# design 1

Design 1, metal layers overlaid:
(2 px per um) Two of the layers only.
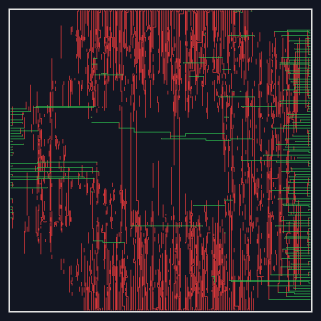

$ cat src/rtl/ingress_packet_arbiter.sv
// Packet-granular round-robin merge of PORT_NUM ingress flit streams into one
// registered ingress_packet_* stream. A grant is held from start to last flit so
// packets never interleave; flits arriving without a start are dropped and counted.

`ifndef PKT_HEAD_BUS_WIDTH
`define PKT_HEAD_BUS_WIDTH 32
`endif
`ifndef PKT_DATA_BUS_WIDTH
`define PKT_DATA_BUS_WIDTH 64
`endif

module ingress_packet_arbiter #(
   parameter int unsigned PORT_NUM     = 2,
   parameter int unsigned PORT_NUM_LOG = 1,
   parameter int unsigned HEAD_WIDTH   = `PKT_HEAD_BUS_WIDTH,
   parameter int unsigned DATA_WIDTH   = `PKT_DATA_BUS_WIDTH
) (
   input  logic                             clk,
   input  logic                             rst,
   input  logic [PORT_NUM-1:0]              in_valid,
   input  logic [PORT_NUM*HEAD_WIDTH-1:0]   in_head,
   input  logic [PORT_NUM*DATA_WIDTH-1:0]   in_data,
   input  logic [PORT_NUM-1:0]              in_start,
   input  logic [PORT_NUM-1:0]              in_last,
   output logic [PORT_NUM-1:0]              in_ready,
   output logic                             ingress_packet_valid,
   output logic [HEAD_WIDTH-1:0]            ingress_packet_head,
   output logic [DATA_WIDTH-1:0]            ingress_packet_data,
   output logic                             ingress_packet_start,
   output logic                             ingress_packet_last,
   input  logic                             ingress_packet_ready,
   output logic [PORT_NUM_LOG-1:0]          grant_port,
   output logic [15:0]                      drop_cnt
);

   localparam int unsigned CNT_W  = 16;
   localparam int unsigned CNT_PW = PORT_NUM_LOG + 1;

   typedef enum logic {
      ST_ARB  = 1'b0,
      ST_XFER = 1'b1
   } state_e;

   state_e                  state_q, state_d;
   logic [PORT_NUM_LOG-1:0] grant_q, grant_d;
   logic [PORT_NUM_LOG-1:0] last_grant_q, last_grant_d;
   logic                    out_valid_q, out_valid_d;
   logic [HEAD_WIDTH-1:0]   out_head_q, out_head_d;
   logic [DATA_WIDTH-1:0]   out_data_q, out_data_d;
   logic                    out_start_q, out_start_d;
   logic                    out_last_q, out_last_d;
   logic [CNT_W-1:0]        drop_q, drop_d;

   logic [PORT_NUM-1:0]     req_c;
   logic [PORT_NUM-1:0]     bad_c;
   logic [CNT_PW-1:0]       bad_cnt_c;
   logic                    win_found_c;
   logic [PORT_NUM_LOG-1:0] win_idx_c;

   logic                    sel_valid_c;
   logic [HEAD_WIDTH-1:0]   sel_head_c;
   logic [DATA_WIDTH-1:0]   sel_data_c;
   logic                    sel_start_c;
   logic                    sel_last_c;

   logic                    out_room_c;
   logic                    accept_c;
   logic [CNT_PW-1:0]       drop_add_c;
   logic [CNT_W:0]          drop_sum_c;

   // Requesters, malformed flits and their count.
   always_comb begin
      req_c     = in_valid & in_start;
      bad_c     = in_valid & ~in_start;
      bad_cnt_c = '0;
      for (int unsigned p = 0; p < PORT_NUM; p++) begin
         bad_cnt_c = bad_cnt_c + CNT_PW'(bad_c[p]);
      end
   end

   // Round-robin winner: first requester searching upward from last_grant+1.
   always_comb begin
      win_found_c = 1'b0;
      win_idx_c   = '0;
      for (int unsigned i = 1; i <= PORT_NUM; i++) begin
         for (int unsigned p = 0; p < PORT_NUM; p++) begin
            if (!win_found_c && req_c[p] &&
                (p == ((32'(last_grant_q) + i) % PORT_NUM))) begin
               win_found_c = 1'b1;
               win_idx_c   = PORT_NUM_LOG'(p);
            end
         end
      end
   end

   // Flit fields of the currently granted port.
   always_comb begin
      sel_valid_c = 1'b0;
      sel_head_c  = '0;
      sel_data_c  = '0;
      sel_start_c = 1'b0;
      sel_last_c  = 1'b0;
      for (int unsigned p = 0; p < PORT_NUM; p++) begin
         if (grant_q == PORT_NUM_LOG'(p)) begin
            sel_valid_c = in_valid[p];
            sel_head_c  = in_head[p*HEAD_WIDTH +: HEAD_WIDTH];
            sel_data_c  = in_data[p*DATA_WIDTH +: DATA_WIDTH];
            sel_start_c = in_start[p];
            sel_last_c  = in_last[p];
         end
      end
   end

   // Arbitration FSM: next state, grant bookkeeping, in_ready and drop accounting.
   always_comb begin
      state_d      = state_q;
      grant_d      = grant_q;
      last_grant_d = last_grant_q;
      in_ready     = '0;
      accept_c     = 1'b0;
      drop_add_c   = '0;
      out_room_c   = !out_valid_q || ingress_packet_ready;

      case (state_q)
         ST_ARB: begin
            in_ready   = bad_c;
            drop_add_c = bad_cnt_c;
            if (win_found_c) begin
               grant_d = win_idx_c;
               state_d = ST_XFER;
            end
         end
         ST_XFER: begin
            for (int unsigned p = 0; p < PORT_NUM; p++) begin
               in_ready[p] = (grant_q == PORT_NUM_LOG'(p)) && out_room_c;
            end
            accept_c = sel_valid_c && out_room_c;
            if (accept_c && sel_last_c) begin
               last_grant_d = grant_q;
               state_d      = ST_ARB;
            end
         end
      endcase
   end

   // Output pipeline stage: load on accept, empty on fire without a new flit.
   always_comb begin
      out_valid_d = out_valid_q;
      out_head_d  = out_head_q;
      out_data_d  = out_data_q;
      out_start_d = out_start_q;
      out_last_d  = out_last_q;
      if (accept_c) begin
         out_valid_d = 1'b1;
         out_head_d  = sel_head_c;
         out_data_d  = sel_data_c;
         out_start_d = sel_start_c;
         out_last_d  = sel_last_c;
      end else if (out_valid_q && ingress_packet_ready) begin
         out_valid_d = 1'b0;
      end
   end

   // Saturating drop counter.
   always_comb begin
      drop_sum_c = {1'b0, drop_q} + (CNT_W + 1)'(drop_add_c);
      drop_d     = drop_sum_c[CNT_W] ? {CNT_W{1'b1}} : drop_sum_c[CNT_W-1:0];
   end

   // State and datapath registers with synchronous reset.
   always_ff @(posedge clk) begin
      if (rst) begin
         state_q      <= ST_ARB;
         grant_q      <= '0;
         last_grant_q <= PORT_NUM_LOG'(PORT_NUM - 1);
         out_valid_q  <= 1'b0;
         out_head_q   <= '0;
         out_data_q   <= '0;
         out_start_q  <= 1'b0;
         out_last_q   <= 1'b0;
         drop_q       <= '0;
      end else begin
         state_q      <= state_d;
         grant_q      <= grant_d;
         last_grant_q <= last_grant_d;
         out_valid_q  <= out_valid_d;
         out_head_q   <= out_head_d;
         out_data_q   <= out_data_d;
         out_start_q  <= out_start_d;
         out_last_q   <= out_last_d;
         drop_q       <= drop_d;
      end
   end

   assign ingress_packet_valid = out_valid_q;
   assign ingress_packet_head  = out_head_q;
   assign ingress_packet_data  = out_data_q;
   assign ingress_packet_start = out_start_q;
   assign ingress_packet_last  = out_last_q;
   assign grant_port           = grant_q;
   assign drop_cnt             = drop_q;

endmodule

$ cat config.mk
export PLATFORM = sky130hd
export DESIGN_NAME = ingress_packet_arbiter
export DESIGN_NICKNAME = d
export VERILOG_FILES = /design/src/rtl/ingress_packet_arbiter.sv
export SDC_FILE = /design/constraint.sdc
export NUM_CORES = 1
export LEC_CHECK = 0
export ABC_CLOCK_PERIOD_IN_PS = 3800
export CAP_MARGIN = 20
export CORE_MARGIN = 5
export CORE_UTILIZATION = 25
export CTS_CLUSTER_SIZE = 40
export DETAILED_ROUTE_END_ITERATION = 10
export GPL_TIMING_DRIVEN = 0
export PLACE_DENSITY_LB_ADDON = 0.3
export SLEW_MARGIN = 20
export SYNTH_ARGS = -nofsm -noshare
export SYNTH_HDL_FRONTEND = slang
export SYNTH_SLANG_ARGS = --single-unit
$ cat constraint.sdc
create_clock -name clk -period 3.8 [get_ports clk]
set_input_delay 0.38 -clock clk [delete_from_list [all_inputs] [get_ports clk]]
set_output_delay 0.38 -clock clk [all_outputs]
set_load 0.1 [all_outputs]
# design 2

[config.mk]
export PLATFORM = sky130hd
export DESIGN_NAME = entrada_saida_param
export DESIGN_NICKNAME = d
export VERILOG_FILES = /design/src/rtl/entrada_saida_param.sv
export SDC_FILE = /design/constraint.sdc
export NUM_CORES = 1
export LEC_CHECK = 0
export CORE_AREA = 5 5 181 183
export CTS_BUF_LIST = sky130_fd_sc_hd__clkbuf_4 sky130_fd_sc_hd__clkbuf_8
export DETAILED_ROUTE_END_ITERATION = 8
export DIE_AREA = 0 0 186 188
export SLEW_MARGIN = 20
export SYNTH_ARGS = -nofsm -noshare
export SYNTH_HDL_FRONTEND = slang
export SYNTH_SLANG_ARGS = --single-unit
[constraint.sdc]
create_clock -name clock -period 6.3 [get_ports clock]
set_input_delay 1.26 -clock clock [delete_from_list [all_inputs] [get_ports clock]]
set_output_delay 1.26 -clock clock [all_outputs]
set_load 0.01 [all_outputs]
[src/rtl/entrada_saida_param.sv]
// Processor I/O unit: latches the CPU output word, converts it to decimal with a
// serial double-dabble engine and drives seven-segment digits; also services CPU input with a stall/confirm handshake.
module entrada_saida_param #(
  parameter int WIDTH       = 32,
  parameter int DIGITS      = 8,
  parameter int SIGNED_MODE = 0,
  parameter int BLANK_ZEROS = 1
) (
  input  logic                  clock,
  input  logic                  reset,
  input  logic                  out_we,
  input  logic [WIDTH-1:0]      out_data,
  input  logic                  in_req,
  input  logic [WIDTH-1:0]      switches,
  input  logic                  confirm,
  output logic [WIDTH-1:0]      in_data,
  output logic                  in_valid,
  output logic                  in_wait,
  output logic                  busy,
  output logic                  overflow,
  output logic                  minus,
  output logic [7*DIGITS-1:0]   seg
);

  localparam int NI = (WIDTH * 3) / 10 + 1;
  localparam int NW = (NI > DIGITS) ? NI : DIGITS;
  localparam int CW = $clog2(WIDTH);
  localparam logic [CW-1:0] LAST_SHIFT = CW'(WIDTH - 1);
  // Inverting a zero-extended 7'h3F gives 7'h40 ("0") in digit 0 and blanks above.
  localparam logic [7*DIGITS-1:0] SEG_RESET = ~((7*DIGITS)'(7'h3F));

  typedef enum logic [1:0] {CONV_IDLE, CONV_SHIFT, CONV_DONE} conv_state_e;
  typedef enum logic [1:0] {IN_WAIT_REQ, IN_WAIT_BTN, IN_CAPTURE, IN_RELEASE} in_state_e;

  function automatic logic [6:0] seg_decode(input logic [3:0] d);
    case (d)
      4'd0:    seg_decode = 7'h40;
      4'd1:    seg_decode = 7'h79;
      4'd2:    seg_decode = 7'h24;
      4'd3:    seg_decode = 7'h30;
      4'd4:    seg_decode = 7'h19;
      4'd5:    seg_decode = 7'h12;
      4'd6:    seg_decode = 7'h02;
      4'd7:    seg_decode = 7'h78;
      4'd8:    seg_decode = 7'h00;
      4'd9:    seg_decode = 7'h10;
      default: seg_decode = 7'h7F;
    endcase
  endfunction

  conv_state_e         conv_state_q;
  logic [CW-1:0]       cnt_q;
  logic [4*NI-1:0]     bcd_q;
  logic [WIDTH-1:0]    bin_q;
  logic                sign_q;
  logic                busy_q;
  logic [7*DIGITS-1:0] seg_q;
  logic                ovf_q;
  logic                minus_q;

  logic [WIDTH-1:0]    mag_d;
  logic                neg_d;
  logic [4*NI-1:0]     bcd_adj_d;
  logic [4*NW-1:0]     bcd_ext_d;
  logic [7*DIGITS-1:0] seg_d;
  logic                ovf_d;
  logic                leading_d;
  logic [3:0]          digit_d;

  // Most-negative input negates to itself, which read unsigned is exactly 2^(WIDTH-1).
  always_comb begin
    neg_d = (SIGNED_MODE != 0) && out_data[WIDTH-1];
    mag_d = neg_d ? (~out_data + WIDTH'(1)) : out_data;
  end

  always_comb begin
    // NOTE: combinational blocks use blocking '=' and assign every output a default first, so no latch is inferred.
    bcd_adj_d = bcd_q;
    for (int i = 0; i < NI; i++) begin
      if (bcd_q[4*i +: 4] >= 4'd5) bcd_adj_d[4*i +: 4] = bcd_q[4*i +: 4] + 4'd3;
    end
  end

  // Display image built from the finished BCD; digits beyond NI read as zero.
  always_comb begin
    bcd_ext_d = '0;
    bcd_ext_d[4*NI-1:0] = bcd_q;
    ovf_d = 1'b0;
    for (int i = DIGITS; i < NW; i++) begin
      if (bcd_ext_d[4*i +: 4] != 4'd0) ovf_d = 1'b1;
    end
    leading_d = (BLANK_ZEROS != 0);
    digit_d   = 4'd0;
    seg_d     = '1;
    for (int i = DIGITS - 1; i >= 0; i--) begin
      digit_d = bcd_ext_d[4*i +: 4];
      if (ovf_d) begin
        seg_d[7*i +: 7] = 7'h3F;
      end else if (leading_d && digit_d == 4'd0 && i != 0) begin
        seg_d[7*i +: 7] = 7'h7F;
      end else begin
        leading_d = 1'b0;
        seg_d[7*i +: 7] = seg_decode(digit_d);
      end
    end
  end

  // The load step happens on the write edge itself, so a write in any state restarts SHIFT.
  always_ff @(posedge clock) begin
    // NOTE: sequential state uses non-blocking '<=' and a synchronous reset that clears every register, datapath included.
    if (reset) begin
      conv_state_q <= CONV_IDLE;
      cnt_q        <= '0;
      bcd_q        <= '0;
      bin_q        <= '0;
      sign_q       <= 1'b0;
      busy_q       <= 1'b0;
      seg_q        <= SEG_RESET;
      ovf_q        <= 1'b0;
      minus_q      <= 1'b0;
    end else if (out_we) begin
      conv_state_q <= CONV_SHIFT;
      cnt_q        <= '0;
      bcd_q        <= '0;
      bin_q        <= mag_d;
      sign_q       <= neg_d;
      busy_q       <= 1'b1;
    end else begin
      case (conv_state_q)
        CONV_SHIFT: begin
          bcd_q <= {bcd_adj_d[4*NI-2:0], bin_q[WIDTH-1]};
          bin_q <= {bin_q[WIDTH-2:0], 1'b0};
          cnt_q <= cnt_q + CW'(1);
          if (cnt_q == LAST_SHIFT) conv_state_q <= CONV_DONE;
        end
        CONV_DONE: begin
          seg_q        <= seg_d;
          ovf_q        <= ovf_d;
          minus_q      <= sign_q;
          busy_q       <= 1'b0;
          conv_state_q <= CONV_IDLE;
        end
        default: conv_state_q <= CONV_IDLE;
      endcase
    end
  end

  assign busy     = busy_q;
  assign seg      = seg_q;
  assign overflow = ovf_q;
  assign minus    = minus_q;

  in_state_e        in_state_q;
  logic             conf_meta_q, conf_sync_q, conf_prev_q;
  logic [WIDTH-1:0] sw_meta_q, sw_sync_q;
  logic [WIDTH-1:0] in_data_q;
  logic             in_valid_q;
  logic             conf_rise;

  always_ff @(posedge clock) begin
    if (reset) begin
      conf_meta_q <= 1'b0;
      conf_sync_q <= 1'b0;
      conf_prev_q <= 1'b0;
      sw_meta_q   <= '0;
      sw_sync_q   <= '0;
    end else begin
      conf_meta_q <= confirm;
      conf_sync_q <= conf_meta_q;
      conf_prev_q <= conf_sync_q;
      sw_meta_q   <= switches;
      sw_sync_q   <= sw_meta_q;
    end
  end

  // Only a fresh press counts: a button already held when in_req rises shows no edge.
  assign conf_rise = conf_sync_q & ~conf_prev_q;

  always_ff @(posedge clock) begin
    if (reset) begin
      in_state_q <= IN_WAIT_REQ;
      in_data_q  <= '0;
      in_valid_q <= 1'b0;
    end else begin
      in_valid_q <= 1'b0;
      case (in_state_q)
        IN_WAIT_REQ: if (in_req) in_state_q <= IN_WAIT_BTN;
        IN_WAIT_BTN: begin
          if (!in_req) begin
            in_state_q <= IN_WAIT_REQ;
          end else if (conf_rise) begin
            in_state_q <= IN_CAPTURE;
            in_data_q  <= sw_sync_q;
            in_valid_q <= 1'b1;
          end
        end
        IN_CAPTURE:  in_state_q <= IN_RELEASE;
        IN_RELEASE:  if (!in_req) in_state_q <= IN_WAIT_REQ;
        default:     in_state_q <= IN_WAIT_REQ;
      endcase
    end
  end

  assign in_data  = in_data_q;
  assign in_valid = in_valid_q;
  assign in_wait  = ((in_state_q == IN_WAIT_REQ) && in_req) || (in_state_q == IN_WAIT_BTN);

endmodule


## Gallery

Pin placement.
image #1
(3 px per um) Pins as bars across the die edge, other pins in gray.
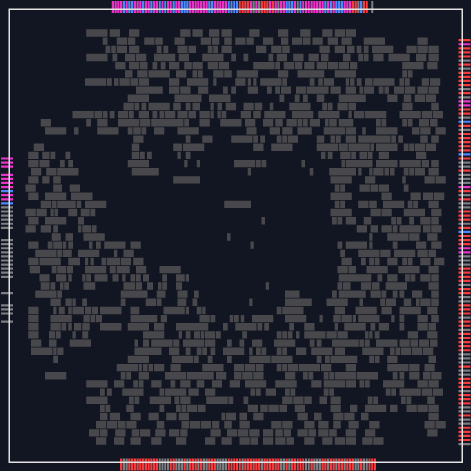
image #2
(2 px per um) Pins as bars across the die edge, other pins in gray.
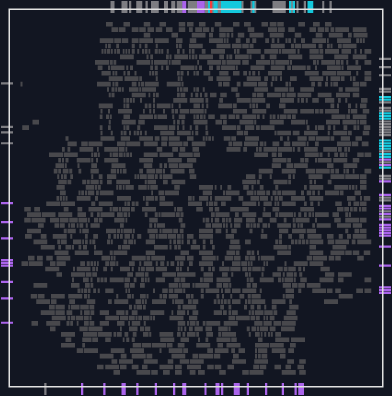
- image #2 = design 2
- image #1 = design 1
- most pins: image #1
- largest die: image #2

Key to image #1:
- red: in_data (pins 128; direction input; edge 59 bottom, 57 right, 12 top)
- blue: ingress_packet_head (pins 32; direction output; edge 27 top, 3 right, 2 left)
- magenta: in_head (pins 64; direction input; edge 49 top, 9 left, 6 right)

Design 1, cell outlines without signal wires:
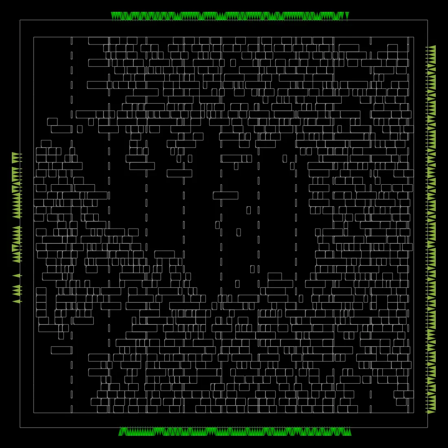
Well-Tap Cells: 265
seq_cells: 118
Final Util: 0.4665
core area: 19,460 sq um
# fillers: 1,907

Design 1, met2 routing:
(3 px per um)
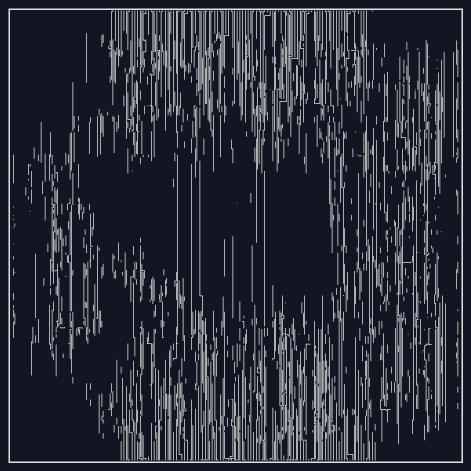
- wire length on this layer: 11,000 um
- share of all routed wire: 50%
- nets with wire on the layer: 923
- longest straight run: 59.8 um
total wire length: 21.90 mm
vias post-DR: 5,632
met2 Resource Use GR: 0.3131

About 'metal layers overlaid' of design 1:
- green: met3 (wire length 1,740 um)
- red: met2 (wire length 11,000 um)
Avg WL per Cell: 18.59 um
All-Layer GR Usage: 0.1830

==> flow_metrics.tcl, design 1 <==
# collected from the flow reports
set metrics [dict create \
    status "complete, no violations" \
    p_total_mw 4.027 \
    die_y_um 150.5 \
    path_cells "clkdlybuf4s50_1, nand2b_1, inv_1, ha_1, nor2b_1, ha_1, inv_1, fa_1, nand4b_1, nor4_1, a31oi_1, a211oi_1" \
    grt_max_degree 17 \
    slew_headroom 0.2835 \
    hp-start "ingress_packet_data[5]" \
    p_sw_frac 0.3081 \
    synth.area.top_cells "dfxtp_1 (48%), a22oi_1 (15%), a21oi_1 (11%)" \
    gp_congestion 0.8103 \
    lay_top_cells "clkdlybuf4s50_1 (317), dfxtp_1 (118), a21oi_1 (110), nand3_1 (103), a22oi_1 (97)" \
    adder_share 0.01167 \
    synthArstFlopShare 0 \
    synthTopLogicFamily "AND-OR/OR-AND gates" \
    edf_count 0 \
    r2r_cells 9 \
    ys_area_sq_um 4933 \
    buf_share 0.3755 \
    path_clk_slew_ns 0.06 \
    ant_nets 0 \
    place_area_sq_um 8438 \
    dr.max_layer_used "met4" \
    synth_top_cell_by_count "dfxtp_1" \
    power.density_nw_per_um2 443.6 \
    logic_gates 381 \
]
Design 2, met2 routing:
(2 px per um)
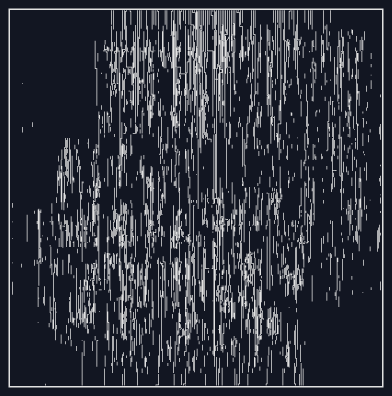
- longest straight run: 65.0 um
- main direction: vertical

==> flow_metrics.tcl, design 2 <==
# collected from the flow reports
set metrics [dict create \
    holdPathStages 1 \
    logic_area_sq_um 5777 \
    cp.required_ns 5.04 \
    cts.path.max_buffers 3 \
    synth_top_cell_by_count "dfxtp_1" \
    viasPerCell 5.007 \
    die_x_um 186 \
    tightest_slew_ns 1.024 \
    drv_cap 0 \
    status "complete, no violations" \
    path_cells "clkdlybuf4s50_1, nor2_1, nor2_1, clkdlybuf4s50_1" \
    ys_seq_share 0.4829 \
    port-buffer-count 160 \
    postCtsSetupBuffers 0 \
    gp_congestion 0.8592 \
    hp-start "sw_meta_q[26]" \
]

# design 3

$ cat src/rtl/prog_loader.sv
// Boot-time program loader: parses a framed byte stream, writes 9-bit words into
// instruction memory and releases the core's reset once the checksum matches.
module prog_loader #(
    parameter int unsigned D = 12
) (
    input  logic         clk,
    input  logic         reset,
    input  logic         start,
    input  logic         in_valid,
    input  logic [7:0]   in_data,
    output logic         in_ready,
    output logic         wr_en,
    output logic [D-1:0] wr_addr,
    output logic [8:0]   wr_data,
    output logic         cpu_reset,
    output logic         load_done,
    output logic         load_err,
    output logic [D-1:0] words_loaded
);

    localparam int unsigned CW = 12;

    localparam logic [2:0] S_IDLE   = 3'd0;
    localparam logic [2:0] S_CNT_LO = 3'd1;
    localparam logic [2:0] S_CNT_HI = 3'd2;
    localparam logic [2:0] S_W_LO   = 3'd3;
    localparam logic [2:0] S_W_HI   = 3'd4;
    localparam logic [2:0] S_CHK    = 3'd5;
    localparam logic [2:0] S_DONE   = 3'd6;
    localparam logic [2:0] S_ERR    = 3'd7;

    logic [2:0]    state, state_nxt;
    logic [CW-1:0] count, count_nxt;
    logic [7:0]    acc, acc_nxt;
    logic [7:0]    lo_byte, lo_byte_nxt;
    logic          in_ready_nxt;
    logic          wr_en_nxt;
    logic [D-1:0]  wr_addr_nxt;
    logic [8:0]    wr_data_nxt;
    logic          cpu_reset_nxt;
    logic          load_done_nxt;
    logic          load_err_nxt;
    logic [D-1:0]  words_nxt;
    logic [D-1:0]  words_inc;
    logic [CW-1:0] cnt_full;
    logic          hs;

    assign hs        = in_valid && in_ready;
    assign words_inc = words_loaded + D'(1);
    assign cnt_full  = {in_data[3:0], count[7:0]};

    // State and registered outputs
    always_ff @(posedge clk) begin
        if (reset) begin
            state        <= S_IDLE;
            count        <= '0;
            acc          <= '0;
            lo_byte      <= '0;
            in_ready     <= 1'b0;
            wr_en        <= 1'b0;
            wr_addr      <= '0;
            wr_data      <= '0;
            cpu_reset    <= 1'b1;
            load_done    <= 1'b0;
            load_err     <= 1'b0;
            words_loaded <= '0;
        end else begin
            state        <= state_nxt;
            count        <= count_nxt;
            acc          <= acc_nxt;
            lo_byte      <= lo_byte_nxt;
            in_ready     <= in_ready_nxt;
            wr_en        <= wr_en_nxt;
            wr_addr      <= wr_addr_nxt;
            wr_data      <= wr_data_nxt;
            cpu_reset    <= cpu_reset_nxt;
            load_done    <= load_done_nxt;
            load_err     <= load_err_nxt;
            words_loaded <= words_nxt;
        end
    end

    // Frame parser: next state and next output values
    always_comb begin
        state_nxt     = state;
        count_nxt     = count;
        acc_nxt       = acc;
        lo_byte_nxt   = lo_byte;
        wr_en_nxt     = 1'b0;
        wr_addr_nxt   = wr_addr;
        wr_data_nxt   = wr_data;
        cpu_reset_nxt = cpu_reset;
        load_done_nxt = load_done;
        load_err_nxt  = load_err;
        words_nxt     = words_loaded;

        case (state)
            S_IDLE, S_DONE, S_ERR: begin
                if (start) begin
                    state_nxt     = S_CNT_LO;
                    count_nxt     = '0;
                    acc_nxt       = '0;
                    words_nxt     = '0;
                    load_done_nxt = 1'b0;
                    load_err_nxt  = 1'b0;
                    cpu_reset_nxt = 1'b1;
                end
            end
            S_CNT_LO: begin
                if (hs) begin
                    count_nxt = {count[CW-1:8], in_data};
                    state_nxt = S_CNT_HI;
                end
            end
            S_CNT_HI: begin
                if (hs) begin
                    if (in_data[7:4] != 4'h0) begin
                        state_nxt    = S_ERR;
                        load_err_nxt = 1'b1;
                    end else begin
                        count_nxt = cnt_full;
                        state_nxt = (cnt_full == CW'(0)) ? S_CHK : S_W_LO;
                    end
                end
            end
            S_W_LO: begin
                if (hs) begin
                    lo_byte_nxt = in_data;
                    acc_nxt     = acc + in_data;
                    state_nxt   = S_W_HI;
                end
            end
            S_W_HI: begin
                if (hs) begin
                    acc_nxt = acc + in_data;
                    if (in_data[7:1] != 7'd0) begin
                        state_nxt    = S_ERR;
                        load_err_nxt = 1'b1;
                    end else begin
                        wr_en_nxt   = 1'b1;
                        wr_addr_nxt = words_loaded;
                        wr_data_nxt = {in_data[0], lo_byte};
                        words_nxt   = words_inc;
                        state_nxt   = (words_inc == D'(count)) ? S_CHK : S_W_LO;
                    end
                end
            end
            S_CHK: begin
                if (hs) begin
                    if (in_data == acc) begin
                        state_nxt     = S_DONE;
                        load_done_nxt = 1'b1;
                        cpu_reset_nxt = 1'b0;
                    end else begin
                        state_nxt     = S_ERR;
                        load_err_nxt  = 1'b1;
                        cpu_reset_nxt = 1'b1;
                    end
                end
            end
            default: state_nxt = S_IDLE;
        endcase

        // Ready is a decode of the upcoming state so it never depends on in_valid
        in_ready_nxt = (state_nxt >= S_CNT_LO) && (state_nxt <= S_CHK);
    end

endmodule

$ cat config.mk
export PLATFORM = sky130hd
export DESIGN_NAME = prog_loader
export DESIGN_NICKNAME = d
export VERILOG_FILES = /design/src/rtl/prog_loader.sv
export SDC_FILE = /design/constraint.sdc
export NUM_CORES = 1
export LEC_CHECK = 0
export ABC_AREA = 1
export CAP_MARGIN = 40
export CORE_ASPECT_RATIO = 0.7
export CORE_UTILIZATION = 38
export CTS_BUF_LIST = sky130_fd_sc_hd__clkbuf_2 sky130_fd_sc_hd__clkbuf_4 sky130_fd_sc_hd__clkbuf_8
export CTS_CLUSTER_SIZE = 20
export DETAILED_ROUTE_END_ITERATION = 7
export PLACE_DENSITY = 0.63
export RECOVER_POWER = 25
export SETUP_SLACK_MARGIN = 0.15
export SLEW_MARGIN = 20
export SYNTH_ARGS = -nofsm -noshare
export SYNTH_HDL_FRONTEND = slang
export SYNTH_SLANG_ARGS = --single-unit
export TNS_END_PERCENT = 50
$ cat constraint.sdc
create_clock -name clk -period 2.84 [get_ports clk]
set_input_delay 0.284 -clock clk [delete_from_list [all_inputs] [get_ports clk]]
set_output_delay 0.284 -clock clk [all_outputs]
set_load 0.01 [all_outputs]
# design 4

`src/rtl/program_loader.sv`:
```
// Boot loader: takes a length-prefixed little-endian byte stream, writes the words into program
// memory, then releases the CPU pipeline reset so fetch starts at address 0.
module program_loader #(
  parameter int MEM_WORDS      = 8,
  parameter int ADDR_WIDTH     = 5,
  parameter int TIMEOUT_CYCLES = 1024
) (
  input  logic                           clk,
  input  logic                           reset,
  input  logic                           start,
  input  logic                           rx_valid,
  input  logic [7:0]                     rx_data,
  output logic                           rx_ready,
  output logic [ADDR_WIDTH-1:0]          mem_address,
  output logic                           mem_write_enable,
  output logic [31:0]                    mem_write_data,
  output logic                           cpu_reset_n,
  output logic                           busy,
  output logic                           done,
  output logic                           error,
  output logic [$clog2(MEM_WORDS+1)-1:0] words_loaded,
  output logic [2:0]                     fsm_state
);

  localparam int CW = $clog2(MEM_WORDS + 1);
  localparam int IW = (MEM_WORDS > 1) ? $clog2(MEM_WORDS) : 1;
  localparam int TW = $clog2(TIMEOUT_CYCLES + 1);

  typedef enum logic [2:0] {
    S_IDLE   = 3'd0,
    S_HEADER = 3'd1,
    S_DATA   = 3'd2,
    S_WRITE  = 3'd3,
    S_RUN    = 3'd4,
    S_ERROR  = 3'd5
  } state_t;

  state_t          state;
  state_t          state_next;
  logic [CW-1:0]   n_words;
  logic [1:0]      byte_idx;
  logic [IW-1:0]   word_idx;
  logic [23:0]     word_buf;
  logic [TW-1:0]   idle_cnt;
  logic            accept;
  logic            header_ok;
  logic            last_word;
  logic            timed_out;

  assign fsm_state = state;

  // Handshake: a byte transfers on a rising edge where rx_valid && rx_ready; rx_ready is registered.
  always_comb begin
    accept     = rx_valid && rx_ready;
    header_ok  = (rx_data != 8'd0) && (rx_data <= 8'(MEM_WORDS));
    last_word  = (CW'(word_idx) + CW'(1)) == n_words;
    timed_out  = !accept && (idle_cnt == TW'(TIMEOUT_CYCLES - 1));
    state_next = state;
    case (state)
      S_IDLE, S_RUN, S_ERROR: begin
        if (start) state_next = S_HEADER;
      end
      S_HEADER: begin
        if (accept)         state_next = header_ok ? S_DATA : S_ERROR;
        else if (timed_out) state_next = S_ERROR;
      end
      S_DATA: begin
        if (accept && byte_idx == 2'd3) state_next = S_WRITE;
        else if (timed_out)             state_next = S_ERROR;
      end
      S_WRITE: begin
        state_next = last_word ? S_RUN : S_DATA;
      end
      default: state_next = S_IDLE;
    endcase
  end

  // Outputs are decoded from state_next so they appear as flops aligned with the state register.
  always_ff @(posedge clk) begin
    if (reset) begin
      state            <= S_IDLE;
      rx_ready         <= 1'b0;
      mem_write_enable <= 1'b0;
      mem_address      <= '0;
      mem_write_data   <= '0;
      cpu_reset_n      <= 1'b0;
      busy             <= 1'b0;
      done             <= 1'b0;
      error            <= 1'b0;
      words_loaded     <= '0;
      n_words          <= '0;
      byte_idx         <= '0;
      word_idx         <= '0;
      word_buf         <= '0;
      idle_cnt         <= '0;
    end else begin
      state            <= state_next;
      rx_ready         <= (state_next == S_HEADER) || (state_next == S_DATA);
      busy             <= (state_next == S_HEADER) || (state_next == S_DATA) ||
                          (state_next == S_WRITE);
      mem_write_enable <= (state_next == S_WRITE);
      cpu_reset_n      <= (state_next == S_RUN);
      done             <= (state_next == S_RUN);
      error            <= (state_next == S_ERROR);

      case (state)
        S_IDLE, S_RUN, S_ERROR: begin
          if (start) idle_cnt <= '0;
        end
        S_HEADER: begin
          if (accept) begin
            idle_cnt <= '0;
            if (header_ok) begin
              n_words      <= rx_data[CW-1:0];
              byte_idx     <= '0;
              word_idx     <= '0;
              words_loaded <= '0;
            end
          end else begin
            idle_cnt <= idle_cnt + TW'(1);
          end
        end
        S_DATA: begin
          if (accept) begin
            idle_cnt <= '0;
            byte_idx <= byte_idx + 2'd1;
            case (byte_idx)
              2'd0: word_buf[7:0]   <= rx_data;
              2'd1: word_buf[15:8]  <= rx_data;
              2'd2: word_buf[23:16] <= rx_data;
              default: begin
                // Fourth byte goes straight to the write register alongside the buffered lanes.
                mem_write_data <= {rx_data, word_buf};
                mem_address    <= ADDR_WIDTH'({word_idx, 2'b00});
                words_loaded   <= words_loaded + CW'(1);
              end
            endcase
          end else begin
            idle_cnt <= idle_cnt + TW'(1);
          end
        end
        S_WRITE: begin
          if (!last_word) begin
            word_idx <= word_idx + IW'(1);
            byte_idx <= '0;
          end
        end
        default: ;
      endcase
    end
  end

endmodule

```
`config.mk`:
```
export PLATFORM = sky130hd
export DESIGN_NAME = program_loader
export DESIGN_NICKNAME = d
export VERILOG_FILES = /design/src/rtl/program_loader.sv
export SDC_FILE = /design/constraint.sdc
export NUM_CORES = 1
export LEC_CHECK = 0
export CAP_MARGIN = 15
export CORE_UTILIZATION = 40
export CTS_CLUSTER_DIAMETER = 50
export DETAILED_ROUTE_END_ITERATION = 16
export GPL_TIMING_DRIVEN = 0
export SLEW_MARGIN = 20
export SYNTH_ARGS = -nofsm -noshare
export SYNTH_HDL_FRONTEND = slang
export SYNTH_SLANG_ARGS = --single-unit
```
`constraint.sdc`:
```
create_clock -name clk -period 5 [get_ports clk]
set_input_delay 1 -clock clk [delete_from_list [all_inputs] [get_ports clk]]
set_output_delay 1 -clock clk [all_outputs]
set_load 0.05 [all_outputs]
```
# design 5

## config.mk

```make
export PLATFORM = sky130hd
export DESIGN_NAME = hdr_serializer
export DESIGN_NICKNAME = d
export VERILOG_FILES = /design/src/rtl/hdr_serializer.sv
export SDC_FILE = /design/constraint.sdc
export NUM_CORES = 1
export LEC_CHECK = 0
export CAP_MARGIN = 20
export CORE_MARGIN = 5
export CORE_UTILIZATION = 50
export CTS_BUF_LIST = sky130_fd_sc_hd__clkbuf_4 sky130_fd_sc_hd__clkbuf_8 sky130_fd_sc_hd__clkbuf_16
export DETAILED_ROUTE_END_ITERATION = 8
export HOLD_SLACK_MARGIN = 0.12
export PLACE_DENSITY = 0.79
export SYNTH_ARGS = -nofsm -noshare
export SYNTH_HDL_FRONTEND = slang
export SYNTH_SLANG_ARGS = --single-unit
```

## constraint.sdc

```tcl
create_clock -name clk -period 2.78 [get_ports clk]
set_input_delay 0.556 -clock clk [delete_from_list [all_inputs] [get_ports clk]]
set_output_delay 0.556 -clock clk [all_outputs]
set_load 0.01 [all_outputs]
```

## src/rtl/hdr_serializer.sv

```systemverilog
// hdr_serializer: streams a left-aligned header MSB byte first,
// OUT_BYTES per beat, with valid/ready backpressure and keep/last.
// Ports: clk, rstN (sync, active-low); inValid/inReady/inHdr/inLen
// header input; outValid/outReady/outData/outKeep/outLast beat output;
// busy = header in flight.
// Optional macro HDR_SER_STATS_EN adds hdrCnt (last-beat count) and
// clampErr (sticky, set when inLen > MAX_BYTES is accepted).
module hdr_serializer #(
   parameter int MAX_BYTES = 36,
   parameter int OUT_BYTES = 1,
   parameter int LEN_W     = $clog2(MAX_BYTES + 1)
) (
   input  logic                   clk,
   input  logic                   rstN,
   input  logic                   inValid,
   output logic                   inReady,
   input  logic [MAX_BYTES*8-1:0] inHdr,
   input  logic [LEN_W-1:0]       inLen,
   output logic                   outValid,
   input  logic                   outReady,
   output logic [OUT_BYTES*8-1:0] outData,
   output logic [OUT_BYTES-1:0]   outKeep,
   output logic                   outLast,
   output logic                   busy
`ifdef HDR_SER_STATS_EN
   ,
   output logic [31:0]            hdrCnt,
   output logic                   clampErr
`endif
);

   localparam int HW = MAX_BYTES * 8;
   localparam int OW = OUT_BYTES * 8;
   localparam logic [LEN_W-1:0] MAXL = LEN_W'(MAX_BYTES);
   localparam logic [LEN_W-1:0] OBL  = LEN_W'(OUT_BYTES);

   typedef enum logic {IDLE, SEND} state_t;

   state_t           state;
   state_t           nxt;
   logic [HW-1:0]    sr;
   logic [LEN_W-1:0] rem;
   logic [LEN_W-1:0] lenc;
   logic             live;
   logic             acc;
   logic             load;
   logic             beat;

   assign lenc = (inLen > MAXL) ? MAXL : inLen;
   assign acc  = inValid & inReady;
   // a zero-length header completes the handshake but loads nothing
   assign load = acc & (inLen != '0);
   assign beat = outValid & outReady;

   // holds inReady low for the first cycle out of reset
   always_ff @(posedge clk) begin
      if (!rstN) live <= 1'b0;
      else       live <= 1'b1;
   end

   always_ff @(posedge clk) begin
      if (!rstN) state <= IDLE;
      else       state <= nxt;
   end

   always_comb begin
      nxt = state;
      unique case (state)
         IDLE: if (load) nxt = SEND;
         SEND: if (beat && outLast) nxt = load ? SEND : IDLE;
         default: nxt = IDLE;
      endcase
   end

   always_comb begin
      outValid = 1'b0;
      busy     = 1'b0;
      outLast  = 1'b0;
      outKeep  = '0;
      outData  = '0;
      inReady  = 1'b0;
      if (state == SEND) begin
         outValid = 1'b1;
         busy     = 1'b1;
         outLast  = (rem <= OBL);
         for (int i = 0; i < OUT_BYTES; i++) begin
            // lanes past the header end stay zero
            if (LEN_W'(i) < rem) begin
               outKeep[OUT_BYTES-1-i]  = 1'b1;
               outData[OW-1-8*i -: 8] = sr[HW-1-8*i -: 8];
            end
         end
      end
      inReady = live & ((state == IDLE) |
                        ((state == SEND) & outLast & outReady));
   end

   always_ff @(posedge clk) begin
      if (!rstN) begin
         sr  <= '0;
         rem <= '0;
      end else if (load) begin
         sr  <= inHdr;
         rem <= lenc;
      end else if (beat) begin
         sr  <= sr << OW;
         rem <= (rem > OBL) ? rem - OBL : '0;
      end
   end

`ifdef HDR_SER_STATS_EN
   always_ff @(posedge clk) begin
      if (!rstN) begin
         hdrCnt   <= '0;
         clampErr <= 1'b0;
      end else begin
         if (beat && outLast) hdrCnt <= hdrCnt + 32'd1;
         if (acc && (inLen > MAXL)) clampErr <= 1'b1;
      end
   end
`endif

endmodule

```

# design 6

===== config.mk =====
export PLATFORM = sky130hd
export DESIGN_NAME = ws_led_node
export DESIGN_NICKNAME = d
export VERILOG_FILES = /design/src/rtl/ws_led_pkg.sv /design/src/rtl/ws_input_sync.sv /design/src/rtl/ws_led_node.sv
export SDC_FILE = /design/constraint.sdc
export NUM_CORES = 1
export LEC_CHECK = 0
export ABC_AREA = 1
export CORE_UTILIZATION = 40
export DETAILED_ROUTE_END_ITERATION = 12
export GPL_TIMING_DRIVEN = 0
export PLACE_DENSITY_LB_ADDON = 0.25
export SYNTH_ARGS = -nofsm -noshare
export SYNTH_HDL_FRONTEND = slang
export SYNTH_SLANG_ARGS = --single-unit

===== constraint.sdc =====
create_clock -name clk -period 1.32 [get_ports clk]
set_clock_uncertainty 0.05 [all_clocks]
set_input_delay 0.132 -clock clk [delete_from_list [all_inputs] [get_ports clk]]
set_output_delay 0.132 -clock clk [all_outputs]
set_load 0.02 [all_outputs]

===== src/rtl/ws_led_pkg.sv =====
// ws_led_pkg: definitions shared by the WS2801-style LED node.
//   node_state_t   - LOAD while collecting this node's word, RELAY while
//                    forwarding the rest of the stream downstream.
//   WS_*           - default parameter values for the node.
//   ws_total_bits  - colour word width for a channel/bit configuration.
package ws_led_pkg;

  typedef enum logic {
    LOAD  = 1'b0,
    RELAY = 1'b1
  } node_state_t;

  localparam int WS_CHANNELS     = 3;
  localparam int WS_CHAN_BITS    = 8;
  localparam int WS_LATCH_CYCLES = 25000;
  localparam int WS_SYNC_STAGES  = 2;

  function automatic int ws_total_bits(input int ch, input int bits);
    return ch * bits;
  endfunction

endpackage


===== src/rtl/ws_input_sync.sv =====
// ws_input_sync: brings the asynchronous serial clock/data into the clk
// domain and detects rising edges of the synchronised serial clock.
// Ports:
//   clk, rst  - system clock, synchronous active-high reset
//   cki, sdi  - raw serial clock / data pins (asynchronous)
//   cki_s     - cki after SYNC_STAGES flops
//   sdi_s     - sdi after SYNC_STAGES flops (same latency as cki_s)
//   cki_rise  - high for one cycle when cki_s goes 0 -> 1
module ws_input_sync
  import ws_led_pkg::*;
#(
  parameter int SYNC_STAGES = WS_SYNC_STAGES
) (
  input  logic clk,
  input  logic rst,
  input  logic cki,
  input  logic sdi,
  output logic cki_s,
  output logic sdi_s,
  output logic cki_rise
);

  logic [SYNC_STAGES-1:0] cki_pipe;
  logic [SYNC_STAGES-1:0] sdi_pipe;
  logic                   cki_prev;

  // Both lines go through identical pipelines so data keeps its phase
  // relative to the clock it was launched with.
  always_ff @(posedge clk) begin
    if (rst) begin
      cki_pipe <= '0;
      sdi_pipe <= '0;
      cki_prev <= 1'b0;
    end else begin
      cki_pipe <= {cki_pipe[SYNC_STAGES-2:0], cki};
      sdi_pipe <= {sdi_pipe[SYNC_STAGES-2:0], sdi};
      cki_prev <= cki_pipe[SYNC_STAGES-1];
    end
  end

  assign cki_s    = cki_pipe[SYNC_STAGES-1];
  assign sdi_s    = sdi_pipe[SYNC_STAGES-1];
  assign cki_rise = cki_s & ~cki_prev;

endmodule


===== src/rtl/ws_led_node.sv =====
// ws_led_node: synthesizable WS2801-style LED node.
// Shifts in one colour word (CHANNELS*CHAN_BITS bits, MSB first) from the
// oversampled serial stream, then relays the remainder of the stream on
// cko/sdo. After LATCH_CYCLES clk cycles with no serial clock edge, a
// complete word is latched onto color; a partial word is dropped and flagged.
// Ports:
//   clk, rst      - system clock, synchronous active-high reset
//   sdi, cki      - serial data / clock in (asynchronous)
//   sdo, cko      - relayed serial data / clock (to the next node)
//   color         - latched colour word, channel 0 in the top bits
//   latch_pulse   - one-cycle strobe when color updates
//   frame_err     - one-cycle strobe when a partial frame is discarded
//   relay_active  - node is forwarding (RELAY state)
module ws_led_node
  import ws_led_pkg::*;
#(
  parameter int CHANNELS     = WS_CHANNELS,
  parameter int CHAN_BITS    = WS_CHAN_BITS,
  parameter int LATCH_CYCLES = WS_LATCH_CYCLES,
  parameter int SYNC_STAGES  = WS_SYNC_STAGES
) (
  input  logic                          clk,
  input  logic                          rst,
  input  logic                          sdi,
  input  logic                          cki,
  output logic                          sdo,
  output logic                          cko,
  output logic [CHANNELS*CHAN_BITS-1:0] color,
  output logic                          latch_pulse,
  output logic                          frame_err,
  output logic                          relay_active
);

  localparam int TOTAL  = ws_total_bits(CHANNELS, CHAN_BITS);
  localparam int CNT_W  = $clog2(TOTAL + 1);
  localparam int IDLE_W = $clog2(LATCH_CYCLES + 1);

  localparam logic [CNT_W-1:0]  TOTAL_CNT = CNT_W'(TOTAL);
  localparam logic [CNT_W-1:0]  LAST_CNT  = CNT_W'(TOTAL - 1);
  localparam logic [IDLE_W-1:0] IDLE_MAX  = IDLE_W'(LATCH_CYCLES);
  localparam logic [IDLE_W-1:0] IDLE_GAP  = IDLE_W'(LATCH_CYCLES - 1);

  logic              cki_s;
  logic              sdi_s;
  logic              cki_rise;

  node_state_t       state;
  logic [TOTAL-1:0]  shift_reg;
  logic [CNT_W-1:0]  bit_cnt;
  logic [IDLE_W-1:0] idle_cnt;
  logic              armed;

  logic              gap_event;
  logic              arm_now;

  ws_input_sync #(
    .SYNC_STAGES(SYNC_STAGES)
  ) u_sync (
    .clk     (clk),
    .rst     (rst),
    .cki     (cki),
    .sdi     (sdi),
    .cki_s   (cki_s),
    .sdi_s   (sdi_s),
    .cki_rise(cki_rise)
  );

  // The gap fires on the single cycle the idle counter would step onto
  // LATCH_CYCLES. A coincident edge clears the counter instead, so the edge
  // wins. Once saturated the counter sits at LATCH_CYCLES, not LATCH_CYCLES-1,
  // so the event cannot repeat until a new edge restarts the count.
  assign gap_event = !cki_rise && (idle_cnt == IDLE_GAP);

  // Forwarding becomes live at the first RELAY cycle with cki_s low. This
  // keeps the high tail of this node's final clock pulse from being relayed
  // as a spurious pulse.
  assign arm_now = (state == RELAY) && (armed || !cki_s);

  // Node control: shift/count in LOAD, forward in RELAY, and on an idle gap
  // latch or discard the frame and return to LOAD. All outputs are
  // registered so cko and sdo see one extra flop of identical latency.
  always_ff @(posedge clk) begin
    if (rst) begin
      state        <= LOAD;
      shift_reg    <= '0;
      bit_cnt      <= '0;
      idle_cnt     <= '0;
      armed        <= 1'b0;
      color        <= '0;
      latch_pulse  <= 1'b0;
      frame_err    <= 1'b0;
      relay_active <= 1'b0;
      cko          <= 1'b0;
      sdo          <= 1'b0;
    end else begin
      latch_pulse <= 1'b0;
      frame_err   <= 1'b0;

      if (cki_rise) begin
        idle_cnt <= '0;
      end else if (idle_cnt != IDLE_MAX) begin
        idle_cnt <= idle_cnt + 1'b1;
      end

      if (gap_event) begin
        if (bit_cnt == TOTAL_CNT) begin
          color       <= shift_reg;
          latch_pulse <= 1'b1;
        end else if (bit_cnt != '0) begin
          frame_err <= 1'b1;
        end
        bit_cnt      <= '0;
        state        <= LOAD;
        armed        <= 1'b0;
        relay_active <= 1'b0;
        cko          <= 1'b0;
        sdo          <= 1'b0;
      end else begin
        case (state)
          LOAD: begin
            armed <= 1'b0;
            cko   <= 1'b0;
            sdo   <= 1'b0;
            if (cki_rise) begin
              shift_reg <= {shift_reg[TOTAL-2:0], sdi_s};
              bit_cnt   <= bit_cnt + 1'b1;
              if (bit_cnt == LAST_CNT) begin
                state        <= RELAY;
                relay_active <= 1'b1;
              end
            end
          end
          RELAY: begin
            relay_active <= 1'b1;
            armed        <= arm_now;
            cko          <= arm_now & cki_s;
            sdo          <= arm_now & sdi_s;
          end
        endcase
      end
    end
  end

endmodule


# design 7

File: config.mk
export PLATFORM = sky130hd
export DESIGN_NAME = alu_arbiter
export DESIGN_NICKNAME = d
export VERILOG_FILES = /design/src/rtl/alu_pkg.sv /design/src/rtl/rr_arbiter.sv /design/src/rtl/alu_arbiter.sv
export SDC_FILE = /design/constraint.sdc
export NUM_CORES = 1
export LEC_CHECK = 0
export CAP_MARGIN = 10
export CORE_MARGIN = 2
export CORE_UTILIZATION = 50
export DETAILED_ROUTE_END_ITERATION = 10
export DONT_BUFFER_PORTS = 1
export HOLD_SLACK_MARGIN = 0.05
export PLACE_DENSITY = 0.75
export SLEW_MARGIN = 20
export SYNTH_ARGS = -nofsm -noshare
export SYNTH_HDL_FRONTEND = slang
export SYNTH_SLANG_ARGS = --single-unit
File: constraint.sdc
create_clock -name clk -period 3.6 [get_ports clk]
set_clock_uncertainty 0.2 [all_clocks]
set_input_delay 0.36 -clock clk [delete_from_list [all_inputs] [get_ports clk]]
set_output_delay 0.36 -clock clk [all_outputs]
set_load 0.03 [all_outputs]
File: src/rtl/alu_pkg.sv
// alu_pkg: ALU command encodings and datapath width shared by alu, alu_arbiter and benches.
package alu_pkg;

  typedef enum logic [2:0] {
    ALU_ADD = 3'b000,
    ALU_LSL = 3'b001,
    ALU_SUB = 3'b110,
    ALU_CMP = 3'b111
  } alu_cmd_t;

  localparam int ALU_W = 8;

endpackage

File: src/rtl/rr_arbiter.sv
// rr_arbiter: round-robin grant over N_REQ valid lines, scanning upward from rr_ptr.
// The pointer moves to one past the winner on every accept and holds otherwise.
module rr_arbiter #(
  parameter int N_REQ = 2
) (
  input  logic                       clk,
  input  logic                       reset,
  input  logic [N_REQ-1:0]           valid,
  output logic [N_REQ-1:0]           grant,
  output logic [$clog2(N_REQ)-1:0]   grant_idx,
  output logic                       accept
);

  localparam int IW = $clog2(N_REQ);

  logic [IW-1:0] rr_ptr;
  logic          found;
  logic [IW-1:0] cand;

  always_comb begin
    found     = 1'b0;
    cand      = '0;
    grant_idx = '0;
    for (int k = 0; k < N_REQ; k++) begin
      cand = (int'(rr_ptr) + k >= N_REQ) ? IW'(int'(rr_ptr) + k - N_REQ)
                                         : IW'(int'(rr_ptr) + k);
      if (!found && valid[cand]) begin
        found     = 1'b1;
        grant_idx = cand;
      end
    end
  end

  assign grant  = found ? (N_REQ'(1) << grant_idx) : '0;
  assign accept = found;

  always_ff @(posedge clk or posedge reset) begin
    if (reset) begin
      rr_ptr <= '0;
    end else if (found) begin
      rr_ptr <= (grant_idx == IW'(N_REQ - 1)) ? '0 : grant_idx + 1'b1;
    end
  end

endmodule

File: src/rtl/alu_arbiter.sv
// alu_arbiter: shares one ALU between N_REQ requesters with a 2-stage op/response pipeline.
// Optional ALU_ARB_LOCK_EN adds req_lock so a requester can hold the ALU across accepts.
module alu_arbiter
  import alu_pkg::*;
#(
  parameter int N_REQ = 2,
  parameter int W     = ALU_W
) (
  input  logic                    clk,
  input  logic                    reset,
  input  logic [N_REQ-1:0]        req_valid,
`ifdef ALU_ARB_LOCK_EN
  input  logic [N_REQ-1:0]        req_lock,
`endif
  output logic [N_REQ-1:0]        req_ready,
  input  logic [N_REQ-1:0][2:0]   req_cmd,
  input  logic [N_REQ-1:0][W-1:0] req_a,
  input  logic [N_REQ-1:0][W-1:0] req_b,
  output logic [N_REQ-1:0]        rsp_valid,
  output logic [W-1:0]            rsp_rslt,
  output logic                    rsp_flag,
  output logic [2:0]              alu_cmd,
  output logic [W-1:0]            alu_a,
  output logic [W-1:0]            alu_b,
  input  logic [W-1:0]            alu_rslt,
  input  logic                    alu_flag
);

  localparam int IW = $clog2(N_REQ);

  logic [N_REQ-1:0] elig;
  logic [N_REQ-1:0] grant;
  logic [IW-1:0]    grant_idx;
  logic             accept;

  logic             op_vld;
  logic [2:0]       op_cmd;
  logic [W-1:0]     op_a;
  logic [W-1:0]     op_b;
  logic [IW-1:0]    op_owner;

`ifdef ALU_ARB_LOCK_EN
  logic          lock_vld;
  logic [IW-1:0] lock_own;

  // While locked, everyone but the lock owner is masked, even if the owner is idle.
  always_comb begin
    elig = reset ? '0 : req_valid;
    if (lock_vld) begin
      elig = elig & (N_REQ'(1) << lock_own);
    end
  end

  always_ff @(posedge clk or posedge reset) begin
    if (reset) begin
      lock_vld <= 1'b0;
      lock_own <= '0;
    end else if (accept) begin
      lock_vld <= req_lock[grant_idx];
      lock_own <= grant_idx;
    end else if (lock_vld && !req_valid[lock_own]) begin
      lock_vld <= 1'b0;
    end
  end
`else
  assign elig = reset ? '0 : req_valid;
`endif

  rr_arbiter #(.N_REQ(N_REQ)) u_rr_arbiter (
    .clk       (clk),
    .reset     (reset),
    .valid     (elig),
    .grant     (grant),
    .grant_idx (grant_idx),
    .accept    (accept)
  );

  assign req_ready = grant;

  assign alu_cmd = op_cmd;
  assign alu_a   = op_a;
  assign alu_b   = op_b;

  always_ff @(posedge clk or posedge reset) begin
    if (reset) begin
      op_vld    <= 1'b0;
      op_cmd    <= ALU_ADD;
      op_a      <= '0;
      op_b      <= '0;
      op_owner  <= '0;
      rsp_valid <= '0;
      rsp_rslt  <= '0;
      rsp_flag  <= 1'b0;
    end else begin
      op_vld <= accept;
      if (accept) begin
        op_cmd   <= req_cmd[grant_idx];
        op_a     <= req_a[grant_idx];
        op_b     <= req_b[grant_idx];
        op_owner <= grant_idx;
      end
      // Responses cannot be stalled: one-cycle pulse to the owner of the op in the ALU.
      rsp_valid <= op_vld ? (N_REQ'(1) << op_owner) : '0;
      if (op_vld) begin
        rsp_rslt <= alu_rslt;
        rsp_flag <= alu_flag;
      end
    end
  end

endmodule

Design 5, nets reached from selected ports:
(1.5 px per um)
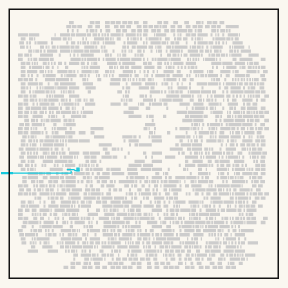
- cyan: outLast (bits 1; direction output; end cells 1; buffers 1; wire 50.7 um)

==> flow_metrics.tcl, design 5 <==
# collected from the flow reports
set metrics [dict create \
    pg_clk_mw 4.19 \
    cts.path.max_buffers 3 \
    syn-cell-area_sq_um 14180 \
    reg2reg_to "sr[64]" \
    whs_endpoint "sr[12]" \
    dieArea_sq_um 31820 \
    final_cells 2303 \
    groute.layer.met3.usage 0.04811 \
    post-route-min-period_ns 2.775 \
    finalSetupTns_ns 0 \
    numCtsBuffers 31 \
    status "complete, no violations" \
    endpoint_kind "output port" \
    logic_gates 1210 \
    met1_usage 0.3925 \
    largestRegisters "sr x288, rem x6" \
    wl_met2_mm 20.51 \
    crit_path_frequent_cell "buf_4" \
    insertion_delay_ns 0.55 \
    wl_per_cell_um 19.88 \
    die_y_um 178.4 \
    inverters 3 \
    grt_overflow 0 \
    holdCritPathClass "input port to flop" \
]
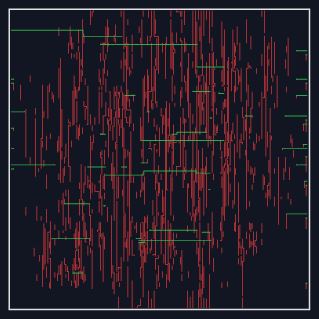
Design 4: metal layers overlaid
(3 px per um) Two of the layers only.
- green: met3 (wire length 314 um)
- red: met2 (wire length 4,120 um)

Design 4, nets reached from selected ports:
(3 px per um)
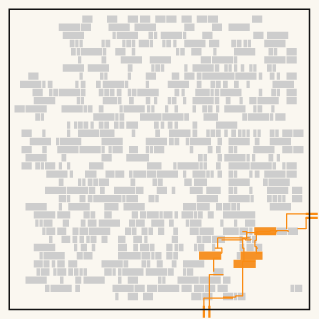
- orange: words_loaded (bits 4; direction output; end cells 4; buffers 4; wire 150 um)
PortBufs: 58
IO Pins: 62

==> flow_metrics.tcl, design 4 <==
# collected from the flow reports
set metrics [dict create \
    cpMaxStageDelayCell "or4_4" \
    comb_cell_power_uw 73.7 \
    cts_tree "yes" \
    pg_clk_uw 542 \
    grt_pass1_vias 3175 \
    postLayoutCoreUtil 0.5160 \
    final_cell_area_sq_um 4768 \
    simple_gate_share 0.2599 \
    insertedDiodeCount 0 \
    grt_usage 0.1944 \
    place_area_sq_um 4554 \
    dieArea_sq_um 9916 \
    route.met3.wl_um 314 \
    numClockSinks 91 \
    cts_resized 0 \
    gp_congestion 0.8417 \
    dr.max_layer_used "met4" \
    nClkBuffers 9 \
    h-tree-depth 3 \
    comb_share 0.3821 \
    p_sw_frac 0.2336 \
    edf_count 0 \
    status "complete, no violations" \
    final-setup-viol-count 0 \
    synth_stat.cells 458 \
    cp-endpoint "words_loaded[2]" \
    timing.rr.start "word_idx[0]" \
    share_comb_of_total_power 0.055 \
    cp.depth 8 \
    power_switching_uw 314.2 \
]
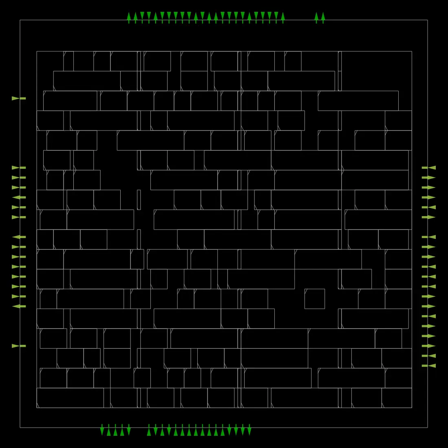
Design 7: cell outlines without signal wires
# fillers: 163
Well-Tap Cells: 30

==> flow_metrics.tcl, design 7 <==
# collected from the flow reports
set metrics [dict create \
    status "complete, no violations" \
    row_count 18 \
    syn_nets 148 \
    numClockSinks 33 \
    synth_flop_count 33 \
    path_delay_family "buffers and inverters" \
    largest_class "registers" \
    finalHoldViolCount 0 \
    critPathLaunchType "input port" \
    whs_endpoint "op_vld" \
    antenna_found_initial 0 \
    post-route-min-period_ns 2.958 \
    comb_cell_power_uw 170 \
    n_all_buffers 50 \
    synth_stat.cells 97 \
    lay_top_count "dlygate4sd3_1" \
    rrSetupSlack_ns 1.16 \
    tightest_slew_ns 0.9053 \
    r2r_cells 3 \
    logic_gates 54 \
]
Design 6, nets reached from selected ports:
(3 px per um)
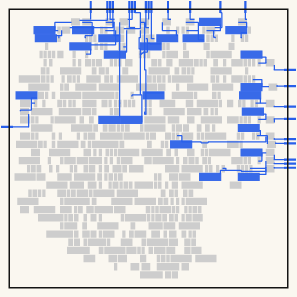
- blue: color (bits 24; direction output; end cells 24; buffers 24; wire 491 um)
IO Pins: 33
PortBufs: 32

Design 6, cell outlines without signal wires:
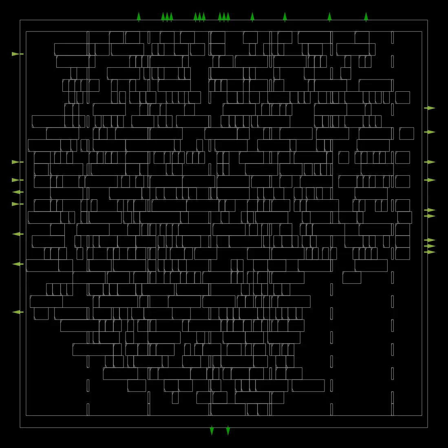
flop share of the area: 0.3796
row count: 32
Final Util: 0.5450

==> flow_metrics.tcl, design 6 <==
# collected from the flow reports
set metrics [dict create \
    syn2layout_area_growth_pct 30.26 \
    edf_count 0 \
    comb_cell_power_uw 175 \
    xor_share 0.005362 \
    groute.layer.met3.usage 0.03695 \
    cp.depth 10 \
    buf_share 0.1273 \
    fin_ws_ns -0.2096 \
    violations "negative setup slack" \
    seqPwrFrac 0.541 \
    drtIter0Drc 95 \
    synth_top_flop_cell "dfxtp_1" \
    final-setup-viol-count 40 \
    insertion_delay_ns 0.35 \
    synth_area_per_cell_sq_um 7.308 \
    dr.max_layer_used "met4" \
    viasPerCell 4.684 \
    grt_max_degree 17 \
    reg2reg_to "color[3]" \
    whs_endpoint "u_sync.cki_pipe[0]" \
    drive_gt1_frac 0.2075 \
    syn_inst 447 \
    status "finished with violations" \
    crit_path_frequent_cell "nand3_4" \
    synth_area_leader_cell "dfxtp_1" \
    route.detailed.drc 0 \
]
Design 3, pin placement:
(4 px per um) Pins as bars across the die edge, other pins in gray.
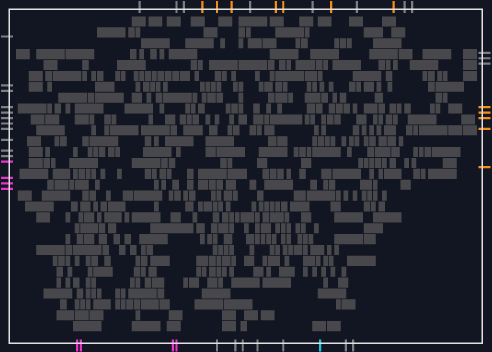
- magenta: in_data (pins 8; direction input; edge 4 left, 4 bottom)
- orange: words_loaded (pins 12; direction output; edge 7 top, 5 right)
- cyan: start (pins 1; direction input; edge bottom)

==> flow_metrics.tcl, design 3 <==
# collected from the flow reports
set metrics [dict create \
    ys_warn_count 0 \
    synth_top_flop_cell "dfxtp_1" \
    path_clk_slew_ns 0.08 \
    status "complete, no violations" \
    comb_share 0.4315 \
    final_cell_area_sq_um 4431 \
    holdCritPathClass "input port to flop" \
    crit_start "in_data[3]" \
    lay_top_count "nand2_1" \
    warnings 26 \
    p_sw_frac 0.4051 \
    cp-endpoint "acc[1]" \
    insertedDiodeCount 0 \
    logic_area_sq_um 1912 \
    insertion_delay_ns 0.36 \
    synth_stat.cells 528 \
    ys_seq_share 0.3867 \
    yosys.area.top_type_share 0.3867 \
    finalSetupTns_ns 0 \
    gp_congestion 0.8547 \
    first_pass_iters 5 \
    final_cells 713 \
    lay_top_cells "nand2_1 (135), dfxtp_1 (69), nor2_1 (66), a21oi_1 (60), inv_1 (47)" \
    buf_share 0.1282 \
    critPathLaunchType "input port" \
]

# design 8

Design 8, met2 routing:
(4 px per um)
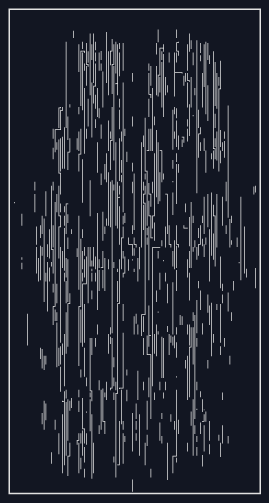

--- src/rtl/inception_pkg.sv ---
// -----------------------------------------------------------------------------
// inception_pkg
// Shared definitions for the Inception branch-synchronisation logic.
//   - state_t       : frame sequencing states (IDLE, RUN, DRAIN, DONE)
//   - occ_width()   : bits needed to hold an occupancy of 0..depth inclusive
//   - DEF_*         : default FIFO depth and pixel counts used by the wrappers
//   - OCC_W         : occupancy width for the default FIFO depth
// -----------------------------------------------------------------------------
package inception_pkg;

    typedef enum logic [1:0] {
        IDLE  = 2'd0,
        RUN   = 2'd1,
        DRAIN = 2'd2,
        DONE  = 2'd3
    } state_t;

    localparam int DEF_FIFO_DEPTH = 64;
    localparam int DEF_IN_PIXELS  = 25;
    localparam int DEF_OUT_PIXELS = 25;

    // An occupancy counter must represent "full" (== depth), hence depth+1.
    function automatic int occ_width(input int depth);
        return $clog2(depth + 1);
    endfunction

    localparam int OCC_W = occ_width(DEF_FIFO_DEPTH);

endpackage

--- src/rtl/branch_occ_counter.sv ---
// -----------------------------------------------------------------------------
// branch_occ_counter
// Occupancy tracker for one buffered branch FIFO. Counts writes up and reads
// down, saturates at DEPTH (the write is dropped) and reports an overflow
// attempt combinationally so the parent can latch a sticky flag.
// Ports:
//   clk, rst (sync, active-low)
//   clr  : clear occupancy (frame start)
//   wr   : branch result written this cycle
//   rd   : common aligned read this cycle
//   occ  : registered occupancy
//   ovf  : write attempted while full with no read to make room
// -----------------------------------------------------------------------------
module branch_occ_counter #(
    parameter int DEPTH = 64,
    parameter int W     = 7
) (
    input  logic         clk,
    input  logic         rst,
    input  logic         clr,
    input  logic         wr,
    input  logic         rd,
    output logic [W-1:0] occ,
    output logic         ovf
);

    logic [W-1:0] occ_reg;
    logic [W-1:0] occ_next;
    logic         full;

    assign full = (occ_reg == W'(DEPTH));
    // A read in the same cycle frees a slot, so write+read at full is legal.
    assign ovf  = wr & full & ~rd;
    assign occ  = occ_reg;

    always_comb begin
        occ_next = occ_reg;
        if (clr) begin
            occ_next = '0;
        end else if (wr && !rd && !full) begin
            occ_next = occ_reg + W'(1);
        end else if (rd && !wr && (occ_reg != '0)) begin
            occ_next = occ_reg - W'(1);
        end
    end

    always_ff @(posedge clk) begin
        if (!rst) begin
            occ_reg <= '0;
        end else begin
            occ_reg <= occ_next;
        end
    end

endmodule

--- src/rtl/inception_branch_sync_ctrl.sv ---
// -----------------------------------------------------------------------------
// inception_branch_sync_ctrl
// Sequencing controller for an Inception block whose parallel branches have
// unequal latency. Buffered branches park results in FIFOs; the lead branch
// (longest latency) drives its output directly. This block tracks FIFO
// occupancy, issues the common aligned read, frames one image and flags
// buffer overflow / underflow.
// Ports:
//   clk, rst (sync, active-low)
//   start      : one-cycle pulse, begins a frame (honoured in IDLE only)
//   valid_in   : input pixel strobe
//   br_valid   : per-branch result strobe, bit LEAD from the lead branch
//   read       : common FIFO read (combinational)
//   valid_out  : aligned output valid, one cycle after read
//   busy       : high in RUN or DRAIN
//   frame_done : one-cycle pulse at frame end
//   err_ovf    : sticky, write to a full buffered branch
//   err_udf    : sticky, lead valid while a buffered branch is empty
// Optional build macro INCEPTION_SYNC_PERF_EN adds:
//   lat_cycles : cycles from start to first read of the frame
//   max_occ    : high-water mark over all buffered occupancies
// -----------------------------------------------------------------------------
module inception_branch_sync_ctrl
    import inception_pkg::*;
#(
    parameter int NUM_BRANCH = 4,
    parameter int LEAD       = 2,
    parameter int FIFO_DEPTH = 64,
    parameter int IN_PIXELS  = 25,
    parameter int OUT_PIXELS = 25,
    parameter int CNT_W      = 16
) (
    input  logic                  clk,
    input  logic                  rst,
    input  logic                  start,
    input  logic                  valid_in,
    input  logic [NUM_BRANCH-1:0] br_valid,
    output logic                  read,
    output logic                  valid_out,
    output logic                  busy,
    output logic                  frame_done,
    output logic                  err_ovf,
    output logic                  err_udf
`ifdef INCEPTION_SYNC_PERF_EN
    ,
    output logic [CNT_W-1:0]                  lat_cycles,
    output logic [occ_width(FIFO_DEPTH)-1:0]  max_occ
`endif
);

    localparam int OW = occ_width(FIFO_DEPTH);

    state_t           state_reg;
    state_t           state_next;
    logic [CNT_W-1:0] in_cnt_reg;
    logic [CNT_W-1:0] out_cnt_reg;
    logic             valid_out_reg;
    logic             err_ovf_reg;
    logic             err_udf_reg;

    logic                  start_acc;
    logic [NUM_BRANCH-1:0] ne_vec;
    logic [NUM_BRANCH-1:0] ovf_vec;
    logic [OW-1:0]         occ_arr [NUM_BRANCH];
    logic                  all_ne;
    logic                  lead_v;
    logic                  in_hit;
    logic                  out_hit;

    assign busy      = (state_reg == RUN) || (state_reg == DRAIN);
    assign start_acc = start && (state_reg == IDLE);

    // One occupancy counter per buffered branch; the lead slot is tied to a
    // constant "always has data" value so the read AND-reduction stays uniform.
    generate
        for (genvar gi = 0; gi < NUM_BRANCH; gi++) begin : g_branch
            if (gi == LEAD) begin : g_lead
                assign occ_arr[gi] = '0;
                assign ne_vec[gi]  = 1'b1;
                assign ovf_vec[gi] = 1'b0;
            end else begin : g_buf
                branch_occ_counter #(
                    .DEPTH (FIFO_DEPTH),
                    .W     (OW)
                ) u_occ (
                    .clk (clk),
                    .rst (rst),
                    .clr (start_acc),
                    .wr  (br_valid[gi] & busy),
                    .rd  (read),
                    .occ (occ_arr[gi]),
                    .ovf (ovf_vec[gi])
                );
                // Registered occupancy only: a same-cycle write is not yet readable.
                assign ne_vec[gi] = (occ_arr[gi] != '0);
            end
        end
    endgenerate

    assign all_ne = &ne_vec;
    assign lead_v = br_valid[LEAD];
    assign read   = busy & lead_v & all_ne;

    assign in_hit  = (state_reg == RUN) && valid_in && (in_cnt_reg == CNT_W'(IN_PIXELS - 1));
    assign out_hit = read && (out_cnt_reg == CNT_W'(OUT_PIXELS - 1));

    // ---------------- FSM ----------------
    always_ff @(posedge clk) begin
        if (!rst) begin
            state_reg <= IDLE;
        end else begin
            state_reg <= state_next;
        end
    end

    always_comb begin
        state_next = state_reg;
        frame_done = 1'b0;
        case (state_reg)
            IDLE:  if (start) state_next = RUN;
            // All outputs may already be delivered before the input finishes.
            RUN: begin
                if (out_hit)     state_next = DONE;
                else if (in_hit) state_next = DRAIN;
            end
            DRAIN: if (out_hit) state_next = DONE;
            DONE: begin
                frame_done = 1'b1;
                state_next = IDLE;
            end
            default: state_next = IDLE;
        endcase
    end

    // ---------------- counters, flags, output valid ----------------
    always_ff @(posedge clk) begin
        if (!rst) begin
            in_cnt_reg    <= '0;
            out_cnt_reg   <= '0;
            valid_out_reg <= 1'b0;
            err_ovf_reg   <= 1'b0;
            err_udf_reg   <= 1'b0;
        end else begin
            valid_out_reg <= read;
            if (start_acc) begin
                in_cnt_reg  <= '0;
                out_cnt_reg <= '0;
                err_ovf_reg <= 1'b0;
                err_udf_reg <= 1'b0;
            end else begin
                if ((state_reg == RUN) && valid_in && (in_cnt_reg < CNT_W'(IN_PIXELS))) begin
                    in_cnt_reg <= in_cnt_reg + CNT_W'(1);
                end
                if (read && (out_cnt_reg < CNT_W'(OUT_PIXELS))) begin
                    out_cnt_reg <= out_cnt_reg + CNT_W'(1);
                end
                if (|ovf_vec) begin
                    err_ovf_reg <= 1'b1;
                end
                // Lead pixel arrives with a buffered branch empty: it is lost.
                if (busy && lead_v && !all_ne) begin
                    err_udf_reg <= 1'b1;
                end
            end
        end
    end

    assign valid_out = valid_out_reg;
    assign err_ovf   = err_ovf_reg;
    assign err_udf   = err_udf_reg;

`ifdef INCEPTION_SYNC_PERF_EN
    logic [CNT_W-1:0] lat_reg;
    logic             lat_run_reg;
    logic [OW-1:0]    max_reg;
    logic [OW-1:0]    peak_now;

    always_comb begin
        peak_now = '0;
        for (int i = 0; i < NUM_BRANCH; i++) begin
            if (occ_arr[i] > peak_now) peak_now = occ_arr[i];
        end
    end

    // The cycle carrying the first read is included in the latency count.
    always_ff @(posedge clk) begin
        if (!rst) begin
            lat_reg     <= '0;
            lat_run_reg <= 1'b0;
            max_reg     <= '0;
        end else if (start_acc) begin
            lat_reg     <= '0;
            lat_run_reg <= 1'b1;
            max_reg     <= '0;
        end else begin
            if (lat_run_reg && busy) begin
                if (lat_reg != '1) lat_reg <= lat_reg + CNT_W'(1);
                if (read) lat_run_reg <= 1'b0;
            end
            if (peak_now > max_reg) max_reg <= peak_now;
        end
    end

    assign lat_cycles = lat_reg;
    assign max_occ    = max_reg;
`endif

endmodule
--- config.mk ---
export PLATFORM = sky130hd
export DESIGN_NAME = inception_branch_sync_ctrl
export DESIGN_NICKNAME = d
export VERILOG_FILES = /design/src/rtl/inception_pkg.sv /design/src/rtl/branch_occ_counter.sv /design/src/rtl/inception_branch_sync_ctrl.sv
export SDC_FILE = /design/constraint.sdc
export NUM_CORES = 1
export LEC_CHECK = 0
export ABC_AREA = 1
export CAP_MARGIN = 20
export CORE_ASPECT_RATIO = 2
export CORE_MARGIN = 2
export CORE_UTILIZATION = 46
export DETAILED_ROUTE_END_ITERATION = 7
export HOLD_SLACK_MARGIN = 0.02
export PLACE_DENSITY = 0.64
export SLEW_MARGIN = 30
export SYNTH_ARGS = -nofsm -noshare
export SYNTH_HDL_FRONTEND = slang
export SYNTH_SLANG_ARGS = --single-unit
--- constraint.sdc ---
create_clock -name clk -period 5.73 [get_ports clk]
set_input_delay 0.573 -clock clk [delete_from_list [all_inputs] [get_ports clk]]
set_output_delay 0.573 -clock clk [all_outputs]
set_load 0.02 [all_outputs]
# design 9

`src/rtl/sys_defs.sv`:
```
// Shared system definitions: bus widths and the bus command encoding.
`ifndef SYS_DEFS_SV
`define SYS_DEFS_SV

`define XLEN        32
`define DATA_LENGTH 64

package sys_defs;
   typedef enum logic [1:0] {
      BUS_NONE  = 2'h0,
      BUS_LOAD  = 2'h1,
      BUS_STORE = 2'h2
   } BUS_COMMAND;
endpackage

`endif

```
`src/rtl/rr_arbiter.sv`:
```
// Grant selector: one-hot grant over req, searching from ptr (round-robin)
// or from index 0 (fixed priority).
module rr_arbiter #(
   parameter int unsigned NUM_CH  = 2,
   parameter int unsigned RR_MODE = 1,
   localparam int unsigned PTR_W  = $clog2(NUM_CH)
) (
   input  logic [NUM_CH-1:0] req,
   input  logic [PTR_W-1:0]  ptr,
   output logic [NUM_CH-1:0] grant
);

   int unsigned      start;
   logic [PTR_W-1:0] idx;
   logic             found;

   always_comb begin
      grant = '0;
      found = 1'b0;
      idx   = '0;
      start = (RR_MODE != 0) ? int'(ptr) : 0;
      for (int unsigned i = 0; i < NUM_CH; i++) begin
         idx = PTR_W'((start + i) % NUM_CH);
         if (!found && req[idx]) begin
            grant[idx] = 1'b1;
            found      = 1'b1;
         end
      end
   end

endmodule

```
`src/rtl/mem_arbiter.sv`:
```
// Multi-channel memory arbiter: forwards one request per cycle to memory,
// tracks load tag ownership and routes completions back to the owning channel.
module mem_arbiter
   import sys_defs::*;
#(
   parameter int unsigned NUM_CH  = 2,
   parameter int unsigned TAG_W   = 4,
   parameter int unsigned MAX_OUT = 4,
   parameter int unsigned RR_MODE = 1
) (
   input  logic                                 clk,
   input  logic                                 rst,
   input  logic [NUM_CH-1:0][`XLEN-1:0]         ch2arb_addr,
   input  logic [NUM_CH-1:0][`DATA_LENGTH-1:0]  ch2arb_data,
   input  logic [NUM_CH-1:0][1:0]               ch2arb_command,
   output logic [NUM_CH-1:0][TAG_W-1:0]         arb2ch_response,
   output logic [NUM_CH-1:0][TAG_W-1:0]         arb2ch_tag,
   output logic [NUM_CH-1:0][`DATA_LENGTH-1:0]  arb2ch_data,
   output logic [`XLEN-1:0]                     arb2mem_addr,
   output logic [`DATA_LENGTH-1:0]              arb2mem_data,
   output logic [1:0]                           arb2mem_command,
   input  logic [TAG_W-1:0]                     mem2arb_response,
   input  logic [TAG_W-1:0]                     mem2arb_tag,
   input  logic [`DATA_LENGTH-1:0]              mem2arb_data,
   output logic                                 tag_error
);

   localparam int unsigned PTR_W = $clog2(NUM_CH);
   localparam int unsigned NTAGS = (2 ** TAG_W) - 1;
   localparam int unsigned CNT_W = 4;

   logic [PTR_W-1:0]              rr_ptr_q, rr_ptr_d;
   logic [NTAGS:1]                own_vld_q, own_vld_d;
   logic [NTAGS:1][PTR_W-1:0]     own_id_q, own_id_d;
   logic [NUM_CH-1:0][CNT_W-1:0]  cnt_q, cnt_d;
   logic                          tag_error_q, tag_error_d;

   logic [NUM_CH-1:0] elig;
   logic [NUM_CH-1:0] grant;
   logic [PTR_W-1:0]  gidx;
   logic [PTR_W-1:0]  cpl_owner;
   logic              any_grant, accept, load_acc, cpl_valid, cpl_hit, cpl_miss;

   // Reset gates eligibility, so every downstream output idles while rst is high.
   always_comb begin
      elig = '0;
      for (int unsigned c = 0; c < NUM_CH; c++) begin
         elig[c] = !rst && (ch2arb_command[c] != BUS_NONE) &&
                   ((ch2arb_command[c] != BUS_LOAD) || (cnt_q[c] < CNT_W'(MAX_OUT)));
      end
   end

   rr_arbiter #(
      .NUM_CH  (NUM_CH),
      .RR_MODE (RR_MODE)
   ) u_rr_arbiter (
      .req   (elig),
      .ptr   (rr_ptr_q),
      .grant (grant)
   );

   always_comb begin
      gidx = '0;
      for (int unsigned c = 0; c < NUM_CH; c++) begin
         if (grant[c]) gidx = PTR_W'(c);
      end
   end

   assign any_grant = |grant;
   assign accept    = any_grant && (mem2arb_response != '0);
   assign load_acc  = accept && (ch2arb_command[gidx] == BUS_LOAD);
   assign cpl_valid = !rst && (mem2arb_tag != '0);
   assign cpl_hit   = cpl_valid && own_vld_q[mem2arb_tag];
   assign cpl_miss  = cpl_valid && !own_vld_q[mem2arb_tag];
   assign cpl_owner = own_id_q[mem2arb_tag];
   assign tag_error = tag_error_q;

   always_comb begin
      arb2mem_addr    = '0;
      arb2mem_data    = '0;
      arb2mem_command = BUS_NONE;
      arb2ch_response = '0;
      arb2ch_tag      = '0;
      arb2ch_data     = '0;
      if (any_grant) begin
         arb2mem_addr          = ch2arb_addr[gidx];
         arb2mem_data          = ch2arb_data[gidx];
         arb2mem_command       = ch2arb_command[gidx];
         arb2ch_response[gidx] = mem2arb_response;
      end
      if (cpl_hit) begin
         arb2ch_tag[cpl_owner]  = mem2arb_tag;
         arb2ch_data[cpl_owner] = mem2arb_data;
      end
   end

   // Completion clears before accept sets, so a same-cycle re-accept of the tag wins.
   always_comb begin
      rr_ptr_d    = rr_ptr_q;
      own_vld_d   = own_vld_q;
      own_id_d    = own_id_q;
      tag_error_d = tag_error_q | cpl_miss;
      if (accept) begin
         rr_ptr_d = (gidx == PTR_W'(NUM_CH - 1)) ? '0 : gidx + 1'b1;
      end
      if (cpl_hit) begin
         own_vld_d[mem2arb_tag] = 1'b0;
      end
      if (load_acc) begin
         own_vld_d[mem2arb_response] = 1'b1;
         own_id_d[mem2arb_response]  = gidx;
      end
      for (int unsigned c = 0; c < NUM_CH; c++) begin
         cnt_d[c] = cnt_q[c]
                  + CNT_W'(load_acc && (gidx == PTR_W'(c)))
                  - CNT_W'(cpl_hit && (cpl_owner == PTR_W'(c)));
      end
   end

   always_ff @(posedge clk) begin
      if (rst) begin
         rr_ptr_q    <= '0;
         own_vld_q   <= '0;
         own_id_q    <= '0;
         cnt_q       <= '0;
         tag_error_q <= 1'b0;
      end else begin
         rr_ptr_q    <= rr_ptr_d;
         own_vld_q   <= own_vld_d;
         own_id_q    <= own_id_d;
         cnt_q       <= cnt_d;
         tag_error_q <= tag_error_d;
      end
   end

endmodule

```
`config.mk`:
```
export PLATFORM = sky130hd
export DESIGN_NAME = mem_arbiter
export DESIGN_NICKNAME = d
export VERILOG_FILES = /design/src/rtl/sys_defs.sv /design/src/rtl/rr_arbiter.sv /design/src/rtl/mem_arbiter.sv
export SDC_FILE = /design/constraint.sdc
export NUM_CORES = 1
export LEC_CHECK = 0
export CELL_PAD_IN_SITES_DETAIL_PLACEMENT = 0
export CELL_PAD_IN_SITES_GLOBAL_PLACEMENT = 1
export CORE_AREA = 2 2 202 204
export DETAILED_ROUTE_END_ITERATION = 10
export DIE_AREA = 0 0 204 206
export MAX_ROUTING_LAYER = met4
export PLACE_DENSITY_LB_ADDON = 0.1
export SYNTH_ARGS = -nofsm -noshare
export SYNTH_HDL_FRONTEND = slang
export SYNTH_HIERARCHICAL = 1
export SYNTH_SLANG_ARGS = --single-unit
```
`constraint.sdc`:
```
create_clock -name clk -period 4.87 [get_ports clk]
set_input_delay 1.2175 -clock clk [delete_from_list [all_inputs] [get_ports clk]]
set_output_delay 1.2175 -clock clk [all_outputs]
set_load 0.03 [all_outputs]
```
# design 10

<file path="src/rtl/note_player_ctrl.sv">
// Note sequencer for one sine_reader voice: fetches step_size from the frequency ROM,
// counts the note's beats, and gates sample requests/samples between sine_reader and codec.
module note_player_ctrl #(
  parameter int NOTE_W   = 6,
  parameter int DUR_W    = 6,
  parameter int STEP_W   = 20,
  parameter int SAMPLE_W = 16
) (
  input  logic                clk,
  input  logic                reset,
  input  logic                play_enable,
  input  logic                load_new_note,
  input  logic [NOTE_W-1:0]   note_to_load,
  input  logic [DUR_W-1:0]    duration_to_load,
  input  logic                beat,
  input  logic                generate_next_sample,
  output logic [NOTE_W-1:0]   rom_addr,
  input  logic [STEP_W-1:0]   rom_data,
  output logic [STEP_W-1:0]   step_size,
  output logic                sr_generate_next,
  input  logic                sr_sample_ready,
  input  logic [SAMPLE_W-1:0] sr_sample,
  output logic [SAMPLE_W-1:0] sample_out,
  output logic                new_sample_ready,
  output logic                note_busy,
  output logic                done_with_note
);

  localparam logic [2:0] ST_IDLE  = 3'd0;
  localparam logic [2:0] ST_FETCH = 3'd1;
  localparam logic [2:0] ST_LATCH = 3'd2;
  localparam logic [2:0] ST_PLAY  = 3'd3;
  localparam logic [2:0] ST_DONE  = 3'd4;

  localparam logic [DUR_W-1:0] DUR_ZERO = {DUR_W{1'b0}};
  localparam logic [DUR_W-1:0] DUR_ONE  = {{(DUR_W-1){1'b0}}, 1'b1};

  logic [2:0]          state_q, state_d;
  logic [NOTE_W-1:0]   note_q, note_d;
  logic [DUR_W-1:0]    dur_q, dur_d;
  logic [DUR_W-1:0]    dur_cnt_q, dur_cnt_d;
  logic [STEP_W-1:0]   step_size_q, step_size_d;
  logic [SAMPLE_W-1:0] sample_q, sample_d;
  logic                nsr_q, nsr_d;
  logic                busy_q, busy_d;
  logic                done_q, done_d;

  // Note sequencing: latch, ROM fetch, step load and beat counting.
  always_comb begin
    state_d     = state_q;
    note_d      = note_q;
    dur_d       = dur_q;
    dur_cnt_d   = dur_cnt_q;
    step_size_d = step_size_q;
    case (state_q)
      ST_IDLE, ST_DONE: begin
        if (load_new_note) begin
          note_d  = note_to_load;
          dur_d   = duration_to_load;
          state_d = ST_FETCH;
        end else begin
          state_d = ST_IDLE;
        end
      end
      ST_FETCH: state_d = ST_LATCH;
      ST_LATCH: begin
        step_size_d = (note_q == {NOTE_W{1'b0}}) ? {STEP_W{1'b0}} : rom_data;
        dur_cnt_d   = dur_q;
        if (dur_q == DUR_ZERO) begin
          state_d = ST_DONE;
        end else begin
          state_d = ST_PLAY;
        end
      end
      ST_PLAY: begin
        // The nonzero guard keeps the counter from ever wrapping below zero.
        if (play_enable && beat && (dur_cnt_q != DUR_ZERO)) begin
          dur_cnt_d = dur_cnt_q - DUR_ONE;
          if (dur_cnt_q == DUR_ONE) begin
            state_d = ST_DONE;
          end else begin
            state_d = ST_PLAY;
          end
        end else begin
          state_d = ST_PLAY;
        end
      end
      default: state_d = ST_IDLE;
    endcase
  end

  // Status flags are registered from the next state so they align with it.
  always_comb begin
    done_d = (state_d == ST_DONE);
    busy_d = (state_d == ST_FETCH) || (state_d == ST_LATCH) || (state_d == ST_PLAY);
  end

  // Sample path: rests, pauses and idle time deliver silence.
  always_comb begin
    if (sr_sample_ready) begin
      nsr_d    = 1'b1;
      sample_d = ((state_q == ST_PLAY) && (note_q != {NOTE_W{1'b0}})) ? sr_sample
                                                                       : {SAMPLE_W{1'b0}};
    end else begin
      nsr_d    = 1'b0;
      sample_d = sample_q;
    end
  end

  // State and output registers.
  always_ff @(posedge clk or negedge reset) begin
    if (!reset) begin
      state_q     <= ST_IDLE;
      note_q      <= {NOTE_W{1'b0}};
      dur_q       <= DUR_ZERO;
      dur_cnt_q   <= DUR_ZERO;
      step_size_q <= {STEP_W{1'b0}};
      sample_q    <= {SAMPLE_W{1'b0}};
      nsr_q       <= 1'b0;
      busy_q      <= 1'b0;
      done_q      <= 1'b0;
    end else begin
      state_q     <= state_d;
      note_q      <= note_d;
      dur_q       <= dur_d;
      dur_cnt_q   <= dur_cnt_d;
      step_size_q <= step_size_d;
      sample_q    <= sample_d;
      nsr_q       <= nsr_d;
      busy_q      <= busy_d;
      done_q      <= done_d;
    end
  end

  assign rom_addr         = note_q;
  assign step_size        = step_size_q;
  assign sr_generate_next = generate_next_sample & play_enable;
  assign sample_out       = sample_q;
  assign new_sample_ready = nsr_q;
  assign note_busy        = busy_q;
  assign done_with_note   = done_q;

endmodule

</file>
<file path="config.mk">
export PLATFORM = sky130hd
export DESIGN_NAME = note_player_ctrl
export DESIGN_NICKNAME = d
export VERILOG_FILES = /design/src/rtl/note_player_ctrl.sv
export SDC_FILE = /design/constraint.sdc
export NUM_CORES = 1
export LEC_CHECK = 0
export CAP_MARGIN = 10
export CORE_UTILIZATION = 46
export DETAILED_ROUTE_END_ITERATION = 16
export GPL_TIMING_DRIVEN = 1
export HOLD_SLACK_MARGIN = 0.1
export PLACE_DENSITY = 0.82
export SLEW_MARGIN = 20
export SYNTH_ARGS = -nofsm -noshare
export SYNTH_HDL_FRONTEND = slang
export SYNTH_SLANG_ARGS = --single-unit
</file>
<file path="constraint.sdc">
create_clock -name clk -period 2.8 [get_ports clk]
set_input_delay 0.42 -clock clk [delete_from_list [all_inputs] [get_ports clk]]
set_output_delay 0.42 -clock clk [all_outputs]
set_load 0.02 [all_outputs]
</file>

==> screenshots <==
Metal layers overlaid.
shot_01.png
(1.5 px per um) Two of the layers only.
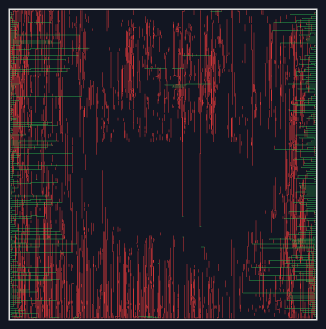
shot_02.png
(4 px per um) Two of the layers only.
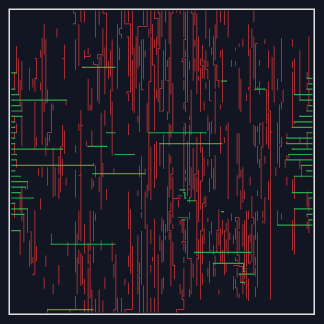
shot_03.png
(3 px per um) Two of the layers only.
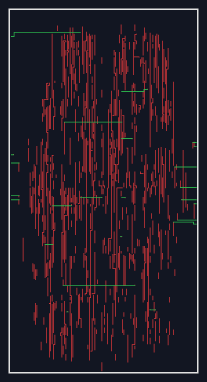
shot_01.png comes from design 9.
shot_02.png comes from design 10.
shot_03.png comes from design 8.
The one with the smallest die is shot_02.png.

Key to shot_01.png:
- green: met3 (wire length 3,250 um)
- red: met2 (wire length 16,900 um)

Design 8, pin placement:
(4 px per um) Pins as bars across the die edge, other pins in gray.
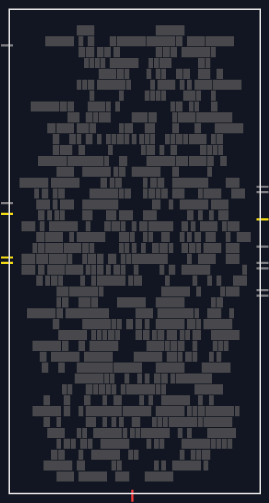
- yellow: br_valid (pins 4; direction input; edge 3 left, 1 right)
- red: read (pins 1; direction output; edge bottom)
- all pins by edge: 8 right, 5 left, 1 bottom
Die Width: 62.35 um
PortBufs: 13
Die Ht: 120.7 um

## Picture notes: 'met2 routing' of design 8
- main direction: vertical
- nets with wire on the layer: 378
total wire length: 6.000 mm
vias post-DR: 2,654

==> flow_metrics.tcl, design 8 <==
# collected from the flow reports
set metrics [dict create \
    numClockSinks 58 \
    postCtsSetupBuffers 0 \
    cts.path.max_buffers 2 \
    p_clk_frac 0.269 \
    common_cells "inv_1 (69), nor2_1 (66), nand2_1 (59)" \
    place_ws_ns 2.611 \
    ys_sh_mux 0 \
    h-tree-depth 3 \
    status "complete, no violations" \
    whs_ns 0.4241 \
    dieArea_sq_um 7524 \
    cts_root_buffer "clkbuf_16" \
    syn_nets 469 \
    insertedDiodeCount 0 \
    holdPathStages 2 \
    wl_met2_mm 3.152 \
    xor_share 0.02517 \
    tightest_slew_ns 0.7100 \
    edf_count 0 \
    crit_type "flop to flop" \
    final_cell_area_sq_um 3650 \
    ff_count 58 \
    hp-start "out_cnt_reg[13]" \
    cp.depth 17 \
]
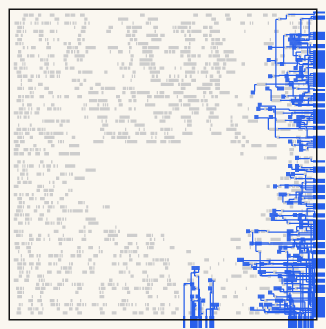
Design 9: nets reached from selected ports
(1.5 px per um)
- blue: arb2ch_data (bits 128; direction output; end cells 128; buffers 129; wire 3,190 um)
PortBufs: 512
IO Pins: 513

==> flow_metrics.tcl, design 9 <==
# collected from the flow reports
set metrics [dict create \
    status "complete, no violations" \
    cp-endpoint "arb2ch_data[38]" \
    crit_type "input port to output port" \
    synth_area_leader_cell "a211oi_1" \
    ys_sh_mux 0.05675 \
    crit_start "mem2arb_tag[1]" \
    met1_usage 0.1640 \
    grt_max_degree 58 \
    post-route-min-period_ns 4.798 \
    drtIter0Drc 257 \
    max_freq_mhz 208.4 \
    insertedDiodeCount 3 \
    synth_cell_type_count 52 \
    p_int_mw 1.176 \
    pg_clk_uw 307 \
    power_top_consumer "combinational cells" \
    dr.max_layer_used "met4" \
    place_area_sq_um 11280 \
    synth_area_per_cell_sq_um 6.300 \
    power_switching_uw 926.5 \
    logic_gates 616 \
    cpPeakStageDelay_ns 0.50 \
    fp-utilization 0.1306 \
    holdCritPathClass "flop to flop" \
    final_cells 1886 \
    top_usage_layer "met2" \
    postLayoutCoreUtil 0.2878 \
]
Design 10, pin placement:
(6 px per um) Pins as bars across the die edge, other pins in gray.
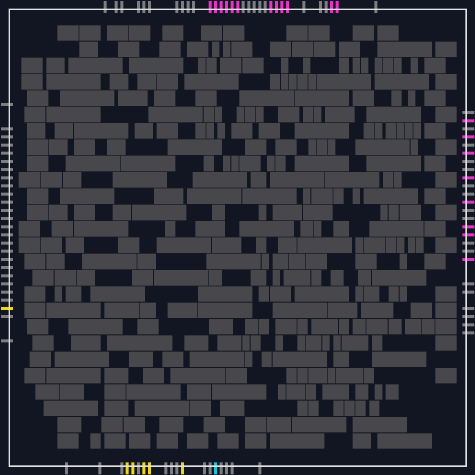
- cyan: new_sample_ready (pins 1; direction output; edge bottom)
- magenta: rom_data (pins 20; direction input; edge 12 top, 8 right)
- yellow: rom_addr (pins 6; direction output; edge 5 bottom, 1 left)

==> flow_metrics.tcl, design 10 <==
# collected from the flow reports
set metrics [dict create \
    cp-endpoint "sample_out[14]" \
    met1_usage 0.2845 \
    synth_flop_count 60 \
    die_x_um 75.91 \
    buf_share 0.2737 \
    viasPerCell 5.179 \
    grt_pass1_vias 2091 \
    finalCritPeriodShare 0.7684 \
    status "complete, no violations" \
    crit_type "flop to flop" \
    wl_per_cell_um 14.62 \
    rsz0062_at_grt "false" \
    pg_clk_uw 752 \
    nClkBuffers 10 \
    place_ws_ns 0.5252 \
    insertion_delay_ns 0.33 \
    p_total_mw 4.171 \
    cts.path.max_buffers 2 \
    path_delay_family "simple AND/OR/NAND/NOR gates" \
    final_cells 403 \
    synthTopLogicFamily "AND-OR/OR-AND gates" \
    cp.depth 3 \
    grt_pass1_wl_mm 9.784 \
    common_cells "dfrtp_1 (60), nand2_1 (45), o21ai_0 (27)" \
    crit_start "state_q[0]" \
    skew_ns 0.008078 \
]

# design 11

Design 11, nets reached from selected ports:
(3 px per um)
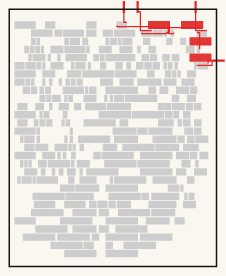

**src/rtl/tinyspu_pkg.sv**
```systemverilog
// Shared tinyspu definitions: cell width, max-pool controller states,
// and the unsigned cell maximum used by the pooling datapath.
package tinyspu_pkg;

  localparam int CELL_W = 4;

  typedef enum logic [1:0] {
    IDLE = 2'd0,
    FILL = 2'd1,
    POOL = 2'd2
  } fmp_state_t;

  // Unsigned maximum of two cells; on a tie either operand is the same value.
  function automatic logic [CELL_W-1:0] cell_max(
    input logic [CELL_W-1:0] x,
    input logic [CELL_W-1:0] y
  );
    return (x >= y) ? x : y;
  endfunction

endpackage

```
**src/rtl/focal_maxpool_ctrl_row.sv**
```systemverilog
// Row-pair max stage of the 2x2 focal max-pool: M is the max of the
// buffered (upper) pair, N is the max of the streamed (lower) pair.
module FocalMaxPoolRow
  import tinyspu_pkg::*;
(
  input  logic [CELL_W-1:0] a,
  input  logic [CELL_W-1:0] b,
  input  logic [CELL_W-1:0] c,
  input  logic [CELL_W-1:0] d,
  output logic [CELL_W-1:0] m,
  output logic [CELL_W-1:0] n
);

  assign m = cell_max(a, b);
  assign n = cell_max(c, d);

endmodule

```
**src/rtl/focal_maxpool_ctrl.sv**
```systemverilog
// Streaming 2x2 max-pool controller. Even rows are captured into a line
// buffer; on odd rows each pair of streamed cells is combined with the
// buffered pair above it and one pooled cell is emitted per window.
module focal_maxpool_ctrl
  import tinyspu_pkg::*;
#(
  parameter int W = 8,
  parameter int H = 8
) (
  input  logic              clk,
  input  logic              rst,
  input  logic              start,
  input  logic [CELL_W-1:0] in_cell,
  input  logic              in_valid,
  output logic              in_ready,
  output logic [CELL_W-1:0] out_cell,
  output logic              out_valid,
  input  logic              out_ready,
  output logic              busy,
  output logic              frame_done
);

  localparam int CW = (W > 1) ? $clog2(W) : 1;
  localparam int RW = (H > 1) ? $clog2(H) : 1;
  localparam logic [CW-1:0] COL_LAST = CW'(W - 1);
  localparam logic [RW-1:0] ROW_LAST = RW'(H - 1);

  fmp_state_t        state_r;
  logic [CW-1:0]     col_r;
  logic [RW-1:0]     row_r;
  logic [CELL_W-1:0] linebuf_r [W];
  logic [CELL_W-1:0] hold_c_r;
  logic [CELL_W-1:0] out_cell_r;
  logic              out_valid_r;
  logic              busy_r;
  logic              frame_done_r;

  logic              in_ready_s;
  logic              accept_s;
  logic [CW-1:0]     col_a_s;
  logic [CELL_W-1:0] m_s;
  logic [CELL_W-1:0] n_s;
  logic [CELL_W-1:0] pooled_s;

  // Input is stalled whenever a pooled cell is waiting, so a window can
  // never be completed while its predecessor is still unconsumed.
  assign in_ready_s = (state_r != IDLE) && !(out_valid_r && !out_ready);
  assign accept_s   = in_valid && in_ready_s;
  assign col_a_s    = col_r - CW'(1);

  FocalMaxPoolRow u_row (
    .a (linebuf_r[col_a_s]),
    .b (linebuf_r[col_r]),
    .c (hold_c_r),
    .d (in_cell),
    .m (m_s),
    .n (n_s)
  );

  assign pooled_s = (m_s >= n_s) ? m_s : n_s;

  assign in_ready   = in_ready_s;
  assign out_cell   = out_cell_r;
  assign out_valid  = out_valid_r;
  assign busy       = busy_r;
  assign frame_done = frame_done_r;

  // Line buffer capture of the even row; deliberately left without reset.
  always_ff @(posedge clk) begin
    if (!rst && (state_r == FILL) && accept_s) begin
      linebuf_r[col_r] <= in_cell;
    end
  end

  // Frame sequencing FSM with counters and registered output handshake.
  always_ff @(posedge clk) begin
    if (rst) begin
      state_r      <= IDLE;
      col_r        <= '0;
      row_r        <= '0;
      hold_c_r     <= '0;
      out_cell_r   <= '0;
      out_valid_r  <= 1'b0;
      busy_r       <= 1'b0;
      frame_done_r <= 1'b0;
    end else begin
      frame_done_r <= 1'b0;
      if (out_valid_r && out_ready) begin
        out_valid_r <= 1'b0;
      end
      case (state_r)
        IDLE: begin
          if (start) begin
            state_r <= FILL;
            col_r   <= '0;
            row_r   <= '0;
            busy_r  <= 1'b1;
          end
        end
        FILL: begin
          if (accept_s) begin
            if (col_r == COL_LAST) begin
              col_r   <= '0;
              row_r   <= row_r + RW'(1);
              state_r <= POOL;
            end else begin
              col_r <= col_r + CW'(1);
            end
          end
        end
        POOL: begin
          if (accept_s) begin
            if (!col_r[0]) begin
              hold_c_r <= in_cell;
            end else begin
              out_cell_r  <= pooled_s;
              out_valid_r <= 1'b1;
            end
            if (col_r == COL_LAST) begin
              col_r <= '0;
              if (row_r == ROW_LAST) begin
                row_r        <= '0;
                state_r      <= IDLE;
                busy_r       <= 1'b0;
                frame_done_r <= 1'b1;
              end else begin
                row_r   <= row_r + RW'(1);
                state_r <= FILL;
              end
            end else begin
              col_r <= col_r + CW'(1);
            end
          end
        end
        default: begin
          state_r <= IDLE;
          busy_r  <= 1'b0;
        end
      endcase
    end
  end

endmodule

```
**config.mk**
```make
export PLATFORM = sky130hd
export DESIGN_NAME = focal_maxpool_ctrl
export DESIGN_NICKNAME = d
export VERILOG_FILES = /design/src/rtl/tinyspu_pkg.sv /design/src/rtl/focal_maxpool_ctrl_row.sv /design/src/rtl/focal_maxpool_ctrl.sv
export SDC_FILE = /design/constraint.sdc
export NUM_CORES = 1
export LEC_CHECK = 0
export CAP_MARGIN = 0
export CORE_ASPECT_RATIO = 1.25
export CORE_MARGIN = 1
export CORE_UTILIZATION = 54
export CTS_CLUSTER_SIZE = 24
export DETAILED_ROUTE_END_ITERATION = 10
export HOLD_SLACK_MARGIN = 0.06
export PLACE_DENSITY_LB_ADDON = 0.12
export SYNTH_ARGS = -nofsm -noshare
export SYNTH_HDL_FRONTEND = slang
export SYNTH_SLANG_ARGS = --single-unit
```
**constraint.sdc**
```tcl
create_clock -name clk -period 4.1 [get_ports clk]
set_input_delay 0.41 -clock clk [delete_from_list [all_inputs] [get_ports clk]]
set_output_delay 0.41 -clock clk [all_outputs]
set_load 0.02 [all_outputs]
```
# design 12

## src/rtl/ibutterfly_4.sv

```systemverilog
// ibutterfly_4: inverse 4-point butterfly, 2-stage elastic pipeline.
// Rebuilds four OUT_W-bit samples from the forward butterfly sum/difference terms.
//
// Ports:
//   clk, rst        rising-edge clock, synchronous active-high reset
//   i_valid/i_ready input handshake; i_0..i_3 are terms b0..b3 (IN_W, signed)
//   o_valid/o_ready output handshake; o_0..o_3 are samples x0..x3 (OUT_W, signed)
//   o_err           beat had an odd pair sum (qualified by o_valid)
//   o_sat           at least one sample was clamped (qualified by o_valid)
//   err_clr         clears err_cnt (wins over increment)
//   err_cnt         saturating count of delivered beats with o_err=1
module ibutterfly_4 #(
  parameter int IN_W  = 25,
  parameter int OUT_W = 24,
  parameter int CNT_W = 16
) (
  input  logic                    clk,
  input  logic                    rst,
  input  logic                    i_valid,
  output logic                    i_ready,
  input  logic signed [IN_W-1:0]  i_0,
  input  logic signed [IN_W-1:0]  i_1,
  input  logic signed [IN_W-1:0]  i_2,
  input  logic signed [IN_W-1:0]  i_3,
  output logic                    o_valid,
  input  logic                    o_ready,
  output logic signed [OUT_W-1:0] o_0,
  output logic signed [OUT_W-1:0] o_1,
  output logic signed [OUT_W-1:0] o_2,
  output logic signed [OUT_W-1:0] o_3,
  output logic                    o_err,
  output logic                    o_sat,
  input  logic                    err_clr,
  output logic [CNT_W-1:0]        err_cnt
);

  localparam int SW = IN_W + 1;

  // Sums carry one extra bit so b+b never wraps.
  logic          s1_v;
  logic          s1_err;
  logic [SW-1:0] sa;
  logic [SW-1:0] sb;
  logic [SW-1:0] sc;
  logic [SW-1:0] sd;

  logic [SW-1:0] b0;
  logic [SW-1:0] b1;
  logic [SW-1:0] b2;
  logic [SW-1:0] b3;

  logic [SW-1:0] n_sa;
  logic [SW-1:0] n_sb;
  logic [SW-1:0] n_sc;
  logic [SW-1:0] n_sd;

  logic             s2_adv;
  logic [OUT_W-1:0] n_0;
  logic [OUT_W-1:0] n_1;
  logic [OUT_W-1:0] n_2;
  logic [OUT_W-1:0] n_3;
  logic             n_sat;

  // Halve with floor rounding.
  function automatic logic [SW-1:0] half(input logic [SW-1:0] v);
    half = SW'($signed(v) >>> 1);
  endfunction

  // The halved value fits OUT_W iff its bits above the OUT_W sign bit
  // are all copies of that sign bit.
  function automatic logic ovf(input logic [SW-1:0] v);
    logic [SW-1:0]     h;
    logic [SW-OUT_W:0] top;
    h   = half(v);
    top = h[SW-1:OUT_W-1];
    ovf = !((&top) || !(|top));
  endfunction

  function automatic logic [OUT_W-1:0] clip(input logic [SW-1:0] v);
    logic [SW-1:0] h;
    h = half(v);
    if (!ovf(v))
      clip = h[OUT_W-1:0];
    else if (h[SW-1])
      clip = {1'b1, {(OUT_W-1){1'b0}}};
    else
      clip = {1'b0, {(OUT_W-1){1'b1}}};
  endfunction

  // Output register frees up when empty or being drained this cycle.
  assign s2_adv  = !o_valid || o_ready;
  assign i_ready = !s1_v || s2_adv;

  assign b0 = {i_0[IN_W-1], i_0};
  assign b1 = {i_1[IN_W-1], i_1};
  assign b2 = {i_2[IN_W-1], i_2};
  assign b3 = {i_3[IN_W-1], i_3};

  always_comb begin
    n_sa = b0 + b3;
    n_sb = b1 + b2;
    n_sc = b1 - b2;
    n_sd = b0 - b3;
  end

  always_comb begin
    n_0   = clip(sa);
    n_1   = clip(sb);
    n_2   = clip(sc);
    n_3   = clip(sd);
    n_sat = ovf(sa) | ovf(sb) | ovf(sc) | ovf(sd);
  end

  // Stage 1: when i_ready, s1 is empty or moving on, so it may take the
  // new beat (or a bubble when i_valid is low).
  always_ff @(posedge clk) begin
    if (rst) begin
      s1_v   <= 1'b0;
      s1_err <= 1'b0;
      sa     <= '0;
      sb     <= '0;
      sc     <= '0;
      sd     <= '0;
    end else if (i_ready) begin
      s1_v <= i_valid;
      if (i_valid) begin
        sa     <= n_sa;
        sb     <= n_sb;
        sc     <= n_sc;
        sd     <= n_sd;
        s1_err <= n_sa[0] | n_sb[0];
      end
    end
  end

  // Stage 2: output register, held while stalled.
  always_ff @(posedge clk) begin
    if (rst) begin
      o_valid <= 1'b0;
      o_0     <= '0;
      o_1     <= '0;
      o_2     <= '0;
      o_3     <= '0;
      o_err   <= 1'b0;
      o_sat   <= 1'b0;
    end else if (s2_adv) begin
      o_valid <= s1_v;
      if (s1_v) begin
        o_0   <= n_0;
        o_1   <= n_1;
        o_2   <= n_2;
        o_3   <= n_3;
        o_err <= s1_err;
        o_sat <= n_sat;
      end
    end
  end

  always_ff @(posedge clk) begin
    if (rst)
      err_cnt <= '0;
    else if (err_clr)
      err_cnt <= '0;
    else if (o_valid && o_ready && o_err && (err_cnt != '1))
      err_cnt <= err_cnt + CNT_W'(1);
  end

endmodule

```

## config.mk

```make
export PLATFORM = sky130hd
export DESIGN_NAME = ibutterfly_4
export DESIGN_NICKNAME = d
export VERILOG_FILES = /design/src/rtl/ibutterfly_4.sv
export SDC_FILE = /design/constraint.sdc
export NUM_CORES = 1
export LEC_CHECK = 0
export ABC_AREA = 1
export CAP_MARGIN = 0
export CORE_MARGIN = 5
export CORE_UTILIZATION = 56
export CTS_CLUSTER_SIZE = 20
export DETAILED_ROUTE_END_ITERATION = 8
export PLACE_DENSITY = 0.82
export SYNTH_ARGS = -nofsm -noshare
export SYNTH_HDL_FRONTEND = slang
export SYNTH_SLANG_ARGS = --single-unit
export TNS_END_PERCENT = 10
```

## constraint.sdc

```tcl
create_clock -name clk -period 2.9 [get_ports clk]
set_clock_uncertainty 0.15 [all_clocks]
set_input_delay 0.58 -clock clk [delete_from_list [all_inputs] [get_ports clk]]
set_output_delay 0.58 -clock clk [all_outputs]
set_load 0.01 [all_outputs]
```

Design 11, met2 routing:
(6 px per um)
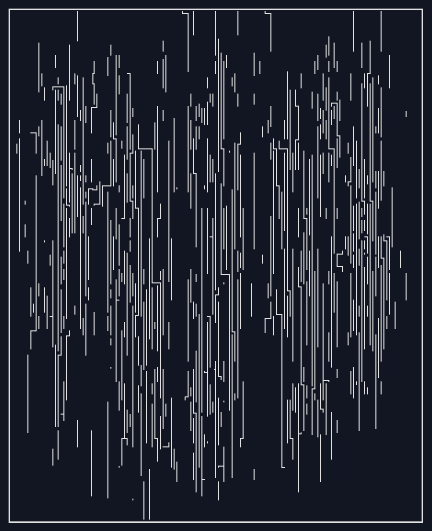
- wire length on this layer: 3,250 um
- nets with wire on the layer: 265
- share of all routed wire: 52%
vias post-DR: 2,048
total wire length: 6.190 mm
met2 Resource Use GR: 0.4073

Notes on 'nets reached from selected ports' of design 11 above:
- red: out_cell (bits 4; direction output; end cells 4; buffers 4; wire 93.0 um)
IO Pins: 17
PortBufs: 16

==> flow_metrics.tcl, design 11 <==
# collected from the flow reports
set metrics [dict create \
    status "complete, no violations" \
    place_ws_ns 0.1766 \
    synth_top_cell_by_count "edfxtp_1" \
    synth_area_leader_cell "edfxtp_1" \
    met1_usage 0.2937 \
    cts_tree "yes" \
    route.met3.wl_um 177 \
    cts.path.max_buffers 2 \
    path_clk_slew_ns 0.09 \
    ant_nets 0 \
    wl_met2_mm 3.245 \
    synth.area.top_cells "edfxtp_1 (32%), dfxtp_1 (15%), mux4_2 (9.8%)" \
    rrSetupSlack_ns 0.32 \
    reg2reg_to "out_cell[0]" \
    whs_ns 0.4939 \
    largest_reg_flops 32 \
    syn2layout_area_growth_pct 12.33 \
    max-vdd-ir-drop_v 0.0005614 \
    power_switching_uw 637.9 \
    dieArea_sq_um 5846 \
    route.detailed.drc 0 \
    grt_usage 0.2425 \
    wl_per_cell_um 18.59 \
    synth_top_flop_cell "edfxtp_1" \
    share_comb_of_total_power 0.471 \
    dr.max_layer_used "met4" \
    p_int_mw 1.087 \
    critPathLaunchType "flop" \
]
Design 12, met2 routing:
(3 px per um)
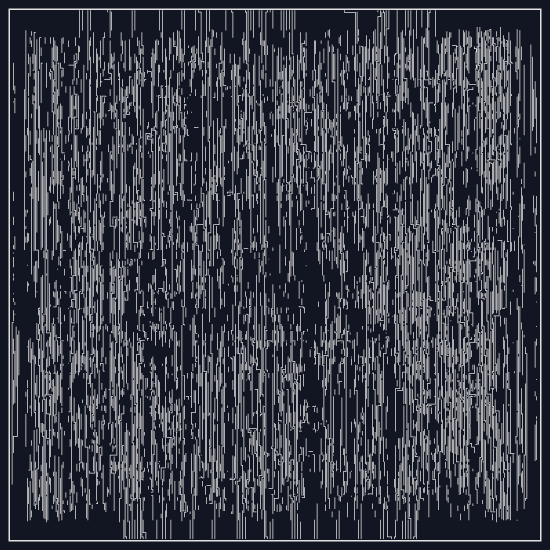
- nets with wire on the layer: 2,477
- wire length on this layer: 25.3 mm

==> flow_metrics.tcl, design 12 <==
# collected from the flow reports
set metrics [dict create \
    drive_gt1_frac 0.09781 \
    final-setup-viol-count 0 \
    clk_share 0.03928 \
    gp_congestion 1.021 \
    xor_share 0.02366 \
    max-vdd-ir-drop_v 0.0005387 \
    crit_start "i_3[0]" \
    aoi_share 0.1583 \
    inverters 390 \
    status "complete, no violations" \
    nClkBuffers 34 \
    cts_tree "yes" \
    arrival_ns 2.88 \
    wl_per_cell_um 17.68 \
    cp-endpoint "sd[18]" \
]

==> notes/layouts.md <==
Pictures saved along the way, in no particular order.

Cell outlines without signal wires.
(a)
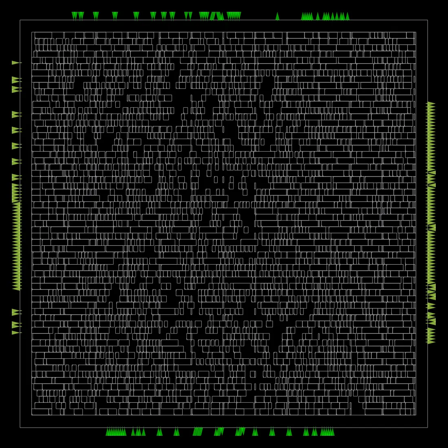
(b)
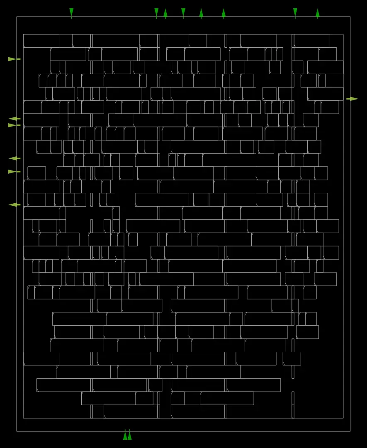
(a): design 12
(b): design 11
- most cells: (a)
- most sequential cells: (a)


# design 13

### src/rtl/hpc2_and_arbiter.sv
// Round-robin front end sharing one masked HPC2 AND gadget between several requesters.
// Schedules the gadget's inb/rnd (issue cycle) and ina (next cycle) and routes results back.
module hpc2_and_arbiter #(
  parameter int unsigned d    = 2,
  parameter int unsigned NREQ = 2,
  localparam int unsigned NRND = d * (d - 1) / 2
) (
  input  logic                clk,
  input  logic                rst_n,
  input  logic                flush,
  input  logic [NREQ-1:0]     req_valid,
  input  logic [NREQ*d-1:0]   req_ina,
  input  logic [NREQ*d-1:0]   req_inb,
  output logic [NREQ-1:0]     req_ready,
  input  logic                rnd_valid,
  input  logic [NRND-1:0]     rnd,
  output logic                rnd_ready,
  output logic [d-1:0]        g_ina,
  output logic [d-1:0]        g_inb,
  output logic [NRND-1:0]     g_rnd,
  input  logic [d-1:0]        g_out,
  output logic [NREQ-1:0]     res_valid,
  output logic [d-1:0]        res_data
);

  localparam int unsigned IdW = (NREQ > 1) ? $clog2(NREQ) : 1;
  localparam logic [IdW-1:0] LastId = IdW'(NREQ - 1);

  logic [IdW-1:0] last_grant_q;
  logic [IdW-1:0] gnt_id;
  logic           found;
  logic           issue;
  logic [d-1:0]   ina_d, ina_q;
  logic           v1_q, v2_q;
  logic [IdW-1:0] id1_q, id2_q;

  // Search starts one past the last winner so every requester gets a turn.
  always_comb begin
    gnt_id = '0;
    found  = 1'b0;
    for (int unsigned i = 1; i <= NREQ; i++) begin
      logic [IdW-1:0] idx;
      idx = IdW'((int'(last_grant_q) + i) % NREQ);
      if (!found && req_valid[idx]) begin
        found  = 1'b1;
        gnt_id = idx;
      end
    end
  end

  // Randomness only reaches the gadget in a cycle where it is also consumed.
  always_comb begin
    issue     = (|req_valid) & rnd_valid & ~flush;
    req_ready = '0;
    rnd_ready = issue;
    g_inb     = '0;
    g_rnd     = '0;
    ina_d     = '0;
    if (issue) begin
      req_ready[gnt_id] = 1'b1;
      g_inb             = req_inb[gnt_id*d +: d];
      g_rnd             = rnd;
      ina_d             = req_ina[gnt_id*d +: d];
    end
  end

  always_ff @(posedge clk or negedge rst_n) begin
    if (!rst_n) begin
      ina_q        <= '0;
      v1_q         <= 1'b0;
      v2_q         <= 1'b0;
      id1_q        <= '0;
      id2_q        <= '0;
      last_grant_q <= LastId;
    end else if (flush) begin
      ina_q <= '0;
      v1_q  <= 1'b0;
      v2_q  <= 1'b0;
    end else begin
      ina_q <= ina_d;
      v1_q  <= issue;
      id1_q <= gnt_id;
      v2_q  <= v1_q;
      id2_q <= id1_q;
      if (issue) last_grant_q <= gnt_id;
    end
  end

  always_comb begin
    res_valid = '0;
    if (v2_q && !flush) res_valid[id2_q] = 1'b1;
  end

  assign g_ina    = ina_q;
  assign res_data = g_out;

endmodule

### config.mk
export PLATFORM = sky130hd
export DESIGN_NAME = hpc2_and_arbiter
export DESIGN_NICKNAME = d
export VERILOG_FILES = /design/src/rtl/hpc2_and_arbiter.sv
export SDC_FILE = /design/constraint.sdc
export NUM_CORES = 1
export LEC_CHECK = 0
export CAP_MARGIN = 20
export CORE_AREA = 2 2 39 41
export CTS_BUF_LIST = sky130_fd_sc_hd__clkbuf_8
export CTS_CLUSTER_DIAMETER = 150
export DETAILED_ROUTE_END_ITERATION = 7
export DIE_AREA = 0 0 41 43
export DONT_BUFFER_PORTS = 1
export HOLD_SLACK_MARGIN = 0.08
export SYNTH_ARGS = -nofsm -noshare
export SYNTH_HDL_FRONTEND = slang
export SYNTH_SLANG_ARGS = --single-unit
### constraint.sdc
create_clock -name clk -period 1.2 [get_ports clk]
set_clock_uncertainty 0.05 [all_clocks]
set_input_delay 0.24 -clock clk [delete_from_list [all_inputs] [get_ports clk]]
set_output_delay 0.24 -clock clk [all_outputs]
set_load 0.03 [all_outputs]
# design 14

==> config.mk <==
export PLATFORM = sky130hd
export DESIGN_NAME = magic_unwind_flat
export DESIGN_NICKNAME = d
export VERILOG_FILES = /design/src/rtl/magic_unwind_if.sv /design/src/rtl/magic_unwind.sv /design/src/flat_wrapper.sv
export SDC_FILE = /design/constraint.sdc
export NUM_CORES = 1
export LEC_CHECK = 0
export CORE_ASPECT_RATIO = 1.75
export CORE_UTILIZATION = 40
export CTS_CLUSTER_DIAMETER = 30
export DETAILED_ROUTE_END_ITERATION = 7
export HOLD_SLACK_MARGIN = 0.06
export PLACE_DENSITY = 0.62
export SLEW_MARGIN = 20
export SYNTH_ARGS = -nofsm -noshare
export SYNTH_HDL_FRONTEND = slang
export SYNTH_SLANG_ARGS = --single-unit
==> constraint.sdc <==
create_clock -name clk -period 2.59 [get_ports clk]
set_input_delay 0.518 -clock clk [delete_from_list [all_inputs] [get_ports clk]]
set_output_delay 0.518 -clock clk [all_outputs]
set_load 0.02 [all_outputs]
==> src/rtl/magic_unwind_if.sv <==
// Stream bundle for magic_unwind: encoded input side, decoded output side and
// frame accounting results. The block uses the slave modport.
interface magic_unwind_if #(
  parameter int LEN_W = 16
) ();
  // Handshake rule on both sides: a beat transfers on the rising clock edge
  // where valid && ready; the sender holds payload stable while valid && !ready.
  logic             in_valid;
  logic             in_ready;
  logic [7:0]       in_data;
  logic [1:0]       in_op;
  logic             in_last;
  logic             out_valid;
  logic             out_ready;
  logic [7:0]       out_data;
  logic             out_lossy;
  logic             out_err;
  logic             out_last;
  logic             frame_done;
  logic [LEN_W-1:0] frame_len;
  logic [7:0]       frame_xor;

  modport slave (
    input  in_valid, in_data, in_op, in_last, out_ready,
    output in_ready, out_valid, out_data, out_lossy, out_err, out_last,
           frame_done, frame_len, frame_xor
  );

  modport master (
    output in_valid, in_data, in_op, in_last, out_ready,
    input  in_ready, out_valid, out_data, out_lossy, out_err, out_last,
           frame_done, frame_len, frame_xor
  );
endinterface

==> src/rtl/magic_unwind.sv <==
// Streaming inverse of the four-op flag byte transform with an output FIFO and
// per-frame length/XOR accounting. Define MAGIC_UNWIND_STRICT_EN to flag impossible op 01 inputs.
module magic_unwind #(
  parameter int DEPTH = 2,
  parameter int LEN_W = 16
) (
  input  logic clk,
  input  logic rst,
  magic_unwind_if.slave bus
);
  localparam int AW = (DEPTH > 1) ? $clog2(DEPTH) : 1;
  localparam int CW = AW + 1;
  localparam logic [CW-1:0] FULL_CNT = CW'(DEPTH);

  // Decode of the incoming byte
  logic [7:0] dec_data;
  logic       dec_lossy;
  logic       dec_err;

  always_comb begin
    dec_data  = 8'h00;
    dec_lossy = 1'b0;
    dec_err   = 1'b0;
    case (bus.in_op)
      2'b00: dec_data = {bus.in_data[2:0], bus.in_data[7:3]};
      2'b01: begin
        dec_data  = {bus.in_data[5:0] ^ 6'h1A, 2'b00};
        dec_lossy = 1'b1;
`ifdef MAGIC_UNWIND_STRICT_EN
        // Forward op 01 never produces nonzero top bits after un-XOR.
        if ((bus.in_data[7:6] ^ 2'b01) != 2'b00) begin
          dec_err  = 1'b1;
          dec_data = 8'h00;
        end
`endif
      end
      2'b10: dec_data = bus.in_data - 8'd77;
      default: dec_data = bus.in_data ^ 8'h33;
    endcase
  end

  // FIFO entry layout: {data[7:0], lossy, err, last}
  logic [10:0]   mem_q [DEPTH];
  logic [AW-1:0] wr_ptr_q, rd_ptr_q;
  logic [CW-1:0] count_q, count_d;
  logic          in_ready_q;
  logic          push, pop, fifo_valid;
  logic [10:0]   head;

  assign fifo_valid = (count_q != '0);
  assign head       = mem_q[rd_ptr_q];
  assign push       = bus.in_valid && in_ready_q;
  assign pop        = fifo_valid && bus.out_ready;

  always_comb begin
    count_d = count_q;
    if (push && !pop)      count_d = count_q + CW'(1);
    else if (pop && !push) count_d = count_q - CW'(1);
  end

  always_ff @(posedge clk or negedge rst) begin
    if (!rst) begin
      for (int i = 0; i < DEPTH; i++) mem_q[i] <= '0;
      wr_ptr_q   <= '0;
      rd_ptr_q   <= '0;
      count_q    <= '0;
      in_ready_q <= 1'b0;
    end else begin
      if (push) begin
        mem_q[wr_ptr_q] <= {dec_data, dec_lossy, dec_err, bus.in_last};
        wr_ptr_q        <= wr_ptr_q + AW'(1);
      end
      if (pop) rd_ptr_q <= rd_ptr_q + AW'(1);
      count_q <= count_d;
      // Registered so ready never depends combinationally on out_ready.
      in_ready_q <= (count_d != FULL_CNT);
    end
  end

  assign bus.in_ready  = in_ready_q;
  assign bus.out_valid = fifo_valid;
  assign bus.out_data  = fifo_valid ? head[10:3] : 8'h00;
  assign bus.out_lossy = fifo_valid & head[2];
  assign bus.out_err   = fifo_valid & head[1];
  assign bus.out_last  = fifo_valid & head[0];

  // Frame accounting on popped beats
  logic [LEN_W-1:0] len_q, len_inc, frame_len_q;
  logic [7:0]       xor_q, xor_nxt, frame_xor_q;
  logic             done_q;

  always_comb begin
    len_inc = (len_q == '1) ? len_q : len_q + LEN_W'(1);
    xor_nxt = head[1] ? xor_q : (xor_q ^ head[10:3]);
  end

  always_ff @(posedge clk or negedge rst) begin
    if (!rst) begin
      len_q       <= '0;
      xor_q       <= 8'h00;
      frame_len_q <= '0;
      frame_xor_q <= 8'h00;
      done_q      <= 1'b0;
    end else begin
      done_q <= pop && head[0];
      if (pop) begin
        if (head[0]) begin
          frame_len_q <= len_inc;
          frame_xor_q <= xor_nxt;
          len_q       <= '0;
          xor_q       <= 8'h00;
        end else begin
          len_q <= len_inc;
          xor_q <= xor_nxt;
        end
      end
    end
  end

  assign bus.frame_done = done_q;
  assign bus.frame_len  = frame_len_q;
  assign bus.frame_xor  = frame_xor_q;
endmodule

==> src/flat_wrapper.sv <==
// flat-port wrapper written by rule: the top's interface ports become plain ports
module magic_unwind_flat 
#(
  parameter int DEPTH = 2,
  parameter int LEN_W = 16
)
  (clk, rst, bus_in_valid, bus_in_data, bus_in_op, bus_in_last, bus_out_ready, bus_in_ready, bus_out_valid, bus_out_data, bus_out_lossy, bus_out_err, bus_out_last, bus_frame_done, bus_frame_len, bus_frame_xor);
  magic_unwind_if #(.LEN_W(LEN_W)) bus_i ();
  input  logic clk;
  input  logic rst;
  input wire logic [$bits(bus_i.in_valid)-1:0] bus_in_valid;
  input wire logic [$bits(bus_i.in_data)-1:0] bus_in_data;
  input wire logic [$bits(bus_i.in_op)-1:0] bus_in_op;
  input wire logic [$bits(bus_i.in_last)-1:0] bus_in_last;
  input wire logic [$bits(bus_i.out_ready)-1:0] bus_out_ready;
  output wire logic [$bits(bus_i.in_ready)-1:0] bus_in_ready;
  output wire logic [$bits(bus_i.out_valid)-1:0] bus_out_valid;
  output wire logic [$bits(bus_i.out_data)-1:0] bus_out_data;
  output wire logic [$bits(bus_i.out_lossy)-1:0] bus_out_lossy;
  output wire logic [$bits(bus_i.out_err)-1:0] bus_out_err;
  output wire logic [$bits(bus_i.out_last)-1:0] bus_out_last;
  output wire logic [$bits(bus_i.frame_done)-1:0] bus_frame_done;
  output wire logic [$bits(bus_i.frame_len)-1:0] bus_frame_len;
  output wire logic [$bits(bus_i.frame_xor)-1:0] bus_frame_xor;
  assign bus_i.in_valid = bus_in_valid;
  assign bus_i.in_data = bus_in_data;
  assign bus_i.in_op = bus_in_op;
  assign bus_i.in_last = bus_in_last;
  assign bus_i.out_ready = bus_out_ready;
  assign bus_in_ready = bus_i.in_ready;
  assign bus_out_valid = bus_i.out_valid;
  assign bus_out_data = bus_i.out_data;
  assign bus_out_lossy = bus_i.out_lossy;
  assign bus_out_err = bus_i.out_err;
  assign bus_out_last = bus_i.out_last;
  assign bus_frame_done = bus_i.frame_done;
  assign bus_frame_len = bus_i.frame_len;
  assign bus_frame_xor = bus_i.frame_xor;
  magic_unwind #(.DEPTH(DEPTH), .LEN_W(LEN_W)) u_core (.clk(clk), .rst(rst), .bus(bus_i));
endmodule
# design 15

### src/rtl/decode_ctrl_pipe_pkg.sv
// Shared decode definitions for the 5-stage core: opcode/funct encodings,
// ALU operation codes, the divide sequencer state type and the control
// bundles passed from D into the ID/EX boundary. Imported by the decode
// pipe, the ALU and the hazard unit.
package decode_ctrl_pipe_pkg;

   localparam logic [5:0] OP_RTYPE = 6'b000000;
   localparam logic [5:0] OP_LW    = 6'b100011;
   localparam logic [5:0] OP_SW    = 6'b101011;
   localparam logic [5:0] OP_ADDI  = 6'b001000;
   localparam logic [5:0] OP_BEQ   = 6'b000100;
   localparam logic [5:0] OP_BNE   = 6'b000101;

   localparam logic [5:0] FN_ADD   = 6'b100000;
   localparam logic [5:0] FN_SUB   = 6'b100010;
   localparam logic [5:0] FN_AND   = 6'b100100;
   localparam logic [5:0] FN_OR    = 6'b100101;
   localparam logic [5:0] FN_SLT   = 6'b101010;
   localparam logic [5:0] FN_DIV   = 6'b011010;

   localparam logic [2:0] ALU_AND  = 3'b000;
   localparam logic [2:0] ALU_OR   = 3'b001;
   localparam logic [2:0] ALU_ADD  = 3'b010;
   localparam logic [2:0] ALU_DIV  = 3'b011;
   localparam logic [2:0] ALU_SUB  = 3'b110;
   localparam logic [2:0] ALU_SLT  = 3'b111;

   typedef enum logic {
      ST_IDLE = 1'b0,
      ST_RUN  = 1'b1
   } div_state_e;

   // Everything decoded in D, including the branch bits that never leave D.
   typedef struct packed {
      logic       reg_write;
      logic       reg_dst;
      logic       alu_src;
      logic       mem_write;
      logic       mem_to_reg;
      logic       branch;
      logic       bne;
      logic [2:0] alu_ctrl;
      logic       illegal;
      logic       is_div;
   } ctrl_t;

   // Subset held in the ID/EX register.
   typedef struct packed {
      logic       reg_write;
      logic       reg_dst;
      logic       alu_src;
      logic       mem_write;
      logic       mem_to_reg;
      logic [2:0] alu_ctrl;
      logic       illegal;
   } ctrl_e_t;

   localparam ctrl_t   CTRL_NOP   = '0;
   localparam ctrl_e_t CTRL_E_NOP = '0;

endpackage

### src/rtl/decode_ctrl_pipe_if.sv
// D/E control bus between the decode stage and the rest of the pipe.
//   master: drives opD, functD, ValidD, FlushE; receives decoded controls
//   slave : the decode pipe; receives D inputs, drives BranchD/BneD and the
//           E-stage controls, divide status and stall
interface decode_ctrl_pipe_if #(
   parameter int ALUC_W = 3
);
   logic [5:0]        opD;
   logic [5:0]        functD;
   logic              ValidD;
   logic              FlushE;
   logic              BranchD;
   logic              BneD;
   logic              RegWriteE;
   logic              RegDstE;
   logic              AluSrcE;
   logic              MemWriteE;
   logic              MemtoRegE;
   logic [ALUC_W-1:0] ALUControlE;
   logic              DivActiveE;
   logic              DivStallD;
   logic              IllegalE;

   modport master (
      output opD, functD, ValidD, FlushE,
      input  BranchD, BneD, RegWriteE, RegDstE, AluSrcE, MemWriteE,
             MemtoRegE, ALUControlE, DivActiveE, DivStallD, IllegalE
   );

   modport slave (
      input  opD, functD, ValidD, FlushE,
      output BranchD, BneD, RegWriteE, RegDstE, AluSrcE, MemWriteE,
             MemtoRegE, ALUControlE, DivActiveE, DivStallD, IllegalE
   );
endinterface

### src/rtl/decode_ctrl_pipe_decode.sv
// Pure combinational op/funct decode for the D stage.
//   op_i, funct_i : instr[31:26], instr[5:0]
//   valid_i       : 0 = bubble, decodes to all-zero and never illegal
//   ctrl_o        : control bundle incl. branch bits, illegal flag, divide flag
module decode_ctrl_pipe_decode
   import decode_ctrl_pipe_pkg::*;
#(
   parameter bit EN_BNE = 1'b1
) (
   input  logic [5:0] op_i,
   input  logic [5:0] funct_i,
   input  logic       valid_i,
   output ctrl_t      ctrl_o
);

   always_comb begin
      ctrl_o = CTRL_NOP;
      if (valid_i) begin
         case (op_i)
            OP_RTYPE: begin
               ctrl_o.reg_write = 1'b1;
               ctrl_o.reg_dst   = 1'b1;
               case (funct_i)
                  FN_ADD: ctrl_o.alu_ctrl = ALU_ADD;
                  FN_SUB: ctrl_o.alu_ctrl = ALU_SUB;
                  FN_AND: ctrl_o.alu_ctrl = ALU_AND;
                  FN_OR:  ctrl_o.alu_ctrl = ALU_OR;
                  FN_SLT: ctrl_o.alu_ctrl = ALU_SLT;
                  FN_DIV: begin
                     ctrl_o.alu_ctrl = ALU_DIV;
                     ctrl_o.is_div   = 1'b1;
                  end
                  default: begin
                     ctrl_o         = CTRL_NOP;
                     ctrl_o.illegal = 1'b1;
                  end
               endcase
            end
            OP_LW: begin
               ctrl_o.reg_write  = 1'b1;
               ctrl_o.alu_src    = 1'b1;
               ctrl_o.mem_to_reg = 1'b1;
               ctrl_o.alu_ctrl   = ALU_ADD;
            end
            OP_SW: begin
               ctrl_o.mem_write = 1'b1;
               ctrl_o.alu_src   = 1'b1;
               ctrl_o.alu_ctrl  = ALU_ADD;
            end
            OP_ADDI: begin
               ctrl_o.reg_write = 1'b1;
               ctrl_o.alu_src   = 1'b1;
               ctrl_o.alu_ctrl  = ALU_ADD;
            end
            OP_BEQ: begin
               ctrl_o.branch   = 1'b1;
               ctrl_o.alu_ctrl = ALU_SUB;
            end
            OP_BNE: begin
               if (EN_BNE) begin
                  ctrl_o.branch   = 1'b1;
                  ctrl_o.bne      = 1'b1;
                  ctrl_o.alu_ctrl = ALU_SUB;
               end else begin
                  ctrl_o.illegal = 1'b1;
               end
            end
            default: ctrl_o.illegal = 1'b1;
         endcase
      end
   end

endmodule

### src/rtl/decode_ctrl_pipe.sv
// Decode control pipe: D-stage decode, ID/EX control register and the
// multi-cycle divide sequencer that parks a divide in E and stalls F/D.
//   clk, rst_n : core clock, asynchronous active-low reset
//   bus        : slave side of decode_ctrl_pipe_if (D inputs, FlushE,
//                BranchD/BneD, E controls, DivActiveE, DivStallD, IllegalE)
//
//   state   | meaning
//   --------+-----------------------------------------------------------
//   ST_IDLE | E loads from D (or bubbles on FlushE) every cycle
//   ST_RUN  | divide parked in E; cnt_q counts down remaining cycles,
//           | E held and F/D stalled until cnt_q reaches 0
module decode_ctrl_pipe
   import decode_ctrl_pipe_pkg::*;
#(
   parameter int ALUC_W     = 3,
   parameter int DIV_CYCLES = 8,
   parameter int CNT_W      = 8,
   parameter bit EN_BNE     = 1'b1
) (
   input  logic               clk,
   input  logic               rst_n,
   decode_ctrl_pipe_if.slave  bus
);

   ctrl_t                dec;
   ctrl_e_t              e_q, e_d;
   div_state_e           state_q, state_d;
   logic [CNT_W-1:0]     cnt_q, cnt_d;
   logic                 stall;

   decode_ctrl_pipe_decode #(.EN_BNE(EN_BNE)) u_decode (
      .op_i    (bus.opD),
      .funct_i (bus.functD),
      .valid_i (bus.ValidD),
      .ctrl_o  (dec)
   );

   // The final divide cycle (cnt_q == 0) is not a stall: F/D advances and E
   // must load on that edge, otherwise the next D instruction is lost.
   assign stall = (state_q == ST_RUN) && (cnt_q != '0);

   always_comb begin
      state_d = state_q;
      cnt_d   = cnt_q;
      e_d     = e_q;
      if (stall) begin
         cnt_d = cnt_q - CNT_W'(1);
      end else begin
         state_d = ST_IDLE;
         cnt_d   = '0;
         if (bus.FlushE) begin
            e_d = CTRL_E_NOP;
         end else begin
            e_d.reg_write  = dec.reg_write;
            e_d.reg_dst    = dec.reg_dst;
            e_d.alu_src    = dec.alu_src;
            e_d.mem_write  = dec.mem_write;
            e_d.mem_to_reg = dec.mem_to_reg;
            e_d.alu_ctrl   = dec.alu_ctrl;
            e_d.illegal    = dec.illegal;
            if (dec.is_div && (DIV_CYCLES > 1)) begin
               state_d = ST_RUN;
               cnt_d   = CNT_W'(DIV_CYCLES - 1);
            end
         end
      end
   end

   always_ff @(posedge clk or negedge rst_n) begin
      if (!rst_n) begin
         state_q <= ST_IDLE;
         cnt_q   <= '0;
         e_q     <= CTRL_E_NOP;
      end else begin
         state_q <= state_d;
         cnt_q   <= cnt_d;
         e_q     <= e_d;
      end
   end

   assign bus.BranchD     = dec.branch;
   assign bus.BneD        = dec.bne;
   assign bus.RegWriteE   = e_q.reg_write & ~stall;
   assign bus.RegDstE     = e_q.reg_dst;
   assign bus.AluSrcE     = e_q.alu_src;
   assign bus.MemWriteE   = e_q.mem_write;
   assign bus.MemtoRegE   = e_q.mem_to_reg;
   assign bus.ALUControlE = ALUC_W'(e_q.alu_ctrl);
   assign bus.IllegalE    = e_q.illegal;
   assign bus.DivActiveE  = (state_q == ST_RUN);
   assign bus.DivStallD   = stall;

endmodule

### src/flat_wrapper.sv
// flat-port wrapper written by rule: the top's interface ports become plain ports
module decode_ctrl_pipe_flat import decode_ctrl_pipe_pkg::*;
#(
   parameter int ALUC_W     = 3,
   parameter int DIV_CYCLES = 8,
   parameter int CNT_W      = 8,
   parameter bit EN_BNE     = 1'b1
)
  (clk, rst_n, bus_opD, bus_functD, bus_ValidD, bus_FlushE, bus_BranchD, bus_BneD, bus_RegWriteE, bus_RegDstE, bus_AluSrcE, bus_MemWriteE, bus_MemtoRegE, bus_ALUControlE, bus_DivActiveE, bus_DivStallD, bus_IllegalE);
  decode_ctrl_pipe_if #(.ALUC_W(ALUC_W)) bus_i ();
  input  logic clk;
  input  logic rst_n;
  input wire logic [$bits(bus_i.opD)-1:0] bus_opD;
  input wire logic [$bits(bus_i.functD)-1:0] bus_functD;
  input wire logic [$bits(bus_i.ValidD)-1:0] bus_ValidD;
  input wire logic [$bits(bus_i.FlushE)-1:0] bus_FlushE;
  output wire logic [$bits(bus_i.BranchD)-1:0] bus_BranchD;
  output wire logic [$bits(bus_i.BneD)-1:0] bus_BneD;
  output wire logic [$bits(bus_i.RegWriteE)-1:0] bus_RegWriteE;
  output wire logic [$bits(bus_i.RegDstE)-1:0] bus_RegDstE;
  output wire logic [$bits(bus_i.AluSrcE)-1:0] bus_AluSrcE;
  output wire logic [$bits(bus_i.MemWriteE)-1:0] bus_MemWriteE;
  output wire logic [$bits(bus_i.MemtoRegE)-1:0] bus_MemtoRegE;
  output wire logic [$bits(bus_i.ALUControlE)-1:0] bus_ALUControlE;
  output wire logic [$bits(bus_i.DivActiveE)-1:0] bus_DivActiveE;
  output wire logic [$bits(bus_i.DivStallD)-1:0] bus_DivStallD;
  output wire logic [$bits(bus_i.IllegalE)-1:0] bus_IllegalE;
  assign bus_i.opD = bus_opD;
  assign bus_i.functD = bus_functD;
  assign bus_i.ValidD = bus_ValidD;
  assign bus_i.FlushE = bus_FlushE;
  assign bus_BranchD = bus_i.BranchD;
  assign bus_BneD = bus_i.BneD;
  assign bus_RegWriteE = bus_i.RegWriteE;
  assign bus_RegDstE = bus_i.RegDstE;
  assign bus_AluSrcE = bus_i.AluSrcE;
  assign bus_MemWriteE = bus_i.MemWriteE;
  assign bus_MemtoRegE = bus_i.MemtoRegE;
  assign bus_ALUControlE = bus_i.ALUControlE;
  assign bus_DivActiveE = bus_i.DivActiveE;
  assign bus_DivStallD = bus_i.DivStallD;
  assign bus_IllegalE = bus_i.IllegalE;
  decode_ctrl_pipe #(.ALUC_W(ALUC_W), .DIV_CYCLES(DIV_CYCLES), .CNT_W(CNT_W), .EN_BNE(EN_BNE)) u_core (.clk(clk), .rst_n(rst_n), .bus(bus_i));
endmodule
### config.mk
export PLATFORM = sky130hd
export DESIGN_NAME = decode_ctrl_pipe_flat
export DESIGN_NICKNAME = d
export VERILOG_FILES = /design/src/rtl/decode_ctrl_pipe_pkg.sv /design/src/rtl/decode_ctrl_pipe_if.sv /design/src/rtl/decode_ctrl_pipe_decode.sv /design/src/rtl/decode_ctrl_pipe.sv /design/src/flat_wrapper.sv
export SDC_FILE = /design/constraint.sdc
export NUM_CORES = 1
export LEC_CHECK = 0
export CAP_MARGIN = 30
export CORE_UTILIZATION = 25
export DETAILED_ROUTE_END_ITERATION = 10
export GPL_TIMING_DRIVEN = 0
export PLACE_DENSITY_LB_ADDON = 0.1
export SLEW_MARGIN = 20
export SYNTH_ARGS = -nofsm -noshare
export SYNTH_HDL_FRONTEND = slang
export SYNTH_HIERARCHICAL = 1
export SYNTH_SLANG_ARGS = --single-unit
### constraint.sdc
create_clock -name clk -period 2.2 [get_ports clk]
set_input_delay 0.33 -clock clk [delete_from_list [all_inputs] [get_ports clk]]
set_output_delay 0.33 -clock clk [all_outputs]
set_load 0.03 [all_outputs]
# design 16

**src/rtl/fp16_pkg.sv**
```systemverilog
// Shared FP16 definitions for the accumulation stage: constants, field
// positions, the controller state encoding and a small field helper.
package fp16_pkg;

   localparam logic [15:0] FP16_ZERO    = 16'h0000;
   localparam logic [4:0]  FP16_EXP_MAX = 5'h1F;

   localparam int FP16_SIGN_BIT = 15;
   localparam int FP16_EXP_MSB  = 14;
   localparam int FP16_EXP_LSB  = 10;
   localparam int FP16_MAN_MSB  = 9;
   localparam int FP16_MAN_LSB  = 0;

   // IDLE: no packet open, ACC: packet open, DONE: result held for consumer
   typedef enum logic [1:0] {
      ST_IDLE = 2'd0,
      ST_ACC  = 2'd1,
      ST_DONE = 2'd2
   } acc_state_t;

   function automatic logic fp16_sign(input logic [15:0] v);
      return v[FP16_SIGN_BIT];
   endfunction

   function automatic logic [4:0] fp16_exp(input logic [15:0] v);
      return v[FP16_EXP_MSB:FP16_EXP_LSB];
   endfunction

   function automatic logic [9:0] fp16_man(input logic [15:0] v);
      return v[FP16_MAN_MSB:FP16_MAN_LSB];
   endfunction

endpackage

```
**src/rtl/fp16_exp_sat_chk.sv**
```systemverilog
// Flags an FP16 value whose exponent field is all ones (infinity or NaN),
// which the accumulator treats as an overflowed intermediate sum.
module fp16_exp_sat_chk
   import fp16_pkg::*;
(
   input  logic [15:0] val,
   output logic        is_max
);

   // Pure compare on the exponent field
   always_comb begin
      is_max = (fp16_exp(val) == FP16_EXP_MAX);
   end

endmodule

```
**src/rtl/fp16_accum_seq.sv**
```systemverilog
// Sequential packet accumulator wrapped around an external combinational
// FP16 adder. Each accepted beat folds one operand into the running sum;
// the last beat of a packet moves sum, element count and overflow flag into
// a held output register with a valid/ready handshake.
module fp16_accum_seq
   import fp16_pkg::*;
#(
   parameter int CNT_W = 8
) (
   input  logic             clk,
   input  logic             rst,
   input  logic             clr,
   input  logic             in_valid,
   output logic             in_ready,
   input  logic [15:0]      in_data,
   input  logic             in_op,
   input  logic             in_last,
   output logic [15:0]      add_a,
   output logic [15:0]      add_b,
   output logic             add_op,
   input  logic [15:0]      add_res,
   output logic             out_valid,
   input  logic             out_ready,
   output logic [15:0]      out_data,
   output logic [CNT_W-1:0] out_cnt,
   output logic             out_ovf
);

   localparam logic [CNT_W-1:0] CNT_MAX = '1;
   localparam logic [CNT_W-1:0] CNT_ONE = CNT_W'(1);

   acc_state_t       state_q, state_d;
   logic [15:0]      acc_q, acc_d;
   logic [CNT_W-1:0] cnt_q, cnt_d;
   logic             ovf_q, ovf_d;
   logic             out_valid_q, out_valid_d;
   logic [15:0]      out_data_q, out_data_d;
   logic [CNT_W-1:0] out_cnt_q, out_cnt_d;
   logic             out_ovf_q, out_ovf_d;

   logic             res_exp_max;
   logic             beat_accept;
   logic [CNT_W-1:0] cnt_base;
   logic [CNT_W-1:0] cnt_next;
   logic             ovf_next;

   fp16_exp_sat_chk u_res_chk (
      .val    (add_res),
      .is_max (res_exp_max)
   );

   // Adder hookup and input handshake; a fresh packet starts from +0 so the
   // first beat yields +x or -x depending on the op
   always_comb begin
      in_ready    = (state_q != ST_DONE) && !clr;
      beat_accept = in_valid && in_ready;
      add_a       = (state_q == ST_IDLE) ? FP16_ZERO : acc_q;
      add_b       = in_data;
      add_op      = in_op;
   end

   // Count and overflow candidates for the current beat; in IDLE the stale
   // packet state is ignored so a new packet always starts at one element
   always_comb begin
      cnt_base = (state_q == ST_IDLE) ? '0 : cnt_q;
      cnt_next = (cnt_base == CNT_MAX) ? CNT_MAX : cnt_base + CNT_ONE;
      ovf_next = ((state_q == ST_IDLE) ? 1'b0 : ovf_q) | res_exp_max;
   end

   // Controller: next state plus all register updates; clr wins over
   // both the input beat and the output handshake
   always_comb begin
      state_d     = state_q;
      acc_d       = acc_q;
      cnt_d       = cnt_q;
      ovf_d       = ovf_q;
      out_valid_d = out_valid_q;
      out_data_d  = out_data_q;
      out_cnt_d   = out_cnt_q;
      out_ovf_d   = out_ovf_q;

      if (clr) begin
         state_d     = ST_IDLE;
         acc_d       = FP16_ZERO;
         cnt_d       = '0;
         ovf_d       = 1'b0;
         out_valid_d = 1'b0;
      end else begin
         case (state_q)
            ST_IDLE, ST_ACC: begin
               if (beat_accept) begin
                  if (in_last) begin
                     out_data_d  = add_res;
                     out_cnt_d   = cnt_next;
                     out_ovf_d   = ovf_next;
                     out_valid_d = 1'b1;
                     state_d     = ST_DONE;
                  end else begin
                     acc_d   = add_res;
                     cnt_d   = cnt_next;
                     ovf_d   = ovf_next;
                     state_d = ST_ACC;
                  end
               end
            end
            ST_DONE: begin
               if (out_valid_q && out_ready) begin
                  out_valid_d = 1'b0;
                  acc_d       = FP16_ZERO;
                  cnt_d       = '0;
                  ovf_d       = 1'b0;
                  state_d     = ST_IDLE;
               end
            end
            default: begin
               state_d     = ST_IDLE;
               acc_d       = FP16_ZERO;
               cnt_d       = '0;
               ovf_d       = 1'b0;
               out_valid_d = 1'b0;
            end
         endcase
      end
   end

   // State and datapath registers with asynchronous reset
   always_ff @(posedge clk or posedge rst) begin
      if (rst) begin
         state_q     <= ST_IDLE;
         acc_q       <= FP16_ZERO;
         cnt_q       <= '0;
         ovf_q       <= 1'b0;
         out_valid_q <= 1'b0;
         out_data_q  <= FP16_ZERO;
         out_cnt_q   <= '0;
         out_ovf_q   <= 1'b0;
      end else begin
         state_q     <= state_d;
         acc_q       <= acc_d;
         cnt_q       <= cnt_d;
         ovf_q       <= ovf_d;
         out_valid_q <= out_valid_d;
         out_data_q  <= out_data_d;
         out_cnt_q   <= out_cnt_d;
         out_ovf_q   <= out_ovf_d;
      end
   end

   // Registered outputs
   always_comb begin
      out_valid = out_valid_q;
      out_data  = out_data_q;
      out_cnt   = out_cnt_q;
      out_ovf   = out_ovf_q;
   end

endmodule

```
**config.mk**
```make
export PLATFORM = sky130hd
export DESIGN_NAME = fp16_accum_seq
export DESIGN_NICKNAME = d
export VERILOG_FILES = /design/src/rtl/fp16_pkg.sv /design/src/rtl/fp16_exp_sat_chk.sv /design/src/rtl/fp16_accum_seq.sv
export SDC_FILE = /design/constraint.sdc
export NUM_CORES = 1
export LEC_CHECK = 0
export CORE_ASPECT_RATIO = 0.75
export CORE_MARGIN = 4
export CORE_UTILIZATION = 38
export CTS_BUF_LIST = sky130_fd_sc_hd__clkbuf_8
export DETAILED_ROUTE_END_ITERATION = 8
export PLACE_DENSITY_LB_ADDON = 0.05
export SLEW_MARGIN = 15
export SYNTH_ARGS = -nofsm -noshare
export SYNTH_HDL_FRONTEND = slang
export SYNTH_SLANG_ARGS = --single-unit
export TNS_END_PERCENT = 30
```
**constraint.sdc**
```tcl
create_clock -name clk -period 1.8 [get_ports clk]
set_input_delay 0.18 -clock clk [delete_from_list [all_inputs] [get_ports clk]]
set_output_delay 0.18 -clock clk [all_outputs]
set_load 0.02 [all_outputs]
```
Design 13, met2 routing:
(12 px per um)
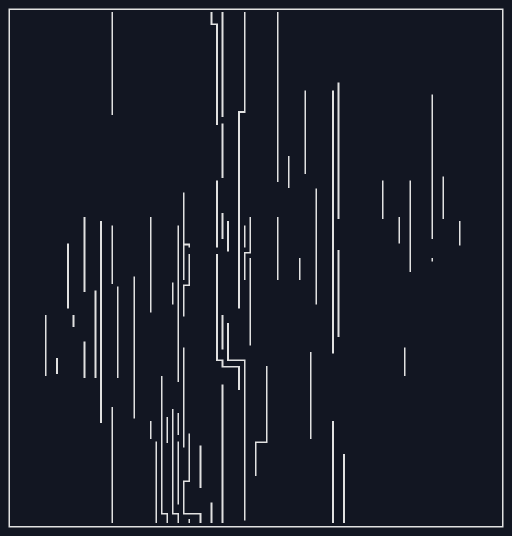
- longest straight run: 21.8 um
- main direction: vertical

==> flow_metrics.tcl, design 13 <==
# collected from the flow reports
set metrics [dict create \
    dr.max_layer_used "met4" \
    hp-start "flush" \
    top_usage_layer "met2" \
    fin_ws_ns -0.3737 \
    viasPerCell 4.818 \
    place_area_sq_um 435.4 \
    p_total_uw 726.0 \
    violations "negative setup slack" \
    yosys.area.top_type_share 0.4255 \
    share_comb_of_total_power 0.151 \
    reg2reg_to "g_ina[1]" \
    status "finished with violations" \
    p_clk_frac 0.459 \
    path_cells "nor2b_2, nor3b_4, a22o_4" \
    finalHoldViolCount 0 \
    final-setup-viol-count 7 \
    whs_endpoint "id1_q" \
    cts_root_buffer "clkbuf_8" \
]
Design 14, pin placement:
(4 px per um) Pins as bars across the die edge, other pins in gray.
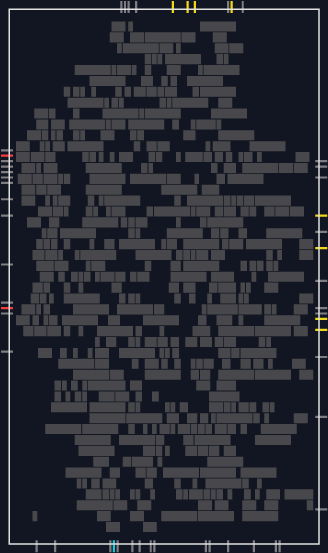
- yellow: bus_frame_xor (pins 8; direction output; edge 4 right, 4 top)
- cyan: bus_in_valid (pins 1; direction input; edge bottom)
- red: bus_in_op (pins 2; direction input; edge left)
- all pins by edge: 15 bottom, 14 right, 14 left, 10 top
Die Ht: 133.3 um
PortBufs: 51

Design 14, met2 routing:
(4 px per um)
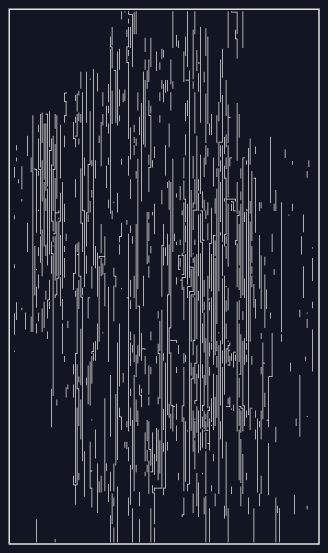
- longest straight run: 66.6 um
- wire length on this layer: 5,070 um
- share of all routed wire: 55%
- nets with wire on the layer: 411
total wire length: 9.177 mm
vias post-DR: 3,217
met2 Resource Use GR: 0.3557

==> flow_metrics.tcl, design 14 <==
# collected from the flow reports
set metrics [dict create \
    status "complete, no violations" \
    p_clk_frac 0.218 \
    worstPathBufferInverterCount 2 \
    dr.max_layer_used "met4" \
    ff_count 74 \
    power_switching_mw 1.974 \
    critPathLaunchType "flop" \
    synth_area_per_cell_sq_um 9.169 \
    reg2reg_to "u_core.len_q[15]" \
    worstPathMaxFanout 8 \
    cpPeakStageDelay_ns 0.63 \
    ant_nets 0 \
    dp_cells 587 \
    pg_clk_mw 1.12 \
    grt_usage 0.1917 \
    skew_ns 0.004595 \
    antenna_found_initial 0 \
    tap_cells 122 \
    synthTopLogicFamily "simple AND/OR/NAND/NOR gates" \
    place_area_sq_um 4592 \
    synth_area_leader_cell "dfrtp_1" \
    final-setup-viol-count 0 \
    postCtsSetupBuffers 0 \
    syn2layout_area_growth_pct 23.17 \
    r2r_cells 6 \
    numCtsBuffers 9 \
    cp.depth 4 \
]
Design 15, pin placement:
(6 px per um) Pins as bars across the die edge, other pins in gray.
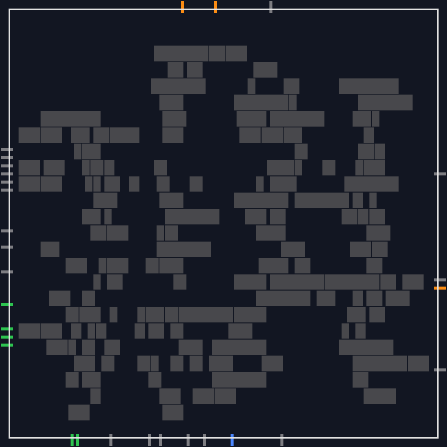
- orange: bus_ALUControlE (pins 3; direction output; edge 2 top, 1 right)
- green: bus_opD (pins 6; direction input; edge 4 left, 2 bottom)
- blue: bus_MemtoRegE (pins 1; direction output; edge bottom)
- all pins by edge: 13 left, 9 bottom, 4 right, 3 top
PortBufs: 28
Die Ht: 71.17 um

==> flow_metrics.tcl, design 15 <==
# collected from the flow reports
set metrics [dict create \
    post-route-min-period_ns 2.242 \
    fin_ws_ns -0.04225 \
    cp.required_ns 1.87 \
    first_pass_iters 7 \
    met1_usage 0.1323 \
    path_cells "or4_4, o41ai_4, buf_6, and2_4, buf_6" \
    logic_gates 85 \
    ant_nets 0 \
    route.detailed.drc 1 \
    share_comb_of_total_power 0.137 \
    postLayoutCoreUtil 0.3666 \
    status "finished with violations" \
    cp.depth 5 \
    seq_share 0.2746 \
    final-setup-viol-count 1 \
    clk_share 0.02517 \
    ys_area_sq_um 1196 \
    violations "design-rule violations, negative setup slack" \
    cpPeakStageDelay_ns 0.57 \
    die_x_um 71.17 \
    logic_area_sq_um 675.6 \
    aoi_share 0.1705 \
    pg_seq_uw 334 \
]
Design 16, cell outlines without signal wires:
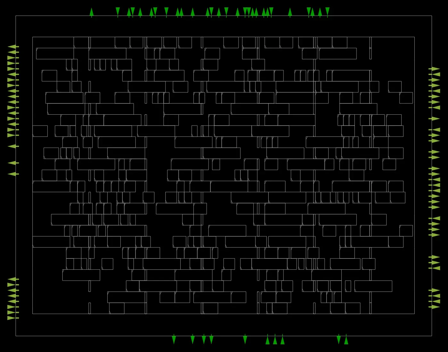
Final Util: 0.5171
seq_cells: 53
core area: 6381 sq um
row count: 25

Design 16, metal layers overlaid:
(3 px per um) Two of the layers only.
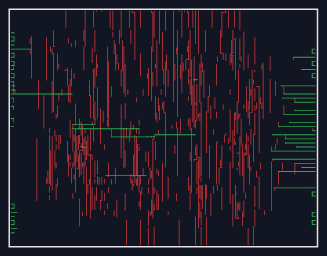
- green: met3 (wire length 347 um)
- red: met2 (wire length 2,510 um)
total wire length: 5.892 mm
Avg WL per Cell: 15.07 um
All-Layer GR Usage: 0.1562

==> flow_metrics.tcl, design 16 <==
# collected from the flow reports
set metrics [dict create \
    max-vdd-ir-drop_v 0.0003098 \
    syn_nets 292 \
    logic_area_sq_um 975.9 \
    finalCritPeriodShare 0.9505 \
    synth_cell_type_count 40 \
    synth_top_cell_by_count "nand2_1" \
    grt_pass1_wl_mm 9.929 \
    synth.area.top_cells "dfrtp_1 (52%), nand2_1 (9.5%), buf_4 (6.2%)" \
    port-buffer-count 64 \
    path_delay_family "simple AND/OR/NAND/NOR gates" \
    ys_area_sq_um 2530 \
    nClkBuffers 6 \
    n_all_buffers 81 \
    status "complete, no violations" \
    p_int_mw 1.883 \
    seqPwrFrac 0.511 \
    p_total_mw 2.629 \
    fp-utilization 0.3965 \
    fin_ws_ns 0.08908 \
    worstPathMaxFanout 18 \
    syn-cell-area_sq_um 2530 \
]

==> notes/layouts.md <==
Pictures saved along the way, in no particular order.

Nets reached from selected ports.
panel A
(6 px per um)
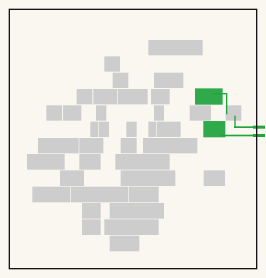
panel B
(4 px per um)
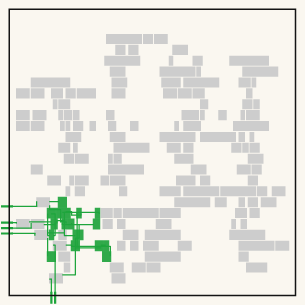
panel C
(3 px per um)
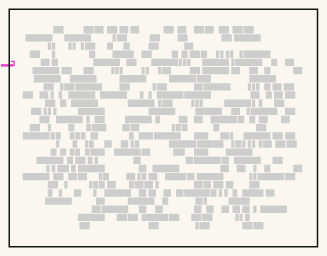
panel D
(3 px per um)
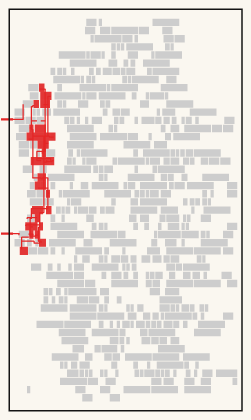
panel D: design 14
panel C: design 16
panel B: design 15
panel A: design 13
Of these, largest die: panel D
Of these, most cells: panel D

Key to panel D:
- red: bus_in_op (bits 2; direction input; end cells 30; buffers 4; wire 207 um)


# design 17

**src/rtl/calc_bin2bcd.sv**
```systemverilog
// Sequential binary-to-BCD converter (shift-and-add-3), one input bit per clock.
// Start/busy/done handshake; bcd holds the last complete result until the next done.
module calc_bin2bcd #(
  parameter int WIDTH  = 8,
  parameter int DIGITS = 3
) (
  input  logic                  clk,
  input  logic                  rst,
  input  logic                  start,
  input  logic [WIDTH-1:0]      bin,
  output logic [4*DIGITS-1:0]   bcd,
  output logic                  busy,
  output logic                  done
);

  typedef enum logic [1:0] {
    IDLE  = 2'd0,
    SHIFT = 2'd1,
    DONE  = 2'd2
  } state_t;

  localparam int CW = $clog2(WIDTH + 1);

  state_t              state;
  state_t              state_nxt;
  logic [WIDTH-1:0]    shreg;
  logic [4*DIGITS-1:0] scratch;
  logic [4*DIGITS-1:0] adj;
  logic [4*DIGITS-1:0] scratch_nxt;
  logic [CW-1:0]       count;
  logic                last_shift;

  assign last_shift = (count == CW'(WIDTH - 1));

  // NOTE: sequential state uses non-blocking assignments so every register
  // samples the pre-edge values of its peers, independent of block ordering.
  always_ff @(posedge clk) begin
    if (rst) state <= IDLE;
    else     state <= state_nxt;
  end

  // NOTE: each always_comb assigns its outputs a default first, so no path
  // through the block leaves a signal unassigned and infers a latch.
  always_comb begin
    state_nxt = state;
    case (state)
      IDLE:    if (start) state_nxt = SHIFT;
      SHIFT:   if (last_shift) state_nxt = DONE;
      DONE:    state_nxt = IDLE;
      default: state_nxt = IDLE;
    endcase
  end

  always_comb begin
    busy = (state == SHIFT);
    done = (state == DONE);
  end

  // Add 3 to every digit >= 5 so the following shift carries correctly into the next decade.
  always_comb begin
    adj = scratch;
    for (int k = 0; k < DIGITS; k++) begin
      if (scratch[4*k +: 4] >= 4'd5) adj[4*k +: 4] = scratch[4*k +: 4] + 4'd3;
    end
  end

  assign scratch_nxt = {adj[4*DIGITS-2:0], shreg[WIDTH-1]};

  // NOTE: all datapath registers are small flops, so they are cleared on reset;
  // bcd is loaded on the final shift so it is valid in the same cycle done is high.
  always_ff @(posedge clk) begin
    if (rst) begin
      shreg   <= '0;
      scratch <= '0;
      count   <= '0;
      bcd     <= '0;
    end else begin
      case (state)
        IDLE: begin
          if (start) begin
            shreg   <= bin;
            scratch <= '0;
            count   <= '0;
          end
        end
        SHIFT: begin
          scratch <= scratch_nxt;
          shreg   <= {shreg[WIDTH-2:0], 1'b0};
          count   <= count + CW'(1);
          if (last_shift) bcd <= scratch_nxt;
        end
        default: ;
      endcase
    end
  end

endmodule

```
**config.mk**
```make
export PLATFORM = sky130hd
export DESIGN_NAME = calc_bin2bcd
export DESIGN_NICKNAME = d
export VERILOG_FILES = /design/src/rtl/calc_bin2bcd.sv
export SDC_FILE = /design/constraint.sdc
export NUM_CORES = 1
export LEC_CHECK = 0
export CORE_UTILIZATION = 48
export CTS_CLUSTER_DIAMETER = 200
export DETAILED_ROUTE_END_ITERATION = 8
export GPL_ROUTABILITY_DRIVEN = 0
export PLACE_DENSITY = 0.85
export SYNTH_ARGS = -nofsm -noshare
export SYNTH_HDL_FRONTEND = slang
export SYNTH_SLANG_ARGS = --single-unit
```
**constraint.sdc**
```tcl
create_clock -name clk -period 1.6 [get_ports clk]
set_clock_uncertainty 0.2 [all_clocks]
set_input_delay 0.32 -clock clk [delete_from_list [all_inputs] [get_ports clk]]
set_output_delay 0.32 -clock clk [all_outputs]
set_load 0.1 [all_outputs]
```
# design 18

File: config.mk
export PLATFORM = sky130hd
export DESIGN_NAME = ste_avg_ctrl
export DESIGN_NICKNAME = d
export VERILOG_FILES = /design/src/rtl/ste_avg_ctrl.sv
export SDC_FILE = /design/constraint.sdc
export NUM_CORES = 1
export LEC_CHECK = 0
export CORE_ASPECT_RATIO = 1.25
export CORE_MARGIN = 2
export CORE_UTILIZATION = 45
export DETAILED_ROUTE_END_ITERATION = 16
export PLACE_DENSITY = 0.86
export SLEW_MARGIN = 20
export SYNTH_ARGS = -nofsm -noshare
export SYNTH_HDL_FRONTEND = slang
export SYNTH_SLANG_ARGS = --single-unit
File: constraint.sdc
create_clock -name clk -period 3.7 [get_ports clk]
set_input_delay 0.37 -clock clk [delete_from_list [all_inputs] [get_ports clk]]
set_output_delay 0.37 -clock clk [all_outputs]
set_load 0.03 [all_outputs]
File: src/rtl/ste_avg_ctrl.sv
// Measurement sequencer for the IIR averager: clear, settle, average, capture.
// Optional sample watchdog enabled by defining STE_AVG_CTRL_TIMEOUT_EN.
module ste_avg_ctrl #(
`ifdef STE_AVG_CTRL_TIMEOUT_EN
    parameter int TIMEOUT_CYC = 1000000,
`endif
    parameter int DATA_W   = 16,
    parameter int CNT_W    = 10,
    parameter int PIPE_LAT = 2
) (
    input  logic              clk,
    input  logic              rst_n,
    input  logic              start_i,
    input  logic              stop_i,
    input  logic              cont_i,
    input  logic [1:0]        mode_i,
    input  logic [CNT_W-1:0]  settle_cnt_i,
    input  logic [CNT_W-1:0]  avg_len_i,
    input  logic              sample_vld_i,
    input  logic [DATA_W-1:0] avg_dout_i,
    output logic              avg_clr_o,
    output logic              avg_en_o,
    output logic [DATA_W-1:0] result_o,
    output logic              result_vld_o,
    input  logic              result_rdy_i,
    output logic              busy_o,
    output logic              ovr_o,
    output logic              err_timeout_o
);

    typedef enum logic [2:0] {
        S_IDLE,
        S_CLEAR,
        S_SETTLE,
        S_AVERAGE,
        S_WAIT,
        S_CAPTURE
    } state_t;

    localparam logic [CNT_W-1:0] WAIT_LAST = CNT_W'(PIPE_LAT - 1);

    state_t             state_q, state_d;
    logic [CNT_W-1:0]   cnt_q, cnt_d;
    logic               cont_q, cont_d;
    logic [1:0]         mode_q, mode_d;
    logic               clr_q, clr_d;
    logic               en_q, en_d;
    logic               busy_q, busy_d;
    logic [DATA_W-1:0]  res_q, res_d;
    logic               vld_q, vld_d;
    logic               ovr_q, ovr_d;
    logic [CNT_W:0]     cnt_nxt;
    logic [CNT_W-1:0]   avg_tgt;
    logic               tmo_hit;

    assign cnt_nxt = {1'b0, cnt_q} + 1'b1;
    assign avg_tgt = (avg_len_i == '0) ? CNT_W'(1) : avg_len_i;

`ifdef STE_AVG_CTRL_TIMEOUT_EN
    logic [31:0] wd_q, wd_d;
    logic        tmo_q;
    logic        in_cnt_state;

    assign in_cnt_state = (state_q == S_SETTLE) || (state_q == S_AVERAGE);
    assign tmo_hit = in_cnt_state && !sample_vld_i &&
                     (wd_q >= 32'(TIMEOUT_CYC - 1));

    // Reload on every strobe and whenever the state changes.
    always_comb begin
        wd_d = '0;
        if (in_cnt_state && (state_d == state_q) && !sample_vld_i)
            wd_d = wd_q + 32'd1;
    end

    always_ff @(posedge clk or negedge rst_n) begin
        if (!rst_n) begin
            wd_q  <= '0;
            tmo_q <= 1'b0;
        end else begin
            wd_q  <= wd_d;
            tmo_q <= tmo_hit && !stop_i;
        end
    end

    assign err_timeout_o = tmo_q;
`else
    assign tmo_hit       = 1'b0;
    assign err_timeout_o = 1'b0;
`endif

    always_comb begin
        state_d = state_q;
        cnt_d   = cnt_q;
        cont_d  = cont_q;
        mode_d  = mode_q;
        res_d   = res_q;
        vld_d   = vld_q;
        ovr_d   = ovr_q;

        if (vld_q && result_rdy_i)
            vld_d = 1'b0;

        unique case (state_q)
            S_IDLE: begin
                if (start_i && !stop_i) begin
                    state_d = S_CLEAR;
                    cont_d  = cont_i;
                    mode_d  = mode_i;
                    ovr_d   = 1'b0;
                end
            end
            S_CLEAR: begin
                cnt_d   = '0;
                state_d = (settle_cnt_i == '0) ? S_AVERAGE : S_SETTLE;
            end
            S_SETTLE: begin
                if (sample_vld_i) begin
                    if (cnt_nxt >= {1'b0, settle_cnt_i}) begin
                        state_d = S_AVERAGE;
                        cnt_d   = '0;
                    end else begin
                        cnt_d = cnt_nxt[CNT_W-1:0];
                    end
                end
            end
            S_AVERAGE: begin
                if (sample_vld_i) begin
                    if (cnt_nxt >= {1'b0, avg_tgt}) begin
                        state_d = S_WAIT;
                        cnt_d   = '0;
                    end else begin
                        cnt_d = cnt_nxt[CNT_W-1:0];
                    end
                end
            end
            S_WAIT: begin
                if (cnt_q >= WAIT_LAST) begin
                    state_d = S_CAPTURE;
                    cnt_d   = '0;
                end else begin
                    cnt_d = cnt_nxt[CNT_W-1:0];
                end
            end
            S_CAPTURE: begin
                // A same-cycle transfer frees the slot, so no overrun then.
                res_d   = avg_dout_i;
                vld_d   = 1'b1;
                if (vld_q && !result_rdy_i)
                    ovr_d = 1'b1;
                cnt_d   = '0;
                state_d = cont_q ? S_AVERAGE : S_IDLE;
            end
            default: state_d = S_IDLE;
        endcase

        if (tmo_hit)
            state_d = S_IDLE;

        if (state_q != S_IDLE) begin
            if (stop_i) begin
                state_d = S_IDLE;
            end else if (mode_i != mode_q) begin
                state_d = S_CLEAR;
                mode_d  = mode_i;
                cnt_d   = '0;
            end
        end
    end

    always_comb begin
        clr_d  = (state_d == S_CLEAR);
        en_d   = (state_d == S_AVERAGE) || (state_d == S_WAIT) ||
                 (state_d == S_CAPTURE);
        busy_d = (state_d != S_IDLE);
    end

    always_ff @(posedge clk or negedge rst_n) begin
        if (!rst_n) begin
            state_q <= S_IDLE;
            cnt_q   <= '0;
            cont_q  <= 1'b0;
            mode_q  <= '0;
            clr_q   <= 1'b0;
            en_q    <= 1'b0;
            busy_q  <= 1'b0;
            res_q   <= '0;
            vld_q   <= 1'b0;
            ovr_q   <= 1'b0;
        end else begin
            state_q <= state_d;
            cnt_q   <= cnt_d;
            cont_q  <= cont_d;
            mode_q  <= mode_d;
            clr_q   <= clr_d;
            en_q    <= en_d;
            busy_q  <= busy_d;
            res_q   <= res_d;
            vld_q   <= vld_d;
            ovr_q   <= ovr_d;
        end
    end

    assign avg_clr_o    = clr_q;
    assign avg_en_o     = en_q;
    assign busy_o       = busy_q;
    assign result_o     = res_q;
    assign result_vld_o = vld_q;
    assign ovr_o        = ovr_q;

endmodule
# design 19

--- config.mk ---
export PLATFORM = sky130hd
export DESIGN_NAME = multicycle_controller
export DESIGN_NICKNAME = d
export VERILOG_FILES = /design/src/rtl/riscv_pkg.sv /design/src/rtl/alu_decoder.sv /design/src/rtl/multicycle_controller.sv
export SDC_FILE = /design/constraint.sdc
export NUM_CORES = 1
export LEC_CHECK = 0
export ABC_AREA = 1
export ABC_CLOCK_PERIOD_IN_PS = 3500
export CORE_UTILIZATION = 42
export DETAILED_ROUTE_END_ITERATION = 8
export HOLD_SLACK_MARGIN = 0.05
export PLACE_DENSITY = 0.83
export SLEW_MARGIN = 10
export SYNTH_ARGS = -nofsm -noshare
export SYNTH_HDL_FRONTEND = slang
export SYNTH_SLANG_ARGS = --single-unit
--- constraint.sdc ---
create_clock -name clk -period 3.5 [get_ports clk]
set_clock_uncertainty 0.15 [all_clocks]
set_input_delay 0.7 -clock clk [delete_from_list [all_inputs] [get_ports clk]]
set_output_delay 0.7 -clock clk [all_outputs]
set_load 0.005 [all_outputs]
--- src/rtl/riscv_pkg.sv ---
// Shared RV32I control definitions: opcodes, controller states, datapath select encodings.
package riscv_pkg;

    // Opcodes of the supported instruction subset
    localparam logic [6:0] OpLoad   = 7'b0000011;
    localparam logic [6:0] OpStore  = 7'b0100011;
    localparam logic [6:0] OpOp     = 7'b0110011;
    localparam logic [6:0] OpImm    = 7'b0010011;
    localparam logic [6:0] OpBranch = 7'b1100011;
    localparam logic [6:0] OpJal    = 7'b1101111;
    localparam logic [6:0] OpJalr   = 7'b1100111;

    // Multicycle controller states (State debug port shows these codes)
    typedef enum logic [3:0] {
        StFetch    = 4'd0,
        StDecode   = 4'd1,
        StMemAdr   = 4'd2,
        StMemRead  = 4'd3,
        StMemWb    = 4'd4,
        StMemWrite = 4'd5,
        StExecR    = 4'd6,
        StExecI    = 4'd7,
        StAluWb    = 4'd8,
        StBranch   = 4'd9,
        StJal      = 4'd10,
        StJalr     = 4'd11,
        StHalt     = 4'd12
    } state_t;

    // ALUControl codes; ALUAlt selects sub (with add) or sra (with srl)
    typedef enum logic [2:0] {
        AluAdd  = 3'b000,
        AluSll  = 3'b001,
        AluSlt  = 3'b010,
        AluSltu = 3'b011,
        AluXor  = 3'b100,
        AluSrl  = 3'b101,
        AluOr   = 3'b110,
        AluAnd  = 3'b111
    } alu_ctrl_t;

    // Operation class handed from the sequencer to the ALU decoder
    typedef enum logic [1:0] {
        AluOpAdd   = 2'b00,
        AluOpSub   = 2'b01,
        AluOpFunct = 2'b10
    } alu_op_t;

    typedef enum logic [1:0] {
        ResAluOut    = 2'b00,
        ResReadData  = 2'b01,
        ResAluResult = 2'b10
    } result_src_t;

    typedef enum logic [1:0] {
        SrcAPc    = 2'b00,
        SrcAOldPc = 2'b01,
        SrcARs1   = 2'b10
    } src_a_t;

    typedef enum logic [1:0] {
        SrcBRs2  = 2'b00,
        SrcBImm  = 2'b01,
        SrcBFour = 2'b10
    } src_b_t;

    typedef enum logic [1:0] {
        ImmI = 2'b00,
        ImmS = 2'b01,
        ImmB = 2'b10,
        ImmJ = 2'b11
    } imm_src_t;

    // Immediate format implied by the opcode; unknown opcodes fall back to I-type
    function automatic imm_src_t imm_src_of(input logic [6:0] op);
        imm_src_t imm;
        imm = ImmI;
        case (op)
            OpStore:  imm = ImmS;
            OpBranch: imm = ImmB;
            OpJal:    imm = ImmJ;
            default:  imm = ImmI;
        endcase
        return imm;
    endfunction

endpackage

--- src/rtl/alu_decoder.sv ---
// ALU decoder: maps the operation class and funct fields onto ALUControl/ALUAlt.
module alu_decoder
    import riscv_pkg::*;
(
    input  logic [6:0] op,
    input  logic [2:0] funct3,
    input  logic       funct7b5,
    input  alu_op_t    alu_op,
    output logic [2:0] alu_control,
    output logic       alu_alt
);

    logic r_type;

    // funct7b5 is an operand modifier for R-type; for OP-IMM it only means srai
    assign r_type = (op == OpOp);

    // Select the ALU operation for the current class
    always_comb begin
        alu_control = AluAdd;
        alu_alt     = 1'b0;
        unique case (alu_op)
            AluOpAdd: begin
                alu_control = AluAdd;
            end
            AluOpSub: begin
                alu_control = AluAdd;
                alu_alt     = 1'b1;
            end
            AluOpFunct: begin
                alu_control = funct3;
                alu_alt     = funct7b5 & (r_type | (funct3 == AluSrl));
            end
            default: begin
                alu_control = AluAdd;
            end
        endcase
    end

endmodule

--- src/rtl/multicycle_controller.sv ---
// Multicycle RV32I sequencer: steps one instruction through a shared ALU and memory port.
module multicycle_controller
    import riscv_pkg::*;
#(
    parameter bit MEM_HANDSHAKE = 1'b1,
    parameter bit ILLEGAL_HALT  = 1'b1
) (
    input  logic       clk,
    input  logic       reset,
    input  logic [6:0] op,
    input  logic [2:0] funct3,
    input  logic       funct7b5,
    input  logic       Zero,
    input  logic       Lt,
    input  logic       Ltu,
    input  logic       MemReady,
    output logic       PCWrite,
    output logic       AdrSrc,
    output logic       IRWrite,
    output logic       MemWrite,
    output logic       RegWrite,
    output logic [1:0] ResultSrc,
    output logic [1:0] ALUSrcA,
    output logic [1:0] ALUSrcB,
    output logic [2:0] ALUControl,
    output logic       ALUAlt,
    output logic [1:0] ImmSrc,
    output logic       Illegal,
    output logic [3:0] State
);

    state_t      state_q, state_d;
    logic        illegal_q, illegal_d;
    logic        mem_ready;
    logic        taken;
    logic        pc_write, adr_src, ir_write, mem_write, reg_write;
    logic        illegal_pulse;
    result_src_t result_src;
    src_a_t      alu_src_a;
    src_b_t      alu_src_b;
    alu_op_t     alu_op;

    assign mem_ready = MEM_HANDSHAKE ? MemReady : 1'b1;

    // Branch condition from the comparator flags; funct3 010/011 never branch
    always_comb begin
        taken = 1'b0;
        case (funct3)
            3'b000:  taken = Zero;
            3'b001:  taken = ~Zero;
            3'b100:  taken = Lt;
            3'b101:  taken = ~Lt;
            3'b110:  taken = Ltu;
            3'b111:  taken = ~Ltu;
            default: taken = 1'b0;
        endcase
    end

    // State register and sticky illegal flag
    always_ff @(posedge clk or posedge reset) begin
        if (reset) begin
            state_q   <= StFetch;
            illegal_q <= 1'b0;
        end else begin
            state_q   <= state_d;
            illegal_q <= illegal_d;
        end
    end

    // Next-state and per-state datapath controls
    always_comb begin
        state_d       = state_q;
        illegal_d     = illegal_q;
        pc_write      = 1'b0;
        adr_src       = 1'b0;
        ir_write      = 1'b0;
        mem_write     = 1'b0;
        reg_write     = 1'b0;
        result_src    = ResAluOut;
        alu_src_a     = SrcAPc;
        alu_src_b     = SrcBRs2;
        alu_op        = AluOpAdd;
        illegal_pulse = 1'b0;

        unique case (state_q)
            StFetch: begin
                // PC + 4 goes straight from ALUResult into PC as the fetch completes
                alu_src_b  = SrcBFour;
                result_src = ResAluResult;
                pc_write   = mem_ready;
                ir_write   = mem_ready;
                if (mem_ready) begin
                    state_d = StDecode;
                end
            end
            StDecode: begin
                // OldPC + imm is latched into ALUOut as the branch/jal target
                alu_src_a = SrcAOldPc;
                alu_src_b = SrcBImm;
                unique case (op)
                    OpLoad, OpStore: state_d = StMemAdr;
                    OpOp:            state_d = StExecR;
                    OpImm:           state_d = StExecI;
                    OpBranch:        state_d = StBranch;
                    OpJal:           state_d = StJal;
                    OpJalr:          state_d = StJalr;
                    default: begin
                        illegal_pulse = 1'b1;
                        if (ILLEGAL_HALT) begin
                            state_d   = StHalt;
                            illegal_d = 1'b1;
                        end else begin
                            state_d = StFetch;
                        end
                    end
                endcase
            end
            StMemAdr: begin
                alu_src_a = SrcARs1;
                alu_src_b = SrcBImm;
                state_d   = (op == OpLoad) ? StMemRead : StMemWrite;
            end
            StMemRead: begin
                adr_src    = 1'b1;
                result_src = ResAluOut;
                if (mem_ready) begin
                    state_d = StMemWb;
                end
            end
            StMemWb: begin
                result_src = ResReadData;
                reg_write  = 1'b1;
                state_d    = StFetch;
            end
            StMemWrite: begin
                // Strobe held for the whole wait so the memory sees a stable request
                adr_src    = 1'b1;
                result_src = ResAluOut;
                mem_write  = 1'b1;
                if (mem_ready) begin
                    state_d = StFetch;
                end
            end
            StExecR: begin
                alu_src_a = SrcARs1;
                alu_src_b = SrcBRs2;
                alu_op    = AluOpFunct;
                state_d   = StAluWb;
            end
            StExecI: begin
                alu_src_a = SrcARs1;
                alu_src_b = SrcBImm;
                alu_op    = AluOpFunct;
                state_d   = StAluWb;
            end
            StAluWb: begin
                result_src = ResAluOut;
                reg_write  = 1'b1;
                state_d    = StFetch;
            end
            StJalr: begin
                // rs1 + imm replaces the DECODE target in ALUOut, then shares the JAL path
                alu_src_a = SrcARs1;
                alu_src_b = SrcBImm;
                state_d   = StJal;
            end
            StJal: begin
                alu_src_a  = SrcAOldPc;
                alu_src_b  = SrcBFour;
                result_src = ResAluOut;
                pc_write   = 1'b1;
                state_d    = StAluWb;
            end
            StBranch: begin
                alu_src_a     = SrcARs1;
                alu_src_b     = SrcBRs2;
                alu_op        = AluOpSub;
                result_src    = ResAluOut;
                pc_write      = taken;
                illegal_pulse = (funct3 == 3'b010) | (funct3 == 3'b011);
                state_d       = StFetch;
            end
            StHalt: begin
                state_d = StHalt;
            end
            default: begin
                state_d = StFetch;
            end
        endcase
    end

    alu_decoder u_alu_decoder (
        .op          (op),
        .funct3      (funct3),
        .funct7b5    (funct7b5),
        .alu_op      (alu_op),
        .alu_control (ALUControl),
        .alu_alt     (ALUAlt)
    );

    // Write strobes are held off combinationally while reset is asserted
    assign PCWrite   = pc_write & ~reset;
    assign IRWrite   = ir_write & ~reset;
    assign MemWrite  = mem_write & ~reset;
    assign RegWrite  = reg_write & ~reset;
    assign AdrSrc    = adr_src;
    assign ResultSrc = result_src;
    assign ALUSrcA   = alu_src_a;
    assign ALUSrcB   = alu_src_b;
    assign ImmSrc    = imm_src_of(op);
    assign Illegal   = illegal_q | illegal_pulse;
    assign State     = state_q;

endmodule

Design 17, met2 routing:
(8 px per um)
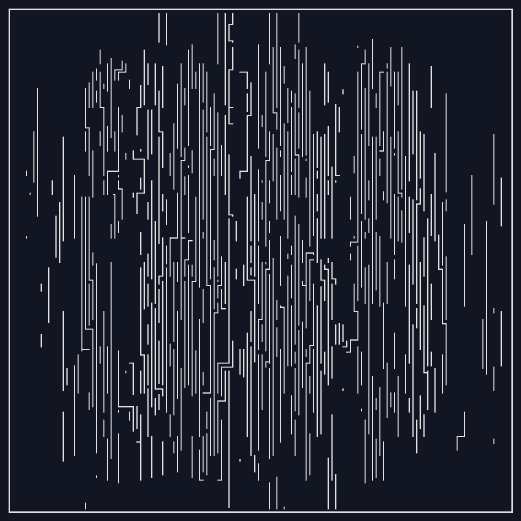
- wire length on this layer: 2,760 um
- main direction: vertical
- nets with wire on the layer: 245
- share of all routed wire: 51%
- longest straight run: 27.9 um
total wire length: 5.453 mm
vias post-DR: 1,758
met2 Resource Use GR: 0.4769

==> flow_metrics.tcl, design 17 <==
# collected from the flow reports
set metrics [dict create \
    fin_ws_ns -0.08458 \
    syn_inst 191 \
    synth_area_per_cell_sq_um 9.250 \
    cpPeakStageDelay_ns 0.35 \
    clk_share 0.02738 \
    final-setup-viol-count 4 \
    postCtsSetupBuffers 5 \
    xor_share 0.01487 \
    post-route-min-period_ns 1.685 \
    simple_gate_share 0.1728 \
    ff_count 38 \
    antenna_found_initial 0 \
    syn_nets 209 \
    timing.rr.start "scratch[9]" \
    syn-cell-area_sq_um 1767 \
    status "finished with violations" \
    lay_top_cells "buf_4 (36), dfxtp_1 (27), nor2_1 (18), a21oi_1 (14), buf_12 (14)" \
    violations "negative setup slack" \
]
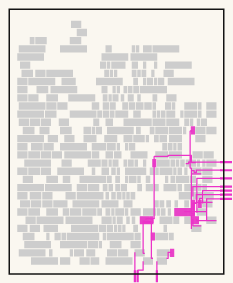
Design 18: nets reached from selected ports
(3 px per um)
- magenta: settle_cnt_i (bits 10; direction input; end cells 12; buffers 10; wire 254 um)
PortBufs: 65
IO Pins: 67

==> flow_metrics.tcl, design 18 <==
# collected from the flow reports
set metrics [dict create \
    status "complete, no violations" \
    fin_ws_ns 0.3292 \
    cp.required_ns 3.91 \
    route.met3.wl_um 483 \
    pg_clk_uw 360 \
    comb_cell_power_uw 413 \
    use_met2 0.3815 \
    antenna_found_initial 0 \
    common_cells "dfrtp_1 (37), nand2_1 (31), inv_1 (28)" \
    die_x_um 71 \
    max_freq_mhz 296.7 \
    drv_cap 0 \
    final-setup-viol-count 0 \
    grt_pass1_wl_mm 10.54 \
    cts.path.max_buffers 2 \
    tap_cells 64 \
    p_clk_frac 0.288 \
    finalHoldViolCount 0 \
    post-route-min-period_ns 3.371 \
    crit_type "flop to flop" \
]
Design 19, cell outlines without signal wires:
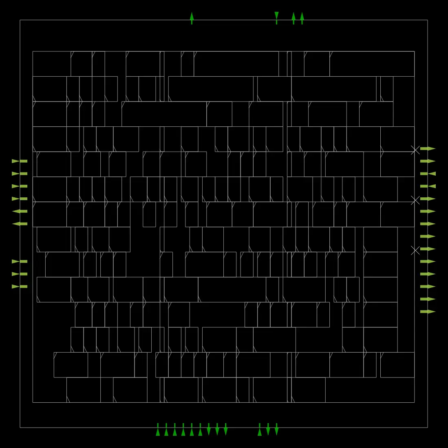
core area: 1577 sq um
Well-Tap Cells: 16

==> flow_metrics.tcl, design 19 <==
# collected from the flow reports
set metrics [dict create \
    status "finished with violations" \
    violations "design-rule violations" \
    ys_sh_mux 0 \
    p_int_uw 305.1 \
    numClockSinks 5 \
    final-setup-viol-count 0 \
    grt_overflow 0 \
    tightest_slew_ns 0.2829 \
    synth_flop_count 5 \
    ys_warn_count 0 \
    logic_gates 97 \
    die_y_um 44.21 \
    finalCritPeriodShare 0.9381 \
    holdPathStages 2 \
    leakagePower_nw 0.5821 \
    synth_area_per_cell_sq_um 5.668 \
    logic_area_sq_um 510.5 \
    p_sw_frac 0.4465 \
    fin_ws_ns 0.2168 \
    route.detailed.drc 3 \
    fin_nets 194 \
    cp.depth 9 \
    pg_clk_uw 66.6 \
    synthArstFlopShare 1.000 \
    drive_gt1_frac 0.1552 \
    dr.max_layer_used "met3" \
    ant_nets 0 \
    drtIter0Drc 22 \
]

## Gallery

Metal layers overlaid.
Plate I
(3 px per um) Two of the layers only.
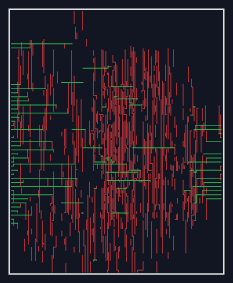
Plate II
(6 px per um) Two of the layers only.
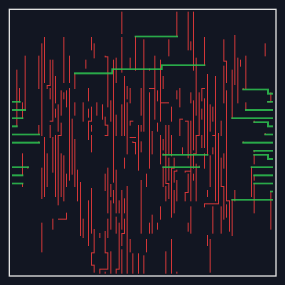
Plate III
(4 px per um) Two of the layers only.
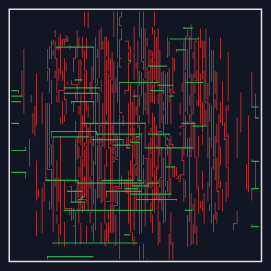
For design 19, see Plate II.
For design 17, see Plate III.
For design 18, see Plate I.
Of these, smallest die: Plate II


# design 20

Design 20, metal layers overlaid:
(4 px per um) Two of the layers only.
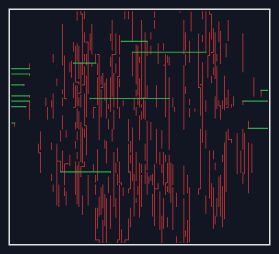

--- config.mk ---
export PLATFORM = sky130hd
export DESIGN_NAME = multicycle_control
export DESIGN_NICKNAME = d
export VERILOG_FILES = /design/src/rtl/multicycle_control_pkg.sv /design/src/rtl/multicycle_control_op_classify.sv /design/src/rtl/multicycle_control.sv
export SDC_FILE = /design/constraint.sdc
export NUM_CORES = 1
export LEC_CHECK = 0
export CAP_MARGIN = 10
export CORE_ASPECT_RATIO = 0.9
export CORE_UTILIZATION = 34
export CTS_BUF_LIST = sky130_fd_sc_hd__clkbuf_16
export DETAILED_ROUTE_END_ITERATION = 8
export GPL_ROUTABILITY_DRIVEN = 0
export PLACE_DENSITY = 0.55
export SYNTH_ARGS = -nofsm -noshare
export SYNTH_HDL_FRONTEND = slang
export SYNTH_SLANG_ARGS = --single-unit
--- constraint.sdc ---
create_clock -name clk -period 1.91 [get_ports clk]
set_input_delay 0.2865 -clock clk [delete_from_list [all_inputs] [get_ports clk]]
set_output_delay 0.2865 -clock clk [all_outputs]
set_load 0.005 [all_outputs]
--- src/rtl/multicycle_control_pkg.sv ---
// Shared types and constants for the multi-cycle CPU sequencing controller.
// Opcode field values and the decoded-instruction record live here.
package mc_pkg;

  localparam int OP_W    = 10;
  localparam int ALUOP_W = 4;
  localparam int JUMP_W  = 3;

  localparam logic [JUMP_W-1:0] JUMP_NONE = 3'd6;

  // op[8:5] values within the op[9]=1, op[8]=1 load/store group
  localparam logic [3:0] OPF_LOADI = 4'b1000;
  localparam logic [3:0] OPF_LOAD  = 4'b1001;
  localparam logic [3:0] OPF_STORE = 4'b1010;

  typedef enum logic [2:0] {
    ST_FETCH,
    ST_DECODE,
    ST_EXEC,
    ST_MEM,
    ST_WB
  } state_e;

  typedef enum logic [2:0] {
    CL_NOP,
    CL_ALU,
    CL_ALUCMP,
    CL_LOADI,
    CL_LOAD,
    CL_STORE,
    CL_JUMP,
    CL_ILLEGAL
  } cls_e;

  typedef struct packed {
    cls_e               cls;
    logic [ALUOP_W-1:0] aluop;
    logic               alu_src;
    logic [JUMP_W-1:0]  jump;
    logic               ls;
  } dec_t;

  localparam dec_t DEC_NOP = '{
    cls:     CL_NOP,
    aluop:   '0,
    alu_src: 1'b0,
    jump:    JUMP_NONE,
    ls:      1'b0
  };

endpackage

--- src/rtl/multicycle_control_op_classify.sv ---
// Combinational opcode decoder: instruction class plus the ALU/jump/LS fields
// of the single-cycle encoding. Latched by the sequencer in DECODE.
module op_classify
  import mc_pkg::*;
(
  input  logic [OP_W-1:0] op,
  output dec_t            dec
);

  always_comb begin
    dec = DEC_NOP;
    if (op == '0) begin
      dec.cls = CL_NOP;
    end else if (!op[9]) begin
      // op[4:2] = 101 is the compare group: flags only, no register write
      dec.cls     = (op[4:2] == 3'b101) ? CL_ALUCMP : CL_ALU;
      dec.alu_src = op[3];
      if (!op[4])                dec.aluop = op[3:0];
      else if (op[3:0] == 4'd0)  dec.aluop = 4'd7;
      else                       dec.aluop = 4'd3;
    end else if (!op[8]) begin
      dec.cls  = CL_JUMP;
      dec.jump = op[7:5];
    end else begin
      unique case (op[8:5])
        OPF_LOADI: begin
          dec.cls   = CL_LOADI;
          dec.aluop = 4'd6;
          dec.ls    = 1'b1;
        end
        OPF_LOAD: begin
          dec.cls = CL_LOAD;
          dec.ls  = 1'b1;
        end
        OPF_STORE: begin
          dec.cls = CL_STORE;
          dec.ls  = 1'b1;
        end
        default: dec.cls = CL_ILLEGAL;
      endcase
    end
  end

endmodule

--- src/rtl/multicycle_control.sv ---
// Multi-cycle sequencer: FETCH/DECODE/EXEC/MEM/WB over a shared memory port,
// with a request timeout that raises bus_error and restarts at FETCH.
module multicycle_control
  import mc_pkg::*;
#(
  parameter int MAX_WAIT = 15
) (
  input  logic               clk,
  input  logic               rst,
  input  logic [OP_W-1:0]    op,
  input  logic               mem_ready,
  output logic               mem_req,
  output logic               mem_we,
  output logic               iord,
  output logic               ir_write,
  output logic               pc_write,
  output logic               pc_jump,
  output logic [JUMP_W-1:0]  jump,
  output logic               alu_src,
  output logic [ALUOP_W-1:0] aluop,
  output logic               reg_write,
  output logic               mem_to_reg,
  output logic               ls,
  output logic               illegal,
  output logic               bus_error
);

  localparam int WAIT_W = $clog2(MAX_WAIT + 1);

  state_e            state_q, state_d;
  dec_t              dec_q, dec_d;
  dec_t              dec_now;
  logic [WAIT_W-1:0] cnt_q, cnt_d;
  logic              timeout;

  op_classify u_cls (
    .op  (op),
    .dec (dec_now)
  );

  assign timeout = (cnt_q == WAIT_W'(MAX_WAIT));

  always_ff @(posedge clk or posedge rst) begin
    if (rst) begin
      state_q <= ST_FETCH;
      dec_q   <= DEC_NOP;
      cnt_q   <= '0;
    end else begin
      state_q <= state_d;
      dec_q   <= dec_d;
      cnt_q   <= cnt_d;
    end
  end

  always_comb begin
    state_d    = state_q;
    dec_d      = dec_q;
    mem_req    = 1'b0;
    mem_we     = 1'b0;
    iord       = 1'b0;
    ir_write   = 1'b0;
    pc_write   = 1'b0;
    pc_jump    = 1'b0;
    reg_write  = 1'b0;
    mem_to_reg = 1'b0;
    illegal    = 1'b0;
    bus_error  = 1'b0;
    alu_src    = 1'b0;
    aluop      = '0;
    jump       = JUMP_NONE;
    ls         = 1'b0;

    unique case (state_q)
      ST_FETCH: begin
        // Timeout cycle: request withdrawn, re-enter FETCH at the same PC
        mem_req   = !timeout;
        bus_error = timeout;
        if (!timeout && mem_ready) begin
          ir_write = 1'b1;
          pc_write = 1'b1;
          state_d  = ST_DECODE;
        end
      end
      ST_DECODE: begin
        illegal = (dec_now.cls == CL_ILLEGAL);
        dec_d   = illegal ? DEC_NOP : dec_now;
        state_d = (dec_now.cls == CL_NOP || illegal) ? ST_FETCH : ST_EXEC;
      end
      ST_EXEC: begin
        unique case (dec_q.cls)
          CL_ALU, CL_LOADI:   state_d = ST_WB;
          CL_LOAD, CL_STORE:  state_d = ST_MEM;
          CL_JUMP: begin
            pc_jump = 1'b1;
            state_d = ST_FETCH;
          end
          default:            state_d = ST_FETCH;
        endcase
      end
      ST_MEM: begin
        iord      = 1'b1;
        mem_req   = !timeout;
        bus_error = timeout;
        mem_we    = !timeout && (dec_q.cls == CL_STORE);
        if (timeout)        state_d = ST_FETCH;
        else if (mem_ready) state_d = (dec_q.cls == CL_LOAD) ? ST_WB : ST_FETCH;
      end
      ST_WB: begin
        reg_write  = 1'b1;
        mem_to_reg = (dec_q.cls == CL_LOAD);
        state_d    = ST_FETCH;
      end
      default: state_d = ST_FETCH;
    endcase

    if (state_q == ST_EXEC || state_q == ST_MEM || state_q == ST_WB) begin
      alu_src = dec_q.alu_src;
      aluop   = dec_q.aluop;
      jump    = dec_q.jump;
      ls      = dec_q.ls;
    end

    // Any ready, idle or timeout cycle restarts the count
    cnt_d = (mem_req && !mem_ready) ? cnt_q + WAIT_W'(1) : '0;

    if (rst) begin
      mem_req    = 1'b0;
      mem_we     = 1'b0;
      iord       = 1'b0;
      ir_write   = 1'b0;
      pc_write   = 1'b0;
      pc_jump    = 1'b0;
      reg_write  = 1'b0;
      mem_to_reg = 1'b0;
      illegal    = 1'b0;
      bus_error  = 1'b0;
      alu_src    = 1'b0;
      aluop      = '0;
      jump       = JUMP_NONE;
      ls         = 1'b0;
    end
  end

endmodule

# design 21

### src/rtl/pzhsbus_if.sv
// Upstream valid/ready/payload bundle for the pzhsbus family; the user picks the payload type.
interface pzhsbus_if #(
    parameter type PAYLOAD = logic
) ();
    logic   valid;
    logic   ready;
    PAYLOAD payload;

    modport master (output valid, output payload, input ready);
    modport slave  (input valid, input payload, output ready);
endinterface

### src/rtl/pzhsbus_credit_counter.sv
// Credit bookkeeping for the credit transmitter: consume on push, refill on return,
// clamp at the receiver depth and latch any overflow until reset or clear.
module pzhsbus_credit_counter #(
    parameter int CREDITS         = 8,
    parameter int INITIAL_CREDITS = CREDITS,
    parameter int MAX_RETURN      = 1
) (
    input  logic                              i_clk,
    input  logic                              i_rst,
    input  logic                              i_clear,
    input  logic                              i_push,
    input  logic [$clog2(MAX_RETURN+1)-1:0]   i_credit_return,
    output logic [$clog2(CREDITS+1)-1:0]      o_count,
    output logic                              o_overflow
);
    localparam int CW = $clog2(CREDITS + 1);
    localparam int RW = $clog2(MAX_RETURN + 1);
    // One bit of headroom above the wider operand so an over-return is visible before clamping.
    localparam int SW = ((RW > CW) ? RW : CW) + 1;

    logic [CW-1:0] count_reg;
    logic [CW-1:0] count_next;
    logic          overflow_reg;
    logic          overflow_next;
    logic [SW-1:0] sum;

    always_comb begin
        sum           = SW'(count_reg) - SW'(i_push) + SW'(i_credit_return);
        count_next    = count_reg;
        overflow_next = overflow_reg;
        if (sum > SW'(CREDITS)) begin
            count_next    = CW'(CREDITS);
            overflow_next = 1'b1;
        end else begin
            count_next = sum[CW-1:0];
        end
        if (i_credit_return > RW'(MAX_RETURN)) begin
            overflow_next = 1'b1;
        end
    end

    always_ff @(posedge i_clk) begin
        if (i_rst || i_clear) begin
            count_reg    <= CW'(INITIAL_CREDITS);
            overflow_reg <= 1'b0;
        end else begin
            count_reg    <= count_next;
            overflow_reg <= overflow_next;
        end
    end

    assign o_count    = count_reg;
    assign o_overflow = overflow_reg;
endmodule

### src/rtl/pzhsbus_credit_tx.sv
// Credit-based transmitter: accepts upstream beats only while the remote receiver has
// buffer space, and forwards each accepted beat one cycle later with no backpressure.
module pzhsbus_credit_tx #(
    parameter type PAYLOAD         = logic,
    parameter int  CREDITS         = 8,
    parameter int  INITIAL_CREDITS = CREDITS,
    parameter int  MAX_RETURN      = 1,
    parameter int  FAST_CREDIT     = 0
) (
    input  logic                              i_clk,
    input  logic                              i_rst,
    input  logic                              i_clear,
    pzhsbus_if.slave                          slave_if,
    output logic                              o_tx_valid,
    output PAYLOAD                            o_tx_payload,
    input  logic [$clog2(MAX_RETURN+1)-1:0]   i_credit_return,
    output logic [$clog2(CREDITS+1)-1:0]      o_credit_count,
    output logic                              o_credit_empty,
    output logic                              o_idle,
    output logic                              o_overflow
);
    localparam type COUNTER = logic [$clog2(CREDITS+1)-1:0];
    localparam type RETURN  = logic [$clog2(MAX_RETURN+1)-1:0];

    COUNTER count;
    RETURN  credit_return;
    logic   push;
    logic   tx_valid_reg;
    PAYLOAD tx_payload_reg;

    assign credit_return = i_credit_return;

    // With the bypass enabled a credit arriving this cycle may be spent this cycle.
    assign slave_if.ready = ~i_clear &
                            ((count != '0) | ((FAST_CREDIT != 0) & (credit_return != '0)));
    assign push = slave_if.valid & slave_if.ready;

    pzhsbus_credit_counter #(
        .CREDITS         (CREDITS),
        .INITIAL_CREDITS (INITIAL_CREDITS),
        .MAX_RETURN      (MAX_RETURN)
    ) u_counter (
        .i_clk           (i_clk),
        .i_rst           (i_rst),
        .i_clear         (i_clear),
        .i_push          (push),
        .i_credit_return (credit_return),
        .o_count         (count),
        .o_overflow      (o_overflow)
    );

    always_ff @(posedge i_clk) begin
        if (i_rst) begin
            tx_valid_reg   <= 1'b0;
            tx_payload_reg <= '0;
        end else if (i_clear) begin
            tx_valid_reg   <= 1'b0;
        end else begin
            tx_valid_reg <= push;
            if (push) begin
                tx_payload_reg <= slave_if.payload;
            end
        end
    end

    // A beat still sitting in the register when reset arrives is dropped, not emitted.
    assign o_tx_valid     = tx_valid_reg & ~i_rst;
    assign o_tx_payload   = tx_payload_reg;
    assign o_credit_count = count;
    assign o_credit_empty = (count == '0);
    assign o_idle         = (count == COUNTER'(CREDITS)) & ~o_tx_valid;
endmodule

### src/flat_wrapper.sv
// flat-port wrapper written by rule: the top's interface ports become plain ports
module pzhsbus_credit_tx_flat 
#(
    parameter type PAYLOAD         = logic,
    parameter int  CREDITS         = 8,
    parameter int  INITIAL_CREDITS = CREDITS,
    parameter int  MAX_RETURN      = 1,
    parameter int  FAST_CREDIT     = 0
)
  (i_clk, i_rst, i_clear, o_tx_valid, o_tx_payload, i_credit_return, o_credit_count, o_credit_empty, o_idle, o_overflow, slave_if_valid, slave_if_payload, slave_if_ready);
  pzhsbus_if #(.PAYLOAD(PAYLOAD)) slave_if_i ();
  input  logic i_clk;
  input  logic i_rst;
  input  logic i_clear;
  output logic o_tx_valid;
  output PAYLOAD o_tx_payload;
  input  logic [$clog2(MAX_RETURN+1)-1:0] i_credit_return;
  output logic [$clog2(CREDITS+1)-1:0] o_credit_count;
  output logic o_credit_empty;
  output logic o_idle;
  output logic o_overflow;
  input wire logic [$bits(slave_if_i.valid)-1:0] slave_if_valid;
  input wire logic [$bits(slave_if_i.payload)-1:0] slave_if_payload;
  output wire logic [$bits(slave_if_i.ready)-1:0] slave_if_ready;
  assign slave_if_i.valid = slave_if_valid;
  assign slave_if_i.payload = slave_if_payload;
  assign slave_if_ready = slave_if_i.ready;
  pzhsbus_credit_tx #(.PAYLOAD(PAYLOAD), .CREDITS(CREDITS), .INITIAL_CREDITS(INITIAL_CREDITS), .MAX_RETURN(MAX_RETURN), .FAST_CREDIT(FAST_CREDIT)) u_core (.i_clk(i_clk), .i_rst(i_rst), .i_clear(i_clear), .slave_if(slave_if_i), .o_tx_valid(o_tx_valid), .o_tx_payload(o_tx_payload), .i_credit_return(i_credit_return), .o_credit_count(o_credit_count), .o_credit_empty(o_credit_empty), .o_idle(o_idle), .o_overflow(o_overflow));
endmodule
### config.mk
export PLATFORM = sky130hd
export DESIGN_NAME = pzhsbus_credit_tx_flat
export DESIGN_NICKNAME = d
export VERILOG_FILES = /design/src/rtl/pzhsbus_if.sv /design/src/rtl/pzhsbus_credit_counter.sv /design/src/rtl/pzhsbus_credit_tx.sv /design/src/flat_wrapper.sv
export SDC_FILE = /design/constraint.sdc
export NUM_CORES = 1
export LEC_CHECK = 0
export CORE_AREA = 8 8 45 47
export CTS_CLUSTER_SIZE = 14
export DETAILED_ROUTE_END_ITERATION = 8
export DIE_AREA = 0 0 53 55
export HOLD_SLACK_MARGIN = 0.15
export SYNTH_ARGS = -nofsm -noshare
export SYNTH_HDL_FRONTEND = slang
export SYNTH_HIERARCHICAL = 1
export SYNTH_SLANG_ARGS = --single-unit
export TNS_END_PERCENT = 10
### constraint.sdc
create_clock -name i_clk -period 6.3 [get_ports i_clk]
set_input_delay 1.575 -clock i_clk [delete_from_list [all_inputs] [get_ports i_clk]]
set_output_delay 1.575 -clock i_clk [all_outputs]
set_load 0.005 [all_outputs]
# design 22

## src/rtl/enemigo_avance.sv

```systemverilog
// Enemy car mover: turns the slow enemy clock into per-tick row steps, lane spawns and player hits.
// Latency: an enemy_clk rise acts on the 3rd clock_in edge (4 worst case); outputs are registered.
// No flow control: ticks arriving while enable is low are dropped, and all state holds meanwhile.
module enemigo_avance #(
    parameter int         ROWS        = 16,
    parameter int         PLAYER_ROW  = 14,
    parameter int         SPAWN_DELAY = 3,
    parameter int         HIT_TICKS   = 4,
    parameter logic [7:0] LFSR_SEED   = 8'hA5
) (
    input  logic       clock_in,
    input  logic       reset_n,
    input  logic       enemy_clk,
    input  logic       enable,
    input  logic [1:0] player_lane,
    output logic [3:0] enemy_row,
    output logic [1:0] enemy_lane,
    output logic       enemy_active,
    output logic       collision,
    output logic [7:0] pass_count
);

    typedef enum logic [1:0] {
        S_WAIT = 2'd0,
        S_MOVE = 2'd1,
        S_HIT  = 2'd2
    } state_t;

    // Row and tick-count landmarks, pre-sized to the register widths.
    localparam logic [3:0] ROW_LAST   = 4'(ROWS - 1);
    localparam logic [3:0] HIT_ROW    = 4'(PLAYER_ROW);
    localparam logic [3:0] PRE_HIT    = 4'(PLAYER_ROW - 1);
    localparam logic [7:0] SPAWN_LAST = 8'(SPAWN_DELAY - 1);
    localparam logic [7:0] HIT_LAST   = 8'(HIT_TICKS - 1);
    localparam logic [7:0] PASS_MAX   = 8'hFF;

    // Tick generation
    logic sync1;
    logic sync2;
    logic clk_prev;
    logic tick;
    logic step;

    // Lane generator
    logic [7:0] lfsr;
    logic       lfsr_fb;

    // FSM state and next-state values
    state_t     state;
    state_t     state_d;
    logic [7:0] wait_cnt;
    logic [7:0] wait_d;
    logic [3:0] row_d;
    logic [1:0] lane_d;
    logic       active_d;
    logic       coll_d;
    logic [7:0] pass_d;

    // Two-flop synchroniser on enemy_clk plus the history flop for rising-edge detection.
    always_ff @(posedge clock_in or negedge reset_n) begin
        if (!reset_n) begin
            sync1    <= 1'b0;
            sync2    <= 1'b0;
            clk_prev <= 1'b0;
        end else begin
            sync1    <= enemy_clk;
            sync2    <= sync1;
            clk_prev <= sync2;
        end
    end

    // The history flop advances even when disabled, so a tick seen while disabled is consumed, not queued.
    assign tick = sync2 & ~clk_prev;
    assign step = tick & enable;

    // Free-running 8-bit Fibonacci LFSR (taps 8,6,5,4); a non-zero seed keeps it off the all-zero lockup state.
    assign lfsr_fb = lfsr[7] ^ lfsr[5] ^ lfsr[4] ^ lfsr[3];

    always_ff @(posedge clock_in or negedge reset_n) begin
        if (!reset_n) begin
            lfsr <= LFSR_SEED;
        end else begin
            lfsr <= {lfsr[6:0], lfsr_fb};
        end
    end

    // Next-state logic: all movement happens only on an enabled tick; otherwise everything holds.
    always_comb begin
        state_d  = state;
        wait_d   = wait_cnt;
        row_d    = enemy_row;
        lane_d   = enemy_lane;
        active_d = enemy_active;
        pass_d   = pass_count;
        coll_d   = 1'b0;

        case (state)
            S_WAIT: begin
                if (step) begin
                    if (wait_cnt < SPAWN_LAST) begin
                        wait_d = wait_cnt + 8'd1;
                    end else begin
                        wait_d   = 8'd0;
                        row_d    = 4'd0;
                        lane_d   = lfsr[1:0];
                        active_d = 1'b1;
                        state_d  = S_MOVE;
                    end
                end
            end

            S_MOVE: begin
                if (step) begin
                    // A hit can only be scored on the step into the player's row.
                    if ((enemy_row == PRE_HIT) && (enemy_lane == player_lane)) begin
                        row_d   = HIT_ROW;
                        coll_d  = 1'b1;
                        wait_d  = 8'd0;
                        state_d = S_HIT;
                    end else if (enemy_row == ROW_LAST) begin
                        active_d = 1'b0;
                        if (pass_count != PASS_MAX) begin
                            pass_d = pass_count + 8'd1;
                        end
                        state_d = S_WAIT;
                    end else begin
                        row_d = enemy_row + 4'd1;
                    end
                end
            end

            S_HIT: begin
                // Crashed car stays parked at the player's row while the hit is shown.
                if (step) begin
                    if (wait_cnt < HIT_LAST) begin
                        wait_d = wait_cnt + 8'd1;
                    end else begin
                        wait_d   = 8'd0;
                        active_d = 1'b0;
                        state_d  = S_WAIT;
                    end
                end
            end

            default: begin
                state_d = S_WAIT;
            end
        endcase
    end

    // State and output registers.
    always_ff @(posedge clock_in or negedge reset_n) begin
        if (!reset_n) begin
            state        <= S_WAIT;
            wait_cnt     <= 8'd0;
            enemy_row    <= 4'd0;
            enemy_lane   <= 2'd0;
            enemy_active <= 1'b0;
            collision    <= 1'b0;
            pass_count   <= 8'd0;
        end else begin
            state        <= state_d;
            wait_cnt     <= wait_d;
            enemy_row    <= row_d;
            enemy_lane   <= lane_d;
            enemy_active <= active_d;
            collision    <= coll_d;
            pass_count   <= pass_d;
        end
    end

endmodule

```

## config.mk

```make
export PLATFORM = sky130hd
export DESIGN_NAME = enemigo_avance
export DESIGN_NICKNAME = d
export VERILOG_FILES = /design/src/rtl/enemigo_avance.sv
export SDC_FILE = /design/constraint.sdc
export NUM_CORES = 1
export LEC_CHECK = 0
export ABC_CLOCK_PERIOD_IN_PS = 4400
export CORE_MARGIN = 3
export CORE_UTILIZATION = 47
export DETAILED_ROUTE_END_ITERATION = 7
export PLACE_DENSITY = 0.69
export RECOVER_POWER = 100
export SETUP_SLACK_MARGIN = 0.5
export SYNTH_ARGS = -nofsm -noshare
export SYNTH_HDL_FRONTEND = slang
export SYNTH_SLANG_ARGS = --single-unit
```

## constraint.sdc

```tcl
create_clock -name clock_in -period 4.4 [get_ports clock_in]
set_clock_uncertainty 0.15 [all_clocks]
set_input_delay 0.88 -clock clock_in [delete_from_list [all_inputs] [get_ports clock_in]]
set_output_delay 0.88 -clock clock_in [all_outputs]
set_load 0.03 [all_outputs]
```

Design 20, cell outlines without signal wires:
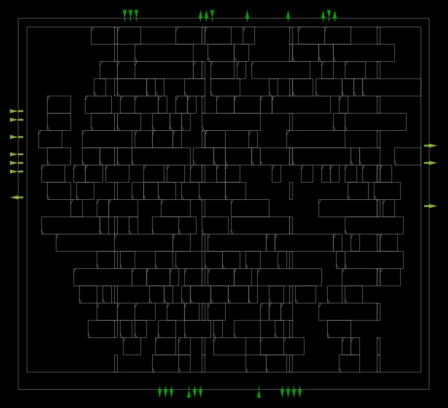
# fillers: 316
seq_cells: 19
Well-Tap Cells: 44
row count: 20

Notes on 'metal layers overlaid' of design 20 above:
- red: met2 (wire length 1,530 um)
- green: met3 (wire length 99.8 um)
Avg WL per Cell: 13.49 um
All-Layer GR Usage: 0.1829
total wire length: 3.184 mm
vias post-DR: 1,205

==> flow_metrics.tcl, design 20 <==
# collected from the flow reports
set metrics [dict create \
    status "finished with violations" \
    violations "negative setup slack" \
    power.density_nw_per_um2 1110 \
    skew_ns 0.001634 \
    cpPeakStageDelay_ns 0.43 \
    dp_cells 223 \
    largest_reg_flops 12 \
    path_clk_slew_ns 0.05 \
    largestRegisters "dec_q x12, cnt_q x4, state_q x3" \
    fin_ws_ns -0.1323 \
    final-setup-viol-count 7 \
    met1_usage 0.2537 \
    logic_area_sq_um 735.7 \
    power_switching_uw 713.5 \
    syn_nets 149 \
    worstPathBufferInverterCount 4 \
    largest_class "logic gates" \
    top_register "dec_q" \
    holdCritPathClass "input port to asynchronous set/reset pin" \
    wl_met1_mm 1.552 \
    synth_area_leader_cell "dfrtp_1" \
]
Design 21, met2 routing:
(8 px per um)
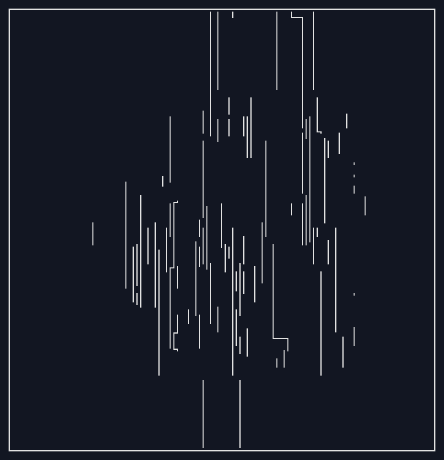
- share of all routed wire: 46%
- nets with wire on the layer: 64
- longest straight run: 18.4 um
- wire length on this layer: 473 um
total wire length: 1.030 mm
met2 Resource Use GR: 0.1250
vias post-DR: 390

==> flow_metrics.tcl, design 21 <==
# collected from the flow reports
set metrics [dict create \
    synth_area_per_cell_sq_um 9.175 \
    ios 16 \
    postLayoutCoreUtil 0.4774 \
    h-tree-depth 1 \
    lay_top_cells "clkdlybuf4s50_1 (15), inv_1 (8), dfxtp_1 (7), nor2_1 (5), ha_1 (5)" \
    synthTopLogicFamily "simple AND/OR/NAND/NOR gates" \
    cp-endpoint "o_idle" \
    rrSetupSlack_ns 3.49 \
    place_hpwl_um 841.6 \
    inverters 8 \
    ys_area_sq_um 467.9 \
    ys_sh_mux 0.04545 \
    status "complete, no violations" \
    rsz0062_at_grt "false" \
    ys_seq_share 0.2995 \
    drv_cap 0 \
    p_int_uw 100.9 \
    row_count 14 \
    final_cells 85 \
    cp.required_ns 4.72 \
    warnings 26 \
    insertedDiodeCount 0 \
]
Design 22, met2 routing:
(6 px per um)
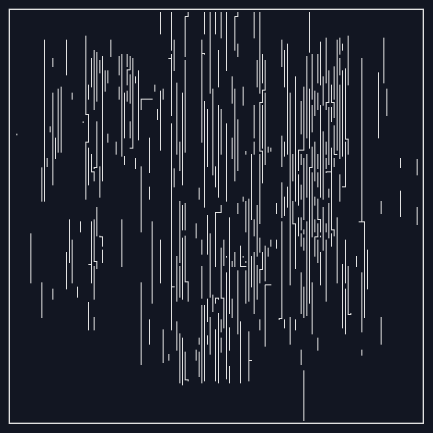
- share of all routed wire: 52%
- nets with wire on the layer: 175
- longest straight run: 34.3 um
- main direction: vertical
- wire length on this layer: 1,960 um
total wire length: 3.799 mm
vias post-DR: 1,341
met2 Resource Use GR: 0.3123

==> flow_metrics.tcl, design 22 <==
# collected from the flow reports
set metrics [dict create \
    drv_cap 1 \
    lay_top_count "dfrtp_1" \
    h-tree-depth 2 \
    met1_usage 0.2106 \
    power_top_consumer "combinational cells" \
    whs_ns 0.2049 \
    top_usage_layer "met2" \
    power_switching_uw 446.3 \
    edf_count 0 \
    maxSlewViolCount 38 \
    port-buffer-count 21 \
    core_area_sq_um 3716 \
    violations "max-capacitance violations, max-slew violations" \
    synth_top_flop_cell "dfrtp_1" \
    inverters 8 \
    status "finished with violations" \
    synth_area_per_cell_sq_um 11.43 \
    lay_top_cells "dfrtp_1 (33), dlygate4sd3_1 (20), xnor2_1 (9), nor2_1 (9), nand3_1 (9)" \
    pg_clk_uw 254 \
    place_ws_ns 1.413 \
    dr.max_layer_used "met4" \
    final_cells 236 \
    cpPeakStageDelay_ns 0.81 \
    die_y_um 68.77 \
    cp.required_ns 4.41 \
    hp-start "sync1" \
    grt_usage 0.1838 \
    syn_nets 176 \
    path_clk_slew_ns 0.07 \
    buf_share 0.09783 \
]

==> notes/layouts.md <==
Pictures saved along the way, in no particular order.

Pin placement.
picture 1
(8 px per um) Pins as bars across the die edge, other pins in gray.
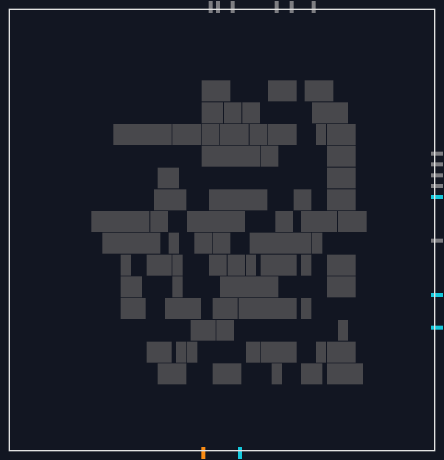
picture 2
(6 px per um) Pins as bars across the die edge, other pins in gray.
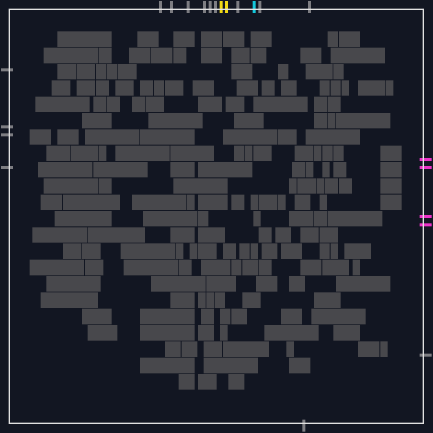
picture 3
(8 px per um) Pins as bars across the die edge, other pins in gray.
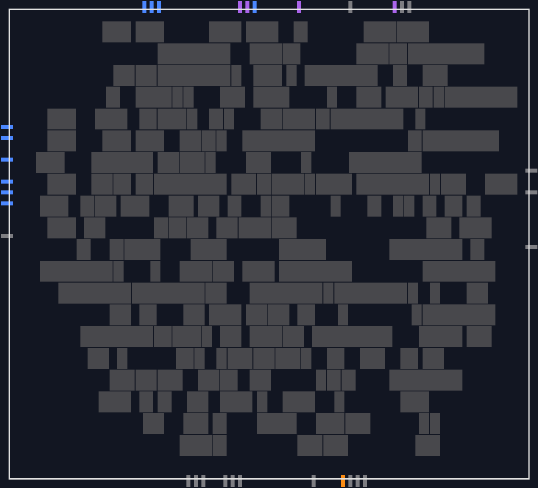
| picture | from |
|---|---|
| picture 2 | design 22 |
| picture 1 | design 21 |
| picture 3 | design 20 |
The one with the smallest die is picture 1.
The one with the most pins is picture 3.

Key to picture 1:
- orange: o_overflow (pins 1; direction output; edge bottom)
- cyan: o_credit_count (pins 4; direction output; edge 3 right, 1 bottom)


# design 23

Design 23, nets reached from selected ports:
(3 px per um)
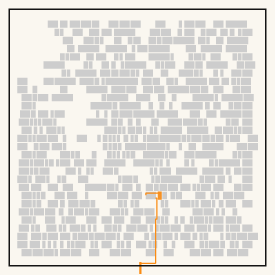

===== src/rtl/regfile_arbiter.sv =====
// Arbitrates the single register-file port set between the core pipeline and
// the debug module; core wins by default, debug is forced through after starvation.
module regfile_arbiter #(
    parameter int STARVE_LIMIT = 8,
    parameter int CNT_W        = 4
) (
    input  logic        clk,
    input  logic        reset,
    input  logic        core_re,
    input  logic [3:0]  core_rs1,
    input  logic [3:0]  core_rs2,
    input  logic        core_we,
    input  logic [3:0]  core_rd,
    input  logic [31:0] core_wdata,
    output logic        core_stall,
    input  logic        dbg_req,
    input  logic        dbg_wr,
    input  logic [3:0]  dbg_addr,
    input  logic [31:0] dbg_wdata,
    output logic        dbg_ack,
    output logic [31:0] dbg_rdata,
    output logic        rf_re,
    output logic        rf_we,
    output logic [3:0]  rf_rs1,
    output logic [3:0]  rf_rs2,
    output logic [3:0]  rf_rd,
    output logic [31:0] rf_wdata,
    input  logic [31:0] rf_rdata1
);

    typedef enum logic [1:0] {IDLE, WAIT, DONE} state_t;

    localparam logic [CNT_W-1:0] LIMIT = CNT_W'(STARVE_LIMIT);

    state_t            state_q, state_d;
    logic [CNT_W-1:0]  starve_q, starve_d;
    logic              ack_q, ack_d;
    logic [31:0]       rdata_q, rdata_d;
    logic              rd_q, rd_d;
    logic              zero_q, zero_d;
    logic              core_active, starve_hit, grant;

    // A zero limit would make the threshold compare trivially true.
    generate
        if (STARVE_LIMIT == 0) begin : g_nolimit
            assign starve_hit = 1'b1;
        end else begin : g_limit
            assign starve_hit = (starve_q >= LIMIT);
        end
    endgenerate

    assign core_active = core_re | core_we;
    assign grant       = !reset && (state_q == IDLE) && dbg_req && (!core_active || starve_hit);
    assign core_stall  = grant & core_active;
    assign dbg_ack     = ack_q;
    assign dbg_rdata   = rdata_q;

    always_comb begin
        rf_re    = 1'b0;
        rf_we    = 1'b0;
        rf_rs1   = '0;
        rf_rs2   = '0;
        rf_rd    = '0;
        rf_wdata = '0;
        if (grant) begin
            rf_re    = !dbg_wr;
            rf_we    = dbg_wr;
            rf_rs1   = dbg_addr;
            rf_rd    = dbg_addr;
            rf_wdata = dbg_wdata;
        end else if (!reset) begin
            rf_re    = core_re;
            rf_we    = core_we;
            rf_rs1   = core_rs1;
            rf_rs2   = core_rs2;
            rf_rd    = core_rd;
            rf_wdata = core_wdata;
        end
    end

    always_comb begin
        state_d  = state_q;
        starve_d = starve_q;
        ack_d    = 1'b0;
        rdata_d  = rdata_q;
        rd_d     = rd_q;
        zero_d   = zero_q;
        case (state_q)
            IDLE: begin
                if (grant) begin
                    state_d  = WAIT;
                    starve_d = '0;
                    rd_d     = !dbg_wr;
                    zero_d   = (dbg_addr == 4'd0);
                end else if (dbg_req) begin
                    starve_d = starve_hit ? starve_q : starve_q + 1'b1;
                end else begin
                    starve_d = '0;
                end
            end
            // Read data is sampled here, before any core write in this cycle lands.
            WAIT: begin
                if (rd_q) rdata_d = zero_q ? 32'd0 : rf_rdata1;
                ack_d   = 1'b1;
                state_d = DONE;
            end
            DONE:    state_d = IDLE;
            default: state_d = IDLE;
        endcase
    end

    always_ff @(posedge clk) begin
        if (reset) begin
            state_q  <= IDLE;
            starve_q <= '0;
            ack_q    <= 1'b0;
            rdata_q  <= '0;
            rd_q     <= 1'b0;
            zero_q   <= 1'b0;
        end else begin
            state_q  <= state_d;
            starve_q <= starve_d;
            ack_q    <= ack_d;
            rdata_q  <= rdata_d;
            rd_q     <= rd_d;
            zero_q   <= zero_d;
        end
    end

endmodule

===== config.mk =====
export PLATFORM = sky130hd
export DESIGN_NAME = regfile_arbiter
export DESIGN_NICKNAME = d
export VERILOG_FILES = /design/src/rtl/regfile_arbiter.sv
export SDC_FILE = /design/constraint.sdc
export NUM_CORES = 1
export LEC_CHECK = 0
export ABC_AREA = 1
export CAP_MARGIN = 10
export CORE_MARGIN = 2
export CORE_UTILIZATION = 35
export DETAILED_ROUTE_END_ITERATION = 16
export PLACE_DENSITY_LB_ADDON = 0.2
export SLEW_MARGIN = 20
export SYNTH_ARGS = -nofsm -noshare
export SYNTH_HDL_FRONTEND = slang
export SYNTH_SLANG_ARGS = --single-unit

===== constraint.sdc =====
create_clock -name clk -period 2.5 [get_ports clk]
set_input_delay 0.25 -clock clk [delete_from_list [all_inputs] [get_ports clk]]
set_output_delay 0.25 -clock clk [all_outputs]
set_load 0.005 [all_outputs]

# design 24

[config.mk]
export PLATFORM = sky130hd
export DESIGN_NAME = hazard_fwd_ctrl
export DESIGN_NICKNAME = d
export VERILOG_FILES = /design/src/rtl/hazard_fwd_ctrl.sv
export SDC_FILE = /design/constraint.sdc
export NUM_CORES = 1
export LEC_CHECK = 0
export ABC_AREA = 1
export CAP_MARGIN = 20
export CORE_MARGIN = 2
export CORE_UTILIZATION = 35
export DETAILED_ROUTE_END_ITERATION = 12
export GPL_TIMING_DRIVEN = 1
export PLACE_DENSITY = 0.86
export RECOVER_POWER = 100
export SYNTH_ARGS = -nofsm -noshare
export SYNTH_HDL_FRONTEND = slang
export SYNTH_SLANG_ARGS = --single-unit
[constraint.sdc]
create_clock -name clk -period 1.3 [get_ports clk]
set_clock_uncertainty 0.15 [all_clocks]
set_input_delay 0.26 -clock clk [delete_from_list [all_inputs] [get_ports clk]]
set_output_delay 0.26 -clock clk [all_outputs]
set_load 0.01 [all_outputs]
[src/rtl/hazard_fwd_ctrl.sv]
// Hazard/forwarding controller for the 5-stage core: load-use and
// HI/LO interlocks, branch flush, and registered ALU operand selects.
module hazard_fwd_ctrl #(
  parameter int RAW    = 5,
  parameter int MD_LAT = 4
) (
  input  logic           clk,
  input  logic           rst,
  input  logic [RAW-1:0] id_rs,
  input  logic [RAW-1:0] id_rt,
  input  logic           id_use_rs,
  input  logic           id_use_rt,
  input  logic           id_muldiv,
  input  logic           id_hilo_use,
  input  logic [RAW-1:0] ex_rd,
  input  logic           ex_regwrite,
  input  logic           ex_memread,
  input  logic [RAW-1:0] mem_rd,
  input  logic           mem_regwrite,
  input  logic           ex_br_taken,
  output logic [1:0]     fwd_a_sel,
  output logic [1:0]     fwd_b_sel,
  output logic           pc_stall,
  output logic           ifid_stall,
  output logic           idex_bubble,
  output logic           ifid_flush,
  output logic           md_busy
);

  localparam int CW = (MD_LAT > 1) ? $clog2(MD_LAT) : 1;

  typedef enum logic {RUN, MD_BUSY} state_t;

  state_t        state_q, state_d;
  logic [CW-1:0] count_q, count_d;
  logic          md_busy_q, md_busy_d;
  logic [1:0]    fwd_a_q, fwd_a_d;
  logic [1:0]    fwd_b_q, fwd_b_d;
  logic          lu, mds, stall, bubble, issue;

  // EX match wins over MEM: it is the younger producer.
  function automatic logic [1:0] fwd_sel(
    input logic [RAW-1:0] src,
    input logic [RAW-1:0] e_rd,
    input logic           e_wr,
    input logic [RAW-1:0] m_rd,
    input logic           m_wr
  );
    logic [1:0] s;
    s = 2'b00;
    if (e_wr && e_rd != '0 && e_rd == src)
      s = 2'b01;
    else if (m_wr && m_rd != '0 && m_rd == src)
      s = 2'b10;
    return s;
  endfunction

  always_ff @(posedge clk or posedge rst) begin
    if (rst) begin
      state_q   <= RUN;
      count_q   <= '0;
      md_busy_q <= 1'b0;
      fwd_a_q   <= 2'b00;
      fwd_b_q   <= 2'b00;
    end else begin
      state_q   <= state_d;
      count_q   <= count_d;
      md_busy_q <= md_busy_d;
      fwd_a_q   <= fwd_a_d;
      fwd_b_q   <= fwd_b_d;
    end
  end

  always_comb begin
    lu = ex_memread && ex_rd != '0 &&
         ((id_use_rs && id_rs == ex_rd) ||
          (id_use_rt && id_rt == ex_rd));
    mds    = md_busy_q && (id_muldiv || id_hilo_use);
    stall  = (lu || mds) && !ex_br_taken;
    bubble = stall || ex_br_taken;
    issue  = id_muldiv && !bubble;
  end

  always_comb begin
    state_d   = state_q;
    count_d   = count_q;
    md_busy_d = md_busy_q;
    unique case (state_q)
      RUN: begin
        if (issue) begin
          state_d   = MD_BUSY;
          count_d   = CW'(MD_LAT - 1);
          md_busy_d = 1'b1;
        end
      end
      MD_BUSY: begin
        if (count_q == '0) begin
          state_d   = RUN;
          md_busy_d = 1'b0;
        end else begin
          count_d = count_q - CW'(1);
        end
      end
    endcase
  end

  always_comb begin
    fwd_a_d = 2'b00;
    fwd_b_d = 2'b00;
    if (!bubble) begin
      fwd_a_d = fwd_sel(id_rs, ex_rd, ex_regwrite,
                        mem_rd, mem_regwrite);
      fwd_b_d = fwd_sel(id_rt, ex_rd, ex_regwrite,
                        mem_rd, mem_regwrite);
    end
    pc_stall    = stall && !rst;
    ifid_stall  = stall && !rst;
    idex_bubble = bubble && !rst;
    ifid_flush  = ex_br_taken && !rst;
    fwd_a_sel   = fwd_a_q;
    fwd_b_sel   = fwd_b_q;
    md_busy     = md_busy_q;
  end

endmodule

# design 25

==> src/rtl/cursor_move_ctrl_if.sv <==
// rtl/cursor_move_ctrl_if.sv - key/enable inputs and move-pulse outputs of the cursor move controller
interface cursor_move_ctrl_if;
  logic       enable;
  logic       key_up;
  logic       key_down;
  logic       key_left;
  logic       key_right;
  logic       up;
  logic       down;
  logic       left;
  logic       right;
  logic       held;
  logic [1:0] dir;

  modport master (
    output enable, key_up, key_down, key_left, key_right,
    input  up, down, left, right, held, dir
  );

  modport slave (
    input  enable, key_up, key_down, key_left, key_right,
    output up, down, left, right, held, dir
  );
endinterface

==> src/rtl/cursor_move_ctrl.sv <==
// rtl/cursor_move_ctrl.sv - synchronised direction keys to single-cycle move pulses with auto-repeat
module cursor_move_ctrl #(
  parameter int DELAY_CYCLES  = 25_000_000,
  parameter int REPEAT_CYCLES = 5_000_000
) (
  input logic              CLOCK_50,
  input logic              reset,
  cursor_move_ctrl_if.slave bus
);

  localparam int MAX_CYCLES = (DELAY_CYCLES > REPEAT_CYCLES) ? DELAY_CYCLES : REPEAT_CYCLES;
  localparam int CW = $clog2(MAX_CYCLES + 1);

  localparam logic [1:0] ST_IDLE   = 2'd0;
  localparam logic [1:0] ST_DELAY  = 2'd1;
  localparam logic [1:0] ST_REPEAT = 2'd2;

  // Key vectors are indexed by direction code: 0=up 1=down 2=right 3=left.
  logic [3:0]    keys;
  logic [3:0]    sync1;
  logic [3:0]    sync2;
  logic [1:0]    state;
  logic [CW-1:0] cnt;
  logic [1:0]    dir_q;
  logic          held_q;
  logic [3:0]    pulse;
  logic [1:0]    pick;
  logic          keep;

  assign keys = {bus.key_left, bus.key_right, bus.key_down, bus.key_up};

  always_comb begin
    pick = 2'd0;
    if (sync2[0])      pick = 2'd0;
    else if (sync2[1]) pick = 2'd1;
    else if (sync2[2]) pick = 2'd2;
    else if (sync2[3]) pick = 2'd3;
  end

  assign keep = bus.enable && sync2[dir_q];

  always_ff @(posedge CLOCK_50) begin
    if (!reset) begin
      sync1  <= 4'b0;
      sync2  <= 4'b0;
      state  <= ST_IDLE;
      cnt    <= '0;
      dir_q  <= 2'd0;
      held_q <= 1'b0;
      pulse  <= 4'b0;
    end else begin
      sync1 <= keys;
      sync2 <= sync1;
      pulse <= 4'b0;
      case (state)
        ST_IDLE: begin
          if (bus.enable && (|sync2)) begin
            state  <= ST_DELAY;
            cnt    <= '0;
            dir_q  <= pick;
            held_q <= 1'b1;
            pulse  <= 4'b0001 << pick;
          end
        end
        ST_DELAY, ST_REPEAT: begin
          // Release or lockout wins even on the cycle the counter expires.
          if (!keep) begin
            state  <= ST_IDLE;
            cnt    <= '0;
            dir_q  <= 2'd0;
            held_q <= 1'b0;
          end else if ((state == ST_DELAY && cnt == CW'(DELAY_CYCLES - 1)) ||
                       (state == ST_REPEAT && cnt == CW'(REPEAT_CYCLES - 1))) begin
            state <= ST_REPEAT;
            cnt   <= '0;
            pulse <= 4'b0001 << dir_q;
          end else begin
            cnt <= cnt + 1'b1;
          end
        end
        default: begin
          state  <= ST_IDLE;
          cnt    <= '0;
          dir_q  <= 2'd0;
          held_q <= 1'b0;
        end
      endcase
    end
  end

  assign bus.up    = pulse[0];
  assign bus.down  = pulse[1];
  assign bus.right = pulse[2];
  assign bus.left  = pulse[3];
  assign bus.held  = held_q;
  assign bus.dir   = dir_q;

endmodule

==> src/flat_wrapper.sv <==
// flat-port wrapper written by rule: the top's interface ports become plain ports
module cursor_move_ctrl_flat 
#(
  parameter int DELAY_CYCLES  = 25_000_000,
  parameter int REPEAT_CYCLES = 5_000_000
)
  (CLOCK_50, reset, bus_enable, bus_key_up, bus_key_down, bus_key_left, bus_key_right, bus_up, bus_down, bus_left, bus_right, bus_held, bus_dir);
  cursor_move_ctrl_if bus_i ();
  input logic CLOCK_50;
  input logic reset;
  input wire logic [$bits(bus_i.enable)-1:0] bus_enable;
  input wire logic [$bits(bus_i.key_up)-1:0] bus_key_up;
  input wire logic [$bits(bus_i.key_down)-1:0] bus_key_down;
  input wire logic [$bits(bus_i.key_left)-1:0] bus_key_left;
  input wire logic [$bits(bus_i.key_right)-1:0] bus_key_right;
  output wire logic [$bits(bus_i.up)-1:0] bus_up;
  output wire logic [$bits(bus_i.down)-1:0] bus_down;
  output wire logic [$bits(bus_i.left)-1:0] bus_left;
  output wire logic [$bits(bus_i.right)-1:0] bus_right;
  output wire logic [$bits(bus_i.held)-1:0] bus_held;
  output wire logic [$bits(bus_i.dir)-1:0] bus_dir;
  assign bus_i.enable = bus_enable;
  assign bus_i.key_up = bus_key_up;
  assign bus_i.key_down = bus_key_down;
  assign bus_i.key_left = bus_key_left;
  assign bus_i.key_right = bus_key_right;
  assign bus_up = bus_i.up;
  assign bus_down = bus_i.down;
  assign bus_left = bus_i.left;
  assign bus_right = bus_i.right;
  assign bus_held = bus_i.held;
  assign bus_dir = bus_i.dir;
  cursor_move_ctrl #(.DELAY_CYCLES(DELAY_CYCLES), .REPEAT_CYCLES(REPEAT_CYCLES)) u_core (.CLOCK_50(CLOCK_50), .reset(reset), .bus(bus_i));
endmodule
==> config.mk <==
export PLATFORM = sky130hd
export DESIGN_NAME = cursor_move_ctrl_flat
export DESIGN_NICKNAME = d
export VERILOG_FILES = /design/src/rtl/cursor_move_ctrl_if.sv /design/src/rtl/cursor_move_ctrl.sv /design/src/flat_wrapper.sv
export SDC_FILE = /design/constraint.sdc
export NUM_CORES = 1
export LEC_CHECK = 0
export ABC_CLOCK_PERIOD_IN_PS = 2400
export CORE_ASPECT_RATIO = 1.1
export CORE_UTILIZATION = 58
export CTS_CLUSTER_SIZE = 8
export DETAILED_ROUTE_END_ITERATION = 12
export HOLD_SLACK_MARGIN = 0.03
export PLACE_DENSITY = 0.79
export REMOVE_ABC_BUFFERS = 1
export SLEW_MARGIN = 25
export SYNTH_ARGS = -nofsm -noshare
export SYNTH_HDL_FRONTEND = slang
export SYNTH_SLANG_ARGS = --single-unit
==> constraint.sdc <==
create_clock -name CLOCK_50 -period 2.4 [get_ports CLOCK_50]
set_clock_uncertainty 0.05 [all_clocks]
set_input_delay 0.48 -clock CLOCK_50 [delete_from_list [all_inputs] [get_ports CLOCK_50]]
set_output_delay 0.48 -clock CLOCK_50 [all_outputs]
set_load 0.05 [all_outputs]
Design 23, cell outlines without signal wires:
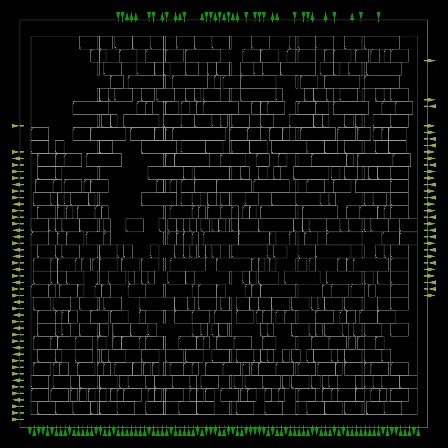
row count: 29
# fillers: 516

Notes on 'nets reached from selected ports' of design 23 above:
- orange: core_stall (bits 1; direction output; end cells 1; buffers 1; wire 33.4 um)

==> flow_metrics.tcl, design 23 <==
# collected from the flow reports
set metrics [dict create \
    status "complete, no violations" \
    path_cells "clkdlybuf4s50_1, o21bai_1, nand2_4, inv_4, buf_12, nand2_1, nand2_1, clkdlybuf4s50_1" \
    synth_flop_count 41 \
    dr.max_layer_used "met4" \
    drv_cap 0 \
    power_top_consumer "registers" \
    finalSetupTns_ns 0 \
    cpMaxStageDelayCell "clkdlybuf4s50_1" \
    place_ws_ns 0.1233 \
    aoi_share 0.08615 \
    drtIter0Drc 123 \
    endpoint_kind "output port" \
    share_comb_of_total_power 0.258 \
    syn-cell-area_sq_um 2295 \
    insertion_delay_ns 0.28 \
    ys_sh_mux 0 \
    n_all_buffers 207 \
    synth_area_leader_cell "dfxtp_1" \
    grt_usage 0.2245 \
    numClockSinks 41 \
    core_area_sq_um 6350 \
    holdCritPathClass "flop to flop" \
    synth_area_per_cell_sq_um 6.613 \
    drt-total-wl_mm 8.402 \
]
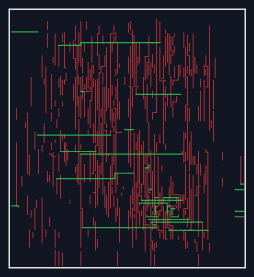
Design 25: metal layers overlaid
(4 px per um) Two of the layers only.
- green: met3 (wire length 215 um)
- red: met2 (wire length 1,840 um)
All-Layer GR Usage: 0.2531
total wire length: 4.140 mm
Avg WL per Cell: 14.03 um
vias post-DR: 1,660

Design 25, met2 routing:
(8 px per um)
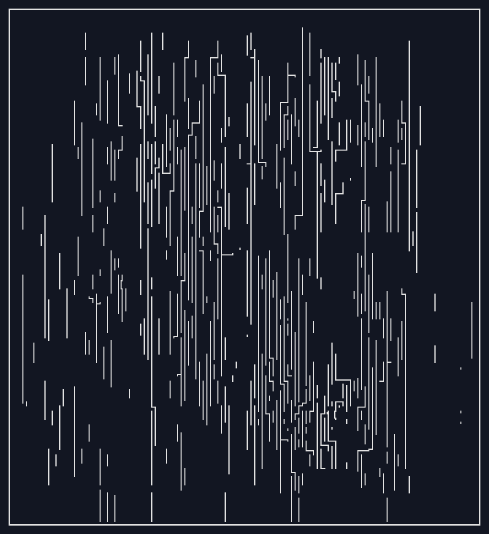
- wire length on this layer: 1,840 um
- share of all routed wire: 44%
- main direction: vertical
- longest straight run: 30.3 um
- nets with wire on the layer: 203
met2 Resource Use GR: 0.3664

==> flow_metrics.tcl, design 25 <==
# collected from the flow reports
set metrics [dict create \
    cts_hold_buf 0 \
    wl_met2_mm 1.838 \
    nClkBuffers 7 \
    drive_gt1_frac 0.1174 \
    syn2layout_area_growth_pct 15.18 \
    logic_gates 171 \
    route.met3.wl_um 215 \
    synth_area_per_cell_sq_um 9.127 \
    yosys.area.top_type_share 0.4113 \
    seqPwrFrac 0.578 \
    synth_area_leader_cell "dfxtp_1" \
    postCtsSetupBuffers 0 \
    synth_cell_type_count 44 \
    rrSetupSlack_ns 0.15 \
    p_sw_frac 0.2649 \
    tap_cells 48 \
    status "complete, no violations" \
]
Design 24, nets reached from selected ports:
(6 px per um)
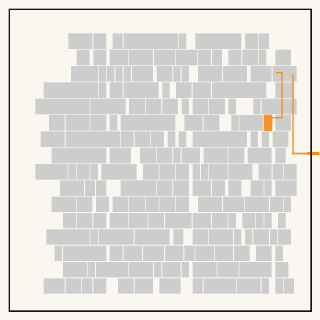
- orange: idex_bubble (bits 1; direction output; end cells 1; buffers 1; wire 26.3 um)

Design 24, metal layers overlaid:
(6 px per um) Two of the layers only.
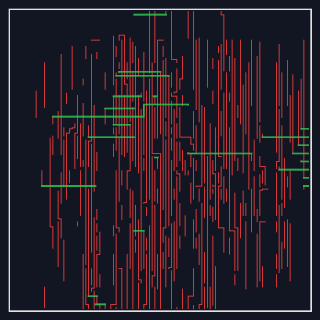
- green: met3 (wire length 110 um)
- red: met2 (wire length 1,910 um)
vias post-DR: 1,057
All-Layer GR Usage: 0.2682
Avg WL per Cell: 16.10 um
total wire length: 3.446 mm

==> flow_metrics.tcl, design 24 <==
# collected from the flow reports
set metrics [dict create \
    synth_cell_type_count 19 \
    viasPerCell 4.939 \
    final_cells 214 \
    grt_pass1_vias 1102 \
    whs_ns 0.1846 \
    share_comb_of_total_power 0.618 \
    place_ws_ns -1.287 \
    endpoint_kind "output port" \
    final-setup-viol-count 8 \
    fin_ws_ns -0.5191 \
    status "finished with violations" \
    synth_area_leader_cell "dfrtp_1" \
    clk_share 0.01391 \
    cpPeakStageDelay_ns 0.15 \
    postCtsSetupBuffers 11 \
    numCtsBuffers 3 \
    crit_path_frequent_cell "nor2_4" \
    use_met2 0.5439 \
    violations "negative setup slack" \
]

# design 26

Design 26, nets reached from selected ports:
(1 px per um)
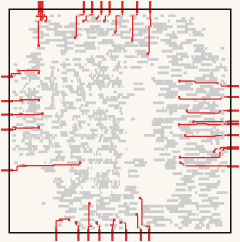

===== src/rtl/m_fetch_q.sv =====
// m_fetch_q: instruction fetch queue sitting between instruction memory and decode.
// Keeps at most one fetch outstanding and buffers {pc, ir} pairs in a circular
// FIFO of DEPTH entries. A redirect flushes the queue and restarts fetching at a
// new PC. A fetch already in flight at that point is killed: its ack is dropped.
// Build option: define FETCHQ_BYPASS_EN to forward ack data straight to decode
// when the queue is empty and decode is ready.
module m_fetch_q #(
    parameter int          DEPTH    = 4,
    parameter logic [31:0] RESET_PC = 32'h0
) (
    input  logic                   w_clk,
    input  logic                   w_rst_n,
    input  logic                   w_redir,
    input  logic [31:0]            w_redir_pc,
    output logic                   w_imem_req,
    output logic [31:0]            w_imem_addr,
    input  logic                   w_imem_ack,
    input  logic [31:0]            w_imem_data,
    output logic                   w_dv,
    output logic [31:0]            w_dpc,
    output logic [31:0]            w_dir,
    input  logic                   w_drdy,
    output logic [$clog2(DEPTH):0] w_cnt
);

    localparam int              PW   = $clog2(DEPTH);
    localparam int              CW   = PW + 1;
    localparam logic [CW-1:0]   FULL = CW'(DEPTH);

    logic [31:0]   pc_q [DEPTH];
    logic [31:0]   ir_q [DEPTH];
    logic [PW-1:0] head_q, head_d;
    logic [PW-1:0] tail_q, tail_d;
    logic [CW-1:0] cnt_q, cnt_d;
    logic [31:0]   fetch_pc_q, fetch_pc_d;
    logic [31:0]   addr_q, addr_d;
    logic          pend_q, pend_d;
    logic          kill_q, kill_d;

    logic          can_issue;
    logic          ack_v;
    logic          accept;
    logic          bypass;
    logic          push;
    logic          pop;

    // Request/acceptance decode, decode-side outputs and next-state computation.
    // A new fetch is issued combinationally once the previous one has completed.
    // This lets a memory that acks in the request cycle stream one word per cycle.
    always_comb begin
        can_issue   = w_rst_n && !pend_q && (cnt_q < FULL);
        w_imem_req  = w_rst_n && (pend_q || can_issue);
        w_imem_addr = pend_q ? addr_q : fetch_pc_q;

        ack_v  = w_imem_ack && w_imem_req;
        accept = ack_v && !kill_q && !w_redir;
`ifdef FETCHQ_BYPASS_EN
        bypass = accept && (cnt_q == '0) && w_drdy;
`else
        bypass = 1'b0;
`endif
        push = accept && !bypass;
        pop  = (cnt_q != '0) && w_drdy && !w_redir;

        w_dv  = (cnt_q != '0) || bypass;
        w_dpc = 32'h0;
        w_dir = 32'h0;
        if (cnt_q != '0) begin
            w_dpc = pc_q[head_q];
            w_dir = ir_q[head_q];
        end else if (bypass) begin
            w_dpc = w_imem_addr;
            w_dir = w_imem_data;
        end

        head_d = head_q;
        tail_d = tail_q;
        cnt_d  = cnt_q;
        if (w_redir) begin
            head_d = '0;
            tail_d = '0;
            cnt_d  = '0;
        end else begin
            if (pop) begin
                head_d = head_q + PW'(1);
            end
            if (push) begin
                tail_d = tail_q + PW'(1);
            end
            case ({push, pop})
                2'b10:   cnt_d = cnt_q + CW'(1);
                2'b01:   cnt_d = cnt_q - CW'(1);
                default: cnt_d = cnt_q;
            endcase
        end

        fetch_pc_d = fetch_pc_q;
        if (w_redir) begin
            fetch_pc_d = w_redir_pc;
        end else if (accept) begin
            fetch_pc_d = w_imem_addr + 32'd4;
        end

        pend_d = w_imem_req && !ack_v;
        addr_d = w_imem_addr;

        kill_d = kill_q;
        if (ack_v) begin
            kill_d = 1'b0;
        end else if (w_redir && w_imem_req) begin
            kill_d = 1'b1;
        end
    end

    assign w_cnt = cnt_q;

    // Control state: pointers, occupancy, fetch PC and outstanding-request tracking.
    always_ff @(posedge w_clk) begin
        if (!w_rst_n) begin
            head_q     <= '0;
            tail_q     <= '0;
            cnt_q      <= '0;
            fetch_pc_q <= RESET_PC;
            addr_q     <= RESET_PC;
            pend_q     <= 1'b0;
            kill_q     <= 1'b0;
        end else begin
            head_q     <= head_d;
            tail_q     <= tail_d;
            cnt_q      <= cnt_d;
            fetch_pc_q <= fetch_pc_d;
            addr_q     <= addr_d;
            pend_q     <= pend_d;
            kill_q     <= kill_d;
        end
    end

    // Queue storage: write the accepted {pc, ir} at the tail slot.
    always_ff @(posedge w_clk) begin
        if (push) begin
            pc_q[tail_q] <= w_imem_addr;
            ir_q[tail_q] <= w_imem_data;
        end
    end

endmodule


===== config.mk =====
export PLATFORM = sky130hd
export DESIGN_NAME = m_fetch_q
export DESIGN_NICKNAME = d
export VERILOG_FILES = /design/src/rtl/m_fetch_q.sv
export SDC_FILE = /design/constraint.sdc
export NUM_CORES = 1
export LEC_CHECK = 0
export ABC_CLOCK_PERIOD_IN_PS = 4450
export CAP_MARGIN = 20
export CORE_AREA = 2 2 218 220
export DETAILED_ROUTE_END_ITERATION = 8
export DIE_AREA = 0 0 220 222
export PLACE_DENSITY = 0.46
export REMOVE_ABC_BUFFERS = 1
export SLEW_MARGIN = 25
export SYNTH_ARGS = -nofsm -noshare
export SYNTH_HDL_FRONTEND = slang
export SYNTH_SLANG_ARGS = --single-unit
export TNS_END_PERCENT = 5

===== constraint.sdc =====
create_clock -name w_clk -period 4.45 [get_ports w_clk]
set_input_delay 0.6675 -clock w_clk [delete_from_list [all_inputs] [get_ports w_clk]]
set_output_delay 0.6675 -clock w_clk [all_outputs]
set_load 0.03 [all_outputs]

# design 27

## config.mk

```make
export PLATFORM = sky130hd
export DESIGN_NAME = fifo_ser_tx_flat
export DESIGN_NICKNAME = d
export VERILOG_FILES = /design/src/rtl/fifo_ser_tx_if.sv /design/src/rtl/fifo_ser_tx.sv /design/src/flat_wrapper.sv
export SDC_FILE = /design/constraint.sdc
export NUM_CORES = 1
export LEC_CHECK = 0
export CORE_MARGIN = 8
export CORE_UTILIZATION = 35
export DETAILED_ROUTE_END_ITERATION = 6
export PLACE_DENSITY = 0.53
export RECOVER_POWER = 50
export SYNTH_ARGS = -nofsm -noshare
export SYNTH_HDL_FRONTEND = slang
export SYNTH_SLANG_ARGS = --single-unit
```

## constraint.sdc

```tcl
create_clock -name Clk -period 2.6 [get_ports Clk]
set_input_delay 0.52 -clock Clk [delete_from_list [all_inputs] [get_ports Clk]]
set_output_delay 0.52 -clock Clk [all_outputs]
set_load 0.005 [all_outputs]
```

## src/rtl/fifo_ser_tx_if.sv

```systemverilog
// fifo_ser_tx_if: FIFO read port and framed serial link of fifo_ser_tx.
// The master side is the transmitter; the slave side is FIFO plus serial device.
interface fifo_ser_tx_if #(
  parameter int unsigned pWidth = 16
);
  logic              FIFO_EF;
  logic [pWidth-1:0] FIFO_DO;
  logic              FIFO_RE;
  logic              SCK;
  logic              SDO;
  logic              nCS;

  modport master (
    input  FIFO_EF,
    input  FIFO_DO,
    output FIFO_RE,
    output SCK,
    output SDO,
    output nCS
  );

  modport slave (
    output FIFO_EF,
    output FIFO_DO,
    input  FIFO_RE,
    input  SCK,
    input  SDO,
    input  nCS
  );
endinterface

```

## src/rtl/fifo_ser_tx.sv

```systemverilog
// fifo_ser_tx: pops words from a first-word-fall-through FIFO and shifts them out
// MSB-first on SCK/SDO/nCS. Define FIFO_SER_TX_PARITY_EN to append an odd-parity bit.
module fifo_ser_tx #(
  parameter int unsigned pWidth = 16,
  parameter int unsigned pDiv   = 4,
  parameter int unsigned pGap   = 2
) (
  input  logic          Clk,
  input  logic          nRst,
  input  logic          En,
  fifo_ser_tx_if.master bus,
  output logic          Busy,
  output logic          Done
);

`ifdef FIFO_SER_TX_PARITY_EN
  localparam int unsigned pBits = pWidth + 1;
`else
  localparam int unsigned pBits = pWidth;
`endif
  localparam int unsigned pDivW = $clog2(pDiv);
  localparam int unsigned pCntW = $clog2(pBits + 1);
  localparam int unsigned pGapW = $clog2(pGap + 2);

  localparam logic [pDivW-1:0] pDivLast = pDivW'(pDiv - 1);
  localparam logic [pDivW-1:0] pDivHalf = pDivW'(pDiv / 2);
  localparam logic [pDivW-1:0] pDivOne  = pDivW'(1);
  localparam logic [pCntW-1:0] pCntLoad = pCntW'(pBits - 1);
  localparam logic [pCntW-1:0] pCntOne  = pCntW'(1);
  localparam logic [pGapW-1:0] pGapLast = pGapW'((pGap > 0) ? (pGap - 1) : 0);
  localparam logic [pGapW-1:0] pGapOne  = pGapW'(1);

  typedef enum logic [1:0] {
    IDLE  = 2'd0,
    LOAD  = 2'd1,
    SHIFT = 2'd2,
    GAP   = 2'd3
  } state_t;

  state_t             state_r, state_nxt_s;
  logic [pBits-1:0]   shreg_r, shreg_nxt_s;
  logic [pCntW-1:0]   bitcnt_r, bitcnt_nxt_s;
  logic [pDivW-1:0]   div_r, div_nxt_s;
  logic [pGapW-1:0]   gap_r, gap_nxt_s;
  logic               sck_r, sck_nxt_s;
  logic               sdo_r, sdo_nxt_s;
  logic               ncs_r, ncs_nxt_s;
  logic               busy_r, busy_nxt_s;
  logic               done_r, done_nxt_s;
  logic [pBits-1:0]   load_word_s;

`ifdef FIFO_SER_TX_PARITY_EN
  // Odd parity: the extra bit makes the total count of ones odd.
  function automatic logic odd_parity(input logic [pWidth-1:0] d);
    return ~^d;
  endfunction

  assign load_word_s = {bus.FIFO_DO, odd_parity(bus.FIFO_DO)};
`else
  assign load_word_s = bus.FIFO_DO;
`endif

  // Next-state and next-output decode for the frame sequencer.
  always_comb begin
    state_nxt_s  = state_r;
    shreg_nxt_s  = shreg_r;
    bitcnt_nxt_s = bitcnt_r;
    div_nxt_s    = div_r;
    gap_nxt_s    = gap_r;
    sck_nxt_s    = 1'b0;
    sdo_nxt_s    = sdo_r;
    ncs_nxt_s    = ncs_r;
    done_nxt_s   = 1'b0;

    case (state_r)
      IDLE: begin
        ncs_nxt_s = 1'b1;
        if (En && !bus.FIFO_EF) begin
          state_nxt_s = LOAD;
        end else begin
          state_nxt_s = IDLE;
        end
      end

      LOAD: begin
        shreg_nxt_s  = load_word_s;
        bitcnt_nxt_s = pCntLoad;
        div_nxt_s    = '0;
        ncs_nxt_s    = 1'b0;
        sdo_nxt_s    = load_word_s[pBits-1];
        state_nxt_s  = SHIFT;
      end

      SHIFT: begin
        if (div_r == pDivLast) begin
          div_nxt_s = '0;
          if (bitcnt_r != '0) begin
            // SDO moves on the SCK falling edge that closes this bit period.
            shreg_nxt_s  = shreg_r << 1'b1;
            bitcnt_nxt_s = bitcnt_r - pCntOne;
            sdo_nxt_s    = shreg_r[pBits-2];
          end else begin
            ncs_nxt_s  = 1'b1;
            done_nxt_s = 1'b1;
            gap_nxt_s  = '0;
            if (pGap == 32'd0) begin
              state_nxt_s = IDLE;
            end else begin
              state_nxt_s = GAP;
            end
          end
        end else begin
          div_nxt_s = div_r + pDivOne;
          sck_nxt_s = (div_nxt_s >= pDivHalf);
        end
      end

      GAP: begin
        ncs_nxt_s = 1'b1;
        if (gap_r == pGapLast) begin
          state_nxt_s = IDLE;
        end else begin
          gap_nxt_s = gap_r + pGapOne;
        end
      end

      default: begin
        state_nxt_s = IDLE;
        ncs_nxt_s   = 1'b1;
      end
    endcase

    busy_nxt_s = (state_nxt_s != IDLE);
  end

  // State, datapath and output registers; nRst aborts any frame immediately.
  always_ff @(posedge Clk or negedge nRst) begin
    if (!nRst) begin
      state_r  <= IDLE;
      shreg_r  <= '0;
      bitcnt_r <= '0;
      div_r    <= '0;
      gap_r    <= '0;
      sck_r    <= 1'b0;
      sdo_r    <= 1'b0;
      ncs_r    <= 1'b1;
      busy_r   <= 1'b0;
      done_r   <= 1'b0;
    end else begin
      state_r  <= state_nxt_s;
      shreg_r  <= shreg_nxt_s;
      bitcnt_r <= bitcnt_nxt_s;
      div_r    <= div_nxt_s;
      gap_r    <= gap_nxt_s;
      sck_r    <= sck_nxt_s;
      sdo_r    <= sdo_nxt_s;
      ncs_r    <= ncs_nxt_s;
      busy_r   <= busy_nxt_s;
      done_r   <= done_nxt_s;
    end
  end

  assign bus.FIFO_RE = (state_r == LOAD);
  assign bus.SCK     = sck_r;
  assign bus.SDO     = sdo_r;
  assign bus.nCS     = ncs_r;
  assign Busy        = busy_r;
  assign Done        = done_r;

endmodule

```

## src/flat_wrapper.sv

```systemverilog
// flat-port wrapper written by rule: the top's interface ports become plain ports
module fifo_ser_tx_flat 
#(
  parameter int unsigned pWidth = 16,
  parameter int unsigned pDiv   = 4,
  parameter int unsigned pGap   = 2
)
  (Clk, nRst, En, Busy, Done, bus_FIFO_EF, bus_FIFO_DO, bus_FIFO_RE, bus_SCK, bus_SDO, bus_nCS);
  fifo_ser_tx_if #(.pWidth(pWidth)) bus_i ();
  input  logic Clk;
  input  logic nRst;
  input  logic En;
  output logic Busy;
  output logic Done;
  input wire logic [$bits(bus_i.FIFO_EF)-1:0] bus_FIFO_EF;
  input wire logic [$bits(bus_i.FIFO_DO)-1:0] bus_FIFO_DO;
  output wire logic [$bits(bus_i.FIFO_RE)-1:0] bus_FIFO_RE;
  output wire logic [$bits(bus_i.SCK)-1:0] bus_SCK;
  output wire logic [$bits(bus_i.SDO)-1:0] bus_SDO;
  output wire logic [$bits(bus_i.nCS)-1:0] bus_nCS;
  assign bus_i.FIFO_EF = bus_FIFO_EF;
  assign bus_i.FIFO_DO = bus_FIFO_DO;
  assign bus_FIFO_RE = bus_i.FIFO_RE;
  assign bus_SCK = bus_i.SCK;
  assign bus_SDO = bus_i.SDO;
  assign bus_nCS = bus_i.nCS;
  fifo_ser_tx #(.pWidth(pWidth), .pDiv(pDiv), .pGap(pGap)) u_core (.Clk(Clk), .nRst(nRst), .En(En), .bus(bus_i), .Busy(Busy), .Done(Done));
endmodule
```

# design 28

$ cat src/rtl/reg_file_mp.sv
// Multi-port integer register file with a pending-write busy scoreboard.
// Optional same-cycle write-to-read bypass under macro REG_FILE_BYPASS_EN.
module reg_file_mp #(
  parameter int XLEN  = 32,
  parameter int NREGS = 32,
  parameter int NRD   = 2,
  localparam int AW   = $clog2(NREGS)
) (
  input  logic                clock,
  input  logic                reset,
  input  logic [NRD*AW-1:0]   rd_addr,
  output logic [NRD*XLEN-1:0] rd_data,
  output logic [NRD-1:0]      rd_busy,
  input  logic                iss_valid,
  input  logic [AW-1:0]       iss_addr,
  input  logic                wa_en,
  input  logic [AW-1:0]       wa_addr,
  input  logic [XLEN-1:0]     wa_data,
  input  logic                wa_clr,
  input  logic                wb_en,
  input  logic [AW-1:0]       wb_addr,
  input  logic [XLEN-1:0]     wb_data,
  input  logic                wb_clr,
  output logic [NREGS-1:0]    busy_vec
);

  logic [XLEN-1:0]  mem_q [NREGS-1:1];
  logic [XLEN-1:0]  mem_d [NREGS-1:1];
  logic [NREGS-1:0] busy_q;
  logic [NREGS-1:0] busy_d;
  logic [AW-1:0]    ra [NRD];

  for (genvar g = 0; g < NRD; g++) begin : g_ra
    assign ra[g] = rd_addr[g*AW +: AW];
  end

  // Next storage: port A then port B, so B wins on a collision.
  always_comb begin
    mem_d = mem_q;
    for (int i = 1; i < NREGS; i++) begin
      if (wa_en && wa_addr == AW'(i)) mem_d[i] = wa_data;
      if (wb_en && wb_addr == AW'(i)) mem_d[i] = wb_data;
    end
  end

  // Next busy bits: clears first, then issue so set wins.
  always_comb begin
    busy_d    = busy_q;
    busy_d[0] = 1'b0;
    for (int i = 1; i < NREGS; i++) begin
      if (wa_en && wa_clr && wa_addr == AW'(i)) busy_d[i] = 1'b0;
      if (wb_en && wb_clr && wb_addr == AW'(i)) busy_d[i] = 1'b0;
      if (iss_valid && iss_addr == AW'(i))      busy_d[i] = 1'b1;
    end
  end

  // State registers, cleared asynchronously.
  always_ff @(posedge clock or posedge reset) begin
    if (reset) begin
      mem_q  <= '{default: '0};
      busy_q <= '0;
    end else begin
      mem_q  <= mem_d;
      busy_q <= busy_d;
    end
  end

  // Read ports: stored value (r0 reads 0), optional bypass.
  always_comb begin
    rd_data = '0;
    rd_busy = '0;
    for (int p = 0; p < NRD; p++) begin
      for (int i = 1; i < NREGS; i++) begin
        if (ra[p] == AW'(i)) rd_data[p*XLEN +: XLEN] = mem_q[i];
      end
      rd_busy[p] = busy_q[ra[p]];
`ifdef REG_FILE_BYPASS_EN
      if (!reset && ra[p] != '0) begin
        if (wa_en && wa_addr == ra[p]) rd_data[p*XLEN +: XLEN] = wa_data;
        if (wb_en && wb_addr == ra[p]) rd_data[p*XLEN +: XLEN] = wb_data;
        if (((wa_en && wa_clr && wa_addr == ra[p]) ||
             (wb_en && wb_clr && wb_addr == ra[p])) &&
            !(iss_valid && iss_addr == ra[p]))
          rd_busy[p] = 1'b0;
      end
`endif
    end
  end

  assign busy_vec = busy_q;

endmodule

$ cat config.mk
export PLATFORM = sky130hd
export DESIGN_NAME = reg_file_mp
export DESIGN_NICKNAME = d
export VERILOG_FILES = /design/src/rtl/reg_file_mp.sv
export SDC_FILE = /design/constraint.sdc
export NUM_CORES = 2
export LEC_CHECK = 0
export ABC_AREA = 1
export ABC_CLOCK_PERIOD_IN_PS = 44100
export CORE_ASPECT_RATIO = 1.2
export CORE_MARGIN = 2
export CORE_UTILIZATION = 32
export DETAILED_ROUTE_END_ITERATION = 7
export GPL_ROUTABILITY_DRIVEN = 0
export PLACE_DENSITY = 0.52
export SKIP_CTS_REPAIR_TIMING = 1
export SLEW_MARGIN = 5
export SYNTH_ARGS = -nofsm -noshare
export SYNTH_HDL_FRONTEND = slang
export SYNTH_SLANG_ARGS = --single-unit
$ cat constraint.sdc
create_clock -name clock -period 44.1 [get_ports clock]
set_input_delay 13.23 -clock clock [delete_from_list [all_inputs] [get_ports clock]]
set_output_delay 13.23 -clock clock [all_outputs]
set_load 0.01 [all_outputs]
Design 27, pin placement:
(6 px per um) Pins as bars across the die edge, other pins in gray.
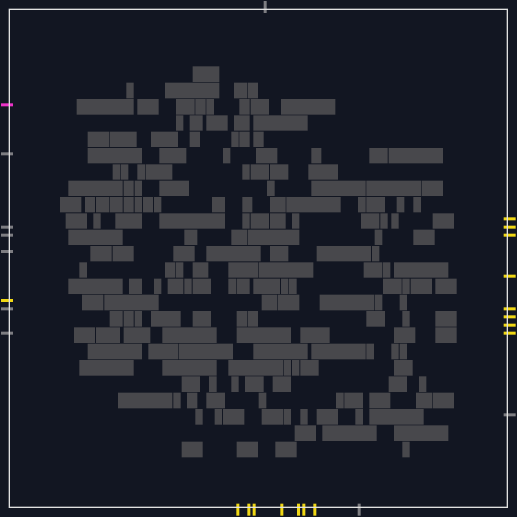
- magenta: Clk (pins 1; direction input; edge left)
- yellow: bus_FIFO_DO (pins 16; direction input; edge 8 right, 7 bottom, 1 left)
- all pins by edge: 9 right, 8 left, 8 bottom, 1 top

==> flow_metrics.tcl, design 27 <==
# collected from the flow reports
set metrics [dict create \
    status "complete, no violations" \
    finalHoldViolCount 0 \
    grt_overflow 0 \
    comb_cell_power_uw 780 \
    largestRegisters "u_core.shreg_r x15, u_core.bitcnt_r x5" \
    finalCritPeriodShare 0.8348 \
    die_y_um 82.77 \
    grt_usage 0.1125 \
    finalSetupTns_ns 0 \
    final_cells 238 \
    n_all_buffers 29 \
    comb_share 0.3202 \
    place_hpwl_mm 2.451 \
    logic_area_sq_um 631.9 \
    cts.path.max_buffers 2 \
    grt_max_degree 32 \
    drt-total-wl_mm 3.350 \
    holdPathStages 2 \
    yosys.area.top_type_share 0.4812 \
    place_area_sq_um 1859 \
    synth_top_flop_cell "dfrtp_1" \
    crit_type "flop to output port" \
]
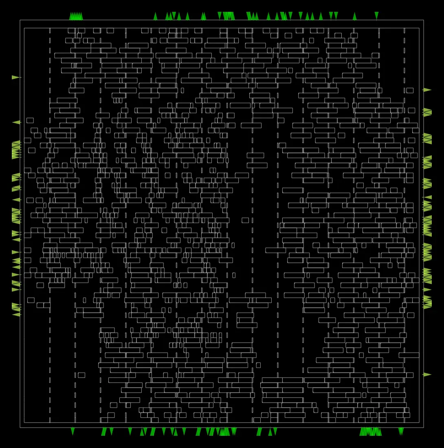
Design 26: cell outlines without signal wires
# fillers: 4,380
flop share of the area: 0.5261
Final Util: 0.3779
row count: 79
Post-Layout Cell Count: 1,708

## Picture notes: 'nets reached from selected ports' of design 26
- red: w_dpc (bits 32; direction output; end cells 32; buffers 32; wire 994 um)
IO Pins: 170
PortBufs: 169

==> flow_metrics.tcl, design 26 <==
# collected from the flow reports
set metrics [dict create \
    status "complete, no violations" \
    synth_cell_type_count 68 \
    cp.depth 3 \
    fin_ws_ns 0.6706 \
    place_hpwl_mm 22.03 \
    route.detailed.drc 0 \
    power.density_nw_per_um2 398.5 \
    met1_usage 0.1987 \
    comb_cell_power_uw 481 \
    finalCritPeriodShare 0.8493 \
    cts_root_buffer "clkbuf_16" \
    p_clk_frac 0.437 \
    p_int_mw 5.419 \
    power_switching_mw 1.548 \
    path_delay_family "buffers and inverters" \
    reg2reg_to "fetch_pc_q[24]" \
    syn2layout_area_growth_pct 26.51 \
    adder_share 0.006882 \
    tap_cells 607 \
    core_area_sq_um 46260 \
    finalSetupTns_ns 0 \
    insertedDiodeCount 1 \
    die_y_um 222 \
    gp_congestion 0.7845 \
    drt-total-wl_mm 35.63 \
    groute.layer.met3.usage 0.03196 \
    logic_area_sq_um 4285 \
]
Design 28, cell outlines without signal wires:
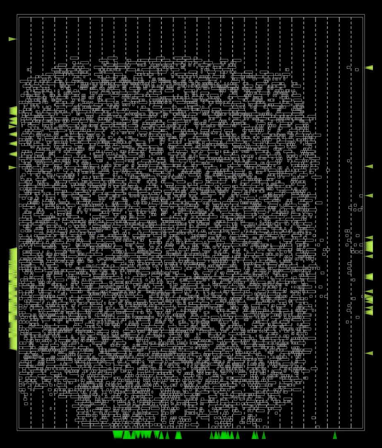
core area: 191,600 sq um
flop share of the area: 0.3679
row count: 176
Final Util: 0.3632
Well-Tap Cells: 2,492

Design 28, nets reached from selected ports:
(1 px per um)
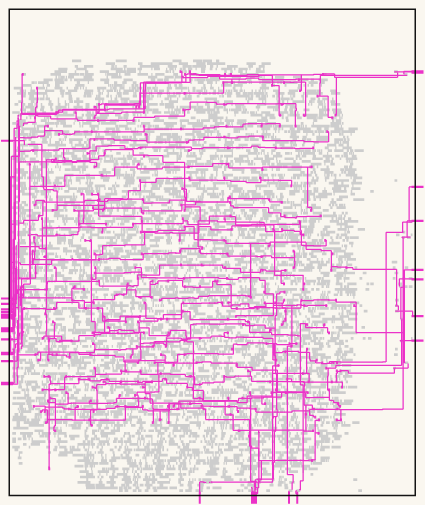
- magenta: wb_data (bits 32; direction input; end cells 364; buffers 45; wire 17,300 um)

==> flow_metrics.tcl, design 28 <==
# collected from the flow reports
set metrics [dict create \
    status "complete, no violations" \
    antenna_found_initial 15 \
    common_cells "nand2_1 (2,927), nor2_1 (1,163), dfrtp_1 (1,023)" \
    synth_top_cell_by_count "nand2_1" \
    cts_root_buffer "clkbuf_16" \
    leakagePower_nw 31.51 \
    p_sw_frac 0.3389 \
    met1_usage 0.3930 \
    vias 67510 \
    comb_share 0.4478 \
    ff_count 1023 \
    route.met3.wl_mm 29.67 \
    power_top_consumer "registers" \
    synth_flop_count 1023 \
    numClockSinks 1023 \
    logic_gates 6414 \
    arrival_ns 18.70 \
    endpoint_kind "output port" \
    syn_nets 8878 \
    synth_stat.cells 8782 \
    slew_headroom 0.1813 \
    cts.path.max_buffers 3 \
    synth_top_flop_cell "dfrtp_1" \
    die_y_um 484.7 \
    synth_area_per_cell_sq_um 7.016 \
    timing.rr.start "mem_q[162]" \
    max-vdd-ir-drop_v 0.00003751 \
    dp_cells 10890 \
    top_usage_layer "met2" \
    comb_cell_power_uw 665 \
]

## Gallery

Met2 routing.
(a)
(1 px per um)
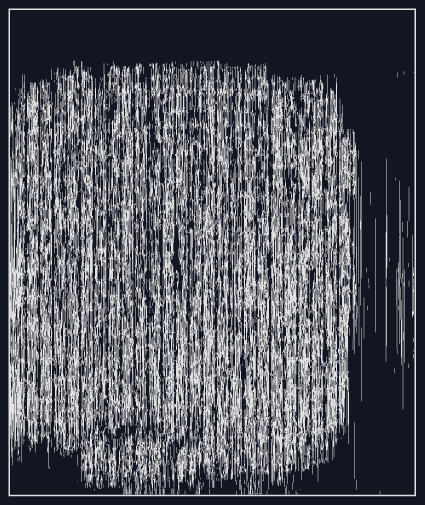
(b)
(2 px per um)
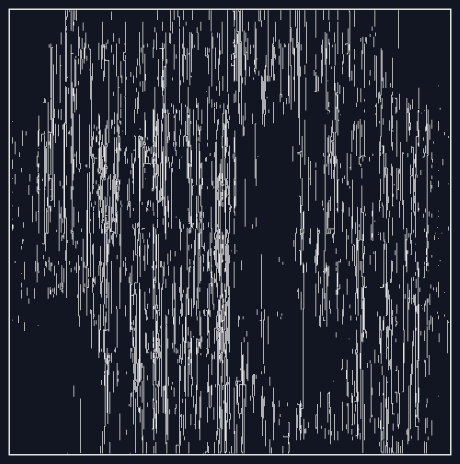
(c)
(6 px per um)
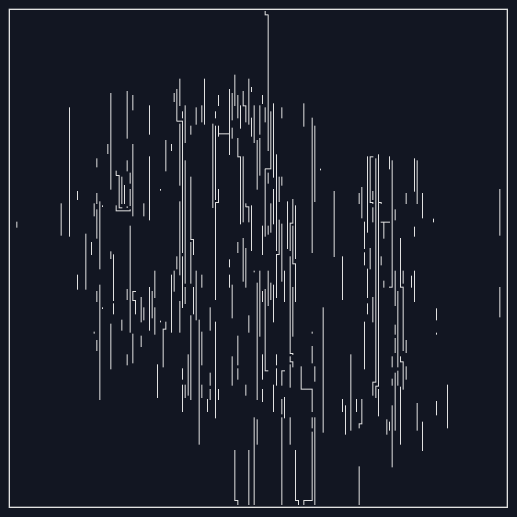
design 28 -> (a)
design 26 -> (b)
design 27 -> (c)
- largest die: (a)
- smallest die: (c)

Key to (a):
- main direction: vertical
- nets with wire on the layer: 6,374
- share of all routed wire: 45%


# design 29

$ cat src/rtl/uart_debug_monitor.sv
// uart_debug_monitor: single-letter ASCII command monitor between the uart byte
// interface and the CPU. Reads probe words back as hex, drives halt/step, and
// selects the probe channel shown on the seven-segment display.
module uart_debug_monitor #(
   parameter int NCH       = 8,
   parameter int DW        = 32,
   parameter int TO_CYCLES = 100_000_000
) (
   input  logic              clk,
   input  logic              rstn,
   input  logic [NCH*DW-1:0] probe,
   input  logic [7:0]        rx_data,
   input  logic              rx_valid,
   output logic              rx_re,
   output logic [7:0]        tx_data,
   output logic              tx_we,
   input  logic              tx_busy,
   output logic              cpu_halt,
   output logic              cpu_step,
   output logic [15:0]       disp,
   output logic [1:0]        led
);

   localparam int         SW       = (NCH > 1) ? $clog2(NCH) : 1;
   localparam int         CW       = $clog2(TO_CYCLES + 1);
   localparam int         ND       = DW / 4;
   localparam logic [3:0] HEX_LEN  = 4'(ND + 2);
   localparam logic [3:0] SHORT_LEN = 4'd3;

   typedef enum logic [1:0] {IDLE, ARG, SEND} state_t;
   typedef enum logic [1:0] {R_OK, R_ERR, R_HEX} reply_t;

   state_t          state;
   reply_t          kind_q;
   logic [3:0]      idx;
   logic            guard;
   logic            arg_is_disp;
   logic [DW-1:0]   snap;
   logic [SW-1:0]   dsel;
   logic [CW-1:0]   cnt;

   logic [DW-1:0]   chan [NCH];

   genvar c;
   generate
      for (c = 0; c < NCH; c++) begin : g_chan
         assign chan[c] = probe[c*DW +: DW];
      end
   endgenerate

   // Byte idx of a reply: hex digits MSB nibble first, or 'K'/'?', then CR LF.
   function automatic logic [7:0] reply_byte(input reply_t kind, input logic [3:0] i,
                                             input logic [DW-1:0] val);
      logic [3:0] nib;
      reply_byte = 8'h0a;
      if (kind == R_HEX) begin
         if (int'(i) < ND) begin
            nib = 4'(val >> (4 * (ND - 1 - int'(i))));
            reply_byte = (nib < 4'd10) ? (8'h30 + {4'h0, nib}) : (8'h37 + {4'h0, nib});
         end else if (int'(i) == ND) begin
            reply_byte = 8'h0d;
         end
      end else begin
         if (i == 4'd0)      reply_byte = (kind == R_OK) ? 8'h4b : 8'h3f;
         else if (i == 4'd1) reply_byte = 8'h0d;
      end
   endfunction

   logic          consume, timed_out, start, go_arg, set_halt, clr_halt, step, set_dsel;
   reply_t        start_kind;
   logic          hex_ok, in_range;
   logic [3:0]    hex_val;
   logic [DW-1:0] sel_val;
   logic [7:0]    start_byte;
   logic [3:0]    reply_len;

   // Command/argument decode of the byte pending at this edge.
   always_comb begin
      timed_out  = (state == ARG) && (cnt == CW'(TO_CYCLES));
      consume    = (state == IDLE || state == ARG) && rx_valid && !rx_re && !timed_out;
      hex_ok     = 1'b1;
      hex_val    = 4'h0;
      if (rx_data >= 8'h30 && rx_data <= 8'h39)      hex_val = 4'(rx_data - 8'h30);
      else if (rx_data >= 8'h41 && rx_data <= 8'h46) hex_val = 4'(rx_data - 8'h37);
      else if (rx_data >= 8'h61 && rx_data <= 8'h66) hex_val = 4'(rx_data - 8'h57);
      else                                           hex_ok  = 1'b0;
      in_range   = hex_ok && ({1'b0, hex_val} < 5'(NCH));
      sel_val    = chan[hex_val[SW-1:0]];
      start      = 1'b0;
      start_kind = R_ERR;
      go_arg     = 1'b0;
      set_halt   = 1'b0;
      clr_halt   = 1'b0;
      step       = 1'b0;
      set_dsel   = 1'b0;
      if (timed_out) begin
         start = 1'b1;
      end else if (consume && state == IDLE) begin
         case (rx_data)
            8'h72, 8'h52, 8'h64, 8'h44: go_arg = 1'b1;
            8'h68, 8'h48: begin set_halt = 1'b1; start = 1'b1; start_kind = R_OK; end
            8'h67, 8'h47: begin clr_halt = 1'b1; start = 1'b1; start_kind = R_OK; end
            8'h73, 8'h53: begin
               start = 1'b1;
               if (cpu_halt) begin
                  step       = 1'b1;
                  start_kind = R_OK;
               end
            end
            8'h0d, 8'h0a, 8'h20: ;
            default: start = 1'b1;
         endcase
      end else if (consume && state == ARG) begin
         start = 1'b1;
         if (in_range) begin
            if (arg_is_disp) begin
               set_dsel   = 1'b1;
               start_kind = R_OK;
            end else begin
               start_kind = R_HEX;
            end
         end
      end
      start_byte = reply_byte(start_kind, 4'd0, sel_val);
      reply_len  = (kind_q == R_HEX) ? HEX_LEN : SHORT_LEN;
   end

   // Main FSM with registered handshakes, CPU control and reply sequencing.
   always_ff @(posedge clk or negedge rstn) begin
      if (!rstn) begin
         state       <= IDLE;
         kind_q      <= R_ERR;
         idx         <= '0;
         guard       <= 1'b0;
         arg_is_disp <= 1'b0;
         snap        <= '0;
         dsel        <= '0;
         cnt         <= '0;
         rx_re       <= 1'b0;
         tx_we       <= 1'b0;
         tx_data     <= '0;
         cpu_halt    <= 1'b0;
         cpu_step    <= 1'b0;
      end else begin
         rx_re    <= consume;
         cpu_step <= step;
         tx_we    <= 1'b0;
         guard    <= tx_we;
         if (set_halt) cpu_halt <= 1'b1;
         if (clr_halt) cpu_halt <= 1'b0;
         if (set_dsel) dsel <= hex_val[SW-1:0];
         case (state)
            IDLE: begin
               if (go_arg) begin
                  state       <= ARG;
                  arg_is_disp <= (rx_data == 8'h64) || (rx_data == 8'h44);
                  cnt         <= '0;
               end
            end
            ARG: begin
               if (!start) cnt <= cnt + 1'b1;
            end
            SEND: begin
               // Leave only after the last byte's guard cycle so a new
               // reply can always be issued at its consuming edge.
               if (idx < reply_len && !tx_we && !guard && !tx_busy) begin
                  tx_we   <= 1'b1;
                  tx_data <= reply_byte(kind_q, idx, snap);
                  idx     <= idx + 1'b1;
               end else if (idx == reply_len && !tx_we && !guard) begin
                  state <= IDLE;
               end
            end
            default: state <= IDLE;
         endcase
         if (start) begin
            state  <= SEND;
            kind_q <= start_kind;
            snap   <= sel_val;
            if (!tx_busy) begin
               tx_we   <= 1'b1;
               tx_data <= start_byte;
               idx     <= 4'd1;
            end else begin
               idx <= 4'd0;
            end
         end
      end
   end

   assign disp = 16'(chan[dsel]);
   assign led  = {state != IDLE, cpu_halt};

endmodule

$ cat config.mk
export PLATFORM = sky130hd
export DESIGN_NAME = uart_debug_monitor
export DESIGN_NICKNAME = d
export VERILOG_FILES = /design/src/rtl/uart_debug_monitor.sv
export SDC_FILE = /design/constraint.sdc
export NUM_CORES = 1
export LEC_CHECK = 0
export CORE_ASPECT_RATIO = 1.75
export CORE_MARGIN = 3
export CORE_UTILIZATION = 46
export CTS_CLUSTER_SIZE = 28
export DETAILED_ROUTE_END_ITERATION = 7
export GPL_ROUTABILITY_DRIVEN = 0
export PLACE_DENSITY = 0.83
export SLEW_MARGIN = 20
export SYNTH_ARGS = -nofsm -noshare
export SYNTH_HDL_FRONTEND = slang
export SYNTH_SLANG_ARGS = --single-unit
$ cat constraint.sdc
create_clock -name clk -period 2.92 [get_ports clk]
set_input_delay 0.73 -clock clk [delete_from_list [all_inputs] [get_ports clk]]
set_output_delay 0.73 -clock clk [all_outputs]
set_load 0.05 [all_outputs]
Design 29, cell outlines without signal wires:
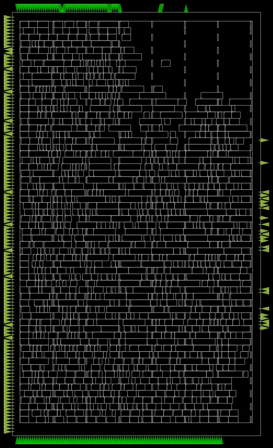
core area: 16,450 sq um
Post-Layout Cell Count: 1,552

==> flow_metrics.tcl <==
# collected from the flow reports
set metrics [dict create \
    status "complete, no violations" \
    lay_top_cells "nand2_1 (292), clkdlybuf4s50_1 (265), buf_4 (106), dfrtp_1 (81), nand3_1 (79)" \
    worstPathBufferInverterCount 2 \
    common_cells "nand2_1 (295), dfrtp_1 (83), nand3_1 (79)" \
    final-setup-viol-count 0 \
    fp-utilization 0.4719 \
    ys_area_sq_um 7760 \
    max-vdd-ir-drop_v 0.0003563 \
    drive_gt1_frac 0.2027 \
    tightest_slew_ns 0.5428 \
    dr.max_layer_used "met4" \
    xor_share 0.02935 \
    drtIter0Drc 628 \
    wl_met1_mm 10.57 \
    timing.rr.start "cnt[9]" \
    top_usage_layer "met2" \
    ys_sh_mux 0.1754 \
    port-buffer-count 297 \
    crit_type "input port to output port" \
    cts_root_buffer "clkbuf_16" \
    ios 298 \
    pg_clk_mw 1.27 \
    nFillCells 1200 \
    lay_top_count "nand2_1" \
    finalCritPeriodShare 0.9905 \
    synth.area.top_cells "dfrtp_1 (27%), nand2_1 (14%), mux4_2 (12%)" \
]


==> layout pictures side by side <==
Metal layers overlaid.
picture 1
(3 px per um) Two of the layers only.
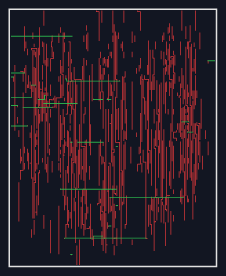
picture 2
(4 px per um) Two of the layers only.
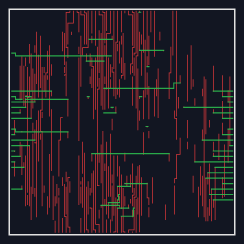
picture 3
(3 px per um) Two of the layers only.
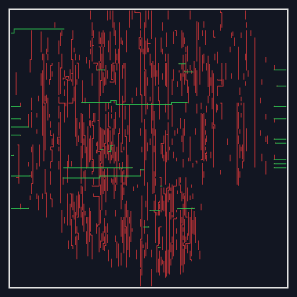
picture 4
(3 px per um) Two of the layers only.
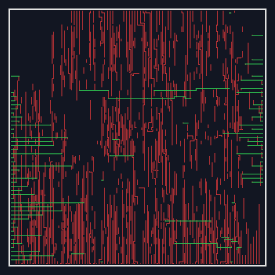
picture 5
(1.5 px per um) Two of the layers only.
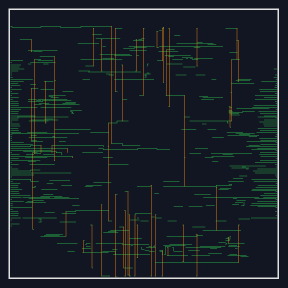
picture 6
(1 px per um) Two of the layers only.
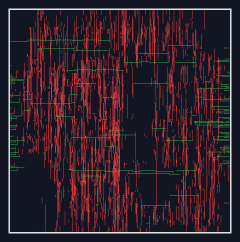
| picture | from |
|---|---|
| picture 2 | design 7 |
| picture 5 | design 5 |
| picture 1 | design 11 |
| picture 3 | design 6 |
| picture 6 | design 26 |
| picture 4 | design 23 |

Key to picture 3:
- red: met2 (wire length 3,160 um)
- green: met3 (wire length 190 um)


==> gallery <==
Nets reached from selected ports.
(a)
(1.5 px per um)
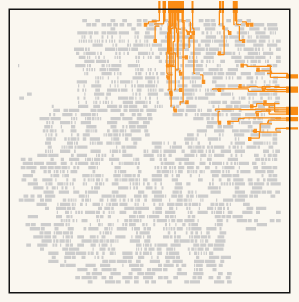
(b)
(4 px per um)
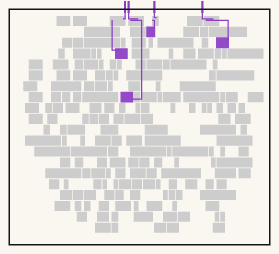
(c)
(6 px per um)
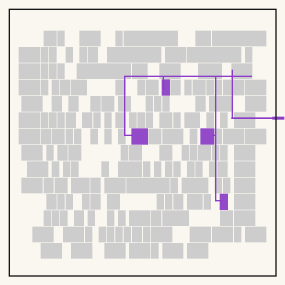
(d)
(4 px per um)
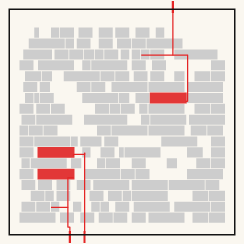
(e)
(4 px per um)
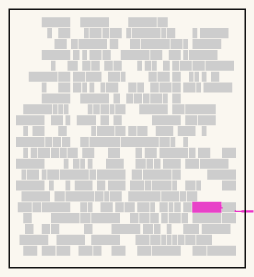
(f)
(1.5 px per um)
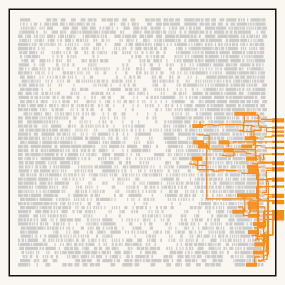
- smallest die: (c)
(f) is design 12.
(e) is design 25.
(b) is design 20.
(c) is design 19.
(a) is design 2.
(d) is design 7.

Key to (a):
- orange: switches (bits 32; direction input; end cells 32; buffers 32; wire 1,180 um)

